######## mem_arbiter ########
mem_arbiter, track usage over the die:
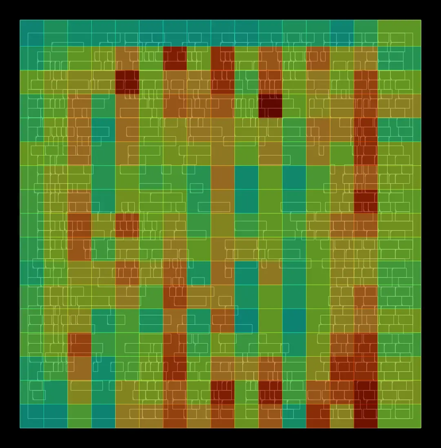

`src/rtl/mem_arbiter.sv`:
```
// Two-port round-robin arbiter in front of a single-port synchronous RAM.
// Each transaction runs IDLE -> ACCESS -> RESP; out-of-range addresses skip ACCESS and answer with err.
module mem_arbiter #(
  parameter  int MEM_BYTES = 65536,
  localparam int WA        = $clog2(MEM_BYTES) - 2
) (
  input  logic          clk,
  input  logic          rst,
  input  logic          m0_req,
  input  logic [31:0]   m0_addr,
  input  logic [31:0]   m0_wdata,
  input  logic [3:0]    m0_we,
  output logic          m0_ack,
  output logic [31:0]   m0_rdata,
  output logic          m0_err,
  input  logic          m1_req,
  input  logic [31:0]   m1_addr,
  input  logic [31:0]   m1_wdata,
  input  logic [3:0]    m1_we,
  output logic          m1_ack,
  output logic [31:0]   m1_rdata,
  output logic          m1_err,
  output logic          ram_en,
  output logic [WA-1:0] ram_addr,
  output logic [31:0]   ram_d,
  output logic [3:0]    ram_we,
  input  logic [31:0]   ram_q,
  output logic          busy
);

  typedef enum logic [1:0] {
    ST_IDLE   = 2'd0,
    ST_ACCESS = 2'd1,
    ST_RESP   = 2'd2
  } state_t;

  localparam logic [32:0] MEM_LIMIT = 33'(MEM_BYTES);

  state_t          r_state;
  state_t          w_state_nxt;
  logic            r_prio;
  logic            r_port;
  logic [WA-1:0]   r_waddr;
  logic [31:0]     r_wdata;
  logic [3:0]      r_we;
  logic            r_ram_en;
  logic [3:0]      r_ram_we;
  logic            r_m0_ack;
  logic            r_m1_ack;
  logic            r_m0_err;
  logic            r_m1_err;
  logic            r_busy;

  logic            w_take;
  logic            w_grant;
  logic [31:0]     w_addr;
  logic [31:0]     w_wdata;
  logic [3:0]      w_we;
  logic            w_oor;
  logic            w_port_nxt;
  logic            w_err_nxt;
  logic            w_resp_nxt;

  // r_prio names the port that wins a tie, so it always points away from the last grant.
  always_comb begin
    w_take      = 1'b0;
    w_state_nxt = r_state;
    w_grant     = (m0_req && m1_req) ? r_prio : m1_req;
    w_addr      = w_grant ? m1_addr  : m0_addr;
    w_wdata     = w_grant ? m1_wdata : m0_wdata;
    w_we        = w_grant ? m1_we    : m0_we;
    w_oor       = ({1'b0, w_addr} >= MEM_LIMIT);
    case (r_state)
      ST_IDLE: begin
        if (m0_req || m1_req) begin
          w_take      = 1'b1;
          w_state_nxt = w_oor ? ST_RESP : ST_ACCESS;
        end else begin
          w_state_nxt = ST_IDLE;
        end
      end
      ST_ACCESS: w_state_nxt = ST_RESP;
      ST_RESP:   w_state_nxt = ST_IDLE;
      default:   w_state_nxt = ST_IDLE;
    endcase
    w_port_nxt = w_take ? w_grant : r_port;
    w_err_nxt  = w_take & w_oor;
    w_resp_nxt = (w_state_nxt == ST_RESP);
  end

  always_ff @(posedge clk or posedge rst) begin
    if (rst) begin
      r_state <= ST_IDLE;
    end else begin
      r_state <= w_state_nxt;
    end
  end

  always_ff @(posedge clk or posedge rst) begin
    if (rst) begin
      r_prio   <= 1'b0;
      r_port   <= 1'b0;
      r_waddr  <= '0;
      r_wdata  <= 32'h0;
      r_we     <= 4'b0000;
      r_ram_en <= 1'b0;
      r_ram_we <= 4'b0000;
      r_m0_ack <= 1'b0;
      r_m1_ack <= 1'b0;
      r_m0_err <= 1'b0;
      r_m1_err <= 1'b0;
      r_busy   <= 1'b0;
    end else begin
      if (w_take) begin
        r_prio  <= ~w_grant;
        r_port  <= w_grant;
        r_waddr <= w_addr[WA+1:2];
        r_wdata <= w_wdata;
        r_we    <= w_we;
      end
      r_ram_en <= (w_state_nxt == ST_ACCESS);
      r_ram_we <= (w_state_nxt == ST_ACCESS) ? w_we : 4'b0000;
      r_m0_ack <= w_resp_nxt & ~w_port_nxt;
      r_m1_ack <= w_resp_nxt &  w_port_nxt;
      r_m0_err <= w_resp_nxt & ~w_port_nxt & w_err_nxt;
      r_m1_err <= w_resp_nxt &  w_port_nxt & w_err_nxt;
      r_busy   <= (w_state_nxt != ST_IDLE);
    end
  end

  // ram_q only becomes valid in the RESP cycle, so read data is gated rather than registered.
  assign m0_rdata = (r_m0_ack && !r_m0_err && (r_we == 4'b0000)) ? ram_q : 32'h0;
  assign m1_rdata = (r_m1_ack && !r_m1_err && (r_we == 4'b0000)) ? ram_q : 32'h0;
  assign m0_ack   = r_m0_ack;
  assign m1_ack   = r_m1_ack;
  assign m0_err   = r_m0_err;
  assign m1_err   = r_m1_err;
  assign ram_en   = r_ram_en;
  assign ram_we   = r_ram_we;
  assign ram_addr = r_waddr;
  assign ram_d    = r_wdata;
  assign busy     = r_busy;

endmodule
```
`config.mk`:
```
export PLATFORM = sky130hd
export DESIGN_NAME = mem_arbiter
export DESIGN_NICKNAME = d
export VERILOG_FILES = /design/src/rtl/mem_arbiter.sv
export SDC_FILE = /design/constraint.sdc
export NUM_CORES = 1
export LEC_CHECK = 0
export CAP_MARGIN = 10
export CORE_AREA = 2 2 114 116
export DETAILED_ROUTE_END_ITERATION = 16
export DIE_AREA = 0 0 116 118
export HOLD_SLACK_MARGIN = 0.15
export PLACE_DENSITY = 0.73
export SYNTH_ARGS = -nofsm -noshare
export SYNTH_HDL_FRONTEND = slang
export SYNTH_SLANG_ARGS = --single-unit
```
`constraint.sdc`:
```
create_clock -name clk -period 2.4 [get_ports clk]
set_input_delay 0.72 -clock clk [delete_from_list [all_inputs] [get_ports clk]]
set_output_delay 0.72 -clock clk [all_outputs]
set_load 0.005 [all_outputs]
```
######## alarm_clock_multi ########
[src/rtl/alarm_clock_multi.sv]
// Timekeeping core: sec/min/hr/day counters plus NALM alarms, each with its own ring/snooze/timeout FSM.
// Optional build macro ALARM_DAYMASK_EN adds the amask input that arms each alarm per weekday.
module alarm_clock_multi #(
    parameter int NS         = 60,
    parameter int NH         = 24,
    parameter int ND         = 7,
    parameter int NALM       = 2,
    parameter int SNOOZE_MIN = 5,
    parameter int RING_SEC   = 30,
    localparam int SELW      = (NALM > 1) ? $clog2(NALM) : 1
) (
    input  logic              clk,
    input  logic              rst,
    input  logic              pulse,
    input  logic              timeset,
    input  logic              alarmset,
    input  logic [SELW-1:0]   alarm_sel,
    input  logic              minadv,
    input  logic              hrsadv,
    input  logic              dayadv,
    input  logic [NALM-1:0]   alarm_on,
    input  logic              snooze,
    input  logic              stop,
`ifdef ALARM_DAYMASK_EN
    input  logic [NALM*ND-1:0] amask,
`endif
    output logic [6:0]        tsec,
    output logic [6:0]        tmin,
    output logic [6:0]        thrs,
    output logic [2:0]        tday,
    output logic [6:0]        disp_min,
    output logic [6:0]        disp_hrs,
    output logic              buzz,
    output logic [NALM-1:0]   ring_vec
);

    typedef enum logic [1:0] {IDLE, RINGING, SNOOZED} alm_state_t;

    localparam logic [7:0] RING_LD = 8'(RING_SEC);
    localparam logic [6:0] SNZ_LD  = 7'(SNOOZE_MIN);

    function automatic logic [6:0] inc_mod(input logic [6:0] v, input int m);
        return (int'(v) >= m - 1) ? 7'd0 : v + 7'd1;
    endfunction

    function automatic logic [2:0] inc_day(input logic [2:0] v);
        return (int'(v) >= ND - 1) ? 3'd0 : v + 3'd1;
    endfunction

    logic tset_m, aset_m, run_m;
    logic sec_wrap, min_wrap, hr_wrap;
    logic mev;
    logic sel_ok;
    logic [SELW-1:0] sel_eff;
    logic [6:0] amin_a [NALM];
    logic [6:0] ahrs_a [NALM];

    // timeset outranks alarmset; neither pressed means RUN
    assign tset_m = timeset;
    assign aset_m = !timeset && alarmset;
    assign run_m  = !timeset && !alarmset;

    assign sec_wrap = (int'(tsec) >= NS - 1);
    assign min_wrap = (int'(tmin) >= NS - 1);
    assign hr_wrap  = (int'(thrs) >= NH - 1);

    assign sel_ok  = (int'(alarm_sel) < NALM);
    assign sel_eff = sel_ok ? alarm_sel : '0;

    always_ff @(posedge clk or negedge rst) begin
        if (!rst) begin
            tsec <= '0;
            tmin <= '0;
            thrs <= '0;
            tday <= '0;
            mev  <= 1'b0;
        end else begin
            mev <= 1'b0;
            if (tset_m) begin
                tsec <= '0;
                if (pulse) begin
                    if (minadv) tmin <= inc_mod(tmin, NS);
                    if (hrsadv) thrs <= inc_mod(thrs, NH);
                    if (dayadv) tday <= inc_day(tday);
                end
            end else if (pulse) begin
                tsec <= inc_mod(tsec, NS);
                if (sec_wrap) begin
                    // minute strobe only for RUN-mode rollovers; the FSMs see it one clk later
                    mev  <= run_m;
                    tmin <= inc_mod(tmin, NS);
                    if (min_wrap) begin
                        thrs <= inc_mod(thrs, NH);
                        if (hr_wrap) tday <= inc_day(tday);
                    end
                end
            end
        end
    end

    for (genvar g = 0; g < NALM; g++) begin : g_alm
        logic [6:0] amin_q, ahrs_q;
        logic [7:0] rct_q, rct_d;
        logic [6:0] sct_q, sct_d;
        alm_state_t st_q, st_d;
        logic ring_q;
        logic sel_hit, day_ok, hit;

        assign sel_hit = aset_m && pulse && sel_ok && (int'(alarm_sel) == g);

        always_ff @(posedge clk or negedge rst) begin
            if (!rst) begin
                amin_q <= '0;
                ahrs_q <= '0;
            end else if (sel_hit) begin
                if (minadv) amin_q <= inc_mod(amin_q, NS);
                if (hrsadv) ahrs_q <= inc_mod(ahrs_q, NH);
            end
        end

        assign amin_a[g] = amin_q;
        assign ahrs_a[g] = ahrs_q;

`ifdef ALARM_DAYMASK_EN
        logic [ND-1:0] dmask;
        assign dmask  = amask[g*ND +: ND];
        assign day_ok = dmask[tday];
`else
        assign day_ok = 1'b1;
`endif

        assign hit = mev && (tmin == amin_q) && (thrs == ahrs_q) && day_ok;

        always_ff @(posedge clk or negedge rst) begin
            if (!rst) begin
                st_q   <= IDLE;
                rct_q  <= '0;
                sct_q  <= '0;
                ring_q <= 1'b0;
            end else begin
                st_q   <= st_d;
                rct_q  <= rct_d;
                sct_q  <= sct_d;
                ring_q <= (st_d == RINGING);
            end
        end

        always_comb begin
            st_d  = st_q;
            rct_d = rct_q;
            sct_d = sct_q;
            case (st_q)
                IDLE: begin
                    if (hit) begin
                        st_d  = RINGING;
                        rct_d = RING_LD;
                    end
                end
                RINGING: begin
                    if (stop) begin
                        st_d = IDLE;
                    end else if (snooze) begin
                        st_d  = SNOOZED;
                        sct_d = SNZ_LD;
                    end else if (pulse) begin
                        if (rct_q <= 8'd1) begin
                            st_d  = IDLE;
                            rct_d = '0;
                        end else begin
                            rct_d = rct_q - 8'd1;
                        end
                    end
                end
                SNOOZED: begin
                    // a fresh time match is deliberately ignored while snoozed
                    if (stop) begin
                        st_d = IDLE;
                    end else if (mev) begin
                        if (sct_q <= 7'd1) begin
                            st_d  = RINGING;
                            sct_d = '0;
                            rct_d = RING_LD;
                        end else begin
                            sct_d = sct_q - 7'd1;
                        end
                    end
                end
                default: st_d = IDLE;
            endcase
            if (!alarm_on[g] || tset_m) st_d = IDLE;
        end

        assign ring_vec[g] = ring_q;
    end

    assign disp_min = aset_m ? amin_a[sel_eff] : tmin;
    assign disp_hrs = aset_m ? ahrs_a[sel_eff] : thrs;
    assign buzz     = |ring_vec;

endmodule

[config.mk]
export PLATFORM = sky130hd
export DESIGN_NAME = alarm_clock_multi
export DESIGN_NICKNAME = d
export VERILOG_FILES = /design/src/rtl/alarm_clock_multi.sv
export SDC_FILE = /design/constraint.sdc
export NUM_CORES = 1
export LEC_CHECK = 0
export CAP_MARGIN = 40
export CORE_UTILIZATION = 45
export CTS_BUF_LIST = sky130_fd_sc_hd__clkbuf_16
export CTS_CLUSTER_SIZE = 16
export DETAILED_ROUTE_END_ITERATION = 8
export PLACE_DENSITY = 0.64
export RECOVER_POWER = 25
export SYNTH_ARGS = -nofsm -noshare
export SYNTH_HDL_FRONTEND = slang
export SYNTH_SLANG_ARGS = --single-unit
[constraint.sdc]
create_clock -name clk -period 3.9 [get_ports clk]
set_clock_uncertainty 0.05 [all_clocks]
set_input_delay 0.585 -clock clk [delete_from_list [all_inputs] [get_ports clk]]
set_output_delay 0.585 -clock clk [all_outputs]
set_load 0.1 [all_outputs]
######## pipe_elastic_stage ########
==> config.mk <==
export PLATFORM = sky130hd
export DESIGN_NAME = pipe_elastic_stage
export DESIGN_NICKNAME = d
export VERILOG_FILES = /design/src/rtl/pipe_pkg.sv /design/src/rtl/pipe_skid_entry.sv /design/src/rtl/pipe_elastic_stage.sv
export SDC_FILE = /design/constraint.sdc
export NUM_CORES = 1
export LEC_CHECK = 0
export ABC_AREA = 1
export CORE_UTILIZATION = 34
export CTS_CLUSTER_SIZE = 16
export DETAILED_ROUTE_END_ITERATION = 10
export PLACE_DENSITY = 0.57
export SYNTH_ARGS = -nofsm -noshare
export SYNTH_HDL_FRONTEND = slang
export SYNTH_SLANG_ARGS = --single-unit
==> constraint.sdc <==
create_clock -name i_Clk -period 3.13 [get_ports i_Clk]
set_input_delay 0.313 -clock i_Clk [delete_from_list [all_inputs] [get_ports i_Clk]]
set_output_delay 0.313 -clock i_Clk [all_outputs]
set_load 0.1 [all_outputs]
==> src/rtl/pipe_pkg.sv <==
// Shared definitions for elastic pipeline stages: checkpoint sizing,
// kill-mask type and the tag-vs-mask match helper.
package pipe_pkg;

    localparam int CHECKPOINT_WIDTH = 2;
    localparam int NUM_CHECKPOINTS  = 2 ** CHECKPOINT_WIDTH;

    typedef logic [NUM_CHECKPOINTS-1:0]  kill_mask_t;
    typedef logic [CHECKPOINT_WIDTH-1:0] ckpt_t;

    // True when the entry's checkpoint tag is selected by the kill mask.
    function automatic logic ckpt_hit(input kill_mask_t mask, input ckpt_t tag);
        return mask[tag];
    endfunction

endpackage

==> src/rtl/pipe_skid_entry.sv <==
// One storage slot of the elastic stage: valid bit, checkpoint tag and payload.
// Controls, in priority order: kill (invalidate, optionally zero contents),
// load (capture new entry), empty (invalidate only), otherwise hold.
module pipe_skid_entry #(
    parameter int DATA_WIDTH   = 64,
    parameter int TAG_WIDTH    = 2,
    parameter bit ZERO_ON_KILL = 1'b1
) (
    input  logic                  clk,
    input  logic                  rst_n,
    input  logic                  kill_en,
    input  logic                  load_en,
    input  logic                  empty_en,
    input  logic [DATA_WIDTH-1:0] load_data,
    input  logic [TAG_WIDTH-1:0]  load_tag,
    output logic                  valid,
    output logic [DATA_WIDTH-1:0] data,
    output logic [TAG_WIDTH-1:0]  tag
);

    // Slot state update; kill beats load so a flushed slot never captures.
    always_ff @(posedge clk or negedge rst_n) begin
        if (!rst_n) begin
            valid <= 1'b0;
            data  <= {DATA_WIDTH{1'b0}};
            tag   <= {TAG_WIDTH{1'b0}};
        end else if (kill_en) begin
            valid <= 1'b0;
            if (ZERO_ON_KILL) begin
                data <= {DATA_WIDTH{1'b0}};
                tag  <= {TAG_WIDTH{1'b0}};
            end
        end else if (load_en) begin
            valid <= 1'b1;
            data  <= load_data;
            tag   <= load_tag;
        end else if (empty_en) begin
            valid <= 1'b0;
        end
    end

endmodule

==> src/rtl/pipe_elastic_stage.sv <==
// Elastic pipeline stage: valid/ready handshake backed by a head (H) and
// skid (S) slot, with global flush and per-checkpoint selective kill.
// o_Ready comes from a flop so no combinational path runs from i_Ready.
module pipe_elastic_stage #(
    parameter int DATA_WIDTH       = 64,
    parameter int CHECKPOINT_WIDTH = pipe_pkg::CHECKPOINT_WIDTH,
    parameter int NUM_CHECKPOINTS  = pipe_pkg::NUM_CHECKPOINTS,
    parameter bit ZERO_ON_FLUSH    = 1'b1,
    parameter int COUNT_WIDTH      = 16
) (
    input  logic                        i_Clk,
    input  logic                        i_Reset_n,
    input  logic                        i_Flush,
    input  logic                        i_Kill,
    input  logic [NUM_CHECKPOINTS-1:0]  i_Kill_Mask,
    input  logic                        i_Valid,
    output logic                        o_Ready,
    input  logic [DATA_WIDTH-1:0]       i_Data,
    input  logic [CHECKPOINT_WIDTH-1:0] i_Checkpoint,
    output logic                        o_Valid,
    input  logic                        i_Ready,
    output logic [DATA_WIDTH-1:0]       o_Data,
    output logic [CHECKPOINT_WIDTH-1:0] o_Checkpoint,
    output logic [1:0]                  o_Occupancy,
    input  logic                        i_Count_Clear,
    output logic [COUNT_WIDTH-1:0]      o_Stall_Count
);

    logic                        h_valid_s, s_valid_s;
    logic [DATA_WIDTH-1:0]       h_data_s, s_data_s;
    logic [CHECKPOINT_WIDTH-1:0] h_tag_s, s_tag_s;

    logic                        ready_r;
    logic [COUNT_WIDTH-1:0]      stall_cnt_r;

    logic h_hit_s, s_hit_s, in_hit_s;
    logic h_live_s, s_live_s, in_live_s, h_stays_s;
    logic h_kill_en_s, h_load_en_s, h_empty_en_s;
    logic s_kill_en_s, s_load_en_s, s_empty_en_s, s_hold_s;
    logic [DATA_WIDTH-1:0]       h_load_data_s;
    logic [CHECKPOINT_WIDTH-1:0] h_load_tag_s;

    // Kill decode for head, skid and the incoming entry; a killed head stays hidden.
    always_comb begin
        h_hit_s   = i_Kill && pipe_pkg::ckpt_hit(i_Kill_Mask, h_tag_s);
        s_hit_s   = i_Kill && pipe_pkg::ckpt_hit(i_Kill_Mask, s_tag_s);
        in_hit_s  = i_Kill && pipe_pkg::ckpt_hit(i_Kill_Mask, i_Checkpoint);
        h_live_s  = h_valid_s && !h_hit_s;
        s_live_s  = s_valid_s && !s_hit_s;
        in_live_s = i_Valid && ready_r && !in_hit_s;
        h_stays_s = h_live_s && !i_Ready;
    end

    // Steering: survivors compact toward H in arrival order; flush clears both slots.
    always_comb begin
        h_kill_en_s   = 1'b0;
        h_load_en_s   = 1'b0;
        h_empty_en_s  = 1'b0;
        s_kill_en_s   = 1'b0;
        s_load_en_s   = 1'b0;
        s_empty_en_s  = 1'b0;
        s_hold_s      = 1'b0;
        h_load_data_s = i_Data;
        h_load_tag_s  = i_Checkpoint;
        if (i_Flush) begin
            h_kill_en_s = 1'b1;
            s_kill_en_s = 1'b1;
        end else begin
            if (h_stays_s) begin
                h_load_en_s = 1'b0;
            end else if (s_live_s) begin
                h_load_en_s   = 1'b1;
                h_load_data_s = s_data_s;
                h_load_tag_s  = s_tag_s;
            end else if (in_live_s) begin
                h_load_en_s = 1'b1;
            end else if (h_valid_s && h_hit_s) begin
                h_kill_en_s = 1'b1;
            end else if (h_valid_s) begin
                h_empty_en_s = 1'b1;
            end else begin
                h_empty_en_s = 1'b0;
            end

            if (h_stays_s && s_live_s) begin
                s_hold_s = 1'b1;
            end else if (in_live_s && (h_stays_s || s_live_s)) begin
                s_load_en_s = 1'b1;
            end else if (s_valid_s && s_hit_s) begin
                s_kill_en_s = 1'b1;
            end else if (s_valid_s) begin
                s_empty_en_s = 1'b1;
            end else begin
                s_empty_en_s = 1'b0;
            end
        end
    end

    pipe_skid_entry #(
        .DATA_WIDTH   (DATA_WIDTH),
        .TAG_WIDTH    (CHECKPOINT_WIDTH),
        .ZERO_ON_KILL (ZERO_ON_FLUSH)
    ) u_head (
        .clk       (i_Clk),
        .rst_n     (i_Reset_n),
        .kill_en   (h_kill_en_s),
        .load_en   (h_load_en_s),
        .empty_en  (h_empty_en_s),
        .load_data (h_load_data_s),
        .load_tag  (h_load_tag_s),
        .valid     (h_valid_s),
        .data      (h_data_s),
        .tag       (h_tag_s)
    );

    pipe_skid_entry #(
        .DATA_WIDTH   (DATA_WIDTH),
        .TAG_WIDTH    (CHECKPOINT_WIDTH),
        .ZERO_ON_KILL (ZERO_ON_FLUSH)
    ) u_skid (
        .clk       (i_Clk),
        .rst_n     (i_Reset_n),
        .kill_en   (s_kill_en_s),
        .load_en   (s_load_en_s),
        .empty_en  (s_empty_en_s),
        .load_data (i_Data),
        .load_tag  (i_Checkpoint),
        .valid     (s_valid_s),
        .data      (s_data_s),
        .tag       (s_tag_s)
    );

    // Ready flop: stage accepts next cycle exactly when the skid slot will be free.
    always_ff @(posedge i_Clk or negedge i_Reset_n) begin
        if (!i_Reset_n) begin
            ready_r <= 1'b1;
        end else if (i_Flush) begin
            ready_r <= 1'b1;
        end else begin
            ready_r <= !(s_hold_s || s_load_en_s);
        end
    end

    // Saturating backpressure counter; clear takes precedence over increment.
    always_ff @(posedge i_Clk or negedge i_Reset_n) begin
        if (!i_Reset_n) begin
            stall_cnt_r <= {COUNT_WIDTH{1'b0}};
        end else if (i_Count_Clear) begin
            stall_cnt_r <= {COUNT_WIDTH{1'b0}};
        end else if (h_stays_s && (stall_cnt_r != {COUNT_WIDTH{1'b1}})) begin
            stall_cnt_r <= stall_cnt_r + {{(COUNT_WIDTH-1){1'b0}}, 1'b1};
        end
    end

    // S is only ever occupied while H is, so the sum is {both, exactly one}.
    assign o_Occupancy   = {h_valid_s & s_valid_s, h_valid_s ^ s_valid_s};
    assign o_Valid       = h_live_s;
    assign o_Data        = h_data_s;
    assign o_Checkpoint  = h_tag_s;
    assign o_Ready       = ready_r;
    assign o_Stall_Count = stall_cnt_r;

endmodule

######## bridge_sync_fifo ########
### config.mk
export PLATFORM = sky130hd
export DESIGN_NAME = bridge_sync_fifo
export DESIGN_NICKNAME = d
export VERILOG_FILES = /design/src/rtl/bridge_sync_fifo.sv
export SDC_FILE = /design/constraint.sdc
export NUM_CORES = 1
export LEC_CHECK = 0
export CAP_MARGIN = 20
export CORE_ASPECT_RATIO = 1.5
export CORE_MARGIN = 2
export CORE_UTILIZATION = 65
export DETAILED_ROUTE_END_ITERATION = 12
export GPL_TIMING_DRIVEN = 1
export PLACE_DENSITY = 0.84
export SYNTH_ARGS = -nofsm -noshare
export SYNTH_HDL_FRONTEND = slang
export SYNTH_SLANG_ARGS = --single-unit
### constraint.sdc
create_clock -name aclk -period 11.78 [get_ports aclk]
set_clock_uncertainty 0.2 [all_clocks]
set_input_delay 2.356 -clock aclk [delete_from_list [all_inputs] [get_ports aclk]]
set_output_delay 2.356 -clock aclk [all_outputs]
set_load 0.01 [all_outputs]
### src/rtl/bridge_sync_fifo.sv
// Parametrised single-clock FIFO for the AXI-side datapath of the bridge.
// Occupancy, thresholds, registered/FWFT read and sticky error flags.
module bridge_sync_fifo #(
  parameter int WIDTH     = 64,
  parameter int DEPTH     = 16,
  parameter int AFULL_TH  = 12,
  parameter int AEMPTY_TH = 2,
  parameter int FWFT      = 0
) (
  input  logic                       aclk,
  input  logic                       aresetn,
  input  logic                       wr_en,
  input  logic [WIDTH-1:0]           wr_data,
  input  logic                       rd_en,
  output logic [WIDTH-1:0]           rd_data,
  output logic                       rd_valid,
  output logic                       full,
  output logic                       empty,
  output logic                       almost_full,
  output logic                       almost_empty,
  output logic [$clog2(DEPTH):0]     count,
  output logic                       overflow,
  output logic                       underflow,
  input  logic                       err_clr
);

  localparam int AW = $clog2(DEPTH);
  localparam int CW = AW + 1;
  localparam logic [CW-1:0] AF_TH = CW'(AFULL_TH);
  localparam logic [CW-1:0] AE_TH = CW'(AEMPTY_TH);

  logic [WIDTH-1:0] mem [DEPTH];
  logic [AW:0]      wr_ptr;
  logic [AW:0]      rd_ptr;
  logic [CW-1:0]    cnt;
  logic             wr_acc;
  logic             rd_acc;
  logic             ovf;
  logic             unf;

  // MSB is the wrap bit: same address, different lap means full
  assign full  = (wr_ptr[AW-1:0] == rd_ptr[AW-1:0])
               && (wr_ptr[AW] != rd_ptr[AW]);
  assign empty = (wr_ptr == rd_ptr);

  assign count        = cnt;
  assign almost_full  = (cnt >= AF_TH);
  assign almost_empty = (cnt <= AE_TH);
  assign overflow     = ovf;
  assign underflow    = unf;

  assign wr_acc = wr_en & ~full;
  assign rd_acc = rd_en & ~empty;

  always_ff @(posedge aclk) begin
    if (!aresetn) begin
      wr_ptr <= '0;
      rd_ptr <= '0;
      cnt    <= '0;
      ovf    <= 1'b0;
      unf    <= 1'b0;
    end else begin
      if (wr_acc) wr_ptr <= wr_ptr + 1'b1;
      if (rd_acc) rd_ptr <= rd_ptr + 1'b1;
      unique case ({wr_acc, rd_acc})
        2'b10:   cnt <= cnt + 1'b1;
        2'b01:   cnt <= cnt - 1'b1;
        default: cnt <= cnt;
      endcase
      // a new error in the clearing cycle keeps the flag set
      if (wr_en && full)  ovf <= 1'b1;
      else if (err_clr)   ovf <= 1'b0;
      if (rd_en && empty) unf <= 1'b1;
      else if (err_clr)   unf <= 1'b0;
    end
  end

  always_ff @(posedge aclk) begin
    if (wr_acc) mem[wr_ptr[AW-1:0]] <= wr_data;
  end

  generate
    if (FWFT != 0) begin : g_fwft
      assign rd_data  = empty ? '0 : mem[rd_ptr[AW-1:0]];
      assign rd_valid = ~empty;
    end else begin : g_reg
      logic [WIDTH-1:0] data_q;
      logic             valid_q;

      always_ff @(posedge aclk) begin
        if (!aresetn) begin
          data_q  <= '0;
          valid_q <= 1'b0;
        end else begin
          valid_q <= rd_acc;
          if (rd_acc) data_q <= mem[rd_ptr[AW-1:0]];
        end
      end

      assign rd_data  = data_q;
      assign rd_valid = valid_q;
    end
  endgenerate

endmodule

bridge_sync_fifo, the metal 3 layer:
Drawn at 1.5 px/um. Cells faint in the background.
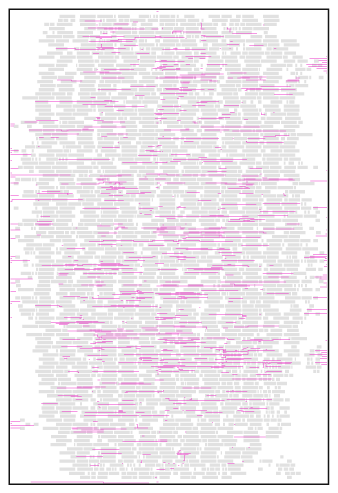
The layer holds 7.4% of the routed length. The layer carries 6920 um of wire. The wires run mostly horizontal.
met3 usage: 3.86%
vias: 21100
Detailed Route WL: 94.0 mm

==> out/results.ini, bridge_sync_fifo <==
[cts]
clockBufferDepth=3
holdBufCountCts=0
cts_buffers=94
clockRootBuffer=clkbuf_16
cts-resized-gates=0
h-tree-depth=3
cts_setup_buffers=0
clock_latency_ns=0.66

[setup_path]
cp-start-kind=flip-flop
crit_cells=4
critPathKind=flip-flop to output port
rr_endpoint=rd_data[33]
crit_start=rd_ptr[3]
required_ns=9.22
critPathTopFamily=flip-flops

[power_and_ir_drop]
comb_power_share_pct=10.8
power_switching_share_pct=23.2
leakage_uw=0.0145
power-top-group=registers
powerComb_uw=911
vdd_drop_max_mv=0.108
finalPower_uw=8460

[global_routing]
grt_pass1_vias=22200
grt_start_max_net_pins=165
grt_pass1_wl_mm=138
top_usage_layer=met2
grt_usage_pct=28.5

[synth]
topCombFamilyByArea=multiplexers
ys_sh_mux_pct=15.4
ys_sh_simple_pct=0.749
netlist_top_cells_count=1024 x edfxtp_1, 188 x mux4_2, 134 x a21oi_1, 128 x mux2_2, 82 x dfxtp_1
most_common_cell=edfxtp_1
synthXorXnorAreaFrac_pct=0.333
syn_avg_cell_area_um2=20.6
async_reset_ff_share_pct=0
top_cells_by_area=edfxtp_1 73%, mux4_2 10%, dfxtp_1 3.9%

[die]
coreArea_um2=64300
die_h_um=316

[detailed_routing]
drt_iter0_drc=2431
drc=0
post_drt_wl_per_cell_um=30.0

[final_timing]
max_freq_mhz=180
finalCritPeriodShare_pct=47.2
hold_slack_ns=0.349
worst_slack_ns=6.22
tns_ns=0
fin_crit_ns=5.56
finalSetupViolations=0

[placed_design]
port_buffers=144
dp_cells=2951
dp_slack_ns=5.79

[final_layout]
layout-drive-gt1-share_pct=22.2
nonClockInverterCount=4
logic_gate_count=807
lay_top_cells=1024 x edfxtp_1, 188 x mux4_2, 143 x clkdlybuf4s50_1, 133 x a21oi_1, 128 x mux2_2
clkCellAreaFrac_pct=6.38
fin_util_pct=73.8
dominant_cells=registers
comb_area_um2=9110
ff_count=1106
comb_area_share_pct=19.2

[worst_hold_path]
holdPathEnd=rd_data[13]

[flow_run]
max_cap_violations=0
tool_warnings=34

[status]
outcome=completed

-- bridge_sync_fifo: layer usage --
| metal | vias up | part of all wire, % | wire [um] |
|---|---|---|---|
| met5 | - | 0.015 | 14 |
| met4 | 2 | 4.7 | 4410 |
| met3 | 275 | 7.4 | 6920 |
| met2 | 1217 | 53 | 50000 |
| met1 | 10800 | 35 | 32600 |
| li1 | 8743 | - | - |
-- bridge_sync_fifo: sequential cells by signal, summed over array words and instances, names as in the netlist --
register / cells
mem: 1024
rd_data: 64
count: 5
rd_ptr: 5
wr_ptr: 5
overflow: 1
rd_valid: 1
underflow: 1
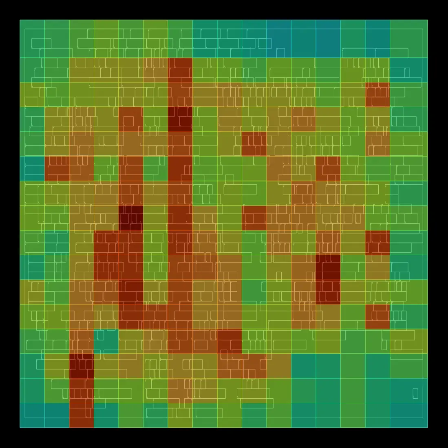
alarm_clock_multi: track usage over the die
GR Util All Layers: 23.4%
met2 GRT Util: 38.6%
met3 usage: 3.56%
grt peak-use layer: met2
Core Util, Final: 58.4%

==> out/results.ini, alarm_clock_multi <==
[final_timing]
hold_violations=0
finalMaxSlewViolations=37
max_freq_mhz=335
relSlewSlack_pct=-32.2
rsz0062_at_grt=false
finalSetupViolations=0

[global_routing]
grt_start_max_net_pins=37
grt_pass1_vias=4762

[setup_path]
cp-end-kind=output port
critPathKind=input port to output port
critical_path_buf_inv_count=3
critPathTopFamily=buffers and inverters
crit_cells=5

[cts]
clockRootBuffer=clkbuf_16

[status]
failed_checks=capacitance limit, slew limit
outcome=complete, but fails checks

[detailed_routing]
drt_iter0_drc=285
drt-met1-wl_mm=6.48

[synth]
numSynthFlops=89
syn_avg_cell_area_um2=9.09
yosys_warnings=0
postSynthSeqShare_pct=39.4
aoi_share_pct=21.7
yosysTopAreaCellShare_pct=39.4

[final_layout]
clockBufferCount=9
layout-drive-gt1-share_pct=12.4
flop_area_um2=2230
comb_area_share_pct=44.4
ff_count=89
logic_gate_count=473
syn_to_final_growth_pct=25.3

[die]
io_pins=54
die_w_um=114

[flow_run]
max_cap_violations=1
tool_warnings=30

[worst_hold_path]
holdPathEnd=g_alm[1].sct_q[6]

alarm_clock_multi: where the power goes:
part	internal [uW]	switching, uW	leakage, uW
combinational	635	1020	0.00176
clock	502	392	0.000140
sequential	1020	252	0.00117
total	2150	1670	0.00307
alarm_clock_multi: synth_stat cells (all sizes together) (8+ instances only):
cell type and count:
nand3 22, xnor2 15, nand2b 13, dfrtp 89, nor3 17, a211oi 9
nor4 8, clkbuf 29, nor2 49, xor2 21, inv 19, a21oi 32
nand4 10, and2 10, nor2b 9, mux2i 17, nand2 57, o21ai 49
buf 11, ha 16, a41oi 11
pipe_elastic_stage, the metal 3 layer:
Drawn at 3 px/um. Cells faint in the background.
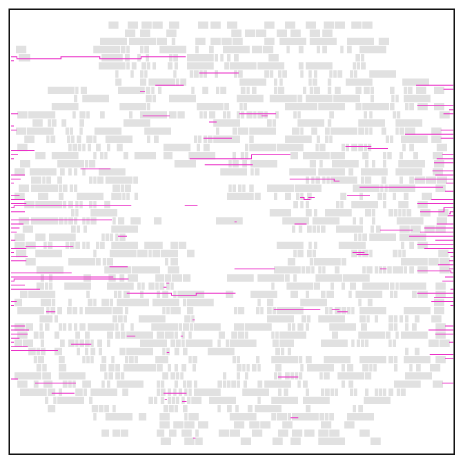
The longest straight run is 38.9 um. The wires run mostly horizontal.
met3 usage: 4.17%
Detailed Route WL: 20.4 mm
vias: 6687

==> out/results.ini, pipe_elastic_stage <==
[setup_path]
path_max_fanout=6
crit_arrival_ns=2.03
cp-end-kind=output port
crit_end=o_Stall_Count[3]
crit_path_top_delay_cell=clkdlybuf4s50_1
cp-start-kind=flip-flop
cpPeakStageDelay_ns=1.17
reg2reg_depth=12
critical_path_buf_inv_count=1
crit_chain=clkdlybuf4s50_1

[final_timing]
relSlewSlack_pct=32.5
finalSetupViolations=0
clock_skew_ns=0.00825
rsz0062_at_grt=false
fin_crit_ns=2.34
finalCritPeriodShare_pct=74.9
worst_pin_slew_ns=1.01
hold_slack_ns=0.335

[detailed_routing]
drt-met1-wl_mm=9.77
highest_layer=met4
drc=0
post_drt_wl_per_cell_um=15.4
route.met2.wl_mm=9.42
drtPass1Iterations=4

[power_and_ir_drop]
power_switching_share_pct=32.0
finalPower_uw=5340
p_sw_uw=1710
p_int_uw=3630
clkPwrFrac_pct=39.5
powerComb_uw=1130

[synth]
top_cells_by_area=dfrtp_1 52%, nand2_1 13%, nor2_1 7.5%
yosysTopAreaCellShare_pct=51.9
numSynthFlops=151

[placed_design]
dp_slack_ns=0.589
dp_hpwl_mm=12.8

[final_layout]
ff_count=151
stdcell_area_um2=9620
logic_gate_count=662
layout-drive-gt1-share_pct=8.33
bufAreaShareNonClock_pct=18.2
seq_area_share_pct=39.3
nonClockInverterCount=34
layout_top_cell=nand2_1
n_all_buffers=178

[status]
outcome=completed

[cts]
cts_buffers=17

[die]
io_pins=163
coreArea_um2=20600

[global_routing]
grt_start_max_net_pins=75

## pipe_elastic_stage: worst min path at each step
stage,start,end,slack [ns],cells past startpoint
floorplan,i_Reset_n,o_Stall_Count[0],0.02,0
global placement,i_Reset_n,u_skid.data[22],0.21,1
detailed placement,i_Reset_n,u_skid.data[22],0.21,1
CTS,i_Reset_n,u_skid.data[22],0.33,2
global route,i_Reset_n,u_skid.data[22],0.34,2
finish,i_Reset_n,u_skid.data[18],0.33,2
mem_arbiter, pin placement:
Drawn at 4 px/um. Pins as bars across the die edge, other pins in gray.
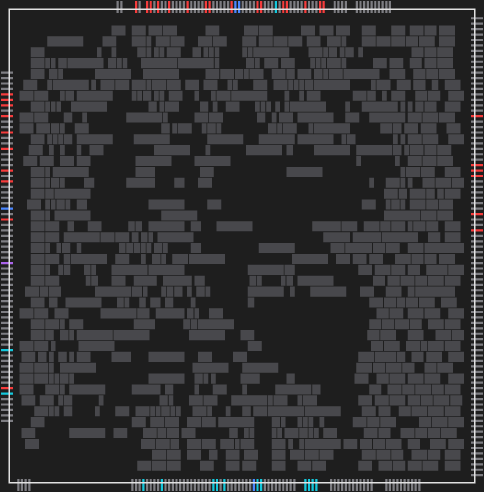
Key: cyan = ram_addr [pins 14, direction output, edge 11 south, 2 west, 1 north]; blue = ram_we [pins 4, direction output, edge 2 north, 1 south, 1 west]; red = m0_wdata [pins 32, direction input, edge 16 north, 10 west, 6 east]; purple = m1_req [pins 1, direction input, edge west]
All pins by edge: 85 east, 75 south, 67 north, 65 west.
# port buffers: 287
Die X: 116 um

mem_arbiter, the metal 3 layer:
Drawn at 4 px/um. Cells faint in the background.
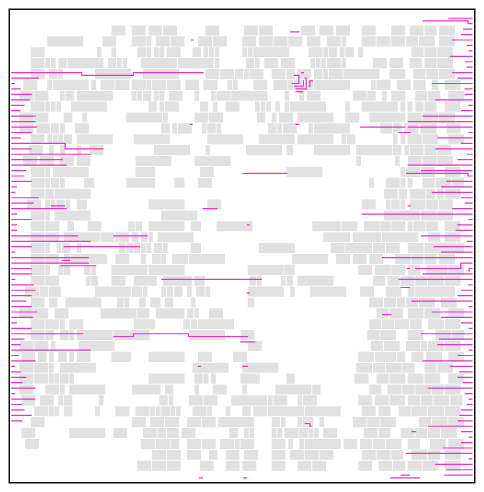
The layer carries 1150 um of wire. 172 nets have wire on it.
vias: 4123
met3 usage: 4.99%
Detailed Route WL: 14.0 mm

Notes on 'track usage over the die' of mem_arbiter above:
routed len/inst: 15.8 um
grt peak-use layer: met2
GRT met1 Usage: 19.6%
met2 GRT Util: 36.9%

==> out/results.ini, mem_arbiter <==
[final_layout]
clkCellAreaFrac_pct=3.95
stdcell_count=886
flop_area_um2=1600
fin_util_pct=58.1
nets=881

[global_routing]
antenna_found_initial=0
grt_overflow=0

[setup_path]
cp-end-kind=output port
r2r-start=r_state[0]
required_ns=1.68
reg2reg_depth=5
critPathMostFrequentCell=buf_6
crit_end=m0_rdata[21]

[detailed_routing]
drc=0
drtPass1Iterations=5
wl_met3_mm=1.15
vias_per_cell=4.65

[synth]
syn_avg_cell_area_um2=8.20
postSynthSeqShare_pct=47.9
yosysTopAreaCell=dfrtp_1
syn_nets=580

[final_timing]
worst_slack_ns=-0.419
finalSetupViolations=64
hold_violations=0
max_freq_mhz=355
hold_slack_ns=0.463
rsz0062_at_grt=true

[status]
failed_checks=setup timing
outcome=complete, but fails checks

[power_and_ir_drop]
powerComb_uw=1910
p_seq_uw=1650
p_sw_uw=1400
clkPwrFrac_pct=25.6

[cts]
cts-resized-gates=348
cts_buffers=9
clockRootBuffer=clkbuf_16

[placed_design]
dp_slack_ns=-0.482
dp_cells=849

[worst_hold_path]
holdCritStartpoint=r_port

mem_arbiter: layout by cell type, fill, tap and decap left out, types with 6 or more instances in the layout:
cell type	n
a21oi_1	7
a31oi_1	50
and2_4	60
buf_12	6
buf_4	8
buf_6	76
clkbuf_16	9
clkdlybuf4s50_1	223
dfrtp_1	64
nand2_1	104
nand3_1	8
nor2_1	52
nor4_1	8
mem_arbiter: registers in the layout, summed over array words and instances (netlist names):
register  cells
ram_en        1
ram_addr     14
busy          1
r_port        1
m1_err        1
r_we          4
ram_we        4
m0_ack        1
m0_err        1
r_state       2
ram_d        32
r_prio        1
m1_ack        1

==> gallery <==
Metal 2.
image #1
Drawn at 4 px/um. Cells faint in the background.
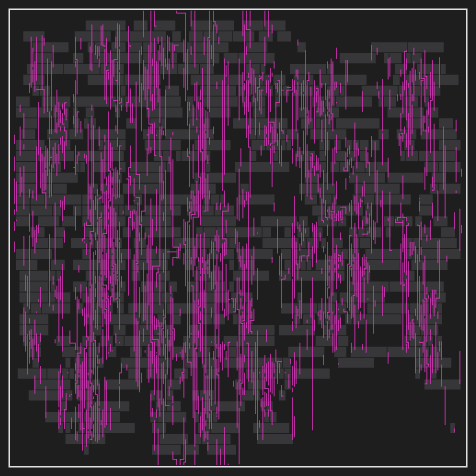
image #2
Drawn at 1.5 px/um. Cells faint in the background.
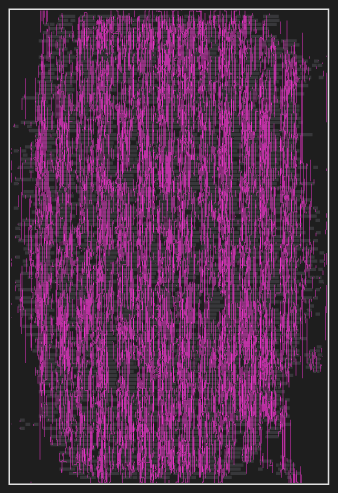
image #3
Drawn at 4 px/um. Cells faint in the background.
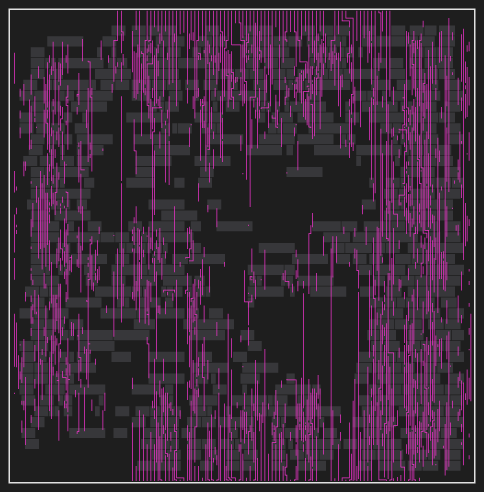
image #4
Drawn at 3 px/um. Cells faint in the background.
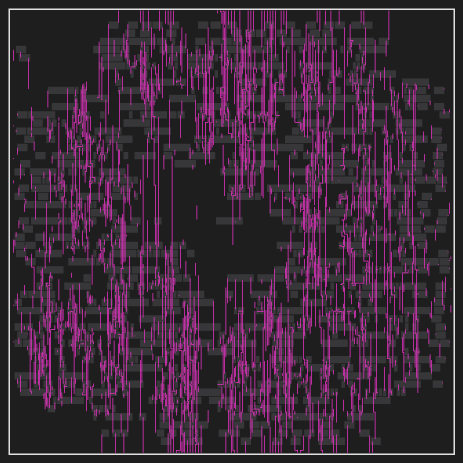
For mem_arbiter, see image #3.
For bridge_sync_fifo, see image #2.
For alarm_clock_multi, see image #1.
For pipe_elastic_stage, see image #4.
The one with the largest die is image #2.


######## collision_search_engine_flat ########
`src/rtl/collision_search_engine_if.sv`:
```
// Custom-instruction bus plus the word stream to and from the external hash core.
interface collision_search_engine_if #(
  parameter int DIGEST_W = 160
);
  logic                clk_en;
  logic                start;
  logic [1:0]          n;
  logic [31:0]         dataa;
  logic [31:0]         datab;
  logic                done;
  logic [31:0]         result;
  logic                hash_init;
  logic                hash_valid;
  logic [31:0]         hash_data;
  logic                hash_ready;
  logic [DIGEST_W-1:0] hash_digest;

  modport master (
    output clk_en, start, n, dataa, datab, hash_ready, hash_digest,
    input  done, result, hash_init, hash_valid, hash_data
  );

  modport slave (
    input  clk_en, start, n, dataa, datab, hash_ready, hash_digest,
    output done, result, hash_init, hash_valid, hash_data
  );
endinterface

```
`src/rtl/collision_search_engine.sv`:
```
// Proof-of-work style search: streams {counter, message words} into a hash core
// and advances the counter until the digest has the requested leading zeros.
module collision_search_engine #(
  parameter int MSG_WORDS = 16,
  parameter int DIGEST_W  = 160,
  parameter int TARGET_W  = 8
) (
  input logic                      clk,
  input logic                      reset,
  collision_search_engine_if.slave bus
);

  localparam int MSG_W  = 32 * MSG_WORDS;
  localparam int WIDX_W = $clog2(MSG_WORDS);
  localparam int TGT_W  = $clog2(DIGEST_W + 1);

  typedef enum logic [3:0] {
    IDLE, APPEND, CONFIG, LOAD, WAIT, CHECK, STATUS, CLEAR, DONE
  } state_t;

  state_t              state_q, state_d;
  logic [31:0]         a_q, a_d, b_q, b_d;
  logic [MSG_W-1:0]    msg_q, msg_d;
  logic [7:0]          acnt_q, acnt_d;
  logic [31:0]         ctr_q, ctr_d;
  logic                found_q, found_d, exh_q, exh_d, wrap_q, wrap_d;
  logic [TGT_W-1:0]    tgt_q, tgt_d;
  logic [31:0]         limit_q, limit_d, att_q, att_d;
  logic [WIDX_W-1:0]   widx_q, widx_d;
  logic [DIGEST_W-1:0] dig_q, dig_d;
  logic [31:0]         res_q, res_d;

  logic                match;
  logic [31:0]         ctr_inc, att_inc, tgt_raw, word_sel;

  // Leading-zero test over the registered digest; target 0 always matches
  always_comb begin
    match = 1'b1;
    for (int unsigned i = 0; i < DIGEST_W; i++) begin
      if (i < 32'(tgt_q) && dig_q[DIGEST_W-1-i]) match = 1'b0;
    end
  end

  // Message word currently addressed by the load index
  always_comb begin
    word_sel = '0;
    for (int unsigned k = 0; k < MSG_WORDS; k++) begin
      if (widx_q == WIDX_W'(k)) word_sel = msg_q[MSG_W-1-32*k -: 32];
    end
  end

  // Next-state and datapath updates
  always_comb begin
    state_d = state_q;
    a_d     = a_q;
    b_d     = b_q;
    msg_d   = msg_q;
    acnt_d  = acnt_q;
    ctr_d   = ctr_q;
    found_d = found_q;
    exh_d   = exh_q;
    wrap_d  = wrap_q;
    tgt_d   = tgt_q;
    limit_d = limit_q;
    att_d   = att_q;
    widx_d  = widx_q;
    dig_d   = dig_q;
    res_d   = res_q;
    ctr_inc = ctr_q + 32'd1;
    att_inc = att_q + 32'd1;
    tgt_raw = 32'(a_q[TARGET_W-1:0]);

    unique case (state_q)
      IDLE: begin
        if (bus.start) begin
          a_d = bus.dataa;
          b_d = bus.datab;
          unique case (bus.n)
            2'd0: state_d = APPEND;
            2'd1: state_d = CONFIG;
            2'd2: state_d = STATUS;
            2'd3: state_d = CLEAR;
          endcase
        end
      end
      APPEND: begin
        msg_d        = msg_q << 64;
        msg_d[63:0]  = {a_q, b_q};
        if (acnt_q != 8'hFF) acnt_d = acnt_q + 8'd1;
        res_d   = '0;
        state_d = DONE;
      end
      CLEAR: begin
        msg_d   = '0;
        ctr_d   = a_q;
        found_d = 1'b0;
        exh_d   = 1'b0;
        wrap_d  = 1'b0;
        acnt_d  = '0;
        res_d   = '0;
        state_d = DONE;
      end
      STATUS: begin
        res_d   = {16'b0, acnt_q, 5'b0, wrap_q, exh_q, found_q};
        state_d = DONE;
      end
      CONFIG: begin
        tgt_d   = (tgt_raw > 32'(DIGEST_W)) ? TGT_W'(DIGEST_W) : TGT_W'(tgt_raw);
        limit_d = b_q;
        att_d   = '0;
        found_d = 1'b0;
        exh_d   = 1'b0;
        widx_d  = '0;
        state_d = LOAD;
      end
      LOAD: begin
        if (widx_q == WIDX_W'(MSG_WORDS - 1)) begin
          widx_d  = '0;
          state_d = WAIT;
        end else begin
          widx_d = widx_q + WIDX_W'(1);
        end
      end
      WAIT: begin
        if (bus.hash_ready) begin
          dig_d   = bus.hash_digest;
          state_d = CHECK;
        end
      end
      CHECK: begin
        // Counter advances on both hit and miss; wrap is sticky until CLEAR
        ctr_d = ctr_inc;
        if (&ctr_q) wrap_d = 1'b1;
        if (match) begin
          res_d   = ctr_q;
          found_d = 1'b1;
          state_d = DONE;
        end else begin
          att_d = att_inc;
          if (limit_q != '0 && att_inc == limit_q) begin
            exh_d   = 1'b1;
            res_d   = ctr_inc;
            state_d = DONE;
          end else begin
            state_d = LOAD;
          end
        end
      end
      DONE:    state_d = IDLE;
      default: state_d = IDLE;
    endcase
  end

  // State and datapath registers; clk_en freezes everything
  always_ff @(posedge clk or posedge reset) begin
    if (reset) begin
      state_q <= IDLE;
      a_q     <= '0;
      b_q     <= '0;
      msg_q   <= '0;
      acnt_q  <= '0;
      ctr_q   <= '0;
      found_q <= 1'b0;
      exh_q   <= 1'b0;
      wrap_q  <= 1'b0;
      tgt_q   <= '0;
      limit_q <= '0;
      att_q   <= '0;
      widx_q  <= '0;
      dig_q   <= '0;
      res_q   <= '0;
    end else if (bus.clk_en) begin
      state_q <= state_d;
      a_q     <= a_d;
      b_q     <= b_d;
      msg_q   <= msg_d;
      acnt_q  <= acnt_d;
      ctr_q   <= ctr_d;
      found_q <= found_d;
      exh_q   <= exh_d;
      wrap_q  <= wrap_d;
      tgt_q   <= tgt_d;
      limit_q <= limit_d;
      att_q   <= att_d;
      widx_q  <= widx_d;
      dig_q   <= dig_d;
      res_q   <= res_d;
    end
  end

  // Outputs decoded from registered state so reset clears them immediately
  always_comb begin
    bus.done       = (state_q == DONE);
    bus.result     = res_q;
    bus.hash_valid = (state_q == LOAD);
    bus.hash_init  = (state_q == LOAD) && (widx_q == '0);
    bus.hash_data  = '0;
    if (state_q == LOAD) bus.hash_data = (widx_q == '0) ? ctr_q : word_sel;
  end

endmodule

```
`src/flat_wrapper.sv`:
```
// flat-port wrapper written by rule: the top's interface ports become plain ports
module collision_search_engine_flat 
#(
  parameter int MSG_WORDS = 16,
  parameter int DIGEST_W  = 160,
  parameter int TARGET_W  = 8
)
  (clk, reset, bus_clk_en, bus_start, bus_n, bus_dataa, bus_datab, bus_hash_ready, bus_hash_digest, bus_done, bus_result, bus_hash_init, bus_hash_valid, bus_hash_data);
  collision_search_engine_if #(.DIGEST_W(DIGEST_W)) bus_i ();
  input logic clk;
  input logic reset;
  input wire logic [$bits(bus_i.clk_en)-1:0] bus_clk_en;
  input wire logic [$bits(bus_i.start)-1:0] bus_start;
  input wire logic [$bits(bus_i.n)-1:0] bus_n;
  input wire logic [$bits(bus_i.dataa)-1:0] bus_dataa;
  input wire logic [$bits(bus_i.datab)-1:0] bus_datab;
  input wire logic [$bits(bus_i.hash_ready)-1:0] bus_hash_ready;
  input wire logic [$bits(bus_i.hash_digest)-1:0] bus_hash_digest;
  output wire logic [$bits(bus_i.done)-1:0] bus_done;
  output wire logic [$bits(bus_i.result)-1:0] bus_result;
  output wire logic [$bits(bus_i.hash_init)-1:0] bus_hash_init;
  output wire logic [$bits(bus_i.hash_valid)-1:0] bus_hash_valid;
  output wire logic [$bits(bus_i.hash_data)-1:0] bus_hash_data;
  assign bus_i.clk_en = bus_clk_en;
  assign bus_i.start = bus_start;
  assign bus_i.n = bus_n;
  assign bus_i.dataa = bus_dataa;
  assign bus_i.datab = bus_datab;
  assign bus_i.hash_ready = bus_hash_ready;
  assign bus_i.hash_digest = bus_hash_digest;
  assign bus_done = bus_i.done;
  assign bus_result = bus_i.result;
  assign bus_hash_init = bus_i.hash_init;
  assign bus_hash_valid = bus_i.hash_valid;
  assign bus_hash_data = bus_i.hash_data;
  collision_search_engine #(.MSG_WORDS(MSG_WORDS), .DIGEST_W(DIGEST_W), .TARGET_W(TARGET_W)) u_core (.clk(clk), .reset(reset), .bus(bus_i));
endmodule
```
`config.mk`:
```
export PLATFORM = sky130hd
export DESIGN_NAME = collision_search_engine_flat
export DESIGN_NICKNAME = d
export VERILOG_FILES = /design/src/rtl/collision_search_engine_if.sv /design/src/rtl/collision_search_engine.sv /design/src/flat_wrapper.sv
export SDC_FILE = /design/constraint.sdc
export NUM_CORES = 2
export LEC_CHECK = 0
export ABC_AREA = 1
export CAP_MARGIN = 20
export CORE_MARGIN = 1
export CORE_UTILIZATION = 60
export CTS_BUF_LIST = sky130_fd_sc_hd__clkbuf_16
export DETAILED_ROUTE_END_ITERATION = 10
export MAX_ROUTING_LAYER = met4
export PLACE_DENSITY_LB_ADDON = 0.05
export SYNTH_ARGS = -nofsm -noshare
export SYNTH_HDL_FRONTEND = slang
export SYNTH_SLANG_ARGS = --single-unit
```
`constraint.sdc`:
```
create_clock -name clk -period 33.8 [get_ports clk]
set_input_delay 6.76 -clock clk [delete_from_list [all_inputs] [get_ports clk]]
set_output_delay 6.76 -clock clk [all_outputs]
set_load 0.03 [all_outputs]
```
######## add_seq ########
File: src/rtl/add_seq.sv
// Multi-cycle adder/subtractor: processes STEP bits per clock with a registered
// carry, behind a start/busy/done handshake.
module add_seq #(
  parameter int WIDTH = 32,
  parameter int STEP  = 8
) (
  input  logic             clk,
  input  logic             rst,
  input  logic             start,
  input  logic             sub,
  input  logic             ci,
  input  logic [WIDTH-1:0] a,
  input  logic [WIDTH-1:0] b,
  output logic             busy,
  output logic             done,
  output logic [WIDTH-1:0] s,
  output logic             co,
  output logic             ov
);

  localparam int N  = WIDTH / STEP;
  localparam int CW = (N > 1) ? $clog2(N) : 1;

  typedef enum logic {IDLE, RUN} state_t;

  state_t           r_state, w_next;
  logic             w_accept, w_finish, w_last;
  logic [WIDTH-1:0] r_a, r_b, r_sum, w_full;
  logic             r_carry;
  logic [CW-1:0]    r_cnt;
  logic             r_done, r_co, r_ov;
  logic [WIDTH-1:0] r_s;
  logic [STEP:0]    w_chunk;

  // Operands shift right each cycle so the active chunk is always the low STEP
  // bits; partial sums enter at the top, so after N shifts r_sum is aligned.
  assign w_chunk = {1'b0, r_a[STEP-1:0]} + {1'b0, r_b[STEP-1:0]}
                 + {{STEP{1'b0}}, r_carry};
  assign w_full  = (r_sum >> STEP) | (WIDTH'(w_chunk[STEP-1:0]) << (WIDTH - STEP));
  assign w_last  = (r_cnt == CW'(N - 1));

  always_comb begin
    w_next   = r_state;
    w_accept = 1'b0;
    w_finish = 1'b0;
    case (r_state)
      IDLE: begin
        if (start) begin
          w_accept = 1'b1;
          w_next   = RUN;
        end
      end
      RUN: begin
        if (w_last) begin
          w_finish = 1'b1;
          w_next   = IDLE;
        end
      end
      default: w_next = IDLE;
    endcase
  end

  always_ff @(posedge clk) begin
    if (rst) begin
      r_state <= IDLE;
      r_done  <= 1'b0;
      r_s     <= '0;
      r_co    <= 1'b0;
      r_ov    <= 1'b0;
      r_cnt   <= '0;
      r_carry <= 1'b0;
      r_a     <= '0;
      r_b     <= '0;
      r_sum   <= '0;
    end else begin
      r_state <= w_next;
      r_done  <= w_finish;
      if (w_accept) begin
        r_a     <= a;
        r_b     <= sub ? ~b : b;
        r_carry <= ci ^ sub;
        r_cnt   <= '0;
      end else if (r_state == RUN) begin
        r_a     <= r_a >> STEP;
        r_b     <= r_b >> STEP;
        r_sum   <= w_full;
        r_carry <= w_chunk[STEP];
        r_cnt   <= w_last ? '0 : r_cnt + CW'(1);
      end
      // On the last chunk the low bits of r_a/r_b hold the original MSBs.
      if (w_finish) begin
        r_s  <= w_full;
        r_co <= w_chunk[STEP];
        r_ov <= (r_a[STEP-1] == r_b[STEP-1]) && (w_chunk[STEP-1] != r_a[STEP-1]);
      end
    end
  end

  assign busy = (r_state == RUN);
  assign done = r_done;
  assign s    = r_s;
  assign co   = r_co;
  assign ov   = r_ov;

endmodule

File: config.mk
export PLATFORM = sky130hd
export DESIGN_NAME = add_seq
export DESIGN_NICKNAME = d
export VERILOG_FILES = /design/src/rtl/add_seq.sv
export SDC_FILE = /design/constraint.sdc
export NUM_CORES = 1
export LEC_CHECK = 0
export CORE_UTILIZATION = 51
export CTS_CLUSTER_DIAMETER = 50
export CTS_CLUSTER_SIZE = 10
export DETAILED_ROUTE_END_ITERATION = 8
export GPL_TIMING_DRIVEN = 0
export PLACE_DENSITY = 0.77
export SLEW_MARGIN = 25
export SYNTH_ARGS = -nofsm -noshare
export SYNTH_HDL_FRONTEND = slang
export SYNTH_SLANG_ARGS = --single-unit
File: constraint.sdc
create_clock -name clk -period 3.1 [get_ports clk]
set_input_delay 0.62 -clock clk [delete_from_list [all_inputs] [get_ports clk]]
set_output_delay 0.62 -clock clk [all_outputs]
set_load 0.01 [all_outputs]
######## vram_arbiter ########
==> config.mk <==
export PLATFORM = sky130hd
export DESIGN_NAME = vram_arbiter
export DESIGN_NICKNAME = d
export VERILOG_FILES = /design/src/rtl/vram_arbiter.sv
export SDC_FILE = /design/constraint.sdc
export NUM_CORES = 1
export LEC_CHECK = 0
export CORE_UTILIZATION = 50
export DETAILED_ROUTE_END_ITERATION = 8
export PLACE_DENSITY = 0.76
export SLEW_MARGIN = 20
export SYNTH_ARGS = -nofsm -noshare
export SYNTH_HDL_FRONTEND = slang
export SYNTH_SLANG_ARGS = --single-unit
==> constraint.sdc <==
create_clock -name pclk -period 6.6 [get_ports pclk]
set_input_delay 1.32 -clock pclk [delete_from_list [all_inputs] [get_ports pclk]]
set_output_delay 1.32 -clock pclk [all_outputs]
set_load 0.1 [all_outputs]
==> src/rtl/vram_arbiter.sv <==
// VRAM arbiter: the scanout owns the RAM in the visible area; CPU writes are
// buffered in a FIFO and drained in blanking, and CPU reads are served after the drain.
module vram_arbiter #(
   parameter int AW     = 19,
   parameter int DW     = 8,
   parameter int WDEPTH = 4
) (
   input  logic                       pclk,
   input  logic                       reset_n,
   input  logic                       vid_active,
   input  logic [AW-1:0]              vid_addr,
   output logic [DW-1:0]              vid_data,
   input  logic                       cpu_req,
   input  logic                       cpu_we,
   input  logic [AW-1:0]              cpu_addr,
   input  logic [DW-1:0]              cpu_wdata,
   output logic                       cpu_ack,
   output logic [DW-1:0]              cpu_rdata,
   output logic [$clog2(WDEPTH):0]    fifo_level,
   output logic [AW-1:0]              ram_addr,
   output logic                       ram_we,
   output logic [DW-1:0]              ram_wdata,
   input  logic [DW-1:0]              ram_rdata
);

   localparam int PW = $clog2(WDEPTH);
   localparam int LW = PW + 1;

   typedef enum logic [1:0] {
      IDLE,
      RD_PEND,
      RD_DATA
   } rd_state_t;

   rd_state_t state, state_d;

   logic [AW-1:0] fa_mem [WDEPTH];
   logic [DW-1:0] fd_mem [WDEPTH];
   logic [PW-1:0] wptr, rptr;
   logic [LW-1:0] level;
   logic [AW-1:0] rd_addr;

   logic empty, full, pop, push, rd_go, rd_issue;

   assign empty    = (level == '0);
   assign full     = (level == LW'(WDEPTH));
   assign pop      = !vid_active && !empty;
   // A pop in the same cycle frees the slot the new write lands in.
   assign push     = cpu_req && cpu_we && !cpu_ack
                     && (state == IDLE) && (!full || pop);
   assign rd_go    = cpu_req && !cpu_we && !cpu_ack
                     && (state == IDLE) && empty;
   assign rd_issue = (state == RD_PEND) && !vid_active && empty;

   assign fifo_level = level;
   assign vid_data   = ram_rdata;

   always_ff @(posedge pclk) begin
      if (push) begin
         fa_mem[wptr] <= cpu_addr;
         fd_mem[wptr] <= cpu_wdata;
      end
   end

   always_ff @(posedge pclk or negedge reset_n) begin
      if (!reset_n) begin
         wptr  <= '0;
         rptr  <= '0;
         level <= '0;
      end else begin
         if (push) wptr <= wptr + PW'(1);
         if (pop)  rptr <= rptr + PW'(1);
         unique case ({push, pop})
            2'b10:   level <= level + LW'(1);
            2'b01:   level <= level - LW'(1);
            default: level <= level;
         endcase
      end
   end

   always_ff @(posedge pclk or negedge reset_n) begin
      if (!reset_n) begin
         state <= IDLE;
      end else begin
         state <= state_d;
      end
   end

   always_comb begin
      state_d = state;
      unique case (state)
         IDLE:    if (rd_go) state_d = RD_PEND;
         RD_PEND: if (rd_issue) state_d = RD_DATA;
         RD_DATA: state_d = IDLE;
         default: state_d = IDLE;
      endcase
   end

   always_ff @(posedge pclk or negedge reset_n) begin
      if (!reset_n) begin
         rd_addr   <= '0;
         cpu_ack   <= 1'b0;
         cpu_rdata <= '0;
      end else begin
         if (rd_go) rd_addr <= cpu_addr;
         cpu_ack <= push || (state == RD_DATA);
         if (state == RD_DATA) cpu_rdata <= ram_rdata;
      end
   end

   always_comb begin
      ram_addr  = vid_addr;
      ram_we    = 1'b0;
      ram_wdata = fd_mem[rptr];
      unique case (1'b1)
         pop: begin
            ram_addr = fa_mem[rptr];
            ram_we   = 1'b1;
         end
         rd_issue: ram_addr = rd_addr;
         default: ;
      endcase
   end

endmodule


==> screenshots <==
Metal 2.
panel A
Drawn at 2 px/um. Cells faint in the background.
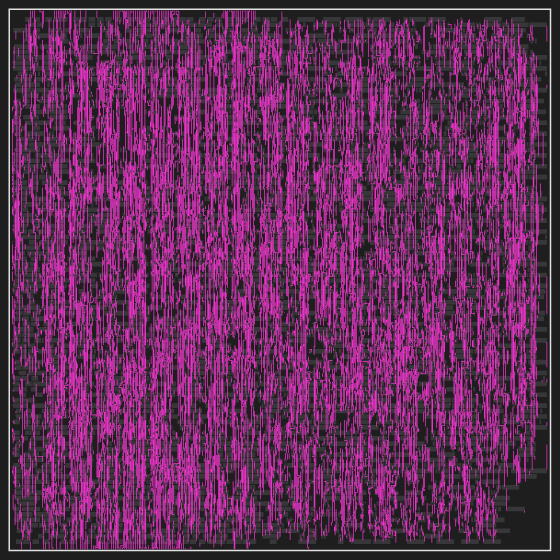
panel B
Drawn at 4 px/um. Cells faint in the background.
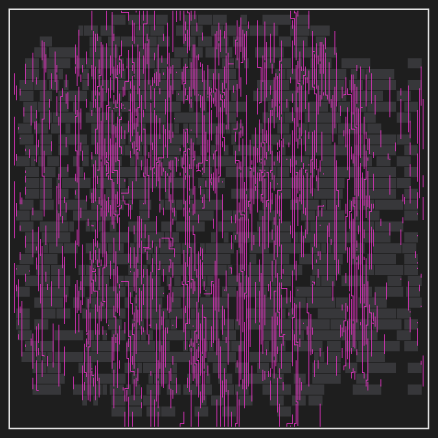
panel C
Drawn at 4 px/um. Cells faint in the background.
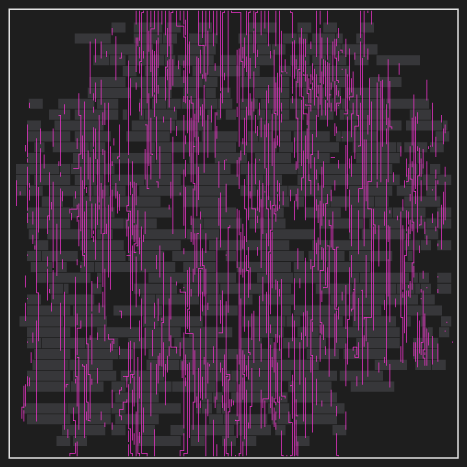
Panel B comes from add_seq.
Panel C comes from vram_arbiter.
Panel A comes from collision_search_engine_flat.
- largest die: panel A

Key to panel A:
The wires run mostly vertical. 4359 nets have wire on it. The layer holds 43% of the routed length. The longest straight run is 84.3 um. The layer carries 62.0 mm of wire.

collision_search_engine_flat, routed metal per tile:
Drawn at 1.5 px/um. 27 x 27 tiles, from dark blue (low) to red (high), scaled to the fullest tile. Values are wire area over tile area, all layers added.
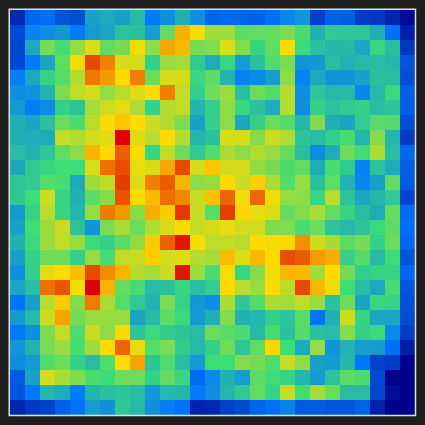
0.80% of the tiles are nearly empty. The fullest tile reaches 0.67. The mean over all tiles is 0.34. The densest ninth of the die: center.
Detailed Route WL: 143 mm
vias: 38700

==> out/results.ini, collision_search_engine_flat <==
[detailed_routing]
vias_per_cell=6.00
route.met2.wl_mm=62.0
drt_iter0_drc=4996
drt-met1-wl_mm=58.8

[cts]
h-tree-depth=3
clock_latency_ns=0.66
holdBufCountCts=0
cts_setup_buffers=0
cts_tree=yes
clockBufferDepth=3

[final_timing]
worst_slack_ns=21.43
rsz0062_at_grt=false
finalMaxSlewViolations=0

[power_and_ir_drop]
clkPwrFrac_pct=23.1
powerComb_uw=1500
power_switching_share_pct=41.1
p_clk_uw=1010

[setup_path]
critical_path_buf_inv_count=3
crit_chain=inv_1, ha_1, clkinv_1, nor2_4, nand2_1, nand3_1, nand2_1, nand2_1, nand2_1, nand2_1, nand2_1, nand3_1, nand3_1, nand3_1, nand2_1, nand2_1, nand2_1, nand2_1, nand2_1, a21oi_1, clkdlybuf4s50_1
critPathMostFrequentCell=nand2_1
cp-end-kind=output port
cp-start-kind=flip-flop
r2r-start=u_core.tgt_q[3]
crit_arrival_ns=5.61

[final_layout]
nonClockInverterCount=492
antenna_cells=17
comb_area_um2=18500
dominant_cells=registers
layout_top_cell=nand2_1
stdcell_count=6455
lay_top_cells=1494 x nand2_1, 859 x dfrtp_1, 662 x nand3_1, 502 x o21ai_0, 492 x inv_1
seq_area_share_pct=43.3
fin_util_pct=70.4
stdcell_area_um2=49600
clkCellAreaFrac_pct=5.98

[synth]
async_reset_ff_share_pct=100
yosysTopAreaCell=dfrtp_1
yosys_warnings=0
enable_flop_cells=0
netlist_top_cells_count=1494 x nand2_1, 859 x dfrtp_1, 666 x nand3_1, 503 x o21ai_0, 479 x inv_1
topCombFamilyByArea=simple AND/OR/NAND/NOR gates
postSynthSeqShare_pct=49.9
synthXorXnorAreaFrac_pct=1.43
yosysUniqueCellTypes=48

[global_routing]
grt_pass1_wl_mm=223
grt_overflow=0
antenna_found_initial=19
top_usage_layer=met2
grt_start_max_net_pins=265
met3_usage_pct=9.15
met1_usage_pct=55.1
use_met2_pct=57.8

[placed_design]
postPlaceCellArea_um2=46500
dp_hpwl_mm=94.5
gp_congestion=0.973
dp_cells=6260

[status]
outcome=completed

[die]
fp_util_pct=61.1

[collision_search_engine_flat: flip-flops by register name, indices dropped and copies added, names as in the netlist, 8 cells and up]
name,count
u_core.dig_q,160
u_core.att_q,32
u_core.limit_q,32
u_core.acnt_q,8
u_core.a_q,32
u_core.tgt_q,8
u_core.bus.result,32
u_core.msg_q,480
u_core.b_q,32
u_core.ctr_q,32
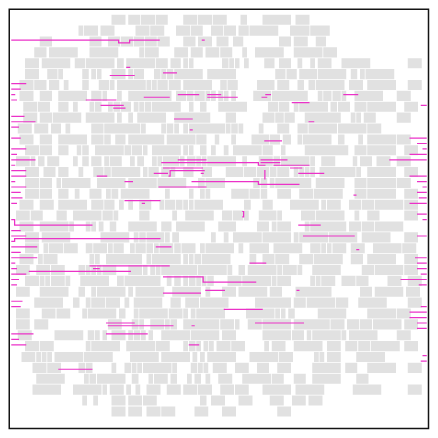
add_seq: the metal 3 layer
Drawn at 4 px/um. Cells faint in the background.
The layer carries 645 um of wire. The layer holds 4.9% of the routed length. The longest straight run is 36.3 um.
met3 usage: 5.51%
vias: 4586
Detailed Route WL: 13.3 mm

==> out/results.ini, add_seq <==
[final_layout]
n_all_buffers=148

[cts]
cts_setup_buffers=0

[power_and_ir_drop]
vdd_drop_max_mv=0.330
power_switching_share_pct=25.8
p_int_uw=3100

[setup_path]
crit_arrival_ns=2.86
reg2reg_depth=8
crit_path_top_delay_cell=or4_1

[final_timing]
finalSetupViolations=0
fin_crit_ns=2.47
max_freq_mhz=404
worst_slack_ns=0.626

[synth]
topCombFamilyByArea=AND-OR/OR-AND gates
ys_sh_mux_pct=9.91
yosysTopAreaCellShare_pct=47.5
aoi_share_pct=17.3

[worst_hold_path]
hp-class=flip-flop to flip-flop

[detailed_routing]
vias_per_cell=5.41

[status]
outcome=completed

## add_seq: power by group through the flow
stage	Clock, uW	Combinational [uW]	Sequential, uW
6_report	1920	497	1760
5_1_grt	2020	550	1760
4_1_cts	1930	496	1760
3_5_place_dp	0	488	1790
3_3_place_gp	0	476	1790
2_1_floorplan	0	321	1770
## add_seq: metal layers
| metal | global-route usage, % | vias to the layer above | part of all wire [%] |
|---|---|---|---|
| met5 | 0 | - | 0 |
| met4 | 10.6 | 0 | 2.6 |
| met3 | 5.51 | 28 | 4.9 |
| met2 | 43.0 | 166 | 49 |
| met1 | 32.3 | 2143 | 44 |
| li1 | - | 2249 | - |
vram_arbiter, pin placement:
Drawn at 4 px/um. Pins as bars across the die edge, other pins in gray.
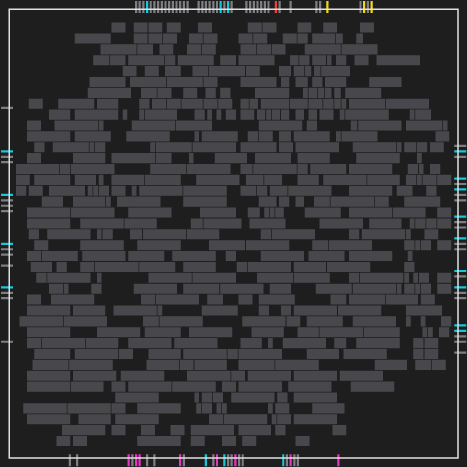
Key: yellow = fifo_level [pins 3, direction output, edge north]; red = cpu_ack [pins 1, direction output, edge north]; cyan = ram_addr [pins 19, direction output, edge 9 east, 4 west, 3 south, 3 north]; magenta = ram_wdata [pins 8, direction output, edge south]
All pins by edge: 42 north, 25 south, 24 east, 16 west.
Die X: 112 um
# port buffers: 106
Die H: 112 um

==> out/results.ini, vram_arbiter <==
[synth]
postSynthSeqShare_pct=69.1
netlist_top_cells_count=108 x edfxtp_1, 39 x nand2_1, 37 x dfrtp_1, 27 x mux4_2, 19 x a22oi_1
numSynthFlops=145
ff_type=edfxtp_1

[final_layout]
nonClockInverterCount=6
clockBufferCount=18
ff_count=145
nets=508

[final_timing]
relSlewSlack_pct=33.8
finalSetupViolations=0
clock_skew_ns=0.00606
finalMaxSlewViolations=0

[placed_design]
gp_congestion=0.718

[die]
io_pins=107
dieArea_um2=12500

[power_and_ir_drop]
powerComb_uw=1810
p_sw_uw=1760
p_seq_uw=1310
vdd_drop_max_mv=0.271

[cts]
h-tree-depth=4
cts_sinks=145

[global_routing]
grt_overflow=0

[status]
failed_checks=DRC
outcome=complete, but fails checks

[setup_path]
critPathKind=input port to output port
r2r-start=state[1]
critPathTopFamily=buffers and inverters

[detailed_routing]
drc=5
route.met2.wl_mm=6.31

==> vram_arbiter: layout by cell type (no fill, tap or decap), types with 10 or more instances in the layout <==
cell | Yosys | routed
edfxtp_1 | 108 | 108
buf_4 | 9 | 25
nand2_1 | 39 | 39
clkdlybuf4s50_1 | 0 | 86
dfrtp_1 | 37 | 36
clkbuf_16 | 0 | 17
mux4_2 | 27 | 27
a22oi_1 | 19 | 19
mux2_2 | 17 | 17
mux2_4 | 10 | 10
==> vram_arbiter: cells by family after synthesis <==
family | Yosys count
xor+xnor | 4
buf+inv | 33
flops | 145
mux | 55
simple gates | 64
compound gates | 34
fa+ha+maj | 5

######## btn_input_ctrl ########
--- src/rtl/btn_ctrl_pkg.sv ---
// Shared types and helpers for the multi-channel button input controller.
package btn_ctrl_pkg;

  typedef enum logic [1:0] {
    IDLE = 2'd0,
    HELD = 2'd1,
    LONG = 2'd2
  } hold_state_e;

  // Ceiling log2, never below 1 so every counter has at least one bit.
  function automatic int clog2_f(input int value);
    int width;
    width = 1;
    for (int i = 1; i < 31; i++) begin
      if ((32'sd1 <<< i) < value) begin
        width = i + 1;
      end
    end
    return width;
  endfunction

endpackage

--- src/rtl/btn_channel.sv ---
// One button channel: synchroniser, debounce filter and hold/long/repeat FSM.
module btn_channel
  import btn_ctrl_pkg::*;
#(
  parameter int MIN_PULSE_WIDTH   = 25000,
  parameter int LONG_PRESS_CYCLES = 12500000,
  parameter int REPEAT_CYCLES     = 2500000,
  parameter int ACTIVE_LOW        = 1
) (
  input  logic i_clk,
  input  logic reset_n,
  input  logic i_btn,
  input  logic i_repeat_en,
  output logic o_btn,
  output logic o_press,
  output logic o_release,
  output logic o_long,
  output logic o_repeat
);

  localparam int DB_W   = clog2_f(MIN_PULSE_WIDTH);
  localparam int HOLD_W = clog2_f(LONG_PRESS_CYCLES);
  localparam int REP_W  = clog2_f(REPEAT_CYCLES);

  localparam logic [DB_W-1:0]   DB_LAST   = DB_W'(MIN_PULSE_WIDTH - 1);
  localparam logic [HOLD_W-1:0] HOLD_LAST = HOLD_W'(LONG_PRESS_CYCLES - MIN_PULSE_WIDTH - 3);
  localparam logic [REP_W-1:0]  REP_LAST  = REP_W'(REPEAT_CYCLES - 1);
  // Raw pin level that means "released"; the synchroniser resets to it.
  localparam logic IDLE_LVL = (ACTIVE_LOW != 0);

  logic              sync1_q, sync2_q;
  logic              pressed_s;
  logic [DB_W-1:0]   db_cnt_q, db_cnt_d;
  logic              btn_q, btn_d;
  logic              press_q, press_d;
  logic              release_q, release_d;
  logic              long_q, long_d;
  logic              repeat_q, repeat_d;
  hold_state_e       state_q, state_d;
  logic [HOLD_W-1:0] hold_cnt_q, hold_cnt_d;
  logic [REP_W-1:0]  rep_cnt_q, rep_cnt_d;

  assign pressed_s = sync2_q ^ IDLE_LVL;

  // Debounce and hold FSM next-state; an accepted release overrides long/repeat.
  always_comb begin
    db_cnt_d   = '0;
    btn_d      = btn_q;
    press_d    = 1'b0;
    release_d  = 1'b0;
    long_d     = 1'b0;
    repeat_d   = 1'b0;
    state_d    = state_q;
    hold_cnt_d = hold_cnt_q;
    rep_cnt_d  = rep_cnt_q;

    if (pressed_s != btn_q) begin
      if (db_cnt_q == DB_LAST) begin
        btn_d     = pressed_s;
        press_d   = pressed_s;
        release_d = ~pressed_s;
      end else begin
        db_cnt_d = db_cnt_q + 1'b1;
      end
    end else begin
      db_cnt_d = '0;
    end

    if (release_d) begin
      state_d    = IDLE;
      hold_cnt_d = '0;
      rep_cnt_d  = '0;
    end else begin
      case (state_q)
        IDLE: begin
          if (press_d) begin
            state_d    = HELD;
            hold_cnt_d = '0;
          end else begin
            state_d = IDLE;
          end
        end
        HELD: begin
          if (hold_cnt_q == HOLD_LAST) begin
            long_d    = 1'b1;
            state_d   = LONG;
            rep_cnt_d = '0;
          end else begin
            hold_cnt_d = hold_cnt_q + 1'b1;
          end
        end
        LONG: begin
          // Phase keeps running with repeat disabled so re-enabling stays aligned.
          if (rep_cnt_q == REP_LAST) begin
            rep_cnt_d = '0;
            repeat_d  = i_repeat_en;
          end else begin
            rep_cnt_d = rep_cnt_q + 1'b1;
          end
        end
        default: begin
          state_d    = IDLE;
          hold_cnt_d = '0;
          rep_cnt_d  = '0;
        end
      endcase
    end
  end

  // Channel state registers.
  always_ff @(posedge i_clk or negedge reset_n) begin
    if (!reset_n) begin
      sync1_q    <= IDLE_LVL;
      sync2_q    <= IDLE_LVL;
      db_cnt_q   <= '0;
      btn_q      <= 1'b0;
      press_q    <= 1'b0;
      release_q  <= 1'b0;
      long_q     <= 1'b0;
      repeat_q   <= 1'b0;
      state_q    <= IDLE;
      hold_cnt_q <= '0;
      rep_cnt_q  <= '0;
    end else begin
      sync1_q    <= i_btn;
      sync2_q    <= sync1_q;
      db_cnt_q   <= db_cnt_d;
      btn_q      <= btn_d;
      press_q    <= press_d;
      release_q  <= release_d;
      long_q     <= long_d;
      repeat_q   <= repeat_d;
      state_q    <= state_d;
      hold_cnt_q <= hold_cnt_d;
      rep_cnt_q  <= rep_cnt_d;
    end
  end

  assign o_btn     = btn_q;
  assign o_press   = press_q;
  assign o_release = release_q;
  assign o_long    = long_q;
  assign o_repeat  = repeat_q;

endmodule

--- src/rtl/btn_input_ctrl.sv ---
// N-channel front-panel button controller: independent debounced channels with events.
module btn_input_ctrl
  import btn_ctrl_pkg::*;
#(
  parameter int NUM_BTN           = 2,
  parameter int MIN_PULSE_WIDTH   = 25000,
  parameter int LONG_PRESS_CYCLES = 12500000,
  parameter int REPEAT_CYCLES     = 2500000,
  parameter int ACTIVE_LOW        = 1
) (
  input  logic               i_clk,
  input  logic               reset_n,
  input  logic [NUM_BTN-1:0] i_btn,
  input  logic [NUM_BTN-1:0] i_repeat_en,
  output logic [NUM_BTN-1:0] o_btn,
  output logic [NUM_BTN-1:0] o_press,
  output logic [NUM_BTN-1:0] o_release,
  output logic [NUM_BTN-1:0] o_long,
  output logic [NUM_BTN-1:0] o_repeat
);

  for (genvar g = 0; g < NUM_BTN; g++) begin : g_ch
    btn_channel #(
      .MIN_PULSE_WIDTH  (MIN_PULSE_WIDTH),
      .LONG_PRESS_CYCLES(LONG_PRESS_CYCLES),
      .REPEAT_CYCLES    (REPEAT_CYCLES),
      .ACTIVE_LOW       (ACTIVE_LOW)
    ) u_ch (
      .i_clk      (i_clk),
      .reset_n    (reset_n),
      .i_btn      (i_btn[g]),
      .i_repeat_en(i_repeat_en[g]),
      .o_btn      (o_btn[g]),
      .o_press    (o_press[g]),
      .o_release  (o_release[g]),
      .o_long     (o_long[g]),
      .o_repeat   (o_repeat[g])
    );
  end

endmodule

--- config.mk ---
export PLATFORM = sky130hd
export DESIGN_NAME = btn_input_ctrl
export DESIGN_NICKNAME = d
export VERILOG_FILES = /design/src/rtl/btn_ctrl_pkg.sv /design/src/rtl/btn_channel.sv /design/src/rtl/btn_input_ctrl.sv
export SDC_FILE = /design/constraint.sdc
export NUM_CORES = 1
export LEC_CHECK = 0
export ABC_AREA = 1
export CAP_MARGIN = 30
export CORE_MARGIN = 2
export CORE_UTILIZATION = 40
export CTS_BUF_LIST = sky130_fd_sc_hd__clkbuf_16
export CTS_CLUSTER_DIAMETER = 200
export DETAILED_ROUTE_END_ITERATION = 16
export GPL_TIMING_DRIVEN = 0
export PLACE_DENSITY = 0.66
export REMOVE_ABC_BUFFERS = 1
export SETUP_SLACK_MARGIN = 0.15
export SLEW_MARGIN = 5
export SYNTH_ARGS = -nofsm -noshare
export SYNTH_HDL_FRONTEND = slang
export SYNTH_SLANG_ARGS = --single-unit
--- constraint.sdc ---
create_clock -name i_clk -period 1.5 [get_ports i_clk]
set_input_delay 0.3 -clock i_clk [delete_from_list [all_inputs] [get_ports i_clk]]
set_output_delay 0.3 -clock i_clk [all_outputs]
set_load 0.02 [all_outputs]
######## mem_port_arbiter ########
**config.mk**
```make
export PLATFORM = sky130hd
export DESIGN_NAME = mem_port_arbiter
export DESIGN_NICKNAME = d
export VERILOG_FILES = /design/src/rtl/mem_port_arbiter.sv
export SDC_FILE = /design/constraint.sdc
export NUM_CORES = 1
export LEC_CHECK = 0
export CORE_ASPECT_RATIO = 1.2
export CORE_MARGIN = 8
export CORE_UTILIZATION = 18
export CTS_BUF_LIST = sky130_fd_sc_hd__clkbuf_8
export CTS_CLUSTER_SIZE = 25
export DETAILED_ROUTE_END_ITERATION = 8
export PLACE_DENSITY = 0.83
export SLEW_MARGIN = 20
export SYNTH_ARGS = -nofsm -noshare
export SYNTH_HDL_FRONTEND = slang
export SYNTH_SLANG_ARGS = --single-unit
export TNS_END_PERCENT = 10
```
**constraint.sdc**
```tcl
create_clock -name clk_i -period 2.4 [get_ports clk_i]
set_clock_uncertainty 0.2 [all_clocks]
set_input_delay 0.48 -clock clk_i [delete_from_list [all_inputs] [get_ports clk_i]]
set_output_delay 0.48 -clock clk_i [all_outputs]
set_load 0.01 [all_outputs]
```
**src/rtl/mem_port_arbiter.sv**
```systemverilog
// Round-robin arbiter sharing one single-port SRAM between the Ibex fetch and data ports.
// Out-of-window accesses are granted locally and answered with an error response.
module mem_port_arbiter #(
   parameter logic [31:0] MemStart = 32'h0000_0000,
   parameter int          MemSize  = 8192,
   parameter int          AddrW    = $clog2(MemSize / 4)
) (
   input  logic             clk_i,
   input  logic             rst_i,
   input  logic             instr_req_i,
   input  logic [31:0]      instr_addr_i,
   output logic             instr_gnt_o,
   output logic             instr_rvalid_o,
   output logic [31:0]      instr_rdata_o,
   output logic             instr_err_o,
   input  logic             data_req_i,
   input  logic             data_we_i,
   input  logic [3:0]       data_be_i,
   input  logic [31:0]      data_addr_i,
   input  logic [31:0]      data_wdata_i,
   output logic             data_gnt_o,
   output logic             data_rvalid_o,
   output logic [31:0]      data_rdata_o,
   output logic             data_err_o,
   output logic             mem_req_o,
   input  logic             mem_gnt_i,
   output logic             mem_we_o,
   output logic [3:0]       mem_be_o,
   output logic [AddrW-1:0] mem_addr_o,
   output logic [31:0]      mem_wdata_o,
   input  logic [31:0]      mem_rdata_i
);

   localparam logic [0:0] PORT_INSTR = 1'b0;
   localparam logic [0:0] PORT_DATA  = 1'b1;
   localparam logic [31:0] MEM_SIZE_W = 32'(MemSize);

   logic [0:0]  prio_r;
   logic        resp_v_r;
   logic [0:0]  resp_owner_r;
   logic        resp_err_r;

   logic [31:0] instr_off_s;
   logic [31:0] data_off_s;
   logic        instr_in_range_s;
   logic        data_in_range_s;
   logic        any_req_s;
   logic        both_req_s;
   logic [0:0]  sel_port_s;
   logic        sel_in_range_s;
   logic        grant_s;
   logic        instr_resp_s;
   logic        data_resp_s;

   // Window decode: unsigned offset compare also rejects addresses below MemStart.
   always_comb begin
      instr_off_s      = instr_addr_i - MemStart;
      data_off_s       = data_addr_i - MemStart;
      instr_in_range_s = (instr_off_s < MEM_SIZE_W);
      data_in_range_s  = (data_off_s < MEM_SIZE_W);
   end

   // Port selection and grant generation; all request-side outputs are held low in reset.
   always_comb begin
      any_req_s      = 1'b0;
      both_req_s     = 1'b0;
      sel_port_s     = PORT_INSTR;
      sel_in_range_s = 1'b0;
      grant_s        = 1'b0;
      if (rst_i) begin
         any_req_s  = 1'b0;
         both_req_s = 1'b0;
      end else begin
         any_req_s  = instr_req_i | data_req_i;
         both_req_s = instr_req_i & data_req_i;
      end

      case ({instr_req_i, data_req_i})
         2'b01:   sel_port_s = PORT_DATA;
         2'b10:   sel_port_s = PORT_INSTR;
         2'b11:   sel_port_s = prio_r;
         default: sel_port_s = PORT_INSTR;
      endcase

      if (sel_port_s == PORT_DATA) begin
         sel_in_range_s = data_in_range_s;
      end else begin
         sel_in_range_s = instr_in_range_s;
      end

      // Out-of-window accesses never wait on the RAM.
      if (!any_req_s) begin
         grant_s = 1'b0;
      end else if (sel_in_range_s) begin
         grant_s = mem_gnt_i;
      end else begin
         grant_s = 1'b1;
      end
   end

   // RAM-side drive; everything is zero unless a RAM access is actually requested.
   always_comb begin
      mem_req_o   = 1'b0;
      mem_we_o    = 1'b0;
      mem_be_o    = 4'h0;
      mem_addr_o  = {AddrW{1'b0}};
      mem_wdata_o = 32'h0000_0000;
      instr_gnt_o = grant_s & (sel_port_s == PORT_INSTR);
      data_gnt_o  = grant_s & (sel_port_s == PORT_DATA);
      if (any_req_s && sel_in_range_s) begin
         mem_req_o = 1'b1;
         if (sel_port_s == PORT_DATA) begin
            mem_we_o    = data_we_i;
            mem_be_o    = data_be_i;
            mem_addr_o  = data_off_s[AddrW+1:2];
            mem_wdata_o = data_wdata_i;
         end else begin
            mem_we_o    = 1'b0;
            mem_be_o    = 4'hF;
            mem_addr_o  = instr_off_s[AddrW+1:2];
            mem_wdata_o = 32'h0000_0000;
         end
      end else begin
         mem_req_o = 1'b0;
      end
   end

   // Priority pointer and one-deep response stage.
   always_ff @(posedge clk_i) begin
      if (rst_i) begin
         prio_r       <= PORT_DATA;
         resp_v_r     <= 1'b0;
         resp_owner_r <= PORT_INSTR;
         resp_err_r   <= 1'b0;
      end else begin
         if (grant_s && both_req_s) begin
            prio_r <= (sel_port_s == PORT_DATA) ? PORT_INSTR : PORT_DATA;
         end else begin
            prio_r <= prio_r;
         end
         resp_v_r <= grant_s;
         if (grant_s) begin
            resp_owner_r <= sel_port_s;
            resp_err_r   <= ~sel_in_range_s;
         end else begin
            resp_owner_r <= resp_owner_r;
            resp_err_r   <= 1'b0;
         end
      end
   end

   // Response steering: data and error reach only the owning port.
   always_comb begin
      instr_resp_s   = resp_v_r & (resp_owner_r == PORT_INSTR);
      data_resp_s    = resp_v_r & (resp_owner_r == PORT_DATA);
      instr_rvalid_o = instr_resp_s;
      data_rvalid_o  = data_resp_s;
      instr_err_o    = instr_resp_s & resp_err_r;
      data_err_o     = data_resp_s & resp_err_r;
      if (instr_resp_s && !resp_err_r) begin
         instr_rdata_o = mem_rdata_i;
      end else begin
         instr_rdata_o = 32'h0000_0000;
      end
      if (data_resp_s && !resp_err_r) begin
         data_rdata_o = mem_rdata_i;
      end else begin
         data_rdata_o = 32'h0000_0000;
      end
   end

endmodule

```
######## pipe_stage_buf ########
$ cat config.mk
export PLATFORM = sky130hd
export DESIGN_NAME = pipe_stage_buf
export DESIGN_NICKNAME = d
export VERILOG_FILES = /design/src/rtl/minisys_pipe_pkg.sv /design/src/rtl/pipe_stage_buf_entry.sv /design/src/rtl/pipe_stage_buf.sv
export SDC_FILE = /design/constraint.sdc
export NUM_CORES = 1
export LEC_CHECK = 0
export CORE_AREA = 2 2 228 230
export CTS_BUF_LIST = sky130_fd_sc_hd__clkbuf_8
export DETAILED_ROUTE_END_ITERATION = 6
export DIE_AREA = 0 0 230 232
export GPL_ROUTABILITY_DRIVEN = 0
export GPL_TIMING_DRIVEN = 0
export PLACE_DENSITY = 0.55
export SKIP_CTS_REPAIR_TIMING = 1
export SLEW_MARGIN = 10
export SYNTH_ARGS = -nofsm -noshare
export SYNTH_HDL_FRONTEND = slang
export SYNTH_SLANG_ARGS = --single-unit
$ cat constraint.sdc
create_clock -name clock -period 1.89 [get_ports clock]
set_input_delay 0.2835 -clock clock [delete_from_list [all_inputs] [get_ports clock]]
set_output_delay 0.2835 -clock clock [all_outputs]
set_load 0.1 [all_outputs]
$ cat src/rtl/minisys_pipe_pkg.sv
// Minisys-1A pipeline shared constants.
// Bundle widths, field offsets and reset images per stage.
package minisys_pipe_pkg;

   localparam int unsigned IF_ID_W  = 64;
   localparam int unsigned ID_EX_W  = 224;
   localparam int unsigned EX_MEM_W = 286;
   localparam int unsigned MEM_WB_W = 106;

   localparam int unsigned IF_ID_PC_LSB    = 0;
   localparam int unsigned IF_ID_INSTR_LSB = 32;

   localparam int unsigned ID_EX_PC_LSB   = 0;
   localparam int unsigned ID_EX_RS_LSB   = 32;
   localparam int unsigned ID_EX_RT_LSB   = 64;
   localparam int unsigned ID_EX_IMM_LSB  = 96;
   localparam int unsigned ID_EX_CTRL_LSB = 128;

   localparam int unsigned EX_MEM_PC_LSB       = 0;
   localparam int unsigned EX_MEM_ALU_LSB      = 32;
   localparam int unsigned EX_MEM_CP0_LSB      = 64;
   localparam int unsigned EX_MEM_WDATA_LSB    = 96;
   localparam int unsigned EX_MEM_CTRL_LSB     = 128;
   localparam int unsigned EX_MEM_NONFLUSH_BIT = 285;

   localparam int unsigned MEM_WB_RES_LSB  = 0;
   localparam int unsigned MEM_WB_RD_LSB   = 32;
   localparam int unsigned MEM_WB_CTRL_LSB = 64;

   localparam logic [IF_ID_W-1:0]  IF_ID_RESET_VAL  = '0;
   localparam logic [ID_EX_W-1:0]  ID_EX_RESET_VAL  = '0;
   localparam logic [MEM_WB_W-1:0] MEM_WB_RESET_VAL = '0;

   // CP0 field idles at all-ones so an empty stage never matches a cause.
   localparam logic [EX_MEM_W-1:0] EX_MEM_RESET_VAL =
      {{(EX_MEM_W-96){1'b0}}, 32'hFFFF_FFFF, 64'h0};

endpackage

$ cat src/rtl/pipe_stage_buf_entry.sv
// One stage-buffer entry: valid, bundle and nonflush bit.
// Load takes new contents, clear empties to RESET_VAL, else hold.
module pipe_stage_entry
   import minisys_pipe_pkg::*;
#(
   parameter int unsigned          DATA_W    = EX_MEM_W,
   parameter logic [DATA_W-1:0]    RESET_VAL = '0
) (
   input  logic              clock,
   input  logic              reset,
   input  logic              load,
   input  logic              clear,
   input  logic [DATA_W-1:0] d_data,
   input  logic              d_nonflush,
   output logic              valid,
   output logic [DATA_W-1:0] data,
   output logic              nonflush
);

   logic              valid_q, valid_d;
   logic [DATA_W-1:0] data_q, data_d;
   logic              nf_q, nf_d;

   // Next contents: load wins over clear, otherwise hold.
   always_comb begin
      valid_d = valid_q;
      data_d  = data_q;
      nf_d    = nf_q;
      if (load) begin
         valid_d = 1'b1;
         data_d  = d_data;
         nf_d    = d_nonflush;
      end else if (clear) begin
         valid_d = 1'b0;
         data_d  = RESET_VAL;
         nf_d    = 1'b0;
      end
   end

   // Entry state, captured on the falling clock edge.
   always_ff @(negedge clock or negedge reset) begin
      if (!reset) begin
         valid_q <= 1'b0;
         data_q  <= RESET_VAL;
         nf_q    <= 1'b0;
      end else begin
         valid_q <= valid_d;
         data_q  <= data_d;
         nf_q    <= nf_d;
      end
   end

   assign valid    = valid_q;
   assign data     = data_q;
   assign nonflush = nf_q;

endmodule

$ cat src/rtl/pipe_stage_buf.sv
// Minisys-1A pipeline stage register with valid/ready handshake.
// Optional skid entry, flush with nonflush override, drop counter.
module pipe_stage_buf
   import minisys_pipe_pkg::*;
#(
   parameter int unsigned       DATA_W    = EX_MEM_W,
   parameter int unsigned       DEPTH     = 1,
   parameter logic [DATA_W-1:0] RESET_VAL = '0
) (
   input  logic              clock,
   input  logic              reset,
   input  logic              in_valid,
   output logic              in_ready,
   input  logic [DATA_W-1:0] in_data,
   input  logic              in_nonflush,
   output logic              out_valid,
   input  logic              out_ready,
   output logic [DATA_W-1:0] out_data,
   output logic              out_nonflush,
   input  logic              flush,
   output logic [1:0]        occupancy,
   output logic [7:0]        drop_count
);

   logic              ent_v  [DEPTH];
   logic [DATA_W-1:0] ent_d  [DEPTH];
   logic              ent_nf [DEPTH];
   logic              ent_ld [DEPTH];
   logic              ent_cl [DEPTH];

   logic              slot_v   [4];
   logic [DATA_W-1:0] slot_d   [4];
   logic              slot_nf  [4];
   logic [1:0]        slot_src [4];

   logic       pop, acc, in_drop;
   logic [1:0] cnt;
   logic [1:0] kills;
   logic [8:0] drop_sum;

   logic [1:0] occ_q, occ_d;
   logic [7:0] drop_q, drop_d;

   // Build next FIFO image: drop popped head, squeeze out flushed
   // entries, append the incoming beat. slot_src 2 = incoming.
   // An upstream beat without nonflush dies during flush even when
   // the stage is full, since upstream is being flushed too.
   always_comb begin
      pop     = ent_v[0] & out_ready;
      acc     = in_valid & in_ready;
      in_drop = flush & in_valid & ~in_nonflush;
      kills   = {1'b0, in_drop};
      cnt     = 2'd0;
      for (int s = 0; s < 4; s++) begin
         slot_v[s]   = 1'b0;
         slot_d[s]   = RESET_VAL;
         slot_nf[s]  = 1'b0;
         slot_src[s] = 2'd3;
      end
      for (int i = 0; i < DEPTH; i++) begin
         if (ent_v[i] && !(i == 0 && pop)) begin
            if (flush && !ent_nf[i]) begin
               kills = kills + 2'd1;
            end else begin
               slot_v[cnt]   = 1'b1;
               slot_d[cnt]   = ent_d[i];
               slot_nf[cnt]  = ent_nf[i];
               slot_src[cnt] = 2'(i);
               cnt           = cnt + 2'd1;
            end
         end
      end
      if (acc && (!flush || in_nonflush)) begin
         slot_v[cnt]   = 1'b1;
         slot_d[cnt]   = in_data;
         slot_nf[cnt]  = in_nonflush;
         slot_src[cnt] = 2'd2;
         cnt           = cnt + 2'd1;
      end
   end

   // Saturating drop counter and occupancy next values.
   always_comb begin
      drop_sum = {1'b0, drop_q} + {7'b0, kills};
      drop_d   = drop_sum[8] ? 8'hFF : drop_sum[7:0];
      occ_d    = cnt;
   end

   // Occupancy and drop counter registers.
   always_ff @(negedge clock or negedge reset) begin
      if (!reset) begin
         occ_q  <= 2'd0;
         drop_q <= 8'd0;
      end else begin
         occ_q  <= occ_d;
         drop_q <= drop_d;
      end
   end

   for (genvar g = 0; g < DEPTH; g++) begin : g_ent
      // An entry fed from itself just holds.
      assign ent_ld[g] = slot_v[g] && (slot_src[g] != 2'(g));
      assign ent_cl[g] = !slot_v[g] && ent_v[g];

      pipe_stage_entry #(
         .DATA_W    (DATA_W),
         .RESET_VAL (RESET_VAL)
      ) u_ent (
         .clock      (clock),
         .reset      (reset),
         .load       (ent_ld[g]),
         .clear      (ent_cl[g]),
         .d_data     (slot_d[g]),
         .d_nonflush (slot_nf[g]),
         .valid      (ent_v[g]),
         .data       (ent_d[g]),
         .nonflush   (ent_nf[g])
      );
   end

   if (DEPTH == 1) begin : g_rdy1
      assign in_ready = !ent_v[0] | out_ready;
   end else begin : g_rdy2
      logic rdy_q, rdy_d;

      // Registered ready keeps out_ready off the upstream path.
      always_comb begin
         rdy_d = (cnt < 2'd2);
      end

      // Ready register, open after reset.
      always_ff @(negedge clock or negedge reset) begin
         if (!reset) begin
            rdy_q <= 1'b1;
         end else begin
            rdy_q <= rdy_d;
         end
      end

      assign in_ready = rdy_q;
   end

   assign out_valid    = ent_v[0];
   assign out_data     = ent_d[0];
   assign out_nonflush = ent_nf[0];
   assign occupancy    = occ_q;
   assign drop_count   = drop_q;

endmodule

btn_input_ctrl, metal 2:
Drawn at 3 px/um. Cells faint in the background.
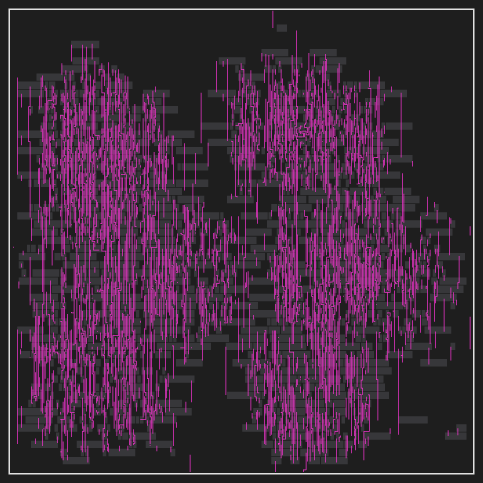
1122 nets have wire on it. The layer holds 48% of the routed length. The longest straight run is 44.7 um. The wires run mostly vertical.
Detailed Route WL: 25.9 mm
vias: 9261
met2 GRT Util: 35.8%

btn_input_ctrl, pin placement:
Drawn at 3 px/um. Pins as bars across the die edge, other pins in gray.
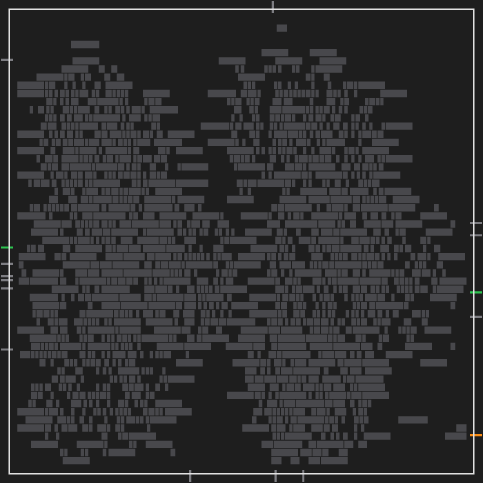
Key: orange = reset_n [pins 1, direction input, edge east]; green = o_release [pins 2, direction output, edge 1 east, 1 west]
All pins by edge: 7 west, 5 east, 3 south, 1 north.
Die X: 154 um
# port buffers: 15
Die H: 154 um

==> out/results.ini, btn_input_ctrl <==
[detailed_routing]
ant_nets=0
highest_layer=met4
drtPass1Iterations=5

[setup_path]
crit_start=g_ch[1].u_ch.hold_cnt_q[0]
critPathMostFrequentCell=nand3_1
required_ns=1.82
cpPeakStageDelay_ns=0.44
cp-start-kind=flip-flop
critPathTopFamily=simple AND/OR/NAND/NOR gates

[synth]
synthAdderAreaFrac_pct=1.11
yosysUniqueCellTypes=39
ys_sh_simple_pct=45.0
ys_chip_area_um2=9040
postSynthSeqShare_pct=38.8
async_reset_ff_share_pct=100
topCombFamilyByArea=simple AND/OR/NAND/NOR gates
ys_cells=1321
top_cells_by_area=dfrtp_1 38%, nand2_1 18%, nor2_1 8.1%
ff_type=dfrtp_1
netlist_top_cells_count=441 x nand2_1, 196 x nor2_1, 136 x dfrtp_1, 122 x nand3_1, 115 x inv_1
synth_area_um2=9040
ys_sh_mux_pct=0

[global_routing]
grt_usage_pct=21.7
grt_overflow=0

[power_and_ir_drop]
power_density_nw_per_um2=704
leakage_uw=0.00513
comb_power_share_pct=2.6
seq_power_share_pct=46.1
powerComb_uw=214

[status]
failed_checks=setup timing
outcome=complete, but fails checks

[die]
dieArea_um2=23800
coreArea_um2=22000
fp_util_pct=41.0

[worst_hold_path]
holdPathStages=1

[final_layout]
syn_to_final_growth_pct=30.5
flop_area_um2=3530
top_register=g_ch.u_ch.hold_cnt_q

[placed_design]
postPlaceCellArea_um2=9360
dp_hpwl_mm=14.6

[final_timing]
worst_slack_ns=-0.352
hold_slack_ns=0.260
relSlewSlack_pct=65.0
rsz0062_at_grt=true
finalSetupViolations=119
max_freq_mhz=540

[cts]
holdBufCountCts=1
cts_sinks=140

btn_input_ctrl: cell usage in the layout (no fill, tap or decap), types with 7 or more instances in the layout:
cell type    n
xor2_1      34
nand3_4      7
nor2_1     163
nor2_4      27
dfrtp_2     14
buf_6       23
nand2_2     67
a21oi_1     10
xnor2_1      7
buf_2        8
nand4_1     65
buf_4       48
clkbuf_16   17
nor3_1      26
inv_2       18
inv_1      106
nand2_4     11
nand2_8     17
buf_12       7
nand3_1    105
nand2_1    375
or2_2       13
o21ai_0     19
nor2_2      18
nor3_2       8
nand3b_1     8
dfrtp_1    122
nand3_2     14
mem_port_arbiter, pin placement:
Drawn at 4 px/um. Pins as bars across the die edge, other pins in gray.
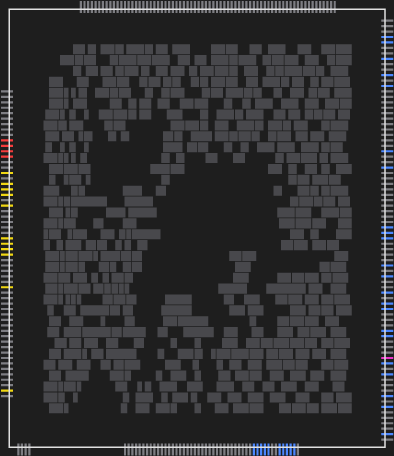
Key: blue = mem_wdata_o [pins 32, direction output, edge 22 east, 10 south]; red = mem_be_o [pins 4, direction output, edge west]; yellow = mem_addr_o [pins 11, direction output, edge west]; magenta = data_we_i [pins 1, direction input, edge east]
# port buffers: 252
Die H: 109 um
Die X: 93.6 um

==> out/results.ini, mem_port_arbiter <==
[detailed_routing]
drt_iter0_drc=47
vias=2423
route.met2.wl_mm=5.37
post_drt_wl_per_cell_um=17.0
drtPass1Iterations=4

[final_timing]
worst_slack_ns=-0.350
rsz0062_at_grt=true
finalSetupViolations=51

[status]
outcome=complete, but fails checks
failed_checks=setup timing

[cts]
clk_pin_slew_worst_paths_ns=0.04
h-tree-depth=1
cts-resized-gates=403
clockBufferDepth=2
cts_tree=yes

[setup_path]
required_ns=1.72
cpPeakStageDelay_ns=0.27

[power_and_ir_drop]
vdd_drop_max_mv=0.183

[synth]
top_cells_by_area=and2_1 35%, and2_2 16%, nand2_1 7.5%
syn_avg_cell_area_um2=6.34
postSynthSeqShare_pct=6.16
most_common_cell=and2_1
yosys_warnings=0
ys_sh_mux_pct=0

[die]
coreArea_um2=7150

[placed_design]
dp_hpwl_mm=8.16
gp_congestion=0.825
postPlaceCellArea_um2=4120

[worst_hold_path]
holdPathEnd=resp_owner_r

[final_layout]
fin_util_pct=60.3

[global_routing]
grt_overflow=0
use_met2_pct=35.3

mem_port_arbiter: where the power goes:
| group | total, uW | internal (uW) | switching (uW) |
|---|---|---|---|
| clock network | 141 | 107 | 33.9 |
| logic | 426 | 276 | 150 |
| registers | 77.9 | 72.4 | 5.44 |
| total | 644 | 455 | 189 |
mem_port_arbiter: final cells by class:
cell class,count,area (um2)
Inverter,3,11.3
Tap cell,90,113
Multi-Input combinational cell,185,1340
Clock buffer,3,41.3
Sequential cell,4,80.1
Fill cell,655,2840
Timing Repair Buffer,280,2720
pipe_stage_buf, metal 2:
Drawn at 2 px/um. Cells faint in the background.
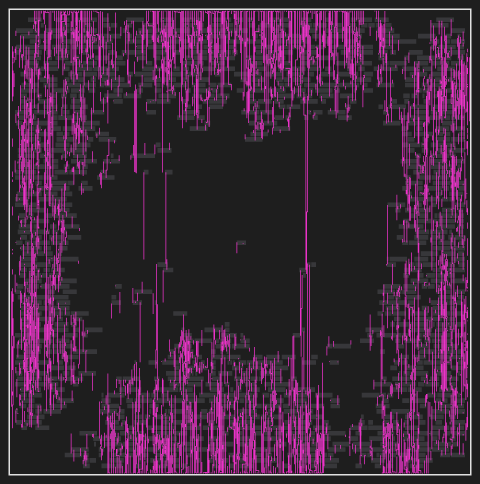
The longest straight run is 77.2 um. 1566 nets have wire on it. The layer holds 51% of the routed length.
vias: 9124
met2 GRT Util: 24.5%
Detailed Route WL: 41.1 mm

==> out/results.ini, pipe_stage_buf <==
[global_routing]
grt_pass1_wl_mm=59.4
grt_overflow=0
grt_usage_pct=14.3
antenna_found_initial=0
top_usage_layer=met2

[cts]
h-tree-depth=2
cts_buffers=54
clk_pin_slew_worst_paths_ns=0.04

[status]
failed_checks=setup timing
outcome=complete, but fails checks

[synth]
ys_sh_simple_pct=1.47
yosys_warnings=0
top_cells_by_area=dfrtn_1 70%, a22o_1 24%, buf_2 1.8%
synth_area_um2=10700
ys_sh_mux_pct=0.0939
synthAdderAreaFrac_pct=0.775
synthXorXnorAreaFrac_pct=0.0822
syn_avg_cell_area_um2=15.2

[setup_path]
required_ns=1.61
critPathTopFamily=flip-flops
rrSetupSlack_ns=-0.48
crit_chain=nor2b_4, inv_6, buf_12
critical_path_buf_inv_count=2

[detailed_routing]
drt_iter0_drc=275
highest_layer=met4
ant_nets=0
route.met2.wl_mm=20.9

[power_and_ir_drop]
power-top-group=combinational cells
p_clk_uw=6120
power_density_nw_per_um2=1040
finalPower_uw=22500

[final_layout]
syn_to_final_growth_pct=103
comb_area_um2=2880
stdcell_area_um2=21600
clockBufferCount=72
logic_gate_count=330
nonClockInverterCount=9
lay_top_cells=298 x dfrtn_1, 287 x a22o_1, 286 x clkdlybuf4s50_1, 266 x buf_12, 72 x clkbuf_8
bufAreaShareNonClock_pct=43.0
n_all_buffers=698

[worst_hold_path]
holdCritStartpoint=g_ent[0].u_ent.data[62]

[die]
die_w_um=230
fp-row-count=83

[placed_design]
postPlaceCellArea_um2=17500

[final_timing]
hold_slack_ns=0.452
clock_skew_ns=0.0125
worst_slack_ns=-0.797
tns_ns=-351.17
finalSetupViolations=594

==> pipe_stage_buf: worst max path at each step <==
stage / cells after the start / end / slack (ns)
after CTS: 3 / in_ready / -1.71
final: 3 / in_ready / -0.80
after global routing: 3 / in_ready / -0.89
after detailed placement: 11 / g_ent[0].u_ent.data[40] / -2.06
after floorplan: 10 / drop_count[4] / -1.03
after global placement: 1 / g_ent[0].u_ent.data[58] / -13.40

==> screenshots <==
Track usage over the die.
shot_01.png
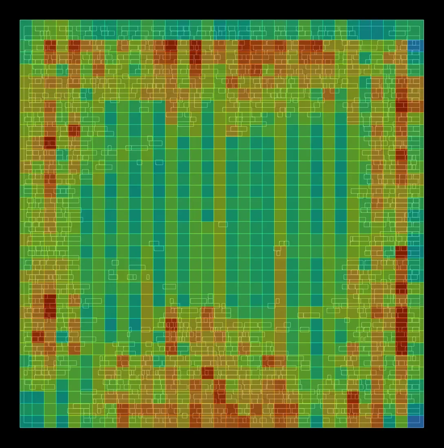
shot_02.png
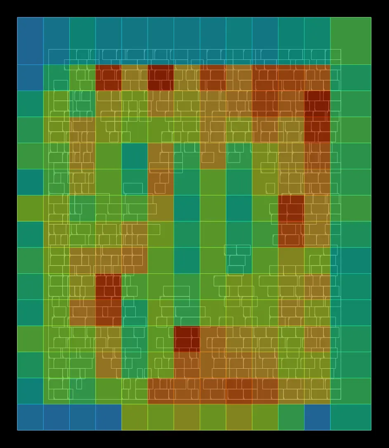
shot_03.png
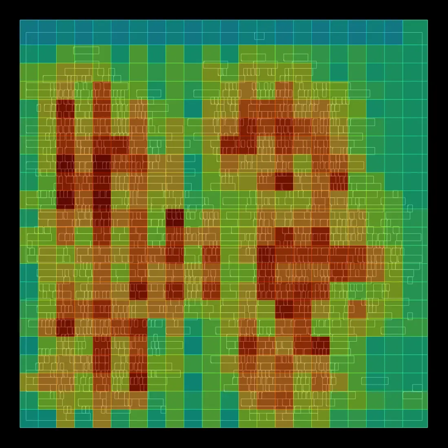
- pipe_stage_buf = shot_01.png
- mem_port_arbiter = shot_02.png
- btn_input_ctrl = shot_03.png


######## r7_redirect_unit_flat ########
r7_redirect_unit_flat, the metal 3 layer:
Drawn at 6 px/um. Cells faint in the background.
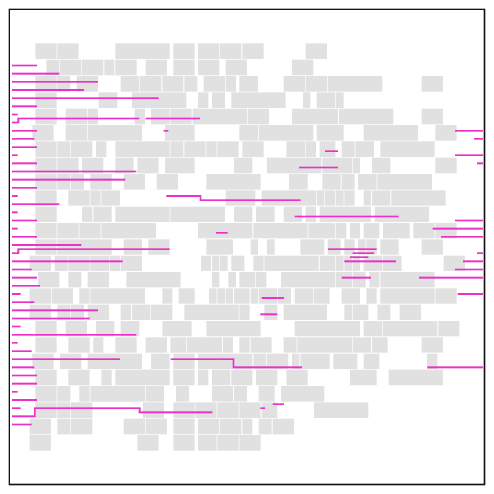

<file path="src/rtl/r7_redirect_unit_if.sv">
// Redirect-unit bundle: EX-stage decode inputs, fetch handshake and status outputs.
// The optional R7_BRANCH_EN build adds eq_flag and branch_pc.
interface r7_redirect_unit_if #(
    parameter int unsigned WIDTH    = 16,
    parameter int unsigned REG_BITS = 3
);
`ifdef R7_BRANCH_EN
    logic                eq_flag;
    logic [WIDTH-1:0]    branch_pc;
`endif
    logic                ex_valid;
    logic [3:0]          ex_opcode;
    logic [1:0]          ex_cond;
    logic [REG_BITS-1:0] ex_rd;
    logic                ex_jlr;
    logic [WIDTH-1:0]    alu_result;
    logic [WIDTH-1:0]    jalr_pc;
    logic [WIDTH-1:0]    incoming_pc;
    logic                fetch_ready;
    logic                redirect_valid;
    logic [WIDTH-1:0]    redirect_pc;
    logic                flush;
    logic                its_r7;
    logic [WIDTH-1:0]    redirect_count;

    modport master (
`ifdef R7_BRANCH_EN
        output eq_flag, branch_pc,
`endif
        output ex_valid, ex_opcode, ex_cond, ex_rd, ex_jlr,
        output alu_result, jalr_pc, incoming_pc, fetch_ready,
        input  redirect_valid, redirect_pc, flush, its_r7, redirect_count
    );

    modport slave (
`ifdef R7_BRANCH_EN
        input  eq_flag, branch_pc,
`endif
        input  ex_valid, ex_opcode, ex_cond, ex_rd, ex_jlr,
        input  alu_result, jalr_pc, incoming_pc, fetch_ready,
        output redirect_valid, redirect_pc, flush, its_r7, redirect_count
    );
endinterface

</file>
<file path="src/rtl/r7_redirect_unit.sv">
// PC redirect unit: turns EX-stage writes to the PC register and JLR jumps into a held
// fetch redirect followed by a fixed flush window. Macro R7_BRANCH_EN adds an eq-branch hit.
module r7_redirect_unit #(
    parameter int unsigned WIDTH        = 16,
    parameter int unsigned REG_BITS     = 3,
    parameter int unsigned PC_REG       = 7,
    parameter int unsigned FLUSH_STAGES = 2
) (
    input logic               clk,
    input logic               rst_n,
    r7_redirect_unit_if.slave bus
);
    typedef enum logic [1:0] {StIdle, StPending, StFlush} state_e;

    localparam logic [3:0] FlushInit = 4'(FLUSH_STAGES - 1);

    state_e           state_q, state_d;
    logic [WIDTH-1:0] pc_q, pc_d;
    logic [WIDTH-1:0] count_q, count_d;
    logic [3:0]       cnt_q, cnt_d;
    logic             r7_q, r7_d;

    logic             alu_hit, jump_hit, branch_hit, any_hit;
    logic [WIDTH-1:0] target;

    always_comb begin
        alu_hit  = (bus.ex_rd == REG_BITS'(PC_REG)) &&
                   ((((bus.ex_opcode == 4'b0000) || (bus.ex_opcode == 4'b0010)) &&
                     (bus.ex_cond == 2'b00)) || (bus.ex_opcode == 4'b0001));
        jump_hit = bus.ex_jlr;
`ifdef R7_BRANCH_EN
        branch_hit = (bus.ex_opcode == 4'b1100) && bus.eq_flag;
`else
        branch_hit = 1'b0;
`endif
        any_hit = alu_hit || jump_hit || branch_hit;
        // Priority: ALU write to PC, then JLR, then branch.
        target = bus.incoming_pc;
        if (alu_hit) begin
            target = bus.alu_result;
        end else if (jump_hit) begin
            target = bus.jalr_pc;
        end else begin
`ifdef R7_BRANCH_EN
            if (branch_hit) target = bus.branch_pc;
`endif
        end
    end

    always_comb begin
        state_d = state_q;
        pc_d    = pc_q;
        count_d = count_q;
        cnt_d   = cnt_q;
        r7_d    = r7_q;
        unique case (state_q)
            StIdle: begin
                if (bus.ex_valid && any_hit) begin
                    pc_d    = target;
                    r7_d    = alu_hit;
                    state_d = StPending;
                end else begin
                    pc_d = bus.incoming_pc;
                    r7_d = 1'b0;
                end
            end
            StPending: begin
                // Target and its_r7 stay frozen; younger EX hits are wrong-path.
                if (bus.fetch_ready) begin
                    state_d = StFlush;
                    cnt_d   = FlushInit;
                    count_d = (count_q == '1) ? count_q : count_q + WIDTH'(1);
                end
            end
            StFlush: begin
                if (cnt_q == 4'd0) begin
                    state_d = StIdle;
                    r7_d    = 1'b0;
                end else begin
                    cnt_d = cnt_q - 4'd1;
                end
            end
            default: state_d = StIdle;
        endcase
    end

    always_ff @(posedge clk or negedge rst_n) begin
        if (!rst_n) begin
            state_q <= StIdle;
            pc_q    <= '0;
            count_q <= '0;
            cnt_q   <= '0;
            r7_q    <= 1'b0;
        end else begin
            state_q <= state_d;
            pc_q    <= pc_d;
            count_q <= count_d;
            cnt_q   <= cnt_d;
            r7_q    <= r7_d;
        end
    end

    assign bus.redirect_valid = (state_q == StPending);
    assign bus.flush          = (state_q != StIdle);
    assign bus.redirect_pc    = pc_q;
    assign bus.its_r7         = r7_q;
    assign bus.redirect_count = count_q;
endmodule

</file>
<file path="src/flat_wrapper.sv">
// flat-port wrapper written by rule: the top's interface ports become plain ports
module r7_redirect_unit_flat 
#(
    parameter int unsigned WIDTH        = 16,
    parameter int unsigned REG_BITS     = 3,
    parameter int unsigned PC_REG       = 7,
    parameter int unsigned FLUSH_STAGES = 2
)
  (clk, rst_n, bus_ex_valid, bus_ex_opcode, bus_ex_cond, bus_ex_rd, bus_ex_jlr, bus_alu_result, bus_jalr_pc, bus_incoming_pc, bus_fetch_ready, bus_redirect_valid, bus_redirect_pc, bus_flush, bus_its_r7, bus_redirect_count);
  r7_redirect_unit_if #(.WIDTH(WIDTH), .REG_BITS(REG_BITS)) bus_i ();
  input logic clk;
  input logic rst_n;
  input wire logic [$bits(bus_i.ex_valid)-1:0] bus_ex_valid;
  input wire logic [$bits(bus_i.ex_opcode)-1:0] bus_ex_opcode;
  input wire logic [$bits(bus_i.ex_cond)-1:0] bus_ex_cond;
  input wire logic [$bits(bus_i.ex_rd)-1:0] bus_ex_rd;
  input wire logic [$bits(bus_i.ex_jlr)-1:0] bus_ex_jlr;
  input wire logic [$bits(bus_i.alu_result)-1:0] bus_alu_result;
  input wire logic [$bits(bus_i.jalr_pc)-1:0] bus_jalr_pc;
  input wire logic [$bits(bus_i.incoming_pc)-1:0] bus_incoming_pc;
  input wire logic [$bits(bus_i.fetch_ready)-1:0] bus_fetch_ready;
  output wire logic [$bits(bus_i.redirect_valid)-1:0] bus_redirect_valid;
  output wire logic [$bits(bus_i.redirect_pc)-1:0] bus_redirect_pc;
  output wire logic [$bits(bus_i.flush)-1:0] bus_flush;
  output wire logic [$bits(bus_i.its_r7)-1:0] bus_its_r7;
  output wire logic [$bits(bus_i.redirect_count)-1:0] bus_redirect_count;
  assign bus_i.ex_valid = bus_ex_valid;
  assign bus_i.ex_opcode = bus_ex_opcode;
  assign bus_i.ex_cond = bus_ex_cond;
  assign bus_i.ex_rd = bus_ex_rd;
  assign bus_i.ex_jlr = bus_ex_jlr;
  assign bus_i.alu_result = bus_alu_result;
  assign bus_i.jalr_pc = bus_jalr_pc;
  assign bus_i.incoming_pc = bus_incoming_pc;
  assign bus_i.fetch_ready = bus_fetch_ready;
  assign bus_redirect_valid = bus_i.redirect_valid;
  assign bus_redirect_pc = bus_i.redirect_pc;
  assign bus_flush = bus_i.flush;
  assign bus_its_r7 = bus_i.its_r7;
  assign bus_redirect_count = bus_i.redirect_count;
  r7_redirect_unit #(.WIDTH(WIDTH), .REG_BITS(REG_BITS), .PC_REG(PC_REG), .FLUSH_STAGES(FLUSH_STAGES)) u_core (.clk(clk), .rst_n(rst_n), .bus(bus_i));
endmodule
</file>
<file path="config.mk">
export PLATFORM = sky130hd
export DESIGN_NAME = r7_redirect_unit_flat
export DESIGN_NICKNAME = d
export VERILOG_FILES = /design/src/rtl/r7_redirect_unit_if.sv /design/src/rtl/r7_redirect_unit.sv /design/src/flat_wrapper.sv
export SDC_FILE = /design/constraint.sdc
export NUM_CORES = 1
export LEC_CHECK = 0
export CORE_MARGIN = 3
export CORE_UTILIZATION = 40
export CTS_CLUSTER_SIZE = 8
export DETAILED_ROUTE_END_ITERATION = 8
export PLACE_DENSITY = 0.87
export SLEW_MARGIN = 30
export SYNTH_ARGS = -nofsm -noshare
export SYNTH_HDL_FRONTEND = slang
export SYNTH_SLANG_ARGS = --single-unit
</file>
<file path="constraint.sdc">
create_clock -name clk -period 1.9 [get_ports clk]
set_input_delay 0.285 -clock clk [delete_from_list [all_inputs] [get_ports clk]]
set_output_delay 0.285 -clock clk [all_outputs]
set_load 0.01 [all_outputs]
</file>
######## pca9685_reg_ctrl ########
### src/rtl/pca9685_reg_ctrl.sv
`default_nettype none
// ============================================================================
// Module      : pca9685_reg_ctrl
// Description : Register-access sequencer between the I2C slave byte layer and
//               a PCA9685-style register file (pointer load, writes, prefetched
//               reads, MODE1.AI auto-increment with roll-over).
// Revision    : 1.0 - initial release
// ============================================================================
module pca9685_reg_ctrl #(
   parameter logic [7:0] LED_LAST  = 8'h45,
   parameter logic [7:0] ALL_FIRST = 8'hFA,
   parameter logic [7:0] ALL_LAST  = 8'hFD
) (
   input  logic       clk_i,
   input  logic       rst_i,
   input  logic       xfer_start_i,
   input  logic       xfer_rw_i,
   input  logic       xfer_stop_i,
   input  logic       wr_valid_i,
   input  logic [7:0] wr_byte_i,
   input  logic       rd_ack_i,
   output logic [7:0] rd_byte_o,
   output logic       rd_valid_o,
   input  logic       ai_i,
   output logic [7:0] reg_addr_o,
   output logic [7:0] reg_wdata_o,
   output logic       reg_we_o,
   output logic       reg_re_o,
   input  logic [7:0] reg_rdata_i,
   output logic       busy_o
);

   typedef enum logic [2:0] {
      S_IDLE     = 3'd0,
      S_GET_PTR  = 3'd1,
      S_WRITE    = 3'd2,
      S_RD_FETCH = 3'd3,
      S_RD_WAIT  = 3'd4,
      S_RD_HOLD  = 3'd5
   } state_t;

   state_t     r_state;
   state_t     w_next;
   logic [7:0] r_ptr;
   logic [7:0] r_rd_byte;
   logic       r_rd_valid;
   logic       r_we;
   logic [7:0] r_wdata;
   logic       w_ptr_load;
   logic       w_wr_accept;
   logic       w_rd_ack;

   // Auto-increment with the two PCA9685 roll-over windows; outside them the
   // pointer is frozen.
   function automatic logic [7:0] f_next(input logic [7:0] p, input logic ai);
      logic [7:0] n;
      n = p;
      if (ai) begin
         if (p == LED_LAST)
            n = 8'h00;
         else if (p == ALL_LAST)
            n = ALL_FIRST;
         else if ((p < LED_LAST) || ((p >= ALL_FIRST) && (p < ALL_LAST)))
            n = p + 8'd1;
      end
      return n;
   endfunction

   always_ff @(posedge clk_i or posedge rst_i) begin
      if (rst_i)
         r_state <= S_IDLE;
      else
         r_state <= w_next;
   end

   // A repeated START overrides everything, including a byte strobe in the same cycle.
   always_comb begin
      w_next = r_state;
      if (xfer_start_i)
         w_next = xfer_rw_i ? S_RD_FETCH : S_GET_PTR;
      else if (xfer_stop_i)
         w_next = S_IDLE;
      else begin
         case (r_state)
            S_GET_PTR:  if (wr_valid_i) w_next = S_WRITE;
            S_RD_FETCH: w_next = S_RD_WAIT;
            S_RD_WAIT:  w_next = S_RD_HOLD;
            S_RD_HOLD:  if (rd_ack_i) w_next = S_RD_FETCH;
            default:    w_next = r_state;
         endcase
      end
   end

   assign w_ptr_load  = wr_valid_i && !xfer_start_i && (r_state == S_GET_PTR);
   assign w_wr_accept = wr_valid_i && !xfer_start_i && (r_state == S_WRITE);
   assign w_rd_ack    = rd_ack_i   && !xfer_start_i && (r_state == S_RD_HOLD);

   always_ff @(posedge clk_i or posedge rst_i) begin
      if (rst_i) begin
         r_ptr      <= 8'h00;
         r_rd_byte  <= 8'h00;
         r_rd_valid <= 1'b0;
         r_we       <= 1'b0;
         r_wdata    <= 8'h00;
      end else begin
         r_we <= w_wr_accept;
         if (w_wr_accept)
            r_wdata <= wr_byte_i;

         // The write strobe cycle advances the pointer for the following byte.
         if (w_ptr_load)
            r_ptr <= wr_byte_i;
         else if (r_we || w_rd_ack)
            r_ptr <= f_next(r_ptr, ai_i);

         if (xfer_start_i || xfer_stop_i)
            r_rd_valid <= 1'b0;
         else if (r_state == S_RD_WAIT) begin
            r_rd_byte  <= reg_rdata_i;
            r_rd_valid <= 1'b1;
         end else if (w_rd_ack)
            r_rd_valid <= 1'b0;
      end
   end

   assign reg_addr_o  = r_ptr;
   assign reg_wdata_o = r_wdata;
   assign reg_we_o    = r_we;
   assign reg_re_o    = (r_state == S_RD_FETCH);
   assign rd_byte_o   = r_rd_byte;
   assign rd_valid_o  = r_rd_valid;
   assign busy_o      = (r_state != S_IDLE);

endmodule
`default_nettype wire

### config.mk
export PLATFORM = sky130hd
export DESIGN_NAME = pca9685_reg_ctrl
export DESIGN_NICKNAME = d
export VERILOG_FILES = /design/src/rtl/pca9685_reg_ctrl.sv
export SDC_FILE = /design/constraint.sdc
export NUM_CORES = 1
export LEC_CHECK = 0
export CAP_MARGIN = 20
export CORE_MARGIN = 5
export CORE_UTILIZATION = 30
export CTS_CLUSTER_DIAMETER = 60
export DETAILED_ROUTE_END_ITERATION = 10
export SLEW_MARGIN = 20
export SYNTH_ARGS = -nofsm -noshare
export SYNTH_HDL_FRONTEND = slang
export SYNTH_SLANG_ARGS = --single-unit
### constraint.sdc
create_clock -name clk_i -period 4.3 [get_ports clk_i]
set_clock_uncertainty 0.2 [all_clocks]
set_input_delay 0.86 -clock clk_i [delete_from_list [all_inputs] [get_ports clk_i]]
set_output_delay 0.86 -clock clk_i [all_outputs]
set_load 0.02 [all_outputs]
pca9685_reg_ctrl, routed metal per tile:
Drawn at 4 px/um. 16 x 16 tiles, from dark blue (low) to red (high), scaled to the fullest tile. Values are wire area over tile area, all layers added.
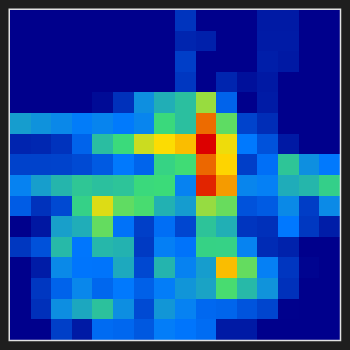
The fullest tile reaches 0.48. 32% of the tiles are nearly empty. The mean over all tiles is 0.096. The emptiest ninth of the die: north-west.
vias: 1379
routed len/inst: 14.9 um
Detailed Route WL: 4.12 mm
GR Util All Layers: 13.4%

pca9685_reg_ctrl, the metal 3 layer:
Drawn at 6 px/um. Cells faint in the background.
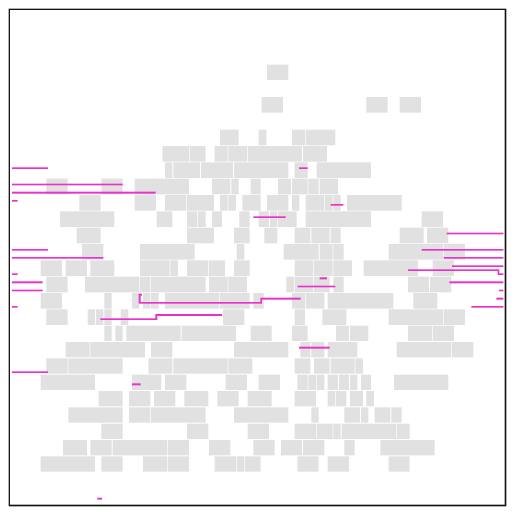
The wires run mostly horizontal. 26 nets have wire on it. The layer carries 228 um of wire. The longest straight run is 23.7 um.
met3 usage: 3.58%

==> out/results.ini, pca9685_reg_ctrl <==
[power_and_ir_drop]
comb_power_share_pct=37.4
leakage_uw=0.000949
powerComb_uw=453

[global_routing]
top_usage_layer=met2
grt_pass1_vias=1366

[setup_path]
critPathTopFamily=simple AND/OR/NAND/NOR gates
critPathKind=input port to flip-flop
path_max_fanout=14
crit_chain=clkdlybuf4s50_1, or3b_4, nor2_4, a21oi_1, a21oi_4, mux2_4
crit_start=xfer_start_i

[final_timing]
relSlewSlack_pct=60.0
finalMaxSlewViolations=0

[flow_run]
max_cap_violations=0

[final_layout]
dominant_cells=multi-input combinational cells
logic_gate_count=110
n_fill_cell=498
clkCellAreaFrac_pct=5.85
n_all_buffers=52
layout_top_cell=clkdlybuf4s50_1
comb_area_share_pct=34.7
seq_area_share_pct=31.7
syn_to_final_growth_pct=45.4

[placed_design]
dp_hpwl_mm=3.05
port_buffers=51

[cts]
holdBufCountCts=0
clockRootBuffer=clkbuf_8
h-tree-depth=2
cts_tree=yes

[detailed_routing]
ant_nets=0
drtPass1Iterations=4
vias_per_cell=4.98
drc=0
wl_met3_um=228

[synth]
ys_sh_simple_pct=14.7
yosys_warnings=0
top_cells_by_area=dfrtp_1 46%, mux2_2 9.3%, nand2_1 4.1%
enable_flop_cells=0
ff_type=dfrtp_1

[die]
die_h_um=82.5
nWellTaps=70
fp_util_pct=30.8

[status]
outcome=completed

## pca9685_reg_ctrl: path summary, 6_finish.rpt
path | to | slack (ns)
setup / recovery | reg_addr_o[7] | 1.25
hold / removal | reg_wdata_o[2] | 0.28
setup reg to reg | reg_addr_o[7] | 1.90
hold reg to reg | reg_wdata_o[2] | 0.28
max in group asynchronous | reg_addr_o[7] | 2.89
min in group asynchronous | rd_byte_o[2] | 0.74
## pca9685_reg_ctrl: stage by stage
stage	worst slack, ns	total power, uW
after detailed placement	0.954	876
after CTS	1.26	1230
final	1.25	1210
after floorplan	1.88	665
after global routing	1.10	1280
after global placement	0.992	881
r7_redirect_unit_flat, routed metal per tile:
Drawn at 4 px/um. 16 x 16 tiles, from dark blue (low) to red (high), scaled to the fullest tile. Values are wire area over tile area, all layers added.
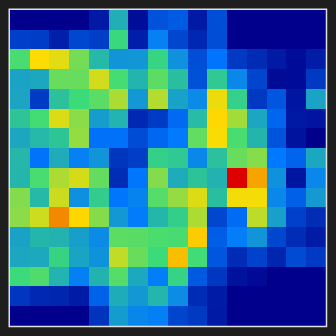
22% of the tiles are over half the peak. 13% of the tiles are nearly empty. The emptiest ninth of the die: south-east. The mean over all tiles is 0.15. The densest ninth of the die: west.
GR Util All Layers: 19.2%
vias: 1984
Detailed Route WL: 5.63 mm
routed len/inst: 15.1 um

r7_redirect_unit_flat, metal 2:
Drawn at 6 px/um. Cells faint in the background.
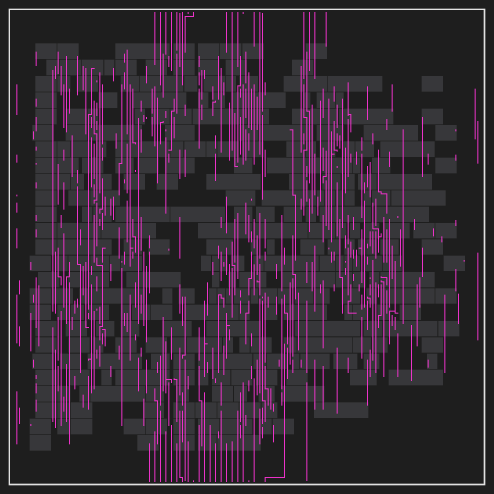
The layer holds 52% of the routed length. The longest straight run is 40.1 um.
met2 GRT Util: 33.0%

Notes on 'the metal 3 layer' of r7_redirect_unit_flat above:
69 nets have wire on it. The layer holds 9.6% of the routed length.
met3 usage: 6.80%

==> out/results.ini, r7_redirect_unit_flat <==
[final_layout]
comb_area_share_pct=33.2
clockBufferCount=6
layout_top_cell=clkdlybuf4s50_1
stdcell_area_um2=3330
bufAreaShareNonClock_pct=30.8
dominant_cells=multi-input combinational cells
clkCellAreaFrac_pct=3.53
n_all_buffers=104
stdcell_count=372
lay_top_cells=94 x clkdlybuf4s50_1, 39 x dfrtp_1, 22 x o21ai_0
nets=368
ff_count=39
layout-drive-gt1-share_pct=9.18

[synth]
ff_type=dfrtp_1
yosys_warnings=0
yosysUniqueCellTypes=42
async_reset_ff_share_pct=100
most_common_cell=dfrtp_1
synth_area_um2=2130

[setup_path]
crit_arrival_ns=1.53
r2r-start=u_core.bus.redirect_count[0]
crit_end=bus_redirect_valid
crit_start=u_core.state_q[0]
required_ns=1.62
path_max_fanout=6
rrSetupSlack_ns=0.19

[placed_design]
postPlaceCellArea_um2=3210
dp_hpwl_mm=4.46
gp_congestion=0.892
dp_slack_ns=0.0151

[power_and_ir_drop]
clkPwrFrac_pct=20.8
comb_power_share_pct=42.3
power-top-group=combinational cells
vdd_drop_max_mv=0.546
leakage_uw=0.00153
seq_power_share_pct=36.9
p_int_uw=2310
powerComb_uw=1460

[global_routing]
grt_pass1_wl_mm=9.32

[final_timing]
fin_crit_ns=1.82
rsz0062_at_grt=false
max_freq_mhz=550

[status]
outcome=completed

[cts]
cts_buffers=5
h-tree-depth=2
cts-resized-gates=1
clockBufferDepth=2

[flow_run]
tool_warnings=26

[detailed_routing]
route.met2.wl_mm=2.91
highest_layer=met4
drt_iter0_drc=47

[die]
io_pins=97
fp-row-count=25

-- r7_redirect_unit_flat: critical path: stages, from the launching register on --
cell and delay, ns:
dfrtp_1 0.47, nor2b_1 0.20, clkdlybuf4s50_1 0.57
-- r7_redirect_unit_flat: cells by family after synthesis --
family,after synthesis,share of synthesized area (%)
flops,39,45.9
xor+xnor,15,6.17
simple gates,69,21.8
fa+ha+maj,2,1.18
buf+inv,13,2.59
mux,17,8.05
compound gates,45,14.3

==> screenshots <==
Pin placement.
Drawn at 6 px/um. Pins as bars across the die edge, other pins in gray.
Plate I
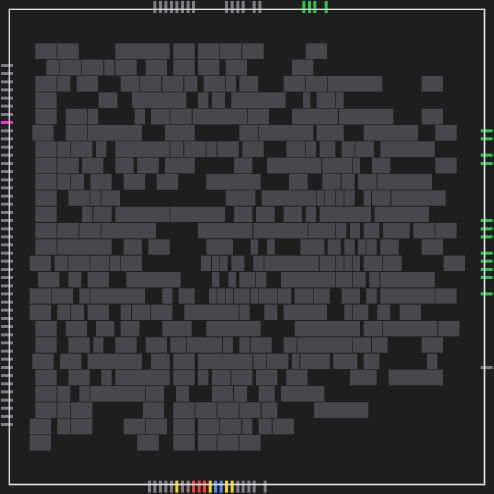
Plate II
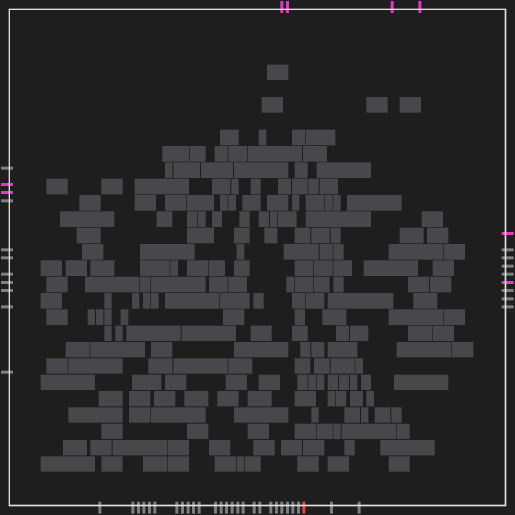
- r7_redirect_unit_flat = Plate I
- pca9685_reg_ctrl = Plate II
- most pins: Plate I

Key to Plate II:
Key: magenta = reg_addr_o [pins 8, direction output, edge 4 north, 2 west, 2 east]; red = xfer_stop_i [pins 1, direction input, edge south]


######## dmem_arbiter ########
dmem_arbiter, routed metal per tile:
Drawn at 2 px/um. 38 x 28 tiles, from dark blue (low) to red (high), scaled to the fullest tile. Values are wire area over tile area, all layers added.
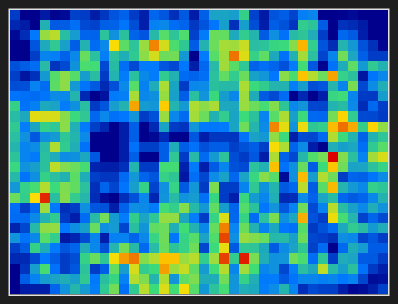

--- src/rtl/dmem_arbiter_pkg.sv ---
// Shared definitions for the data-memory arbiter: load/store funct3 codes,
// sequencer states, the latched request record and small decode helpers.
package dmem_arbiter_pkg;

    localparam int XLEN = 32;

    localparam logic [2:0] F3_LB  = 3'b000;
    localparam logic [2:0] F3_LH  = 3'b001;
    localparam logic [2:0] F3_LW  = 3'b010;
    localparam logic [2:0] F3_LBU = 3'b100;
    localparam logic [2:0] F3_LHU = 3'b101;
    localparam logic [2:0] F3_SB  = 3'b000;
    localparam logic [2:0] F3_SH  = 3'b001;
    localparam logic [2:0] F3_SW  = 3'b010;

    typedef enum logic [1:0] {
        IDLE,
        ISSUE,
        WAIT,
        RESP
    } arb_state_t;

    typedef struct packed {
        logic            we;
        logic [2:0]      funct3;
        logic [XLEN-1:0] addr;
        logic [XLEN-1:0] wdata;
    } dmem_req_t;

    // Unsigned sizes only exist for loads; stores accept byte/half/word.
    function automatic logic funct3_legal(input logic we, input logic [2:0] funct3);
        case (funct3)
            F3_LB, F3_LH, F3_LW: funct3_legal = 1'b1;
            F3_LBU, F3_LHU:      funct3_legal = !we;
            default:             funct3_legal = 1'b0;
        endcase
    endfunction

    function automatic logic is_misaligned(input logic [2:0] funct3, input logic [1:0] addr_lo);
        case (funct3[1:0])
            2'b01:   is_misaligned = addr_lo[0];
            2'b10:   is_misaligned = (addr_lo != 2'b00);
            default: is_misaligned = 1'b0;
        endcase
    endfunction

endpackage

--- src/rtl/dmem_access_check.sv ---
// Combinational legality check for one data-memory access: size/sign code,
// natural alignment and implemented address range.
module dmem_access_check
    import dmem_arbiter_pkg::*;
#(
    parameter int DATA_WIDTH = XLEN,
    parameter int ADDR_BITS  = 17
) (
    input  logic                  we,
    input  logic [2:0]            funct3,
    input  logic [DATA_WIDTH-1:0] addr,
    output logic                  err
);

    logic misaligned;
    logic out_of_range;
    logic bad_funct3;

    // Any bit set above the implemented range means addr >= 2**ADDR_BITS.
    always_comb begin
        misaligned   = is_misaligned(funct3, addr[1:0]);
        out_of_range = ((addr >> ADDR_BITS) != '0);
        bad_funct3   = !funct3_legal(we, funct3);
        err          = misaligned | out_of_range | bad_funct3;
    end

endmodule

--- src/rtl/dmem_arbiter.sv ---
// Two-port round-robin arbiter and access sequencer in front of the data memory.
// Port 0 is the CPU load/store path, port 1 the loader/debug path.
module dmem_arbiter
    import dmem_arbiter_pkg::*;
#(
    parameter int DATA_WIDTH = XLEN,
    parameter int ADDR_BITS  = 17
) (
    input  logic                       clk,
    input  logic                       rst,
    input  logic [1:0]                 req_valid,
    output logic [1:0]                 req_ready,
    input  logic [1:0]                 req_we,
    input  logic [1:0][2:0]            req_funct3,
    input  logic [1:0][DATA_WIDTH-1:0] req_addr,
    input  logic [1:0][DATA_WIDTH-1:0] req_wdata,
    output logic [1:0]                 resp_valid,
    output logic [DATA_WIDTH-1:0]      resp_rdata,
    output logic                       resp_err,
    output logic                       mem_en,
    output logic                       mem_wen,
    output logic [2:0]                 mem_funct3,
    output logic [DATA_WIDTH-1:0]      mem_addr,
    output logic [DATA_WIDTH-1:0]      mem_wdata,
    input  logic [DATA_WIDTH-1:0]      mem_rdata
);

    arb_state_t            state;
    logic                  last_grant;
    logic                  owner;
    dmem_req_t             req_q;
    dmem_req_t             sel_req;
    logic                  grant;
    logic                  accept;
    logic                  access_err;
    logic [DATA_WIDTH-1:0] load_data;

    // On contention the port that did not win last time gets the grant.
    always_comb begin
        grant = 1'b0;
        case (req_valid)
            2'b01:   grant = 1'b0;
            2'b10:   grant = 1'b1;
            2'b11:   grant = ~last_grant;
            default: grant = 1'b0;
        endcase
        req_ready      = (state == IDLE) ? (req_valid & (2'b01 << grant)) : 2'b00;
        accept         = |req_ready;
        sel_req.we     = req_we[grant];
        sel_req.funct3 = req_funct3[grant];
        sel_req.addr   = req_addr[grant];
        sel_req.wdata  = req_wdata[grant];
    end

    dmem_access_check #(
        .DATA_WIDTH(DATA_WIDTH),
        .ADDR_BITS (ADDR_BITS)
    ) u_check (
        .we    (sel_req.we),
        .funct3(sel_req.funct3),
        .addr  (sel_req.addr),
        .err   (access_err)
    );

    // Memory returns LSB-aligned data; sign/zero extension happens here.
    always_comb begin
        load_data = mem_rdata;
        case (req_q.funct3)
            F3_LB:   load_data = {{(DATA_WIDTH-8){mem_rdata[7]}}, mem_rdata[7:0]};
            F3_LH:   load_data = {{(DATA_WIDTH-16){mem_rdata[15]}}, mem_rdata[15:0]};
            F3_LBU:  load_data = {{(DATA_WIDTH-8){1'b0}}, mem_rdata[7:0]};
            F3_LHU:  load_data = {{(DATA_WIDTH-16){1'b0}}, mem_rdata[15:0]};
            default: load_data = mem_rdata;
        endcase
    end

    // Erroring requests skip the memory entirely and never update req_q,
    // so an out-of-range address cannot appear on mem_addr.
    always_ff @(posedge clk) begin
        if (rst) begin
            state      <= IDLE;
            last_grant <= 1'b1;
            owner      <= 1'b0;
            req_q      <= '0;
            resp_valid <= 2'b00;
            resp_err   <= 1'b0;
            resp_rdata <= '0;
            mem_en     <= 1'b0;
            mem_wen    <= 1'b0;
        end else begin
            case (state)
                IDLE: begin
                    if (accept) begin
                        owner      <= grant;
                        last_grant <= grant;
                        if (access_err) begin
                            resp_valid <= 2'b01 << grant;
                            resp_err   <= 1'b1;
                            resp_rdata <= '0;
                            state      <= RESP;
                        end else begin
                            req_q   <= sel_req;
                            mem_en  <= 1'b1;
                            mem_wen <= sel_req.we;
                            state   <= ISSUE;
                        end
                    end
                end
                ISSUE: begin
                    mem_en  <= 1'b0;
                    mem_wen <= 1'b0;
                    state   <= WAIT;
                end
                WAIT: begin
                    resp_rdata <= req_q.we ? '0 : load_data;
                    resp_valid <= 2'b01 << owner;
                    resp_err   <= 1'b0;
                    state      <= RESP;
                end
                RESP: begin
                    resp_valid <= 2'b00;
                    resp_err   <= 1'b0;
                    resp_rdata <= '0;
                    state      <= IDLE;
                end
                default: state <= IDLE;
            endcase
        end
    end

    assign mem_funct3 = req_q.funct3;
    assign mem_addr   = req_q.addr;
    assign mem_wdata  = req_q.wdata;

endmodule

--- config.mk ---
export PLATFORM = sky130hd
export DESIGN_NAME = dmem_arbiter
export DESIGN_NICKNAME = d
export VERILOG_FILES = /design/src/rtl/dmem_arbiter_pkg.sv /design/src/rtl/dmem_access_check.sv /design/src/rtl/dmem_arbiter.sv
export SDC_FILE = /design/constraint.sdc
export NUM_CORES = 1
export LEC_CHECK = 0
export CELL_PAD_IN_SITES_DETAIL_PLACEMENT = 2
export CELL_PAD_IN_SITES_GLOBAL_PLACEMENT = 2
export CORE_ASPECT_RATIO = 0.75
export CORE_MARGIN = 1
export CORE_UTILIZATION = 23
export CTS_BUF_LIST = sky130_fd_sc_hd__clkbuf_4
export DETAILED_ROUTE_END_ITERATION = 8
export PLACE_DENSITY_LB_ADDON = 0.1
export REMOVE_ABC_BUFFERS = 1
export SLEW_MARGIN = 0
export SYNTH_ARGS = -nofsm -noshare
export SYNTH_HDL_FRONTEND = slang
export SYNTH_HIERARCHICAL = 1
export SYNTH_SLANG_ARGS = --single-unit
--- constraint.sdc ---
create_clock -name clk -period 4.3 [get_ports clk]
set_input_delay 0.43 -clock clk [delete_from_list [all_inputs] [get_ports clk]]
set_output_delay 0.43 -clock clk [all_outputs]
set_load 0.02 [all_outputs]
######## audio_tdm_serializer ########
<file path="config.mk">
export PLATFORM = sky130hd
export DESIGN_NAME = audio_tdm_serializer
export DESIGN_NICKNAME = d
export VERILOG_FILES = /design/src/rtl/audio_tdm_serializer.sv
export SDC_FILE = /design/constraint.sdc
export NUM_CORES = 1
export LEC_CHECK = 0
export CELL_PAD_IN_SITES_DETAIL_PLACEMENT = 0
export CELL_PAD_IN_SITES_GLOBAL_PLACEMENT = 1
export CORE_MARGIN = 8
export CORE_UTILIZATION = 45
export DETAILED_ROUTE_END_ITERATION = 8
export GPL_TIMING_DRIVEN = 0
export PLACE_DENSITY = 0.77
export SYNTH_ARGS = -nofsm -noshare
export SYNTH_HDL_FRONTEND = slang
export SYNTH_SLANG_ARGS = --single-unit
export TNS_END_PERCENT = 30
</file>
<file path="constraint.sdc">
create_clock -name clk_sys -period 4.69 [get_ports clk_sys]
set_clock_uncertainty 0.05 [all_clocks]
set_input_delay 1.407 -clock clk_sys [delete_from_list [all_inputs] [get_ports clk_sys]]
set_output_delay 1.407 -clock clk_sys [all_outputs]
set_load 0.05 [all_outputs]
</file>
<file path="src/rtl/audio_tdm_serializer.sv">
// audio_tdm_serializer: serial audio transmitter producing standard 2-channel I2S
// or N-slot TDM (DSP mode A) from multi-channel frames offered through a
// 1-entry holding buffer.
// Optional feature: define AUDIO_DSM_EN to enable first-order delta-sigma
// outputs on dsm_l / dsm_r; otherwise both outputs are tied low.
module audio_tdm_serializer #(
    parameter int SAMPLE_WIDTH = 16,
    parameter int CHANNELS     = 2,
    parameter int SLOT_WIDTH   = 32,
    parameter int BCK_DIV      = 8,
    parameter int TDM_MODE     = 0
) (
    input  logic                             clk_sys,
    input  logic                             reset_n,
    input  logic [CHANNELS*SAMPLE_WIDTH-1:0] sample_data,
    input  logic                             sample_valid,
    output logic                             sample_ready,
    output logic                             i2s_bck,
    output logic                             i2s_lrck,
    output logic                             i2s_data,
    output logic                             frame_start,
    output logic                             underrun,
    output logic                             dsm_l,
    output logic                             dsm_r
);
    localparam int FW     = CHANNELS * SAMPLE_WIDTH;
    localparam int DIV_W  = (BCK_DIV > 1) ? $clog2(BCK_DIV) : 1;
    localparam int SLOT_W = (CHANNELS > 1) ? $clog2(CHANNELS) : 1;
    localparam int POS_W  = (SLOT_WIDTH > 1) ? $clog2(SLOT_WIDTH) : 1;
    localparam int IDX_W  = (FW > 1) ? $clog2(FW) : 1;

    localparam logic [DIV_W-1:0]  DIV_LAST  = DIV_W'(BCK_DIV - 1);
    localparam logic [SLOT_W-1:0] SLOT_LAST = SLOT_W'(CHANNELS - 1);
    localparam logic [POS_W-1:0]  POS_LAST  = POS_W'(SLOT_WIDTH - 1);

    logic [DIV_W-1:0]  div_cnt;
    logic [SLOT_W-1:0] slot_idx, slot_n, slot_after;
    logic [POS_W-1:0]  pos_idx, pos_n;
    logic [FW-1:0]     frame_reg, frame_n, holding;
    logic              holding_full;
    logic              tick, bck_fall, last_pos, last_slot, load, accept;
    logic              in_sample, data_n, lrck_n;
    logic [IDX_W-1:0]  bit_sel;

    assign sample_ready = !holding_full;

    // Bit index b is kept as (slot, position) so no divider is needed for b / SLOT_WIDTH
    always_comb begin
        tick      = (div_cnt == DIV_LAST);
        bck_fall  = tick && i2s_bck;
        last_pos  = (pos_idx == POS_LAST);
        last_slot = (slot_idx == SLOT_LAST);
        load      = bck_fall && last_pos && last_slot;
        accept    = sample_valid && !holding_full;
        pos_n     = last_pos ? '0 : pos_idx + 1'b1;
        slot_n    = slot_idx;
        if (last_pos) begin
            slot_n = last_slot ? '0 : slot_idx + 1'b1;
        end
        frame_n = frame_reg;
        if (load) begin
            frame_n = holding_full ? holding : '0;
        end
    end

    // Serial bit and word select for the index reached on this falling edge;
    // the bit for b = 0 comes from the frame being loaded in the same cycle
    always_comb begin
        in_sample = (int'(pos_n) < SAMPLE_WIDTH);
        bit_sel   = '0;
        data_n    = 1'b0;
        if (in_sample) begin
            bit_sel = IDX_W'(int'(slot_n) * SAMPLE_WIDTH + (SAMPLE_WIDTH - 1) - int'(pos_n));
            data_n  = frame_n[bit_sel];
        end
        slot_after = slot_n;
        if (pos_n == POS_LAST) begin
            slot_after = (slot_n == SLOT_LAST) ? '0 : slot_n + 1'b1;
        end
        if (TDM_MODE != 0) begin
            lrck_n = (pos_n == POS_LAST) && (slot_n == SLOT_LAST);
        end else begin
            lrck_n = (slot_after != '0);
        end
    end

    // BCK divider: toggle the bit clock on each terminal count
    always_ff @(posedge clk_sys or negedge reset_n) begin
        if (!reset_n) begin
            div_cnt <= '0;
            i2s_bck <= 1'b0;
        end else if (tick) begin
            div_cnt <= '0;
            i2s_bck <= ~i2s_bck;
        end else begin
            div_cnt <= div_cnt + 1'b1;
        end
    end

    // Bit index and serial outputs advance together on the BCK falling edge
    always_ff @(posedge clk_sys or negedge reset_n) begin
        if (!reset_n) begin
            slot_idx <= SLOT_LAST;
            pos_idx  <= POS_LAST;
            i2s_lrck <= 1'b0;
            i2s_data <= 1'b0;
        end else if (bck_fall) begin
            slot_idx <= slot_n;
            pos_idx  <= pos_n;
            i2s_lrck <= lrck_n;
            i2s_data <= data_n;
        end
    end

    // Frame register load and per-frame status pulses
    always_ff @(posedge clk_sys or negedge reset_n) begin
        if (!reset_n) begin
            frame_reg   <= '0;
            frame_start <= 1'b0;
            underrun    <= 1'b0;
        end else begin
            frame_reg   <= frame_n;
            frame_start <= load;
            underrun    <= load && !holding_full;
        end
    end

    // One-entry holding buffer; a load and an accept in the same cycle leave it full
    always_ff @(posedge clk_sys or negedge reset_n) begin
        if (!reset_n) begin
            holding      <= '0;
            holding_full <= 1'b0;
        end else begin
            if (accept) begin
                holding <= sample_data;
            end
            holding_full <= (holding_full && !load) || accept;
        end
    end

`ifdef AUDIO_DSM_EN
    localparam int R_CH = (CHANNELS > 1) ? 1 : 0;
    localparam logic [SAMPLE_WIDTH-1:0] MSB_FLIP = SAMPLE_WIDTH'(1) << (SAMPLE_WIDTH - 1);

    logic [SAMPLE_WIDTH-1:0] dsm_in_l, dsm_in_r;
    logic [SAMPLE_WIDTH:0]   acc_l, acc_r;

    // Offset-binary modulator inputs latched from each newly loaded frame
    always_ff @(posedge clk_sys or negedge reset_n) begin
        if (!reset_n) begin
            dsm_in_l <= '0;
            dsm_in_r <= '0;
        end else if (load) begin
            dsm_in_l <= frame_n[0 +: SAMPLE_WIDTH] ^ MSB_FLIP;
            dsm_in_r <= frame_n[R_CH*SAMPLE_WIDTH +: SAMPLE_WIDTH] ^ MSB_FLIP;
        end
    end

    // First-order accumulators; the carry out is the 1-bit output stream
    always_ff @(posedge clk_sys or negedge reset_n) begin
        if (!reset_n) begin
            acc_l <= '0;
            acc_r <= '0;
        end else begin
            acc_l <= {1'b0, acc_l[SAMPLE_WIDTH-1:0]} + {1'b0, dsm_in_l};
            acc_r <= {1'b0, acc_r[SAMPLE_WIDTH-1:0]} + {1'b0, dsm_in_r};
        end
    end

    assign dsm_l = acc_l[SAMPLE_WIDTH];
    assign dsm_r = acc_r[SAMPLE_WIDTH];
`else
    assign dsm_l = 1'b0;
    assign dsm_r = 1'b0;
`endif

endmodule
</file>
######## dna_digit_packer ########
===== config.mk =====
export PLATFORM = sky130hd
export DESIGN_NAME = dna_digit_packer
export DESIGN_NICKNAME = d
export VERILOG_FILES = /design/src/rtl/dna_digit_packer.sv
export SDC_FILE = /design/constraint.sdc
export NUM_CORES = 1
export LEC_CHECK = 0
export CELL_PAD_IN_SITES_DETAIL_PLACEMENT = 1
export CELL_PAD_IN_SITES_GLOBAL_PLACEMENT = 1
export CORE_AREA = 2 2 52 54
export DETAILED_ROUTE_END_ITERATION = 8
export DIE_AREA = 0 0 54 56
export PLACE_DENSITY_LB_ADDON = 0.15
export SLEW_MARGIN = 20
export SYNTH_ARGS = -nofsm -noshare
export SYNTH_HDL_FRONTEND = slang
export SYNTH_SLANG_ARGS = --single-unit
export TNS_END_PERCENT = 100

===== constraint.sdc =====
create_clock -name clk -period 5.2 [get_ports clk]
set_input_delay 0.78 -clock clk [delete_from_list [all_inputs] [get_ports clk]]
set_output_delay 0.78 -clock clk [all_outputs]
set_load 0.02 [all_outputs]

===== src/rtl/dna_digit_packer.sv =====
// Packs N 2-bit nucleotide digits into a 2N-bit word, with one word of buffering behind the output register.
// Optional build macro DNA_PACKER_COMPLEMENT_EN stores every accepted digit complemented (d -> 3-d).
module dna_digit_packer #(
    parameter int N       = 4,
    parameter bit REVERSE = 1'b1
) (
    input  logic                       clk,
    input  logic                       rst_n,
    input  logic                       in_valid,
    input  logic [1:0]                 in_digit,
    output logic                       in_ready,
    output logic                       out_valid,
    output logic [2*N-1:0]             word_out,
    input  logic                       out_ready,
    output logic [$clog2(N+1)-1:0]     digit_cnt
);

    localparam int              CW   = $clog2(N + 1);
    localparam int              W    = 2 * N;
    localparam logic [CW-1:0]   FULL = CW'(N);
    localparam logic [CW-1:0]   LAST = CW'(N - 1);

    logic [W-1:0]  coll_q, coll_d;
    logic [W-1:0]  word_q, word_d;
    logic [CW-1:0] cnt_q, cnt_d;
    logic          out_valid_q, out_valid_d;

    logic [W-1:0]  filled;
    logic [CW-1:0] slot;
    logic [1:0]    digit_s;
    logic          slot_free;
    logic          accept;

    // in_ready depends only on state, so out_ready never reaches it combinationally.
    assign in_ready  = (cnt_q != FULL);
    assign slot_free = !out_valid_q || out_ready;
    assign accept    = in_valid && in_ready;

    assign out_valid = out_valid_q;
    assign word_out  = word_q;
    assign digit_cnt = cnt_q;

    always_comb begin
`ifdef DNA_PACKER_COMPLEMENT_EN
        digit_s = ~in_digit;
`else
        digit_s = in_digit;
`endif
        slot   = REVERSE ? cnt_q : (LAST - cnt_q);
        filled = coll_q;
        for (int k = 0; k < N; k++) begin
            if (slot == CW'(k)) filled[2*k +: 2] = digit_s;
        end
    end

    // NOTE: every signal assigned here gets a default first so no latch is inferred.
    always_comb begin
        coll_d      = coll_q;
        cnt_d       = cnt_q;
        word_d      = word_q;
        out_valid_d = out_valid_q;

        if (out_valid_q && out_ready) out_valid_d = 1'b0;

        if (cnt_q == FULL) begin
            // Waiting word moves up as soon as the output register frees; no digit is taken this cycle.
            if (slot_free) begin
                word_d      = coll_q;
                out_valid_d = 1'b1;
                cnt_d       = '0;
            end
        end else if (accept) begin
            if (cnt_q == LAST) begin
                if (slot_free) begin
                    word_d      = filled;
                    out_valid_d = 1'b1;
                    cnt_d       = '0;
                end else begin
                    coll_d = filled;
                    cnt_d  = FULL;
                end
            end else begin
                coll_d = filled;
                cnt_d  = cnt_q + 1'b1;
            end
        end
    end

    // NOTE: state registers use non-blocking assignments so all flops update together on the edge.
    always_ff @(posedge clk or negedge rst_n) begin
        if (!rst_n) begin
            coll_q      <= '0;
            cnt_q       <= '0;
            word_q      <= '0;
            out_valid_q <= 1'b0;
        end else begin
            coll_q      <= coll_d;
            cnt_q       <= cnt_d;
            word_q      <= word_d;
            out_valid_q <= out_valid_d;
        end
    end

endmodule


######## fountain_v1_decoder_flat ########
$ cat src/rtl/fountain_v1_decoder_if.sv
// Symbol handshake bundle for the fountain decoder.
// The "slave" modport is the decoder side and the "master" modport is the source/sink side.
interface fountain_v1_decoder_if #(
    parameter int unsigned K = 8,
    parameter int unsigned W = 8
) ();
    localparam int unsigned IW = (K > 1) ? $clog2(K) : 1;

    logic          in_valid;
    logic          in_ready;
    logic [K-1:0]  in_mask;
    logic [W-1:0]  in_data;
    logic          out_valid;
    logic          out_ready;
    logic [IW-1:0] out_index;
    logic [W-1:0]  out_data;
    logic          out_last;

    modport slave (
        input  in_valid, in_mask, in_data, out_ready,
        output in_ready, out_valid, out_index, out_data, out_last
    );

    modport master (
        output in_valid, in_mask, in_data, out_ready,
        input  in_ready, out_valid, out_index, out_data, out_last
    );
endinterface

$ cat src/rtl/fountain_v1_decoder.sv
// Peeling fountain decoder: reduces each encoded symbol against the recovered sources,
// buffers unresolved symbols, and streams the K sources out once all are known.
module fountain_v1_decoder #(
    parameter int unsigned K = 8,
    parameter int unsigned W = 8,
    parameter int unsigned M = 16
) (
    input  logic                    clk,
    input  logic                    reset,
    input  logic                    start,
    fountain_v1_decoder_if.slave    bus,
    output logic                    done,
    output logic                    overflow,
    output logic [$clog2(K+1)-1:0]  recovered_count
);
    localparam int unsigned IW = (K > 1) ? $clog2(K) : 1;
    localparam int unsigned CW = $clog2(K + 1);
    localparam int unsigned PW = (M > 1) ? $clog2(M) : 1;

    typedef enum logic [1:0] {
        ST_IDLE   = 2'd0,
        ST_REDUCE = 2'd1,
        ST_PEEL   = 2'd2,
        ST_OUT    = 2'd3
    } state_t;

    state_t        r_state;
    state_t        w_state_nxt;

    logic [W-1:0]  r_src [K];
    logic [K-1:0]  r_rec;
    logic [M-1:0]  r_bv;
    logic [K-1:0]  r_bm [M];
    logic [W-1:0]  r_bd [M];
    logic [K-1:0]  r_in_mask;
    logic [W-1:0]  r_in_data;
    logic [CW-1:0] r_count;
    logic [PW-1:0] r_ptr;
    logic [IW-1:0] r_idx;
    logic          r_changed;
    logic          r_overflow;
    logic          r_done;

    logic [K-1:0]  w_op_mask;
    logic [W-1:0]  w_op_data;
    logic [K-1:0]  w_new_mask;
    logic [W-1:0]  w_new_data;
    logic          w_zero;
    logic          w_one;
    logic [IW-1:0] w_bit;
    logic          w_free_found;
    logic [PW-1:0] w_free_idx;
    logic          w_recover;
    logic [CW-1:0] w_count_next;
    logic          w_in_ready;
    logic          w_hs_in;
    logic          w_hs_out;
    logic          w_ptr_last;
    logic          w_clear;
    logic          w_start_clr;
    logic          w_store;
    logic          w_drop;
    logic          w_free;
    logic          w_wb;
    logic          w_fin;

    // One shared reduction datapath: the latched input in REDUCE, buffer entry r_ptr in PEEL.
    assign w_op_mask  = (r_state == ST_PEEL) ? r_bm[r_ptr] : r_in_mask;
    assign w_op_data  = (r_state == ST_PEEL) ? r_bd[r_ptr] : r_in_data;
    assign w_new_mask = w_op_mask & ~r_rec;

    always_comb begin
        w_new_data = w_op_data;
        for (int unsigned j = 0; j < K; j++) begin
            if (w_op_mask[j] && r_rec[j]) begin
                w_new_data = w_new_data ^ r_src[j];
            end
        end
    end

    assign w_zero = (w_new_mask == '0);
    assign w_one  = !w_zero && ((w_new_mask & (w_new_mask - K'(1))) == '0);

    always_comb begin
        w_bit = '0;
        for (int unsigned j = 0; j < K; j++) begin
            if (w_new_mask[j]) begin
                w_bit = IW'(j);
            end
        end
    end

    // Lowest-index free slot wins: the loop runs downward, so the last hit is the lowest.
    always_comb begin
        w_free_found = 1'b0;
        w_free_idx   = '0;
        for (int i = int'(M) - 1; i >= 0; i--) begin
            if (!r_bv[i]) begin
                w_free_found = 1'b1;
                w_free_idx   = PW'(i);
            end
        end
    end

    assign w_recover    = w_one && ((r_state == ST_REDUCE) ||
                                    ((r_state == ST_PEEL) && r_bv[r_ptr]));
    assign w_count_next = r_count + CW'(w_recover);
    assign w_ptr_last   = (r_ptr == PW'(M - 1));

    assign w_in_ready = (r_state == ST_IDLE) && !start && !reset;
    assign w_hs_in    = w_in_ready && bus.in_valid;
    assign w_hs_out   = (r_state == ST_OUT) && bus.out_ready;

    // State register.
    always_ff @(posedge clk or posedge reset) begin
        if (reset) begin
            r_state <= ST_IDLE;
        end else begin
            r_state <= w_state_nxt;
        end
    end

    // Next-state and datapath strobes.
    always_comb begin
        w_state_nxt = r_state;
        w_clear     = 1'b0;
        w_start_clr = 1'b0;
        w_store     = 1'b0;
        w_drop      = 1'b0;
        w_free      = 1'b0;
        w_wb        = 1'b0;
        w_fin       = 1'b0;
        unique case (r_state)
            ST_IDLE: begin
                if (start) begin
                    w_clear     = 1'b1;
                    w_start_clr = 1'b1;
                end else if (w_hs_in) begin
                    w_state_nxt = ST_REDUCE;
                end
            end
            ST_REDUCE: begin
                if (w_zero) begin
                    w_state_nxt = ST_IDLE;
                end else if (w_one) begin
                    w_state_nxt = (w_count_next == CW'(K)) ? ST_OUT : ST_PEEL;
                end else begin
                    w_store     = w_free_found;
                    w_drop      = !w_free_found;
                    w_state_nxt = ST_IDLE;
                end
            end
            ST_PEEL: begin
                if (r_bv[r_ptr]) begin
                    w_free = w_zero || w_one;
                    w_wb   = !w_zero && !w_one;
                end
                if (w_ptr_last) begin
                    if (w_count_next == CW'(K)) begin
                        w_state_nxt = ST_OUT;
                    end else if (r_changed || w_recover) begin
                        w_state_nxt = ST_PEEL;
                    end else begin
                        w_state_nxt = ST_IDLE;
                    end
                end
            end
            ST_OUT: begin
                if (w_hs_out && (r_idx == IW'(K - 1))) begin
                    w_fin       = 1'b1;
                    w_clear     = 1'b1;
                    w_state_nxt = ST_IDLE;
                end
            end
            default: w_state_nxt = ST_IDLE;
        endcase
    end

    // Source store, buffer, counters and sticky flags.
    always_ff @(posedge clk or posedge reset) begin
        if (reset) begin
            for (int unsigned j = 0; j < K; j++) begin
                r_src[j] <= '0;
            end
            for (int unsigned i = 0; i < M; i++) begin
                r_bm[i] <= '0;
                r_bd[i] <= '0;
            end
            r_rec      <= '0;
            r_bv       <= '0;
            r_in_mask  <= '0;
            r_in_data  <= '0;
            r_count    <= '0;
            r_ptr      <= '0;
            r_idx      <= '0;
            r_changed  <= 1'b0;
            r_overflow <= 1'b0;
            r_done     <= 1'b0;
        end else begin
            r_done <= w_fin;
            if (w_hs_in) begin
                r_in_mask <= bus.in_mask;
                r_in_data <= bus.in_data;
            end
            if (w_clear) begin
                r_rec   <= '0;
                r_bv    <= '0;
                r_count <= '0;
            end
            if (w_start_clr) begin
                r_overflow <= 1'b0;
            end
            if (w_drop) begin
                r_overflow <= 1'b1;
            end
            if (w_recover) begin
                r_src[w_bit] <= w_new_data;
                r_rec[w_bit] <= 1'b1;
                r_count      <= w_count_next;
            end
            if (w_store) begin
                r_bv[w_free_idx] <= 1'b1;
                r_bm[w_free_idx] <= w_new_mask;
                r_bd[w_free_idx] <= w_new_data;
            end
            if (w_free) begin
                r_bv[r_ptr] <= 1'b0;
            end
            if (w_wb) begin
                r_bm[r_ptr] <= w_new_mask;
                r_bd[r_ptr] <= w_new_data;
            end
            // A pass restarts at entry 0 with a clean changed flag.
            if (r_state == ST_REDUCE) begin
                r_ptr     <= '0;
                r_changed <= 1'b0;
            end else if (r_state == ST_PEEL) begin
                if (w_ptr_last) begin
                    r_ptr     <= '0;
                    r_changed <= 1'b0;
                end else begin
                    r_ptr <= r_ptr + PW'(1);
                    if (w_recover) begin
                        r_changed <= 1'b1;
                    end
                end
            end
            if (w_fin) begin
                r_idx <= '0;
            end else if (w_hs_out) begin
                r_idx <= r_idx + IW'(1);
            end
        end
    end

    assign bus.in_ready    = w_in_ready;
    assign bus.out_valid   = (r_state == ST_OUT);
    assign bus.out_index   = r_idx;
    assign bus.out_data    = r_src[r_idx];
    assign bus.out_last    = (r_state == ST_OUT) && (r_idx == IW'(K - 1));
    assign done            = r_done;
    assign overflow        = r_overflow;
    assign recovered_count = r_count;

endmodule

$ cat src/flat_wrapper.sv
// flat-port wrapper written by rule: the top's interface ports become plain ports
module fountain_v1_decoder_flat 
#(
    parameter int unsigned K = 8,
    parameter int unsigned W = 8,
    parameter int unsigned M = 16
)
  (clk, reset, start, done, overflow, recovered_count, bus_in_valid, bus_in_mask, bus_in_data, bus_out_ready, bus_in_ready, bus_out_valid, bus_out_index, bus_out_data, bus_out_last);
  fountain_v1_decoder_if #(.K(K), .W(W)) bus_i ();
  input  logic clk;
  input  logic reset;
  input  logic start;
  output logic done;
  output logic overflow;
  output logic [$clog2(K+1)-1:0] recovered_count;
  input wire logic [$bits(bus_i.in_valid)-1:0] bus_in_valid;
  input wire logic [$bits(bus_i.in_mask)-1:0] bus_in_mask;
  input wire logic [$bits(bus_i.in_data)-1:0] bus_in_data;
  input wire logic [$bits(bus_i.out_ready)-1:0] bus_out_ready;
  output wire logic [$bits(bus_i.in_ready)-1:0] bus_in_ready;
  output wire logic [$bits(bus_i.out_valid)-1:0] bus_out_valid;
  output wire logic [$bits(bus_i.out_index)-1:0] bus_out_index;
  output wire logic [$bits(bus_i.out_data)-1:0] bus_out_data;
  output wire logic [$bits(bus_i.out_last)-1:0] bus_out_last;
  assign bus_i.in_valid = bus_in_valid;
  assign bus_i.in_mask = bus_in_mask;
  assign bus_i.in_data = bus_in_data;
  assign bus_i.out_ready = bus_out_ready;
  assign bus_in_ready = bus_i.in_ready;
  assign bus_out_valid = bus_i.out_valid;
  assign bus_out_index = bus_i.out_index;
  assign bus_out_data = bus_i.out_data;
  assign bus_out_last = bus_i.out_last;
  fountain_v1_decoder #(.K(K), .W(W), .M(M)) u_core (.clk(clk), .reset(reset), .start(start), .bus(bus_i), .done(done), .overflow(overflow), .recovered_count(recovered_count));
endmodule
$ cat config.mk
export PLATFORM = sky130hd
export DESIGN_NAME = fountain_v1_decoder_flat
export DESIGN_NICKNAME = d
export VERILOG_FILES = /design/src/rtl/fountain_v1_decoder_if.sv /design/src/rtl/fountain_v1_decoder.sv /design/src/flat_wrapper.sv
export SDC_FILE = /design/constraint.sdc
export NUM_CORES = 1
export LEC_CHECK = 0
export CAP_MARGIN = 15
export CORE_ASPECT_RATIO = 0.8
export CORE_UTILIZATION = 50
export CTS_CLUSTER_SIZE = 40
export DETAILED_ROUTE_END_ITERATION = 12
export GPL_ROUTABILITY_DRIVEN = 0
export GPL_TIMING_DRIVEN = 0
export PLACE_DENSITY = 0.66
export SETUP_SLACK_MARGIN = 0.4
export SYNTH_ARGS = -nofsm -noshare
export SYNTH_HDL_FRONTEND = slang
export SYNTH_SLANG_ARGS = --single-unit
$ cat constraint.sdc
create_clock -name clk -period 28.7 [get_ports clk]
set_input_delay 4.305 -clock clk [delete_from_list [all_inputs] [get_ports clk]]
set_output_delay 4.305 -clock clk [all_outputs]
set_load 0.05 [all_outputs]
dmem_arbiter, metal 2:
Drawn at 2 px/um. Cells faint in the background.
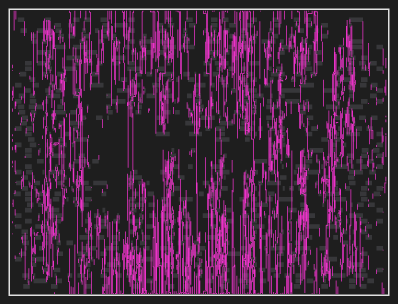
The wires run mostly vertical. 965 nets have wire on it. The layer holds 49% of the routed length. The longest straight run is 57.1 um. The layer carries 12500 um of wire.
Detailed Route WL: 25.6 mm
met2 GRT Util: 32.8%
vias: 6144

Notes on 'routed metal per tile' of dmem_arbiter above:
4.7% of the tiles are nearly empty. The fullest tile reaches 0.45. The mean over all tiles is 0.15.
routed len/inst: 20.8 um
GR Util All Layers: 18.8%

==> out/results.ini, dmem_arbiter <==
[cts]
cts_sinks=109
cts_tree=yes
cts_setup_buffers=0
clk_pin_slew_worst_paths_ns=0.16

[final_layout]
layout_top_cell=clkdlybuf4s50_1
fin_util_pct=34.1

[final_timing]
worst_pin_slew_ns=1.05
worst_slack_ns=0.627
tns_ns=0
clock_skew_ns=0.0263
fin_crit_ns=3.67

[die]
die_h_um=142
die_w_um=189

[global_routing]
grt_pass1_vias=6786
antenna_found_initial=1

[status]
outcome=completed

[placed_design]
port_buffers=277

[synth]
yosys_warnings=6

-- dmem_arbiter: per-layer routing --
metal / routed length (um) / vias up / global-route usage (%)
met5: 0 / - / 0
met4: 342 / 0 / 4.24
met3: 1170 / 21 / 3.80
met2: 12500 / 149 / 32.8
met1: 11700 / 3076 / 23.9
li1: - / 2898 / -
-- dmem_arbiter: final timing paths --
path | end | slack (ns) | from | cells after the start
min | owner | 0.42 | rst | 2
min reg2reg | resp_valid[0] | 0.50 | resp_valid[0] | 2
max | resp_valid[0] | 0.63 | req_valid[0] | 13
max reg2reg | resp_valid[0] | 0.81 | last_grant | 12
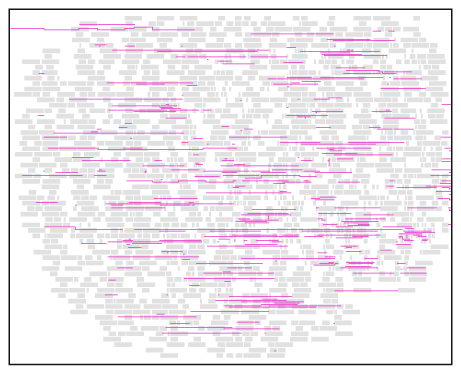
fountain_v1_decoder_flat: the metal 3 layer
Drawn at 2 px/um. Cells faint in the background.
The layer carries 4240 um of wire. The longest straight run is 134 um. The layer holds 7.9% of the routed length. The wires run mostly horizontal.
vias: 13000
Detailed Route WL: 53.7 mm
met3 usage: 4.93%

fountain_v1_decoder_flat, metal 2:
Drawn at 2 px/um. Cells faint in the background.
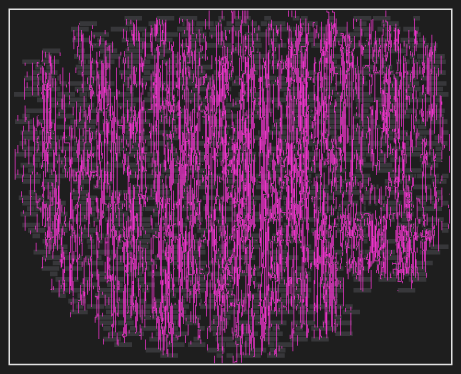
The wires run mostly vertical. 1413 nets have wire on it. The longest straight run is 77.9 um. The layer holds 43% of the routed length.
met2 GRT Util: 41.4%

==> out/results.ini, fountain_v1_decoder_flat <==
[synth]
async_reset_ff_share_pct=100
synthAdderAreaFrac_pct=0.917
top_cells_by_area=dfrtp_1 49%, mux2_2 20%, mux4_2 6.7%
ys_sh_mux_pct=30.2
synthXorXnorAreaFrac_pct=3.22
yosysUniqueCellTypes=73
yosysTopAreaCellShare_pct=49.3
synth_area_um2=19100
ys_chip_area_um2=19100
yosysTopAreaCell=dfrtp_1
synth_cells=1454

[power_and_ir_drop]
power_density_nw_per_um2=96.9
power-top-group=combinational cells
comb_power_share_pct=39.9
power_switching_share_pct=38.1
seq_power_share_pct=35.3

[final_timing]
finalCritPeriodShare_pct=35.6
finalSetupViolations=0
finalMaxSlewViolations=0
relSlewSlack_pct=20.8
worst_slack_ns=18.48

[status]
outcome=complete, but fails checks
failed_checks=DRC

[detailed_routing]
drc=3
vias_per_cell=6.31
ant_nets=0

[cts]
cts-resized-gates=0
clockBufferDepth=3
clockRootBuffer=clkbuf_16
holdBufCountCts=0

[final_layout]
nets=1575
stdcell_count=2053
layout_top_cell=dfrtp_1
bufAreaShareNonClock_pct=4.59
lay_top_cells=376 x dfrtp_1, 346 x mux2_2, 126 x nand2_1, 66 x clkbuf_1, 57 x mux4_2
n_fill_cell=3086
n_all_buffers=153
syn_to_final_growth_pct=12.5
ff_count=376
comb_area_um2=9110
seq_area_share_pct=43.8

[die]
die_h_um=177
die_w_um=221
dieArea_um2=39000
fp-row-count=63

[worst_hold_path]
holdPathEnd=u_core.r_bm[124]
holdPathStages=1

[setup_path]
cp-start-kind=input port
critPathKind=input port to output port
critPathMostFrequentCell=clkdlybuf4s50_1
crit_end=bus_in_ready
path_max_fanout=2
required_ns=24.40
crit_arrival_ns=5.91

[global_routing]
grt_pass1_wl_mm=82.8
grt_start_max_net_pins=130
antenna_found_initial=0

[placed_design]
dp_slack_ns=18.47

==> fountain_v1_decoder_flat: routing by layer <==
metal  up-vias  wire length [um]  global-route usage [%]
met5         -                 0                       0
met4         0              1130                    7.71
met3        85              4240                    4.93
met2       552             23300                    41.4
met1      6839             25000                    44.6
li1       5478                 -                       -
==> fountain_v1_decoder_flat: cells by family after synthesis <==
kind of cell,after synthesis
flip-flops,376
adder cells (fa/ha/maj),14
AND-OR/OR-AND,174
AND/OR/NAND/NOR,247
multiplexers,457
buffers and inverters,130
XOR/XNOR,56
audio_tdm_serializer, routed metal per tile:
Drawn at 4 px/um. 21 x 21 tiles, from dark blue (low) to red (high), scaled to the fullest tile. Values are wire area over tile area, all layers added.
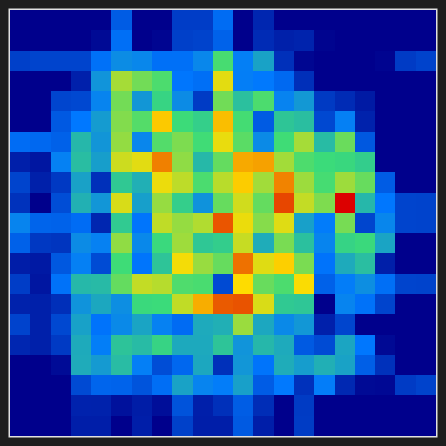
The densest ninth of the die: center. 20% of the tiles are over half the peak. The mean over all tiles is 0.11.
routed len/inst: 15.8 um
vias: 2645
Detailed Route WL: 8.10 mm

audio_tdm_serializer, metal 2:
Drawn at 4 px/um. Cells faint in the background.
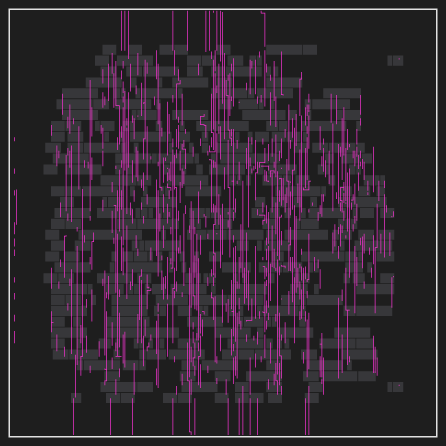
The longest straight run is 41.8 um. The wires run mostly vertical. 361 nets have wire on it. The layer holds 46% of the routed length.
met2 GRT Util: 23.4%

==> out/results.ini, audio_tdm_serializer <==
[status]
outcome=completed

[cts]
cts_tree=yes
clock_latency_ns=0.35
clockBufferDepth=2
cts-resized-gates=0

[setup_path]
rrSetupSlack_ns=1.61
reg2reg_depth=13
crit_chain=buf_2, buf_1, clkbuf_1, inv_1, clkdlybuf4s50_1
critPathKind=flip-flop to output port
crit_arrival_ns=2.60
required_ns=3.23
r2r-start=pos_idx[1]
rr_endpoint=i2s_data

[die]
io_pins=43
fp_util_pct=45.5
dieArea_um2=11300
die_w_um=107
fp-row-count=33

[synth]
syn_avg_cell_area_um2=10.5
yosysUniqueCellTypes=48
synthAdderAreaFrac_pct=1.70
ff_type=dfrtp_1
synth_cells=350
ys_chip_area_um2=3690
synthXorXnorAreaFrac_pct=1.19
topCombFamilyByArea=simple AND/OR/NAND/NOR gates
ys_cells=350
top_cells_by_area=dfrtp_1 50%, mux2_2 11%, nand2_1 7.5%
yosysTopAreaCell=dfrtp_1

[final_layout]
layout-drive-gt1-share_pct=18.9
dominant_cells=registers
logic_gate_count=236
layout_top_cell=nand2_1
bufAreaShareNonClock_pct=12.5
comb_area_share_pct=34.5
ff_count=79
fin_util_pct=55.0
nonClockInverterCount=8
flop_area_um2=1980
seq_area_share_pct=44.6
clkCellAreaFrac_pct=4.78
lay_top_cells=74 x nand2_1, 73 x dfrtp_1, 39 x clkdlybuf4s50_1, 35 x mux2_2, 29 x nand3_1

[global_routing]
top_usage_layer=met2
grt_overflow=0
met3_usage_pct=2.84

[placed_design]
gp_congestion=0.851
dp_cells=497
dp_hpwl_mm=5.90
postPlaceCellArea_um2=4240

[final_timing]
finalCritPeriodShare_pct=86.5
rsz0062_at_grt=false
tns_ns=0
hold_slack_ns=0.387
fin_crit_ns=4.06

[power_and_ir_drop]
finalPower_uw=1610
leakage_uw=0.00205

[worst_hold_path]
holdCritStartpoint=div_cnt[0]

[detailed_routing]
wl_met3_um=293
ant_nets=0

==> audio_tdm_serializer: worst max-delay path: cells and delay by family, from the launching register on <==
family                 cells  cell delay (ns)
buffers and inverters      5             1.90
DFF                        1             0.34
==> audio_tdm_serializer: where the power goes <==
part           internal (uW)  leakage [uW]  total (uW)  switching [uW]
Combinational            125      0.000948         199            74.2
Sequential               789       0.00100         850            61.8
Clock                    301      0.000104         556             254
dna_digit_packer, routed metal per tile:
Drawn at 6 px/um. 11 x 11 tiles, from dark blue (low) to red (high), scaled to the fullest tile. Values are wire area over tile area, all layers added.
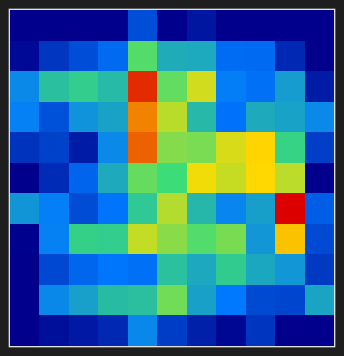
The densest ninth of the die: center. 17% of the tiles are nearly empty. The fullest tile reaches 0.34.
Detailed Route WL: 2.01 mm
GR Util All Layers: 15.5%
routed len/inst: 15.8 um

dna_digit_packer, metal 2:
Drawn at 8 px/um. Cells faint in the background.
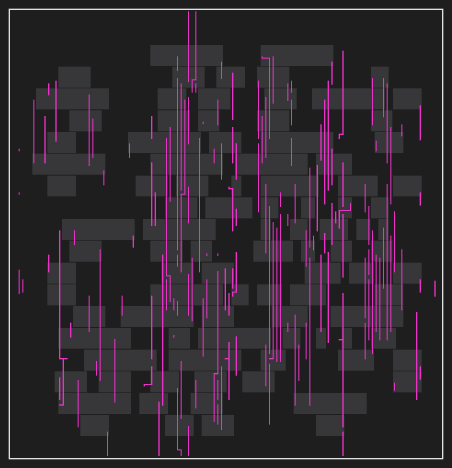
100 nets have wire on it. The wires run mostly vertical. The layer carries 965 um of wire.
vias: 691
met2 GRT Util: 23.9%

==> out/results.ini, dna_digit_packer <==
[final_layout]
nets=109
n_fill_cell=257
ff_count=20
fin_util_pct=52.7
seq_area_share_pct=39.1
n_all_buffers=18
stdcell_count=127
clockBufferCount=3
dominant_cells=multi-input combinational cells

[die]
fp-row-count=18
die_h_um=56

[final_timing]
worst_pin_slew_ns=0.883
finalSetupViolations=0
hold_violations=0
finalMaxSlewViolations=0

[detailed_routing]
ant_nets=0
vias_per_cell=5.44
drt_iter0_drc=5

[cts]
cts-resized-gates=0
cts_tree=yes
holdBufCountCts=0
cts_buffers=3

[synth]
enable_flop_cells=0
syn_avg_cell_area_um2=13.6
netlist_top_cells_count=24 x mux2_2, 20 x dfrtp_1, 4 x ha_1, 4 x inv_1, 3 x nand2b_1
yosysTopAreaCell=dfrtp_1
synth_area_um2=1050
ys_cells=77
most_common_cell=mux2_2

[worst_hold_path]
holdPathStages=1
hp-class=flip-flop to flip-flop
holdCritStartpoint=coll_q[4]

[power_and_ir_drop]
finalPower_uw=739
power_density_nw_per_um2=576
p_clk_uw=72.1
powerComb_uw=398

[setup_path]
rrSetupSlack_ns=3.33
cpPeakStageDelay_ns=0.63
critical_path_buf_inv_count=2
cp-end-kind=output port
critPathTopFamily=buffers and inverters

[global_routing]
grt_overflow=0

[placed_design]
dp_hpwl_mm=1.55
port_buffers=18

[status]
outcome=completed

[flow_run]
max_cap_violations=0

-- dna_digit_packer: kinds of logic (layout without fill, tap and decap cells) --
| logic type | Yosys count | after routing | share of synthesized area (%) |
|---|---|---|---|
| simple gates | 12 | 12 | 9.81 |
| fa+ha+maj | 4 | 4 | 4.78 |
| flops | 20 | 20 | 47.8 |
| compound gates | 11 | 11 | 8.85 |
| buf+inv | 5 | 25 | 1.91 |
| mux | 25 | 25 | 26.8 |
-- dna_digit_packer: metal layers --
metal	up-vias	wire, um	GRT usage [%]
met3	5	60	3.23
met5	-	0	0
li1	322	-	-
met4	0	45	7.50
met1	349	935	20.2
met2	15	965	23.9

######## sap2_computer ########
sap2_computer, pin placement:
Drawn at 3 px/um. Pins as bars across the die edge, other pins in gray.
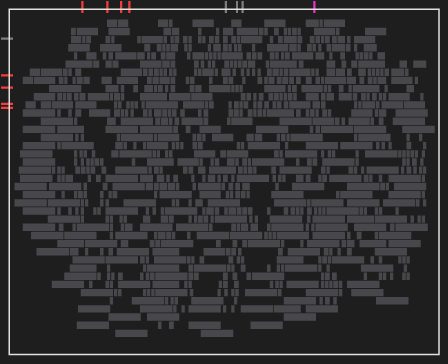

File: src/rtl/arch_defs_pkg.sv
// Shared definitions for the SAP-2 style computer.
// Contents: default datapath/address widths, RAM depth, opcode enum and
// microstep enum. Imported by sap2_computer and its RAM / PC sub-modules.
// Optional feature macro: SUB_INSTR_EN (enables the SUB instruction, opcode 3).
package arch_defs_pkg;

  localparam int unsigned DATA_WIDTH = 8;
  localparam int unsigned ADDR_WIDTH = 4;
  localparam int unsigned RAM_DEPTH  = 16;

  typedef enum logic [3:0] {
    OP_NOP  = 4'h0,
    OP_LDA  = 4'h1,
    OP_ADD  = 4'h2,
    OP_SUB  = 4'h3,
    OP_STA  = 4'h4,
    OP_LDI  = 4'h5,
    OP_JMP  = 4'h6,
    OP_JC   = 4'h7,
    OP_JZ   = 4'h8,
    OP_JN   = 4'h9,
    OP_OUTA = 4'hE,
    OP_HLT  = 4'hF
  } opcode_e;

  typedef enum logic [2:0] {
    T0 = 3'd0,
    T1 = 3'd1,
    T2 = 3'd2,
    T3 = 3'd3,
    T4 = 3'd4,
    T5 = 3'd5,
    T6 = 3'd6
  } step_e;

endpackage

File: src/rtl/register_nbit.sv
// Generic load-enabled register with synchronous active-low reset.
// Used for the A, B, OUT and IR registers.
// Ports:
//   i_clk        clock, rising edge
//   i_rst_n      synchronous active-low reset (clears to 0, wins over load)
//   i_load       load enable
//   i_data       value captured when i_load is high
//   latched_data current register contents
module register_nbit #(
  parameter int unsigned WIDTH = 8
) (
  input  logic             i_clk,
  input  logic             i_rst_n,
  input  logic             i_load,
  input  logic [WIDTH-1:0] i_data,
  output logic [WIDTH-1:0] latched_data
);

  always_ff @(posedge i_clk) begin
    if (!i_rst_n) begin
      latched_data <= '0;
    end else if (i_load) begin
      latched_data <= i_data;
    end
  end

endmodule

File: src/rtl/sap2_computer_pc.sv
// Program counter: increments with natural wrap, or loads a jump target.
// Ports:
//   i_clk       clock, rising edge
//   i_rst_n     synchronous active-low reset (clears to 0)
//   i_inc       increment by one (wraps at the top of the address space)
//   i_load      load i_load_val (takes precedence over i_inc)
//   i_load_val  jump target
//   counter_out current PC value
module sap2_computer_pc #(
  parameter int unsigned ADDR_WIDTH = arch_defs_pkg::ADDR_WIDTH
) (
  input  logic                  i_clk,
  input  logic                  i_rst_n,
  input  logic                  i_inc,
  input  logic                  i_load,
  input  logic [ADDR_WIDTH-1:0] i_load_val,
  output logic [ADDR_WIDTH-1:0] counter_out
);

  always_ff @(posedge i_clk) begin
    if (!i_rst_n) begin
      counter_out <= '0;
    end else if (i_load) begin
      counter_out <= i_load_val;
    end else if (i_inc) begin
      counter_out <= counter_out + ADDR_WIDTH'(1);
    end
  end

endmodule

File: src/rtl/sap2_computer_ram.sv
// Unified code/data RAM, asynchronous read, synchronous write.
// Contents are not touched by reset; they are loaded from outside.
// Ports:
//   i_clk   clock, rising edge
//   i_we    write enable
//   i_addr  read/write address
//   i_wdata write data
//   o_rdata combinational read data at i_addr
module sap2_computer_ram #(
  parameter int unsigned DATA_WIDTH = arch_defs_pkg::DATA_WIDTH,
  parameter int unsigned ADDR_WIDTH = arch_defs_pkg::ADDR_WIDTH
) (
  input  logic                  i_clk,
  input  logic                  i_we,
  input  logic [ADDR_WIDTH-1:0] i_addr,
  input  logic [DATA_WIDTH-1:0] i_wdata,
  output logic [DATA_WIDTH-1:0] o_rdata
);

  logic [DATA_WIDTH-1:0] mem [2**ADDR_WIDTH];

  always_ff @(posedge i_clk) begin
    if (i_we) begin
      mem[i_addr] <= i_wdata;
    end
  end

  assign o_rdata = mem[i_addr];

`ifndef SYNTHESIS
  // Simulation-only helper that prints the RAM image.
  task automatic dump();
    for (int unsigned i = 0; i < 2**ADDR_WIDTH; i++) begin
      $display("RAM[%0h] = %h", i, mem[i]);
    end
  endtask
`endif

endmodule

File: src/rtl/sap2_computer.sv
// SAP-2 style 8-bit computer: 16-byte unified RAM, A/B/OUT/IR registers,
// Z/C/N flags and a fixed 7-microstep (T0..T6) instruction cycle.
// Optional feature macro: SUB_INSTR_EN -- when defined opcode 3 performs
// A <= A + ~B + 1; otherwise opcode 3 is a NOP and no subtractor exists.
// Ports:
//   clk             system clock, all state on the rising edge
//   reset           synchronous active-low reset (RAM untouched)
//   out_val         OUT register contents
//   flag_zero_o     Z flag
//   flag_carry_o    C flag (for SUB, 1 means no borrow)
//   flag_negative_o N flag
module sap2_computer #(
  parameter int unsigned DATA_WIDTH = arch_defs_pkg::DATA_WIDTH,
  parameter int unsigned ADDR_WIDTH = arch_defs_pkg::ADDR_WIDTH
) (
  input  logic                  clk,
  input  logic                  reset,
  output logic [DATA_WIDTH-1:0] out_val,
  output logic                  flag_zero_o,
  output logic                  flag_carry_o,
  output logic                  flag_negative_o
);

  import arch_defs_pkg::*;

  step_e                 r_step;
  step_e                 w_step_next;
  logic [ADDR_WIDTH-1:0] r_mar;
  logic                  r_z;
  logic                  r_c;
  logic                  r_n;
  logic                  halt;

  logic [DATA_WIDTH-1:0] w_a;
  logic [DATA_WIDTH-1:0] w_b;
  logic [DATA_WIDTH-1:0] w_out;
  logic [DATA_WIDTH-1:0] w_ir;
  logic [ADDR_WIDTH-1:0] w_pc;
  logic [DATA_WIDTH-1:0] w_ram_rdata;

  opcode_e               w_op;
  logic [ADDR_WIDTH-1:0] w_operand;
  logic [DATA_WIDTH:0]   w_sum;
  logic                  w_is_alu;

  logic                  w_mar_load;
  logic [ADDR_WIDTH-1:0] w_mar_d;
  logic                  w_ir_load;
  logic                  w_pc_inc;
  logic                  w_pc_load;
  logic                  w_a_load;
  logic [DATA_WIDTH-1:0] w_a_d;
  logic                  w_b_load;
  logic                  w_out_load;
  logic                  w_ram_we;
  logic                  w_flags_load;
  logic                  w_z_d;
  logic                  w_c_d;
  logic                  w_n_d;
  logic                  w_halt_set;

  assign w_op      = opcode_e'(w_ir[DATA_WIDTH-1 -: 4]);
  assign w_operand = w_ir[ADDR_WIDTH-1:0];

`ifdef SUB_INSTR_EN
  assign w_is_alu = (w_op == OP_ADD) || (w_op == OP_SUB);
  assign w_sum    = (w_op == OP_SUB)
                  ? ({1'b0, w_a} + {1'b0, ~w_b} + (DATA_WIDTH+1)'(1))
                  : ({1'b0, w_a} + {1'b0, w_b});
`else
  assign w_is_alu = (w_op == OP_ADD);
  assign w_sum    = {1'b0, w_a} + {1'b0, w_b};
`endif

  always_ff @(posedge clk) begin
    if (!reset) begin
      r_step <= T0;
      r_mar  <= '0;
      r_z    <= 1'b0;
      r_c    <= 1'b0;
      r_n    <= 1'b0;
      halt   <= 1'b0;
    end else begin
      r_step <= w_step_next;
      if (w_mar_load) begin
        r_mar <= w_mar_d;
      end
      if (w_flags_load) begin
        r_z <= w_z_d;
        r_c <= w_c_d;
        r_n <= w_n_d;
      end
      if (w_halt_set) begin
        halt <= 1'b1;
      end
    end
  end

  always_comb begin
    w_step_next  = r_step;
    w_mar_load   = 1'b0;
    w_mar_d      = w_pc;
    w_ir_load    = 1'b0;
    w_pc_inc     = 1'b0;
    w_pc_load    = 1'b0;
    w_a_load     = 1'b0;
    w_a_d        = '0;
    w_b_load     = 1'b0;
    w_out_load   = 1'b0;
    w_ram_we     = 1'b0;
    w_flags_load = 1'b0;
    w_z_d        = r_z;
    w_c_d        = r_c;
    w_n_d        = r_n;
    w_halt_set   = 1'b0;

    // Once halted every enable stays low and the microstep freezes.
    if (!halt) begin
      case (r_step)
        T0: w_step_next = T1;
        T1: w_step_next = T2;
        T2: w_step_next = T3;
        T3: w_step_next = T4;
        T4: w_step_next = T5;
        T5: w_step_next = T6;
        default: w_step_next = T0;
      endcase

      case (r_step)
        T0: begin
          w_mar_load = 1'b1;
          w_mar_d    = w_pc;
        end
        T1: begin
          w_ir_load = 1'b1;
          w_pc_inc  = 1'b1;
        end
        T2: begin
          w_mar_load = 1'b1;
          w_mar_d    = w_operand;
        end
        T3: begin
          case (w_op)
            OP_LDA: begin
              w_a_load     = 1'b1;
              w_a_d        = w_ram_rdata;
              w_flags_load = 1'b1;
            end
            OP_LDI: begin
              w_a_load     = 1'b1;
              w_a_d        = DATA_WIDTH'(w_operand);
              w_flags_load = 1'b1;
            end
            OP_STA:  w_ram_we   = 1'b1;
            OP_OUTA: w_out_load = 1'b1;
            OP_JMP:  w_pc_load  = 1'b1;
            OP_JC:   w_pc_load  = r_c;
            OP_JZ:   w_pc_load  = r_z;
            OP_JN:   w_pc_load  = r_n;
            OP_HLT:  w_halt_set = 1'b1;
            default: w_b_load   = w_is_alu;
          endcase
          if (w_flags_load) begin
            w_z_d = (w_a_d == '0);
            w_n_d = w_a_d[DATA_WIDTH-1];
            w_c_d = 1'b0;
          end
        end
        T4: begin
          if (w_is_alu) begin
            w_a_load     = 1'b1;
            w_a_d        = w_sum[DATA_WIDTH-1:0];
            w_flags_load = 1'b1;
            w_z_d        = (w_sum[DATA_WIDTH-1:0] == '0);
            w_n_d        = w_sum[DATA_WIDTH-1];
            w_c_d        = w_sum[DATA_WIDTH];
          end
        end
        default: ;
      endcase
    end
  end

  register_nbit #(.WIDTH(DATA_WIDTH)) u_register_A (
    .i_clk(clk), .i_rst_n(reset), .i_load(w_a_load), .i_data(w_a_d),
    .latched_data(w_a)
  );

  register_nbit #(.WIDTH(DATA_WIDTH)) u_register_B (
    .i_clk(clk), .i_rst_n(reset), .i_load(w_b_load), .i_data(w_ram_rdata),
    .latched_data(w_b)
  );

  register_nbit #(.WIDTH(DATA_WIDTH)) u_register_OUT (
    .i_clk(clk), .i_rst_n(reset), .i_load(w_out_load), .i_data(w_a),
    .latched_data(w_out)
  );

  register_nbit #(.WIDTH(DATA_WIDTH)) u_register_IR (
    .i_clk(clk), .i_rst_n(reset), .i_load(w_ir_load), .i_data(w_ram_rdata),
    .latched_data(w_ir)
  );

  sap2_computer_pc #(.ADDR_WIDTH(ADDR_WIDTH)) u_program_counter (
    .i_clk(clk), .i_rst_n(reset), .i_inc(w_pc_inc), .i_load(w_pc_load),
    .i_load_val(w_operand), .counter_out(w_pc)
  );

  sap2_computer_ram #(.DATA_WIDTH(DATA_WIDTH), .ADDR_WIDTH(ADDR_WIDTH)) u_ram (
    .i_clk(clk), .i_we(w_ram_we), .i_addr(r_mar), .i_wdata(w_a),
    .o_rdata(w_ram_rdata)
  );

  assign out_val         = w_out;
  assign flag_zero_o     = r_z;
  assign flag_carry_o    = r_c;
  assign flag_negative_o = r_n;

endmodule

File: config.mk
export PLATFORM = sky130hd
export DESIGN_NAME = sap2_computer
export DESIGN_NICKNAME = d
export VERILOG_FILES = /design/src/rtl/arch_defs_pkg.sv /design/src/rtl/register_nbit.sv /design/src/rtl/sap2_computer_pc.sv /design/src/rtl/sap2_computer_ram.sv /design/src/rtl/sap2_computer.sv
export SDC_FILE = /design/constraint.sdc
export NUM_CORES = 1
export LEC_CHECK = 0
export ABC_AREA = 1
export ABC_CLOCK_PERIOD_IN_PS = 2400
export CORE_ASPECT_RATIO = 0.8
export CORE_UTILIZATION = 50
export CTS_CLUSTER_DIAMETER = 100
export DETAILED_ROUTE_END_ITERATION = 10
export PLACE_DENSITY = 0.71
export SLEW_MARGIN = 20
export SYNTH_ARGS = -nofsm -noshare
export SYNTH_HDL_FRONTEND = slang
export SYNTH_SLANG_ARGS = --single-unit
File: constraint.sdc
create_clock -name clk -period 2.4 [get_ports clk]
set_input_delay 0.72 -clock clk [delete_from_list [all_inputs] [get_ports clk]]
set_output_delay 0.72 -clock clk [all_outputs]
set_load 0.05 [all_outputs]
######## pwm_gen ########
<file path="src/rtl/pwm_gen.sv">
`default_nettype none
// ============================================================================
// Module      : pwm_gen
// Description : Free-running PWM with a double-buffered duty word. The duty
//               is captured once per period so ramping din never glitches sout.
// Revision    : 1.0 - initial release
// ============================================================================
module pwm_gen #(
    parameter int WIDTH = 8
) (
    input  logic             clk,
    input  logic             rst,
    input  logic [WIDTH-1:0] din,
    output logic             sout
);

    // Period is 2^WIDTH-1, so the counter tops out at 2^WIDTH-2 and the
    // all-ones code is reserved for "always high".
    localparam logic [WIDTH-1:0] c_CNT_LAST = {{(WIDTH-1){1'b1}}, 1'b0};

    logic [WIDTH-1:0] r_cnt;
    logic [WIDTH-1:0] r_duty;
    logic             r_sout;
    logic             w_wrap;

    assign w_wrap = (r_cnt == c_CNT_LAST);

    always_ff @(posedge clk) begin
        if (rst) begin
            r_cnt  <= '0;
            r_duty <= '0;
            r_sout <= 1'b0;
        end else begin
            r_sout <= (r_cnt < r_duty);
            if (w_wrap) begin
                r_cnt  <= '0;
                r_duty <= din;
            end else begin
                r_cnt  <= r_cnt + WIDTH'(1);
            end
        end
    end

    assign sout = r_sout;

endmodule
`default_nettype wire

</file>
<file path="config.mk">
export PLATFORM = sky130hd
export DESIGN_NAME = pwm_gen
export DESIGN_NICKNAME = d
export VERILOG_FILES = /design/src/rtl/pwm_gen.sv
export SDC_FILE = /design/constraint.sdc
export NUM_CORES = 1
export LEC_CHECK = 0
export CORE_ASPECT_RATIO = 0.75
export CORE_UTILIZATION = 47
export DETAILED_ROUTE_END_ITERATION = 8
export HOLD_SLACK_MARGIN = 0.03
export MAX_ROUTING_LAYER = met4
export PLACE_DENSITY = 0.76
export SLEW_MARGIN = 20
export SYNTH_ARGS = -nofsm -noshare
export SYNTH_HDL_FRONTEND = slang
export SYNTH_SLANG_ARGS = --single-unit
</file>
<file path="constraint.sdc">
create_clock -name clk -period 1.3 [get_ports clk]
set_input_delay 0.26 -clock clk [delete_from_list [all_inputs] [get_ports clk]]
set_output_delay 0.26 -clock clk [all_outputs]
set_load 0.005 [all_outputs]
</file>
######## ref_window_loader ########
<file path="src/rtl/ref_window_loader_pkg.sv">
// Shared definitions for the subpixel interpolator front end and core.
// Holds the default geometry (block edge, tap count, pixel width), the
// derived window edge and flat window width, and the pixel/window types.
package subpel_pkg;

    localparam int NUM_PIXEL  = 8;
    localparam int TAPS       = 8;
    localparam int PIXEL_BITS = 8;
    localparam int DIM        = NUM_PIXEL + TAPS - 1;
    localparam int WIN_BITS   = DIM * DIM * PIXEL_BITS;

    typedef logic [PIXEL_BITS-1:0] pixel_t;
    typedef logic [WIN_BITS-1:0]   win_t;

    // Row-major flat position of pixel (row, col) inside a dim x dim window.
    function automatic int win_index(input int row, input int col, input int dim);
        return row * dim + col;
    endfunction

endpackage

</file>
<file path="src/rtl/ref_window_loader_bank.sv">
// window_bank: storage for one reference window.
// One pixel is written per enabled cycle at a flat row-major index. The
// whole window is visible as one flat vector. Asynchronous reset clears it.
module window_bank
    import subpel_pkg::*;
#(
    parameter int DIM_P = DIM,
    parameter int PIX_W = PIXEL_BITS
) (
    input  logic                                clock,
    input  logic                                reset,
    input  logic                                wr_en,
    input  logic [$clog2(DIM_P*DIM_P)-1:0]      wr_idx,
    input  logic [PIX_W-1:0]                    wr_pixel,
    output logic [DIM_P*DIM_P*PIX_W-1:0]        win_out
);

    localparam int FLAT_W = DIM_P * DIM_P * PIX_W;

    logic [FLAT_W-1:0] win_q;
    logic [FLAT_W-1:0] win_d;

    // Overlay the incoming pixel onto its slot; other slots keep their contents.
    always_comb begin
        win_d = win_q;
        if (wr_en) begin
            win_d[wr_idx*PIX_W +: PIX_W] = wr_pixel;
        end
    end

    // Window storage register, cleared to zero on reset.
    always_ff @(posedge clock or posedge reset) begin
        if (reset) begin
            win_q <= '0;
        end else begin
            win_q <= win_d;
        end
    end

    assign win_out = win_q;

endmodule

</file>
<file path="src/rtl/ref_window_loader.sv">
// ref_window_loader: assembles a row-major pixel stream into a flat
// DIM x DIM reference window for the subpixel interpolator.
// Configuration macro REF_WINDOW_PINGPONG_EN selects two ping-pong banks,
// so the next window fills while the previous one is held. Without it a
// single bank is used and input stalls while a window waits to be taken.
// A window closes on its last index or on pix_last, whichever comes first.
// It is flagged as a framing error unless both happen on the same beat.
module ref_window_loader #(
    parameter int NUM_PIXEL  = subpel_pkg::NUM_PIXEL,
    parameter int TAPS       = subpel_pkg::TAPS,
    parameter int PIXEL_BITS = subpel_pkg::PIXEL_BITS
) (
    input  logic                                                          clock,
    input  logic                                                          reset,
    input  logic                                                          pix_valid,
    output logic                                                          pix_ready,
    input  logic [PIXEL_BITS-1:0]                                         pix_data,
    input  logic                                                          pix_last,
    output logic                                                          win_valid,
    input  logic                                                          win_ready,
    output logic [(NUM_PIXEL+TAPS-1)*(NUM_PIXEL+TAPS-1)*PIXEL_BITS-1:0]  win_data,
    output logic                                                          win_error
);

    localparam int DIM   = NUM_PIXEL + TAPS - 1;
    localparam int NPIX  = DIM * DIM;
    localparam int CNT_W = $clog2(DIM);
    localparam int IDX_W = $clog2(NPIX);
    localparam int WIN_W = NPIX * PIXEL_BITS;

`ifdef REF_WINDOW_PINGPONG_EN
    localparam int NUM_BANKS = 2;
`else
    localparam int NUM_BANKS = 1;
`endif

    logic [CNT_W-1:0]     col_q, col_d;
    logic [CNT_W-1:0]     row_q, row_d;
    logic [NUM_BANKS-1:0] full_q, full_d;
    logic [NUM_BANKS-1:0] err_q, err_d;
    logic                 wb_q, wb_d;
    logic                 rb_q, rb_d;

    logic [NUM_BANKS-1:0] wr_sel;
    logic [NUM_BANKS-1:0] rd_sel;
    logic                 wr_full;
    logic                 rd_full;
    logic                 rd_err;
    logic                 beat_acc;
    logic                 win_hs;
    logic                 at_end;
    logic                 close_win;
    logic                 close_err;
    logic [IDX_W-1:0]     wr_idx;
    logic [WIN_W-1:0]     bank_data [NUM_BANKS];

    // One-hot bank selects derived from the write and read pointers.
    assign wr_sel  = NUM_BANKS'(1) << wb_q;
    assign rd_sel  = NUM_BANKS'(1) << rb_q;
    assign wr_full = |(full_q & wr_sel);
    assign rd_full = |(full_q & rd_sel);
    assign rd_err  = |(err_q & rd_sel);

    assign pix_ready = !wr_full && !reset;
    assign beat_acc  = pix_valid && pix_ready;
    assign win_hs    = rd_full && win_ready;

    assign at_end    = (row_q == CNT_W'(DIM-1)) && (col_q == CNT_W'(DIM-1));
    assign close_win = beat_acc && (at_end || pix_last);
    // A clean window has pix_last exactly on its final index.
    assign close_err = !(at_end && pix_last);
    assign wr_idx    = IDX_W'(row_q) * IDX_W'(DIM) + IDX_W'(col_q);

    // Column/row position of the next beat; restarts at 0 whenever a window closes.
    always_comb begin
        col_d = col_q;
        row_d = row_q;
        if (beat_acc) begin
            if (close_win) begin
                col_d = '0;
                row_d = '0;
            end else if (col_q == CNT_W'(DIM-1)) begin
                col_d = '0;
                row_d = row_q + CNT_W'(1);
            end else begin
                col_d = col_q + CNT_W'(1);
            end
        end
    end

    // Bank flags: a close marks the write bank full (with its framing status);
    // a handshake frees the read bank. Both may act on different banks at once.
    always_comb begin
        full_d = full_q;
        err_d  = err_q;
        if (close_win) begin
            full_d = full_d | wr_sel;
            err_d  = (err_q & ~wr_sel) | (close_err ? wr_sel : '0);
        end
        if (win_hs) begin
            full_d = full_d & ~rd_sel;
        end
    end

`ifdef REF_WINDOW_PINGPONG_EN
    // Ping-pong pointers: write side advances on close, read side on handshake.
    always_comb begin
        wb_d = wb_q ^ close_win;
        rb_d = rb_q ^ win_hs;
    end

    assign win_data = bank_data[rb_q];
`else
    // Single bank: both pointers stay on bank 0.
    always_comb begin
        wb_d = 1'b0;
        rb_d = 1'b0;
    end

    assign win_data = bank_data[0];
`endif

    assign win_valid = rd_full;
    assign win_error = rd_err;

    // Control state register; reset empties every bank and discards any partial window.
    always_ff @(posedge clock or posedge reset) begin
        if (reset) begin
            col_q  <= '0;
            row_q  <= '0;
            full_q <= '0;
            err_q  <= '0;
            wb_q   <= 1'b0;
            rb_q   <= 1'b0;
        end else begin
            col_q  <= col_d;
            row_q  <= row_d;
            full_q <= full_d;
            err_q  <= err_d;
            wb_q   <= wb_d;
            rb_q   <= rb_d;
        end
    end

    for (genvar b = 0; b < NUM_BANKS; b++) begin : g_bank
        window_bank #(
            .DIM_P (DIM),
            .PIX_W (PIXEL_BITS)
        ) u_bank (
            .clock    (clock),
            .reset    (reset),
            .wr_en    (beat_acc && wr_sel[b]),
            .wr_idx   (wr_idx),
            .wr_pixel (pix_data),
            .win_out  (bank_data[b])
        );
    end

endmodule

</file>
<file path="config.mk">
export PLATFORM = sky130hd
export DESIGN_NAME = ref_window_loader
export DESIGN_NICKNAME = d
export VERILOG_FILES = /design/src/rtl/ref_window_loader_pkg.sv /design/src/rtl/ref_window_loader_bank.sv /design/src/rtl/ref_window_loader.sv
export SDC_FILE = /design/constraint.sdc
export NUM_CORES = 2
export LEC_CHECK = 0
export ABC_AREA = 1
export CAP_MARGIN = 10
export CORE_AREA = 2 2 715 717
export DETAILED_ROUTE_END_ITERATION = 8
export DIE_AREA = 0 0 717 719
export GPL_TIMING_DRIVEN = 1
export PLACE_DENSITY = 0.39
export SLEW_MARGIN = 15
export SYNTH_ARGS = -nofsm -noshare
export SYNTH_HDL_FRONTEND = slang
export SYNTH_SLANG_ARGS = --single-unit
export TNS_END_PERCENT = 20
</file>
<file path="constraint.sdc">
create_clock -name clock -period 68.5 [get_ports clock]
set_clock_uncertainty 0.2 [all_clocks]
set_input_delay 17.125 -clock clock [delete_from_list [all_inputs] [get_ports clock]]
set_output_delay 17.125 -clock clock [all_outputs]
set_load 0.02 [all_outputs]
</file>
######## img_loader ########
### src/rtl/lenet_pkg.sv
// Shared constants and FSM state type for the LeNet image loader front end.
// Optional checksum output in img_loader is enabled by IMG_LOADER_CHKSUM_EN.
package lenet_pkg;

    localparam int SRAM_BANKS = 9;
    localparam int SRAM_DW    = 32;
    localparam int SRAM_AW    = 10;
    localparam int SRAM_LANES = 4;
    localparam int BANK_IDX_W = 4;

    typedef enum logic [1:0] {
        ST_IDLE = 2'd0,
        ST_LOAD = 2'd1,
        ST_DONE = 2'd2
    } load_state_e;

endpackage

### src/rtl/img_bank_map.sv
// Maps a raster pixel position (row, col) onto SRAM bank, word address
// and byte lane for the 3x3 interleaved bank layout.
module img_bank_map
    import lenet_pkg::*;
#(
    parameter int IMG_SIZE               = 32,
    parameter int DATA_NUM_PER_SRAM_ADDR = 4,
    localparam int CW = $clog2(IMG_SIZE),
    localparam int LW = $clog2(DATA_NUM_PER_SRAM_ADDR)
) (
    input  logic [CW-1:0]         row,
    input  logic [CW-1:0]         col,
    output logic [BANK_IDX_W-1:0] bank,
    output logic [SRAM_AW-1:0]    addr,
    output logic [LW-1:0]         lane
);

    logic [31:0] r_w;
    logic [31:0] c_w;
    logic [31:0] wc_w;
    logic [31:0] dps_w;

    assign dps_w = 32'(DATA_NUM_PER_SRAM_ADDR);
    assign r_w   = 32'(row);
    assign c_w   = 32'(col);
    assign wc_w  = c_w / dps_w;

    // Adjacent rows and word-columns land in different banks so a 3x3
    // window can be fetched in one cycle.
    assign bank = BANK_IDX_W'((r_w % 32'd3) * 32'd3 + (wc_w % 32'd3));
    assign addr = SRAM_AW'((r_w / 32'd3) * 32'd3 + (wc_w / 32'd3));
    assign lane = LW'(c_w % dps_w);

endmodule

### src/rtl/img_loader.sv
// Streams one square image into nine interleaved SRAM banks.
// Define IMG_LOADER_CHKSUM_EN to add the 16-bit pixel checksum output.
module img_loader
    import lenet_pkg::*;
#(
    parameter int DATA_WIDTH             = 8,
    parameter int IMG_SIZE               = 32,
    parameter int DATA_NUM_PER_SRAM_ADDR = 4
) (
    input  logic                  clk,
    input  logic                  srstn,
    input  logic                  load_start,
    input  logic                  pix_valid,
    input  logic [DATA_WIDTH-1:0] pix_data,
    output logic                  pix_ready,
    output logic                  sram_write_enable_a0,
    output logic                  sram_write_enable_a1,
    output logic                  sram_write_enable_a2,
    output logic                  sram_write_enable_a3,
    output logic                  sram_write_enable_a4,
    output logic                  sram_write_enable_a5,
    output logic                  sram_write_enable_a6,
    output logic                  sram_write_enable_a7,
    output logic                  sram_write_enable_a8,
    output logic [SRAM_LANES-1:0] sram_bytemask_a,
    output logic [SRAM_AW-1:0]    sram_waddr_a,
    output logic [SRAM_DW-1:0]    sram_wdata_a,
    output logic                  load_done
`ifdef IMG_LOADER_CHKSUM_EN
    ,
    output logic [15:0]           chksum
`endif
);

    localparam int CW = $clog2(IMG_SIZE);
    localparam int LW = $clog2(DATA_NUM_PER_SRAM_ADDR);
    localparam logic [CW-1:0] LAST = CW'(IMG_SIZE - 1);

    load_state_e state_q, state_d;
    logic [CW-1:0]         r_q, r_d;
    logic [CW-1:0]         c_q, c_d;
    logic [SRAM_BANKS-1:0] we_n_q, we_n_d;
    logic [SRAM_LANES-1:0] mask_q, mask_d;
    logic [SRAM_AW-1:0]    waddr_q, waddr_d;
    logic [SRAM_DW-1:0]    wdata_q, wdata_d;
    logic                  done_q, done_d;

    logic                  accept;
    logic                  last_pix;
    logic [BANK_IDX_W-1:0] map_bank;
    logic [SRAM_AW-1:0]    map_addr;
    logic [LW-1:0]         map_lane;

    img_bank_map #(
        .IMG_SIZE               (IMG_SIZE),
        .DATA_NUM_PER_SRAM_ADDR (DATA_NUM_PER_SRAM_ADDR)
    ) u_map (
        .row  (r_q),
        .col  (c_q),
        .bank (map_bank),
        .addr (map_addr),
        .lane (map_lane)
    );

    assign pix_ready = (state_q == ST_LOAD);
    assign accept    = pix_valid && pix_ready;
    assign last_pix  = (r_q == LAST) && (c_q == LAST);

    always_comb begin
        state_d = state_q;
        r_d     = r_q;
        c_d     = c_q;
        unique case (state_q)
            ST_IDLE: begin
                if (load_start) begin
                    state_d = ST_LOAD;
                    r_d     = '0;
                    c_d     = '0;
                end
            end
            ST_LOAD: begin
                if (accept) begin
                    if (last_pix) begin
                        state_d = ST_DONE;
                        r_d     = '0;
                        c_d     = '0;
                    end else if (c_q == LAST) begin
                        c_d = '0;
                        r_d = r_q + CW'(1);
                    end else begin
                        c_d = c_q + CW'(1);
                    end
                end
            end
            ST_DONE: state_d = ST_IDLE;
            default: state_d = ST_IDLE;
        endcase
    end

    always_comb begin
        we_n_d  = '1;
        mask_d  = '0;
        waddr_d = waddr_q;
        wdata_d = wdata_q;
        done_d  = (state_q == ST_DONE);
        if (accept) begin
            we_n_d  = ~(SRAM_BANKS'(1) << map_bank);
            mask_d  = SRAM_LANES'(1) << map_lane;
            waddr_d = map_addr;
            wdata_d = SRAM_DW'({DATA_NUM_PER_SRAM_ADDR{pix_data}});
        end
    end

    always_ff @(posedge clk or negedge srstn) begin
        if (!srstn) begin
            state_q <= ST_IDLE;
            r_q     <= '0;
            c_q     <= '0;
            we_n_q  <= '1;
            mask_q  <= '0;
            waddr_q <= '0;
            wdata_q <= '0;
            done_q  <= 1'b0;
        end else begin
            state_q <= state_d;
            r_q     <= r_d;
            c_q     <= c_d;
            we_n_q  <= we_n_d;
            mask_q  <= mask_d;
            waddr_q <= waddr_d;
            wdata_q <= wdata_d;
            done_q  <= done_d;
        end
    end

`ifdef IMG_LOADER_CHKSUM_EN
    logic [15:0] sum_q, sum_d;

    always_comb begin
        sum_d = sum_q;
        if (state_q == ST_IDLE && load_start) begin
            sum_d = '0;
        end else if (accept) begin
            sum_d = sum_q + 16'(pix_data);
        end
    end

    always_ff @(posedge clk or negedge srstn) begin
        if (!srstn) begin
            sum_q <= '0;
        end else begin
            sum_q <= sum_d;
        end
    end

    assign chksum = sum_q;
`endif

    assign sram_write_enable_a0 = we_n_q[0];
    assign sram_write_enable_a1 = we_n_q[1];
    assign sram_write_enable_a2 = we_n_q[2];
    assign sram_write_enable_a3 = we_n_q[3];
    assign sram_write_enable_a4 = we_n_q[4];
    assign sram_write_enable_a5 = we_n_q[5];
    assign sram_write_enable_a6 = we_n_q[6];
    assign sram_write_enable_a7 = we_n_q[7];
    assign sram_write_enable_a8 = we_n_q[8];
    assign sram_bytemask_a      = mask_q;
    assign sram_waddr_a         = waddr_q;
    assign sram_wdata_a         = wdata_q;
    assign load_done            = done_q;

endmodule

### config.mk
export PLATFORM = sky130hd
export DESIGN_NAME = img_loader
export DESIGN_NICKNAME = d
export VERILOG_FILES = /design/src/rtl/lenet_pkg.sv /design/src/rtl/img_bank_map.sv /design/src/rtl/img_loader.sv
export SDC_FILE = /design/constraint.sdc
export NUM_CORES = 1
export LEC_CHECK = 0
export CORE_ASPECT_RATIO = 0.8
export CORE_MARGIN = 2
export CORE_UTILIZATION = 49
export CTS_CLUSTER_DIAMETER = 100
export DETAILED_ROUTE_END_ITERATION = 16
export PLACE_DENSITY = 0.83
export SETUP_SLACK_MARGIN = 0.02
export SYNTH_ARGS = -nofsm -noshare
export SYNTH_HDL_FRONTEND = slang
export SYNTH_SLANG_ARGS = --single-unit
### constraint.sdc
create_clock -name clk -period 7.9 [get_ports clk]
set_input_delay 1.185 -clock clk [delete_from_list [all_inputs] [get_ports clk]]
set_output_delay 1.185 -clock clk [all_outputs]
set_load 0.02 [all_outputs]

==> screenshots <==
Routed metal per tile.
picture 1
Drawn at 0.5 px/um. 36 x 36 tiles, from dark blue (low) to red (high), scaled to the fullest tile. Values are wire area over tile area, all layers added.
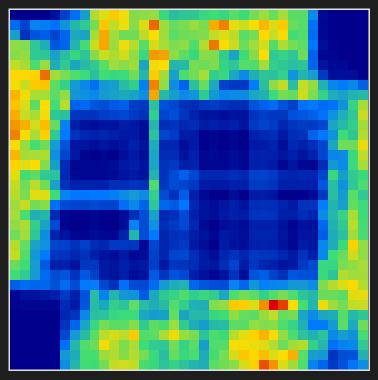
picture 2
Drawn at 8 px/um. 10 x 8 tiles, from dark blue (low) to red (high), scaled to the fullest tile. Values are wire area over tile area, all layers added.
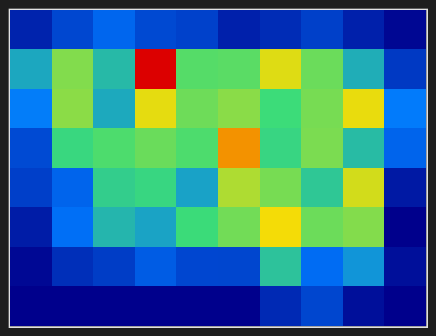
picture 3
Drawn at 4 px/um. 17 x 14 tiles, from dark blue (low) to red (high), scaled to the fullest tile. Values are wire area over tile area, all layers added.
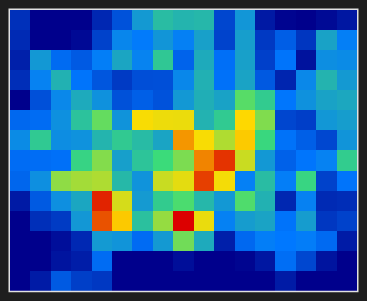
picture 4
Drawn at 2 px/um. 29 x 23 tiles, from dark blue (low) to red (high), scaled to the fullest tile. Values are wire area over tile area, all layers added.
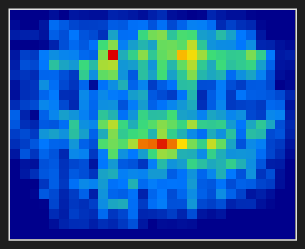
pwm_gen: picture 2
sap2_computer: picture 4
ref_window_loader: picture 1
img_loader: picture 3

img_loader, track usage over the die:
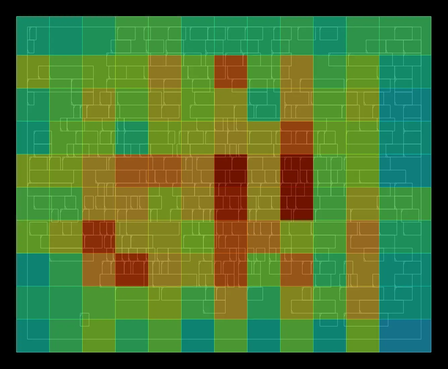
met2 GRT Util: 28.1%
GRT met1 Usage: 22.9%
met3 usage: 3.78%

img_loader, metal 2:
Drawn at 6 px/um. Cells faint in the background.
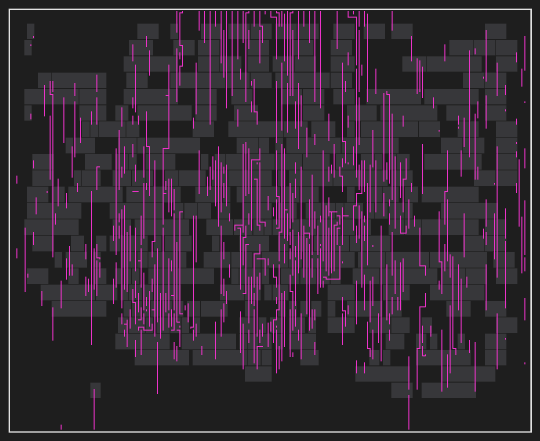
The wires run mostly vertical. The layer holds 49% of the routed length.
Detailed Route WL: 5.03 mm
vias: 1925

==> out/results.ini, img_loader <==
[status]
outcome=completed

[setup_path]
critPathMostFrequentCell=ha_1
cp-start-kind=flip-flop
critical_path_buf_inv_count=3
crit_arrival_ns=7.38
critPathKind=flip-flop to flip-flop
required_ns=8.10

[final_timing]
fin_crit_ns=7.17
max_freq_mhz=139
finalSetupViolations=0
finalCritPeriodShare_pct=90.8
clock_skew_ns=0.00600
hold_violations=0
rsz0062_at_grt=false

[detailed_routing]
drtPass1Iterations=4
post_drt_wl_per_cell_um=13.5

[final_layout]
bufAreaShareNonClock_pct=19.5
clockBufferCount=6
n_fill_cell=446
nonClockInverterCount=19
top_register=we_n_q
antenna_cells=0
ff_count=40
seq_area_share_pct=31.1
nets=346
largest_register_ffs=9

[power_and_ir_drop]
powerComb_uw=891
power_switching_share_pct=44.6
seq_power_share_pct=21.7
p_int_uw=745
comb_power_share_pct=66.2
finalPower_uw=1350

[synth]
synth_cells=268
ys_sh_simple_pct=15.9
ys_sh_mux_pct=7.04
most_common_cell=dfrtp_1
synthXorXnorAreaFrac_pct=3.92
postSynthSeqShare_pct=37.7

[placed_design]
postPlaceCellArea_um2=3140

[flow_run]
tool_warnings=34

[global_routing]
grt_pass1_vias=1811
grt_usage_pct=17.3
grt_overflow=0
antenna_found_initial=0

[worst_hold_path]
holdPathEnd=sram_waddr_a[4]
hp-class=flip-flop to flip-flop

[die]
die_w_um=86.7
fp_util_pct=49.9
fp-row-count=24

[cts]
clk_pin_slew_worst_paths_ns=0.07
cts_tree=yes
clockRootBuffer=clkbuf_8
holdBufCountCts=0

-- img_loader: routing by layer --
| metal | global-route usage (%) | vias up | share of wire, % |
|---|---|---|---|
| met5 | 0 | - | 0 |
| met4 | 5.90 | 0 | 1.1 |
| met2 | 28.1 | 58 | 49 |
| met1 | 22.9 | 904 | 45 |
| li1 | - | 958 | - |
| met3 | 3.78 | 5 | 5.0 |
-- img_loader: through the flow --
stage | std cells | util, %
floorplan | 271 | -
global placement | 364 | 58.5
detailed placement | 364 | 58.5
CTS | 372 | 60.5
global route | 372 | 60.5
finish | 372 | 60.5
ref_window_loader, metal 2:
Drawn at 1 px/um. Cells faint in the background.
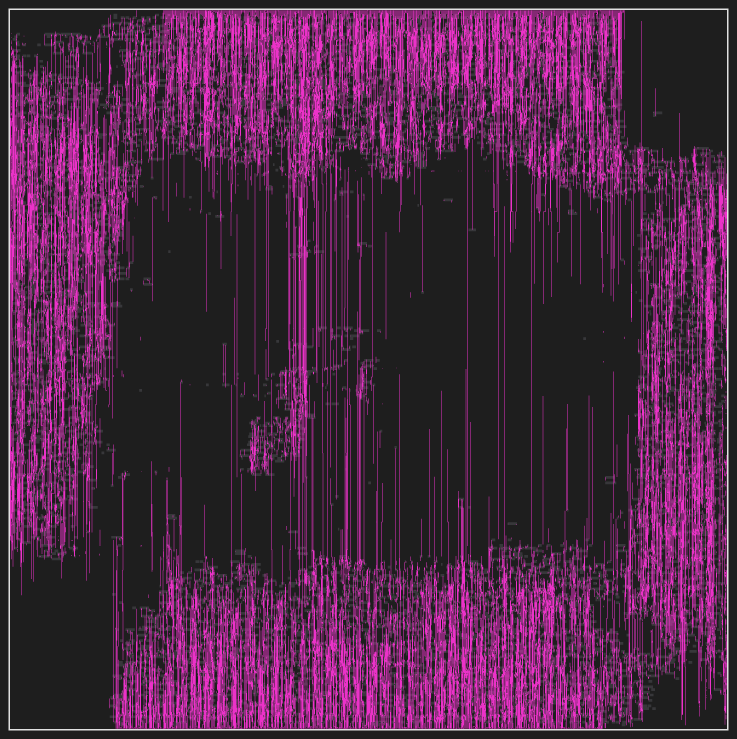
The layer carries 236 mm of wire. The wires run mostly vertical. The layer holds 44% of the routed length. 8378 nets have wire on it.
Detailed Route WL: 531 mm
vias: 71300

==> out/results.ini, ref_window_loader <==
[status]
outcome=completed

[setup_path]
crit_start=reset
critical_path_buf_inv_count=2
crit_end=pix_ready
crit_arrival_ns=18.47
cpPeakStageDelay_ns=0.63
crit_chain=clkdlybuf4s50_1, nor2_1, clkdlybuf4s50_1
cp-start-kind=input port
reg2reg_depth=21

[global_routing]
top_usage_layer=met2
grt_overflow=0

[cts]
cts_sinks=1810
cts_buffers=231
holdBufCountCts=0
cts_setup_buffers=0

[final_layout]
largest_register_ffs=1800
dominant_cells=registers
flop_area_um2=45300
logic_gate_count=5999
layout_top_cell=nand2_1
seq_area_share_pct=41.8
ff_count=1810
lay_top_cells=3428 x nand2_1, 1811 x clkdlybuf4s50_1, 1810 x dfrtp_1, 762 x o21ai_0, 725 x nor2_1
nets=10400

[final_timing]
fin_crit_ns=35.79
worst_slack_ns=32.71
finalMaxSlewViolations=0
hold_violations=0

[die]
io_pins=1816
coreArea_um2=508000
dieArea_um2=516000

[placed_design]
dp_slack_ns=32.70
dp_cells=16900
port_buffers=1815

[synth]
top_cells_by_area=dfrtp_1 61%, nand2_1 17%, o21ai_0 5.1%
numSynthFlops=1810
yosysTopAreaCell=dfrtp_1
ys_cells=8637

[detailed_routing]
drtPass1Iterations=6
route.met2.wl_mm=236
vias_per_cell=4.11

[power_and_ir_drop]
finalPower_uw=4710

[flow_run]
max_cap_violations=0

ref_window_loader: power by group:
| group | internal (uW) | switching, uW |
|---|---|---|
| Clock | 718 | 541 |
| Combinational | 291 | 2020 |
| Sequential | 1110 | 30.4 |
| Total | 2120 | 2590 |
ref_window_loader: kinds of logic (layout without fill, tap and decap cells):
family / after synthesis / after routing / synth area share (%)
simple gates: 5037 / 5037 / 27.9
flops: 1810 / 1810 / 60.6
compound gates: 933 / 933 / 6.47
buf+inv: 828 / 2772 / 4.52
fa+ha+maj: 28 / 28 / 0.539
xor+xnor: 1 / 1 / 0.0117
other cells: 0 / 21 / 0
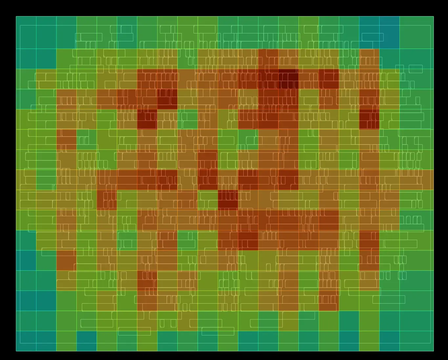
sap2_computer: track usage over the die
Core Util, Final: 58.7%
met3 usage: 6.86%
routed len/inst: 17.3 um

About 'pin placement' of sap2_computer:
Key: red = out_val [pins 8, direction output, edge 4 west, 4 north]; magenta = flag_carry_o [pins 1, direction output, edge north]
All pins by edge: 8 north, 5 west.
Die X: 143 um
Die H: 115 um

==> out/results.ini, sap2_computer <==
[setup_path]
crit_cells=1
critPathTopFamily=buffers and inverters
rr_endpoint=flag_zero_o
path_max_fanout=3
crit_arrival_ns=1.61
crit_chain=clkdlybuf4s50_1
cp-end-kind=output port
cpPeakStageDelay_ns=0.81

[final_layout]
seq_area_share_pct=54.3
largest_register_ffs=128
comb_area_um2=2450
logic_gate_count=521
dominant_cells=registers
comb_area_share_pct=27.4
n_all_buffers=47
antenna_cells=0
nonClockInverterCount=105

[power_and_ir_drop]
p_sw_uw=1750
powerComb_uw=804
p_clk_uw=2640

[status]
outcome=completed

[detailed_routing]
ant_nets=0
vias_per_cell=5.37
highest_layer=met5

[flow_run]
tool_warnings=26
max_cap_violations=0

[die]
io_pins=13
fp-row-count=40
fp_util_pct=51.9
dieArea_um2=16400

[final_timing]
relSlewSlack_pct=61.9
finalSetupViolations=0
finalMaxSlewViolations=0
tns_ns=0

[synth]
syn_avg_cell_area_um2=9.45
async_reset_ff_share_pct=0
ys_chip_area_um2=7920
ys_sh_simple_pct=20.3
top_cells_by_area=edfxtp_1 49%, dfxtp_1 13%, nand2_1 10%
ff_type=edfxtp_1
topCombFamilyByArea=simple AND/OR/NAND/NOR gates
most_common_cell=nand2_1
yosysTopAreaCell=edfxtp_1
yosysTopAreaCellShare_pct=48.5
ys_cells=838

[global_routing]
grt_pass1_wl_mm=29.7
met1_usage_pct=37.3
antenna_found_initial=0

[placed_design]
dp_cells=1062
port_buffers=12

[cts]
holdBufCountCts=0
cts-resized-gates=0
cts_tree=yes

sap2_computer: stage by stage:
stage | total power [uW] | hold slack (ns) | cell area [um2] | worst slack [ns] | util [%]
6_report | 6820 | 0.509 | 8950 | 0.0741 | 58.7
5_1_grt | 7050 | 0.532 | 8950 | 0.0420 | 58.7
4_1_cts | 6820 | 0.508 | 8950 | 0.0230 | 58.6
3_5_place_dp | 4220 | 0.498 | 8400 | 0.291 | 55.0
3_3_place_gp | 4200 | 0.493 | 8400 | 0.351 | 55.0
2_1_floorplan | 4000 | 0.470 | 7920 | 0.337 | -
pwm_gen, track usage over the die:
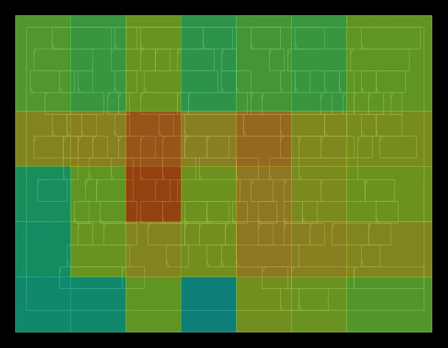
met3 usage: 8.14%
routed len/inst: 14.1 um
GR Util All Layers: 23.1%

==> out/results.ini, pwm_gen <==
[status]
outcome=complete, but fails checks
failed_checks=setup timing

[synth]
ys_sh_simple_pct=17.6
numSynthFlops=17
ys_sh_mux_pct=0
netlist_top_cells_count=17 x dfxtp_1, 11 x a21oi_1, 10 x nand3_1, 9 x ha_1
ys_cells=97
yosysTopAreaCell=dfxtp_1
synth_area_um2=883

[placed_design]
gp_congestion=0.819
port_buffers=10

[global_routing]
grt_overflow=0
top_usage_layer=met2
grt_pass1_wl_mm=3.13
grt_pass1_vias=675
met1_usage_pct=28.8

[setup_path]
crit_start=r_cnt[4]
crit_end=sout
required_ns=1.50
path_max_fanout=4
crit_chain=ha_2, o2111a_1, a2111oi_2
rrSetupSlack_ns=-0.04
critical_path_buf_inv_count=0

[detailed_routing]
drc=0
ant_nets=0
route.met2.wl_um=928

[final_layout]
stdcell_count=142
nets=140
n_fill_cell=157
layout_top_cell=buf_4
n_all_buffers=24

[final_timing]
finalSetupViolations=1
finalMaxSlewViolations=0
relSlewSlack_pct=77.1
hold_slack_ns=0.477
tns_ns=-0.0361
max_freq_mhz=748
clock_skew_ns=0.00709
worst_slack_ns=-0.0361

[power_and_ir_drop]
p_sw_uw=231
vdd_drop_max_mv=0.606
comb_power_share_pct=11.4
p_clk_uw=297
leakage_uw=0.000418
seq_power_share_pct=57.2
power_switching_share_pct=24.4
p_seq_uw=539

[die]
io_pins=11
nWellTaps=22
dieArea_um2=2060

[flow_run]
max_cap_violations=0

[cts]
clockBufferDepth=2
cts_buffers=3
cts_tree=yes
clock_latency_ns=0.30
clk_pin_slew_worst_paths_ns=0.11

[worst_hold_path]
hp-class=flip-flop to flip-flop
holdCritStartpoint=r_duty[4]

## pwm_gen: worst min-delay path by stage
| stage | to | depth (start not counted) | slack [ns] |
|---|---|---|---|
| 2_1_floorplan | r_duty[0] | 2 | 0.41 |
| 3_3_place_gp | r_duty[3] | 2 | 0.46 |
| 3_5_place_dp | r_duty[4] | 2 | 0.46 |
| 4_1_cts | r_duty[4] | 2 | 0.48 |
| 5_1_grt | r_duty[6] | 2 | 0.50 |
| 6_report | r_duty[4] | 2 | 0.48 |
## pwm_gen: state kept, by name (all words and copies together), names as in the netlist
name    cells
r_cnt       8
r_duty      8
sout        1


==> screenshots <==
Metal 2.
(a)
Drawn at 6 px/um. Cells faint in the background.
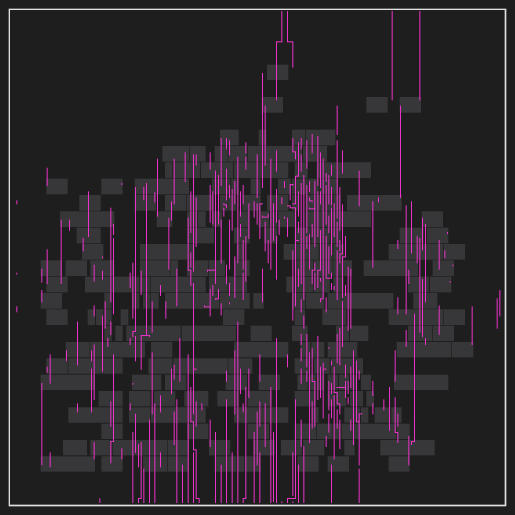
(b)
Drawn at 4 px/um. Cells faint in the background.
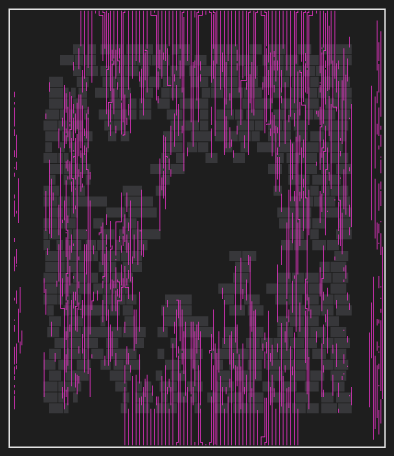
(c)
Drawn at 10 px/um. Cells faint in the background.
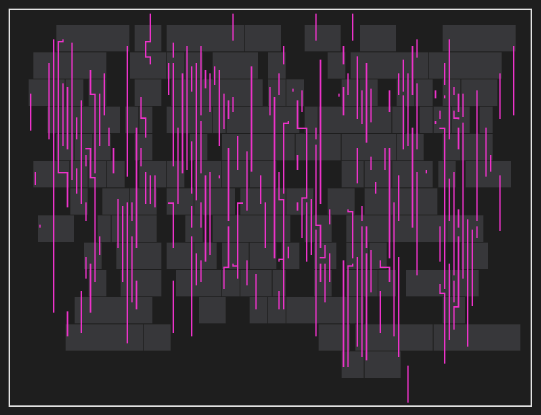
(d)
Drawn at 3 px/um. Cells faint in the background.
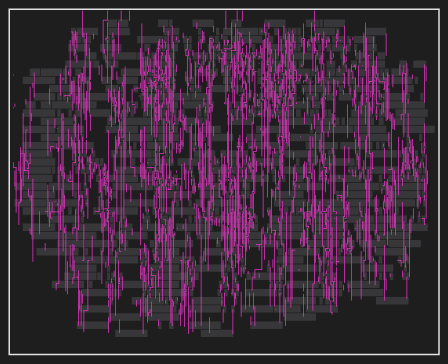
pwm_gen: (c)
mem_port_arbiter: (b)
pca9685_reg_ctrl: (a)
sap2_computer: (d)
The one with the smallest die is (c).


==> gallery <==
Pin placement.
Plate I
Drawn at 4 px/um. Pins as bars across the die edge, other pins in gray.
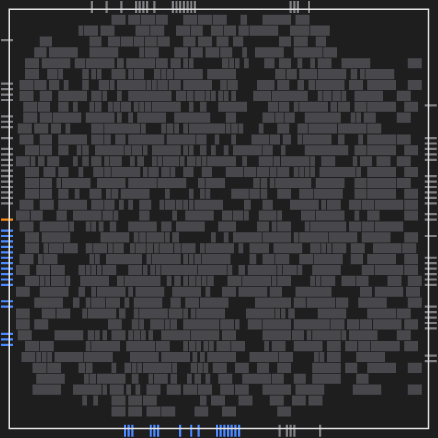
Plate II
Drawn at 2 px/um. Pins as bars across the die edge, other pins in gray.
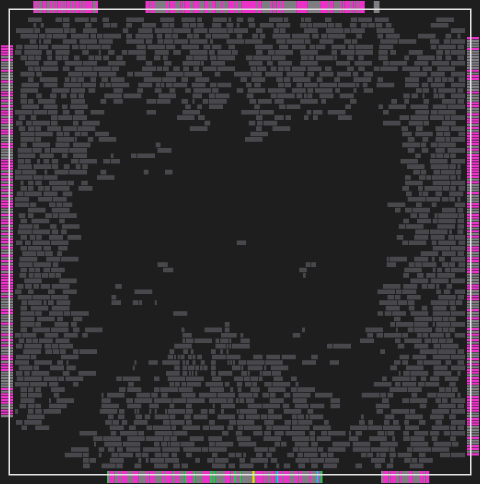
Plate III
Drawn at 4 px/um. Pins as bars across the die edge, other pins in gray.
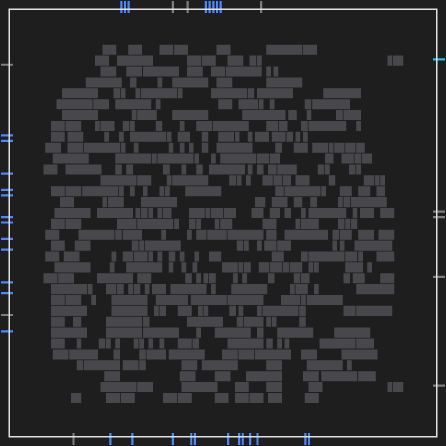
Plate IV
Drawn at 8 px/um. Pins as bars across the die edge, other pins in gray.
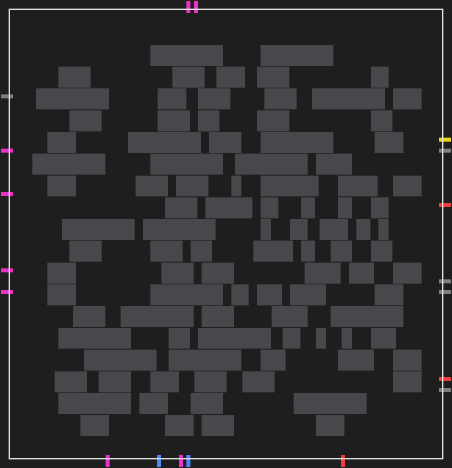
Plate V
Drawn at 3 px/um. Pins as bars across the die edge, other pins in gray.
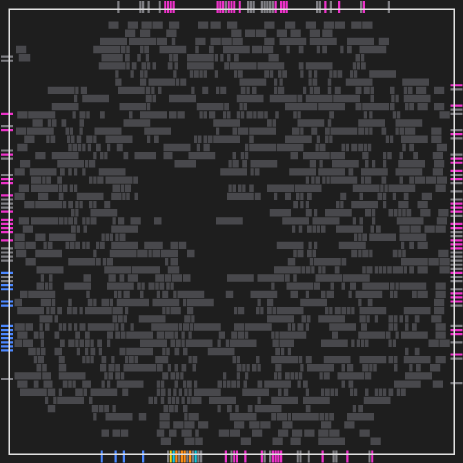
Plate VI
Drawn at 6 px/um. Pins as bars across the die edge, other pins in gray.
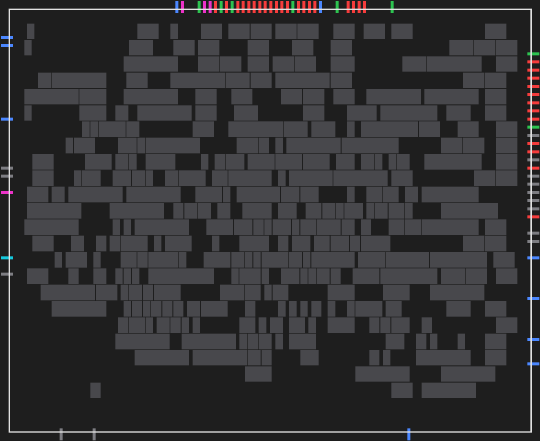
| picture | from |
|---|---|
| Plate III | audio_tdm_serializer |
| Plate IV | dna_digit_packer |
| Plate I | add_seq |
| Plate V | pipe_elastic_stage |
| Plate VI | img_loader |
| Plate II | pipe_stage_buf |

Key to Plate VI:
Key: magenta = sram_bytemask_a [pins 4, direction output, edge 3 north, 1 west]; blue = sram_waddr_a [pins 10, direction output, edge 4 east, 3 west, 2 north, 1 south]; cyan = load_done [pins 1, direction output, edge west]; red = sram_wdata_a [pins 32, direction output, edge 20 north, 12 east]; green = pix_data [pins 8, direction input, edge 6 north, 2 east]
All pins by edge: 31 north, 27 east, 8 west, 3 south.

Power is estimated from default activity; no workload was simulated.
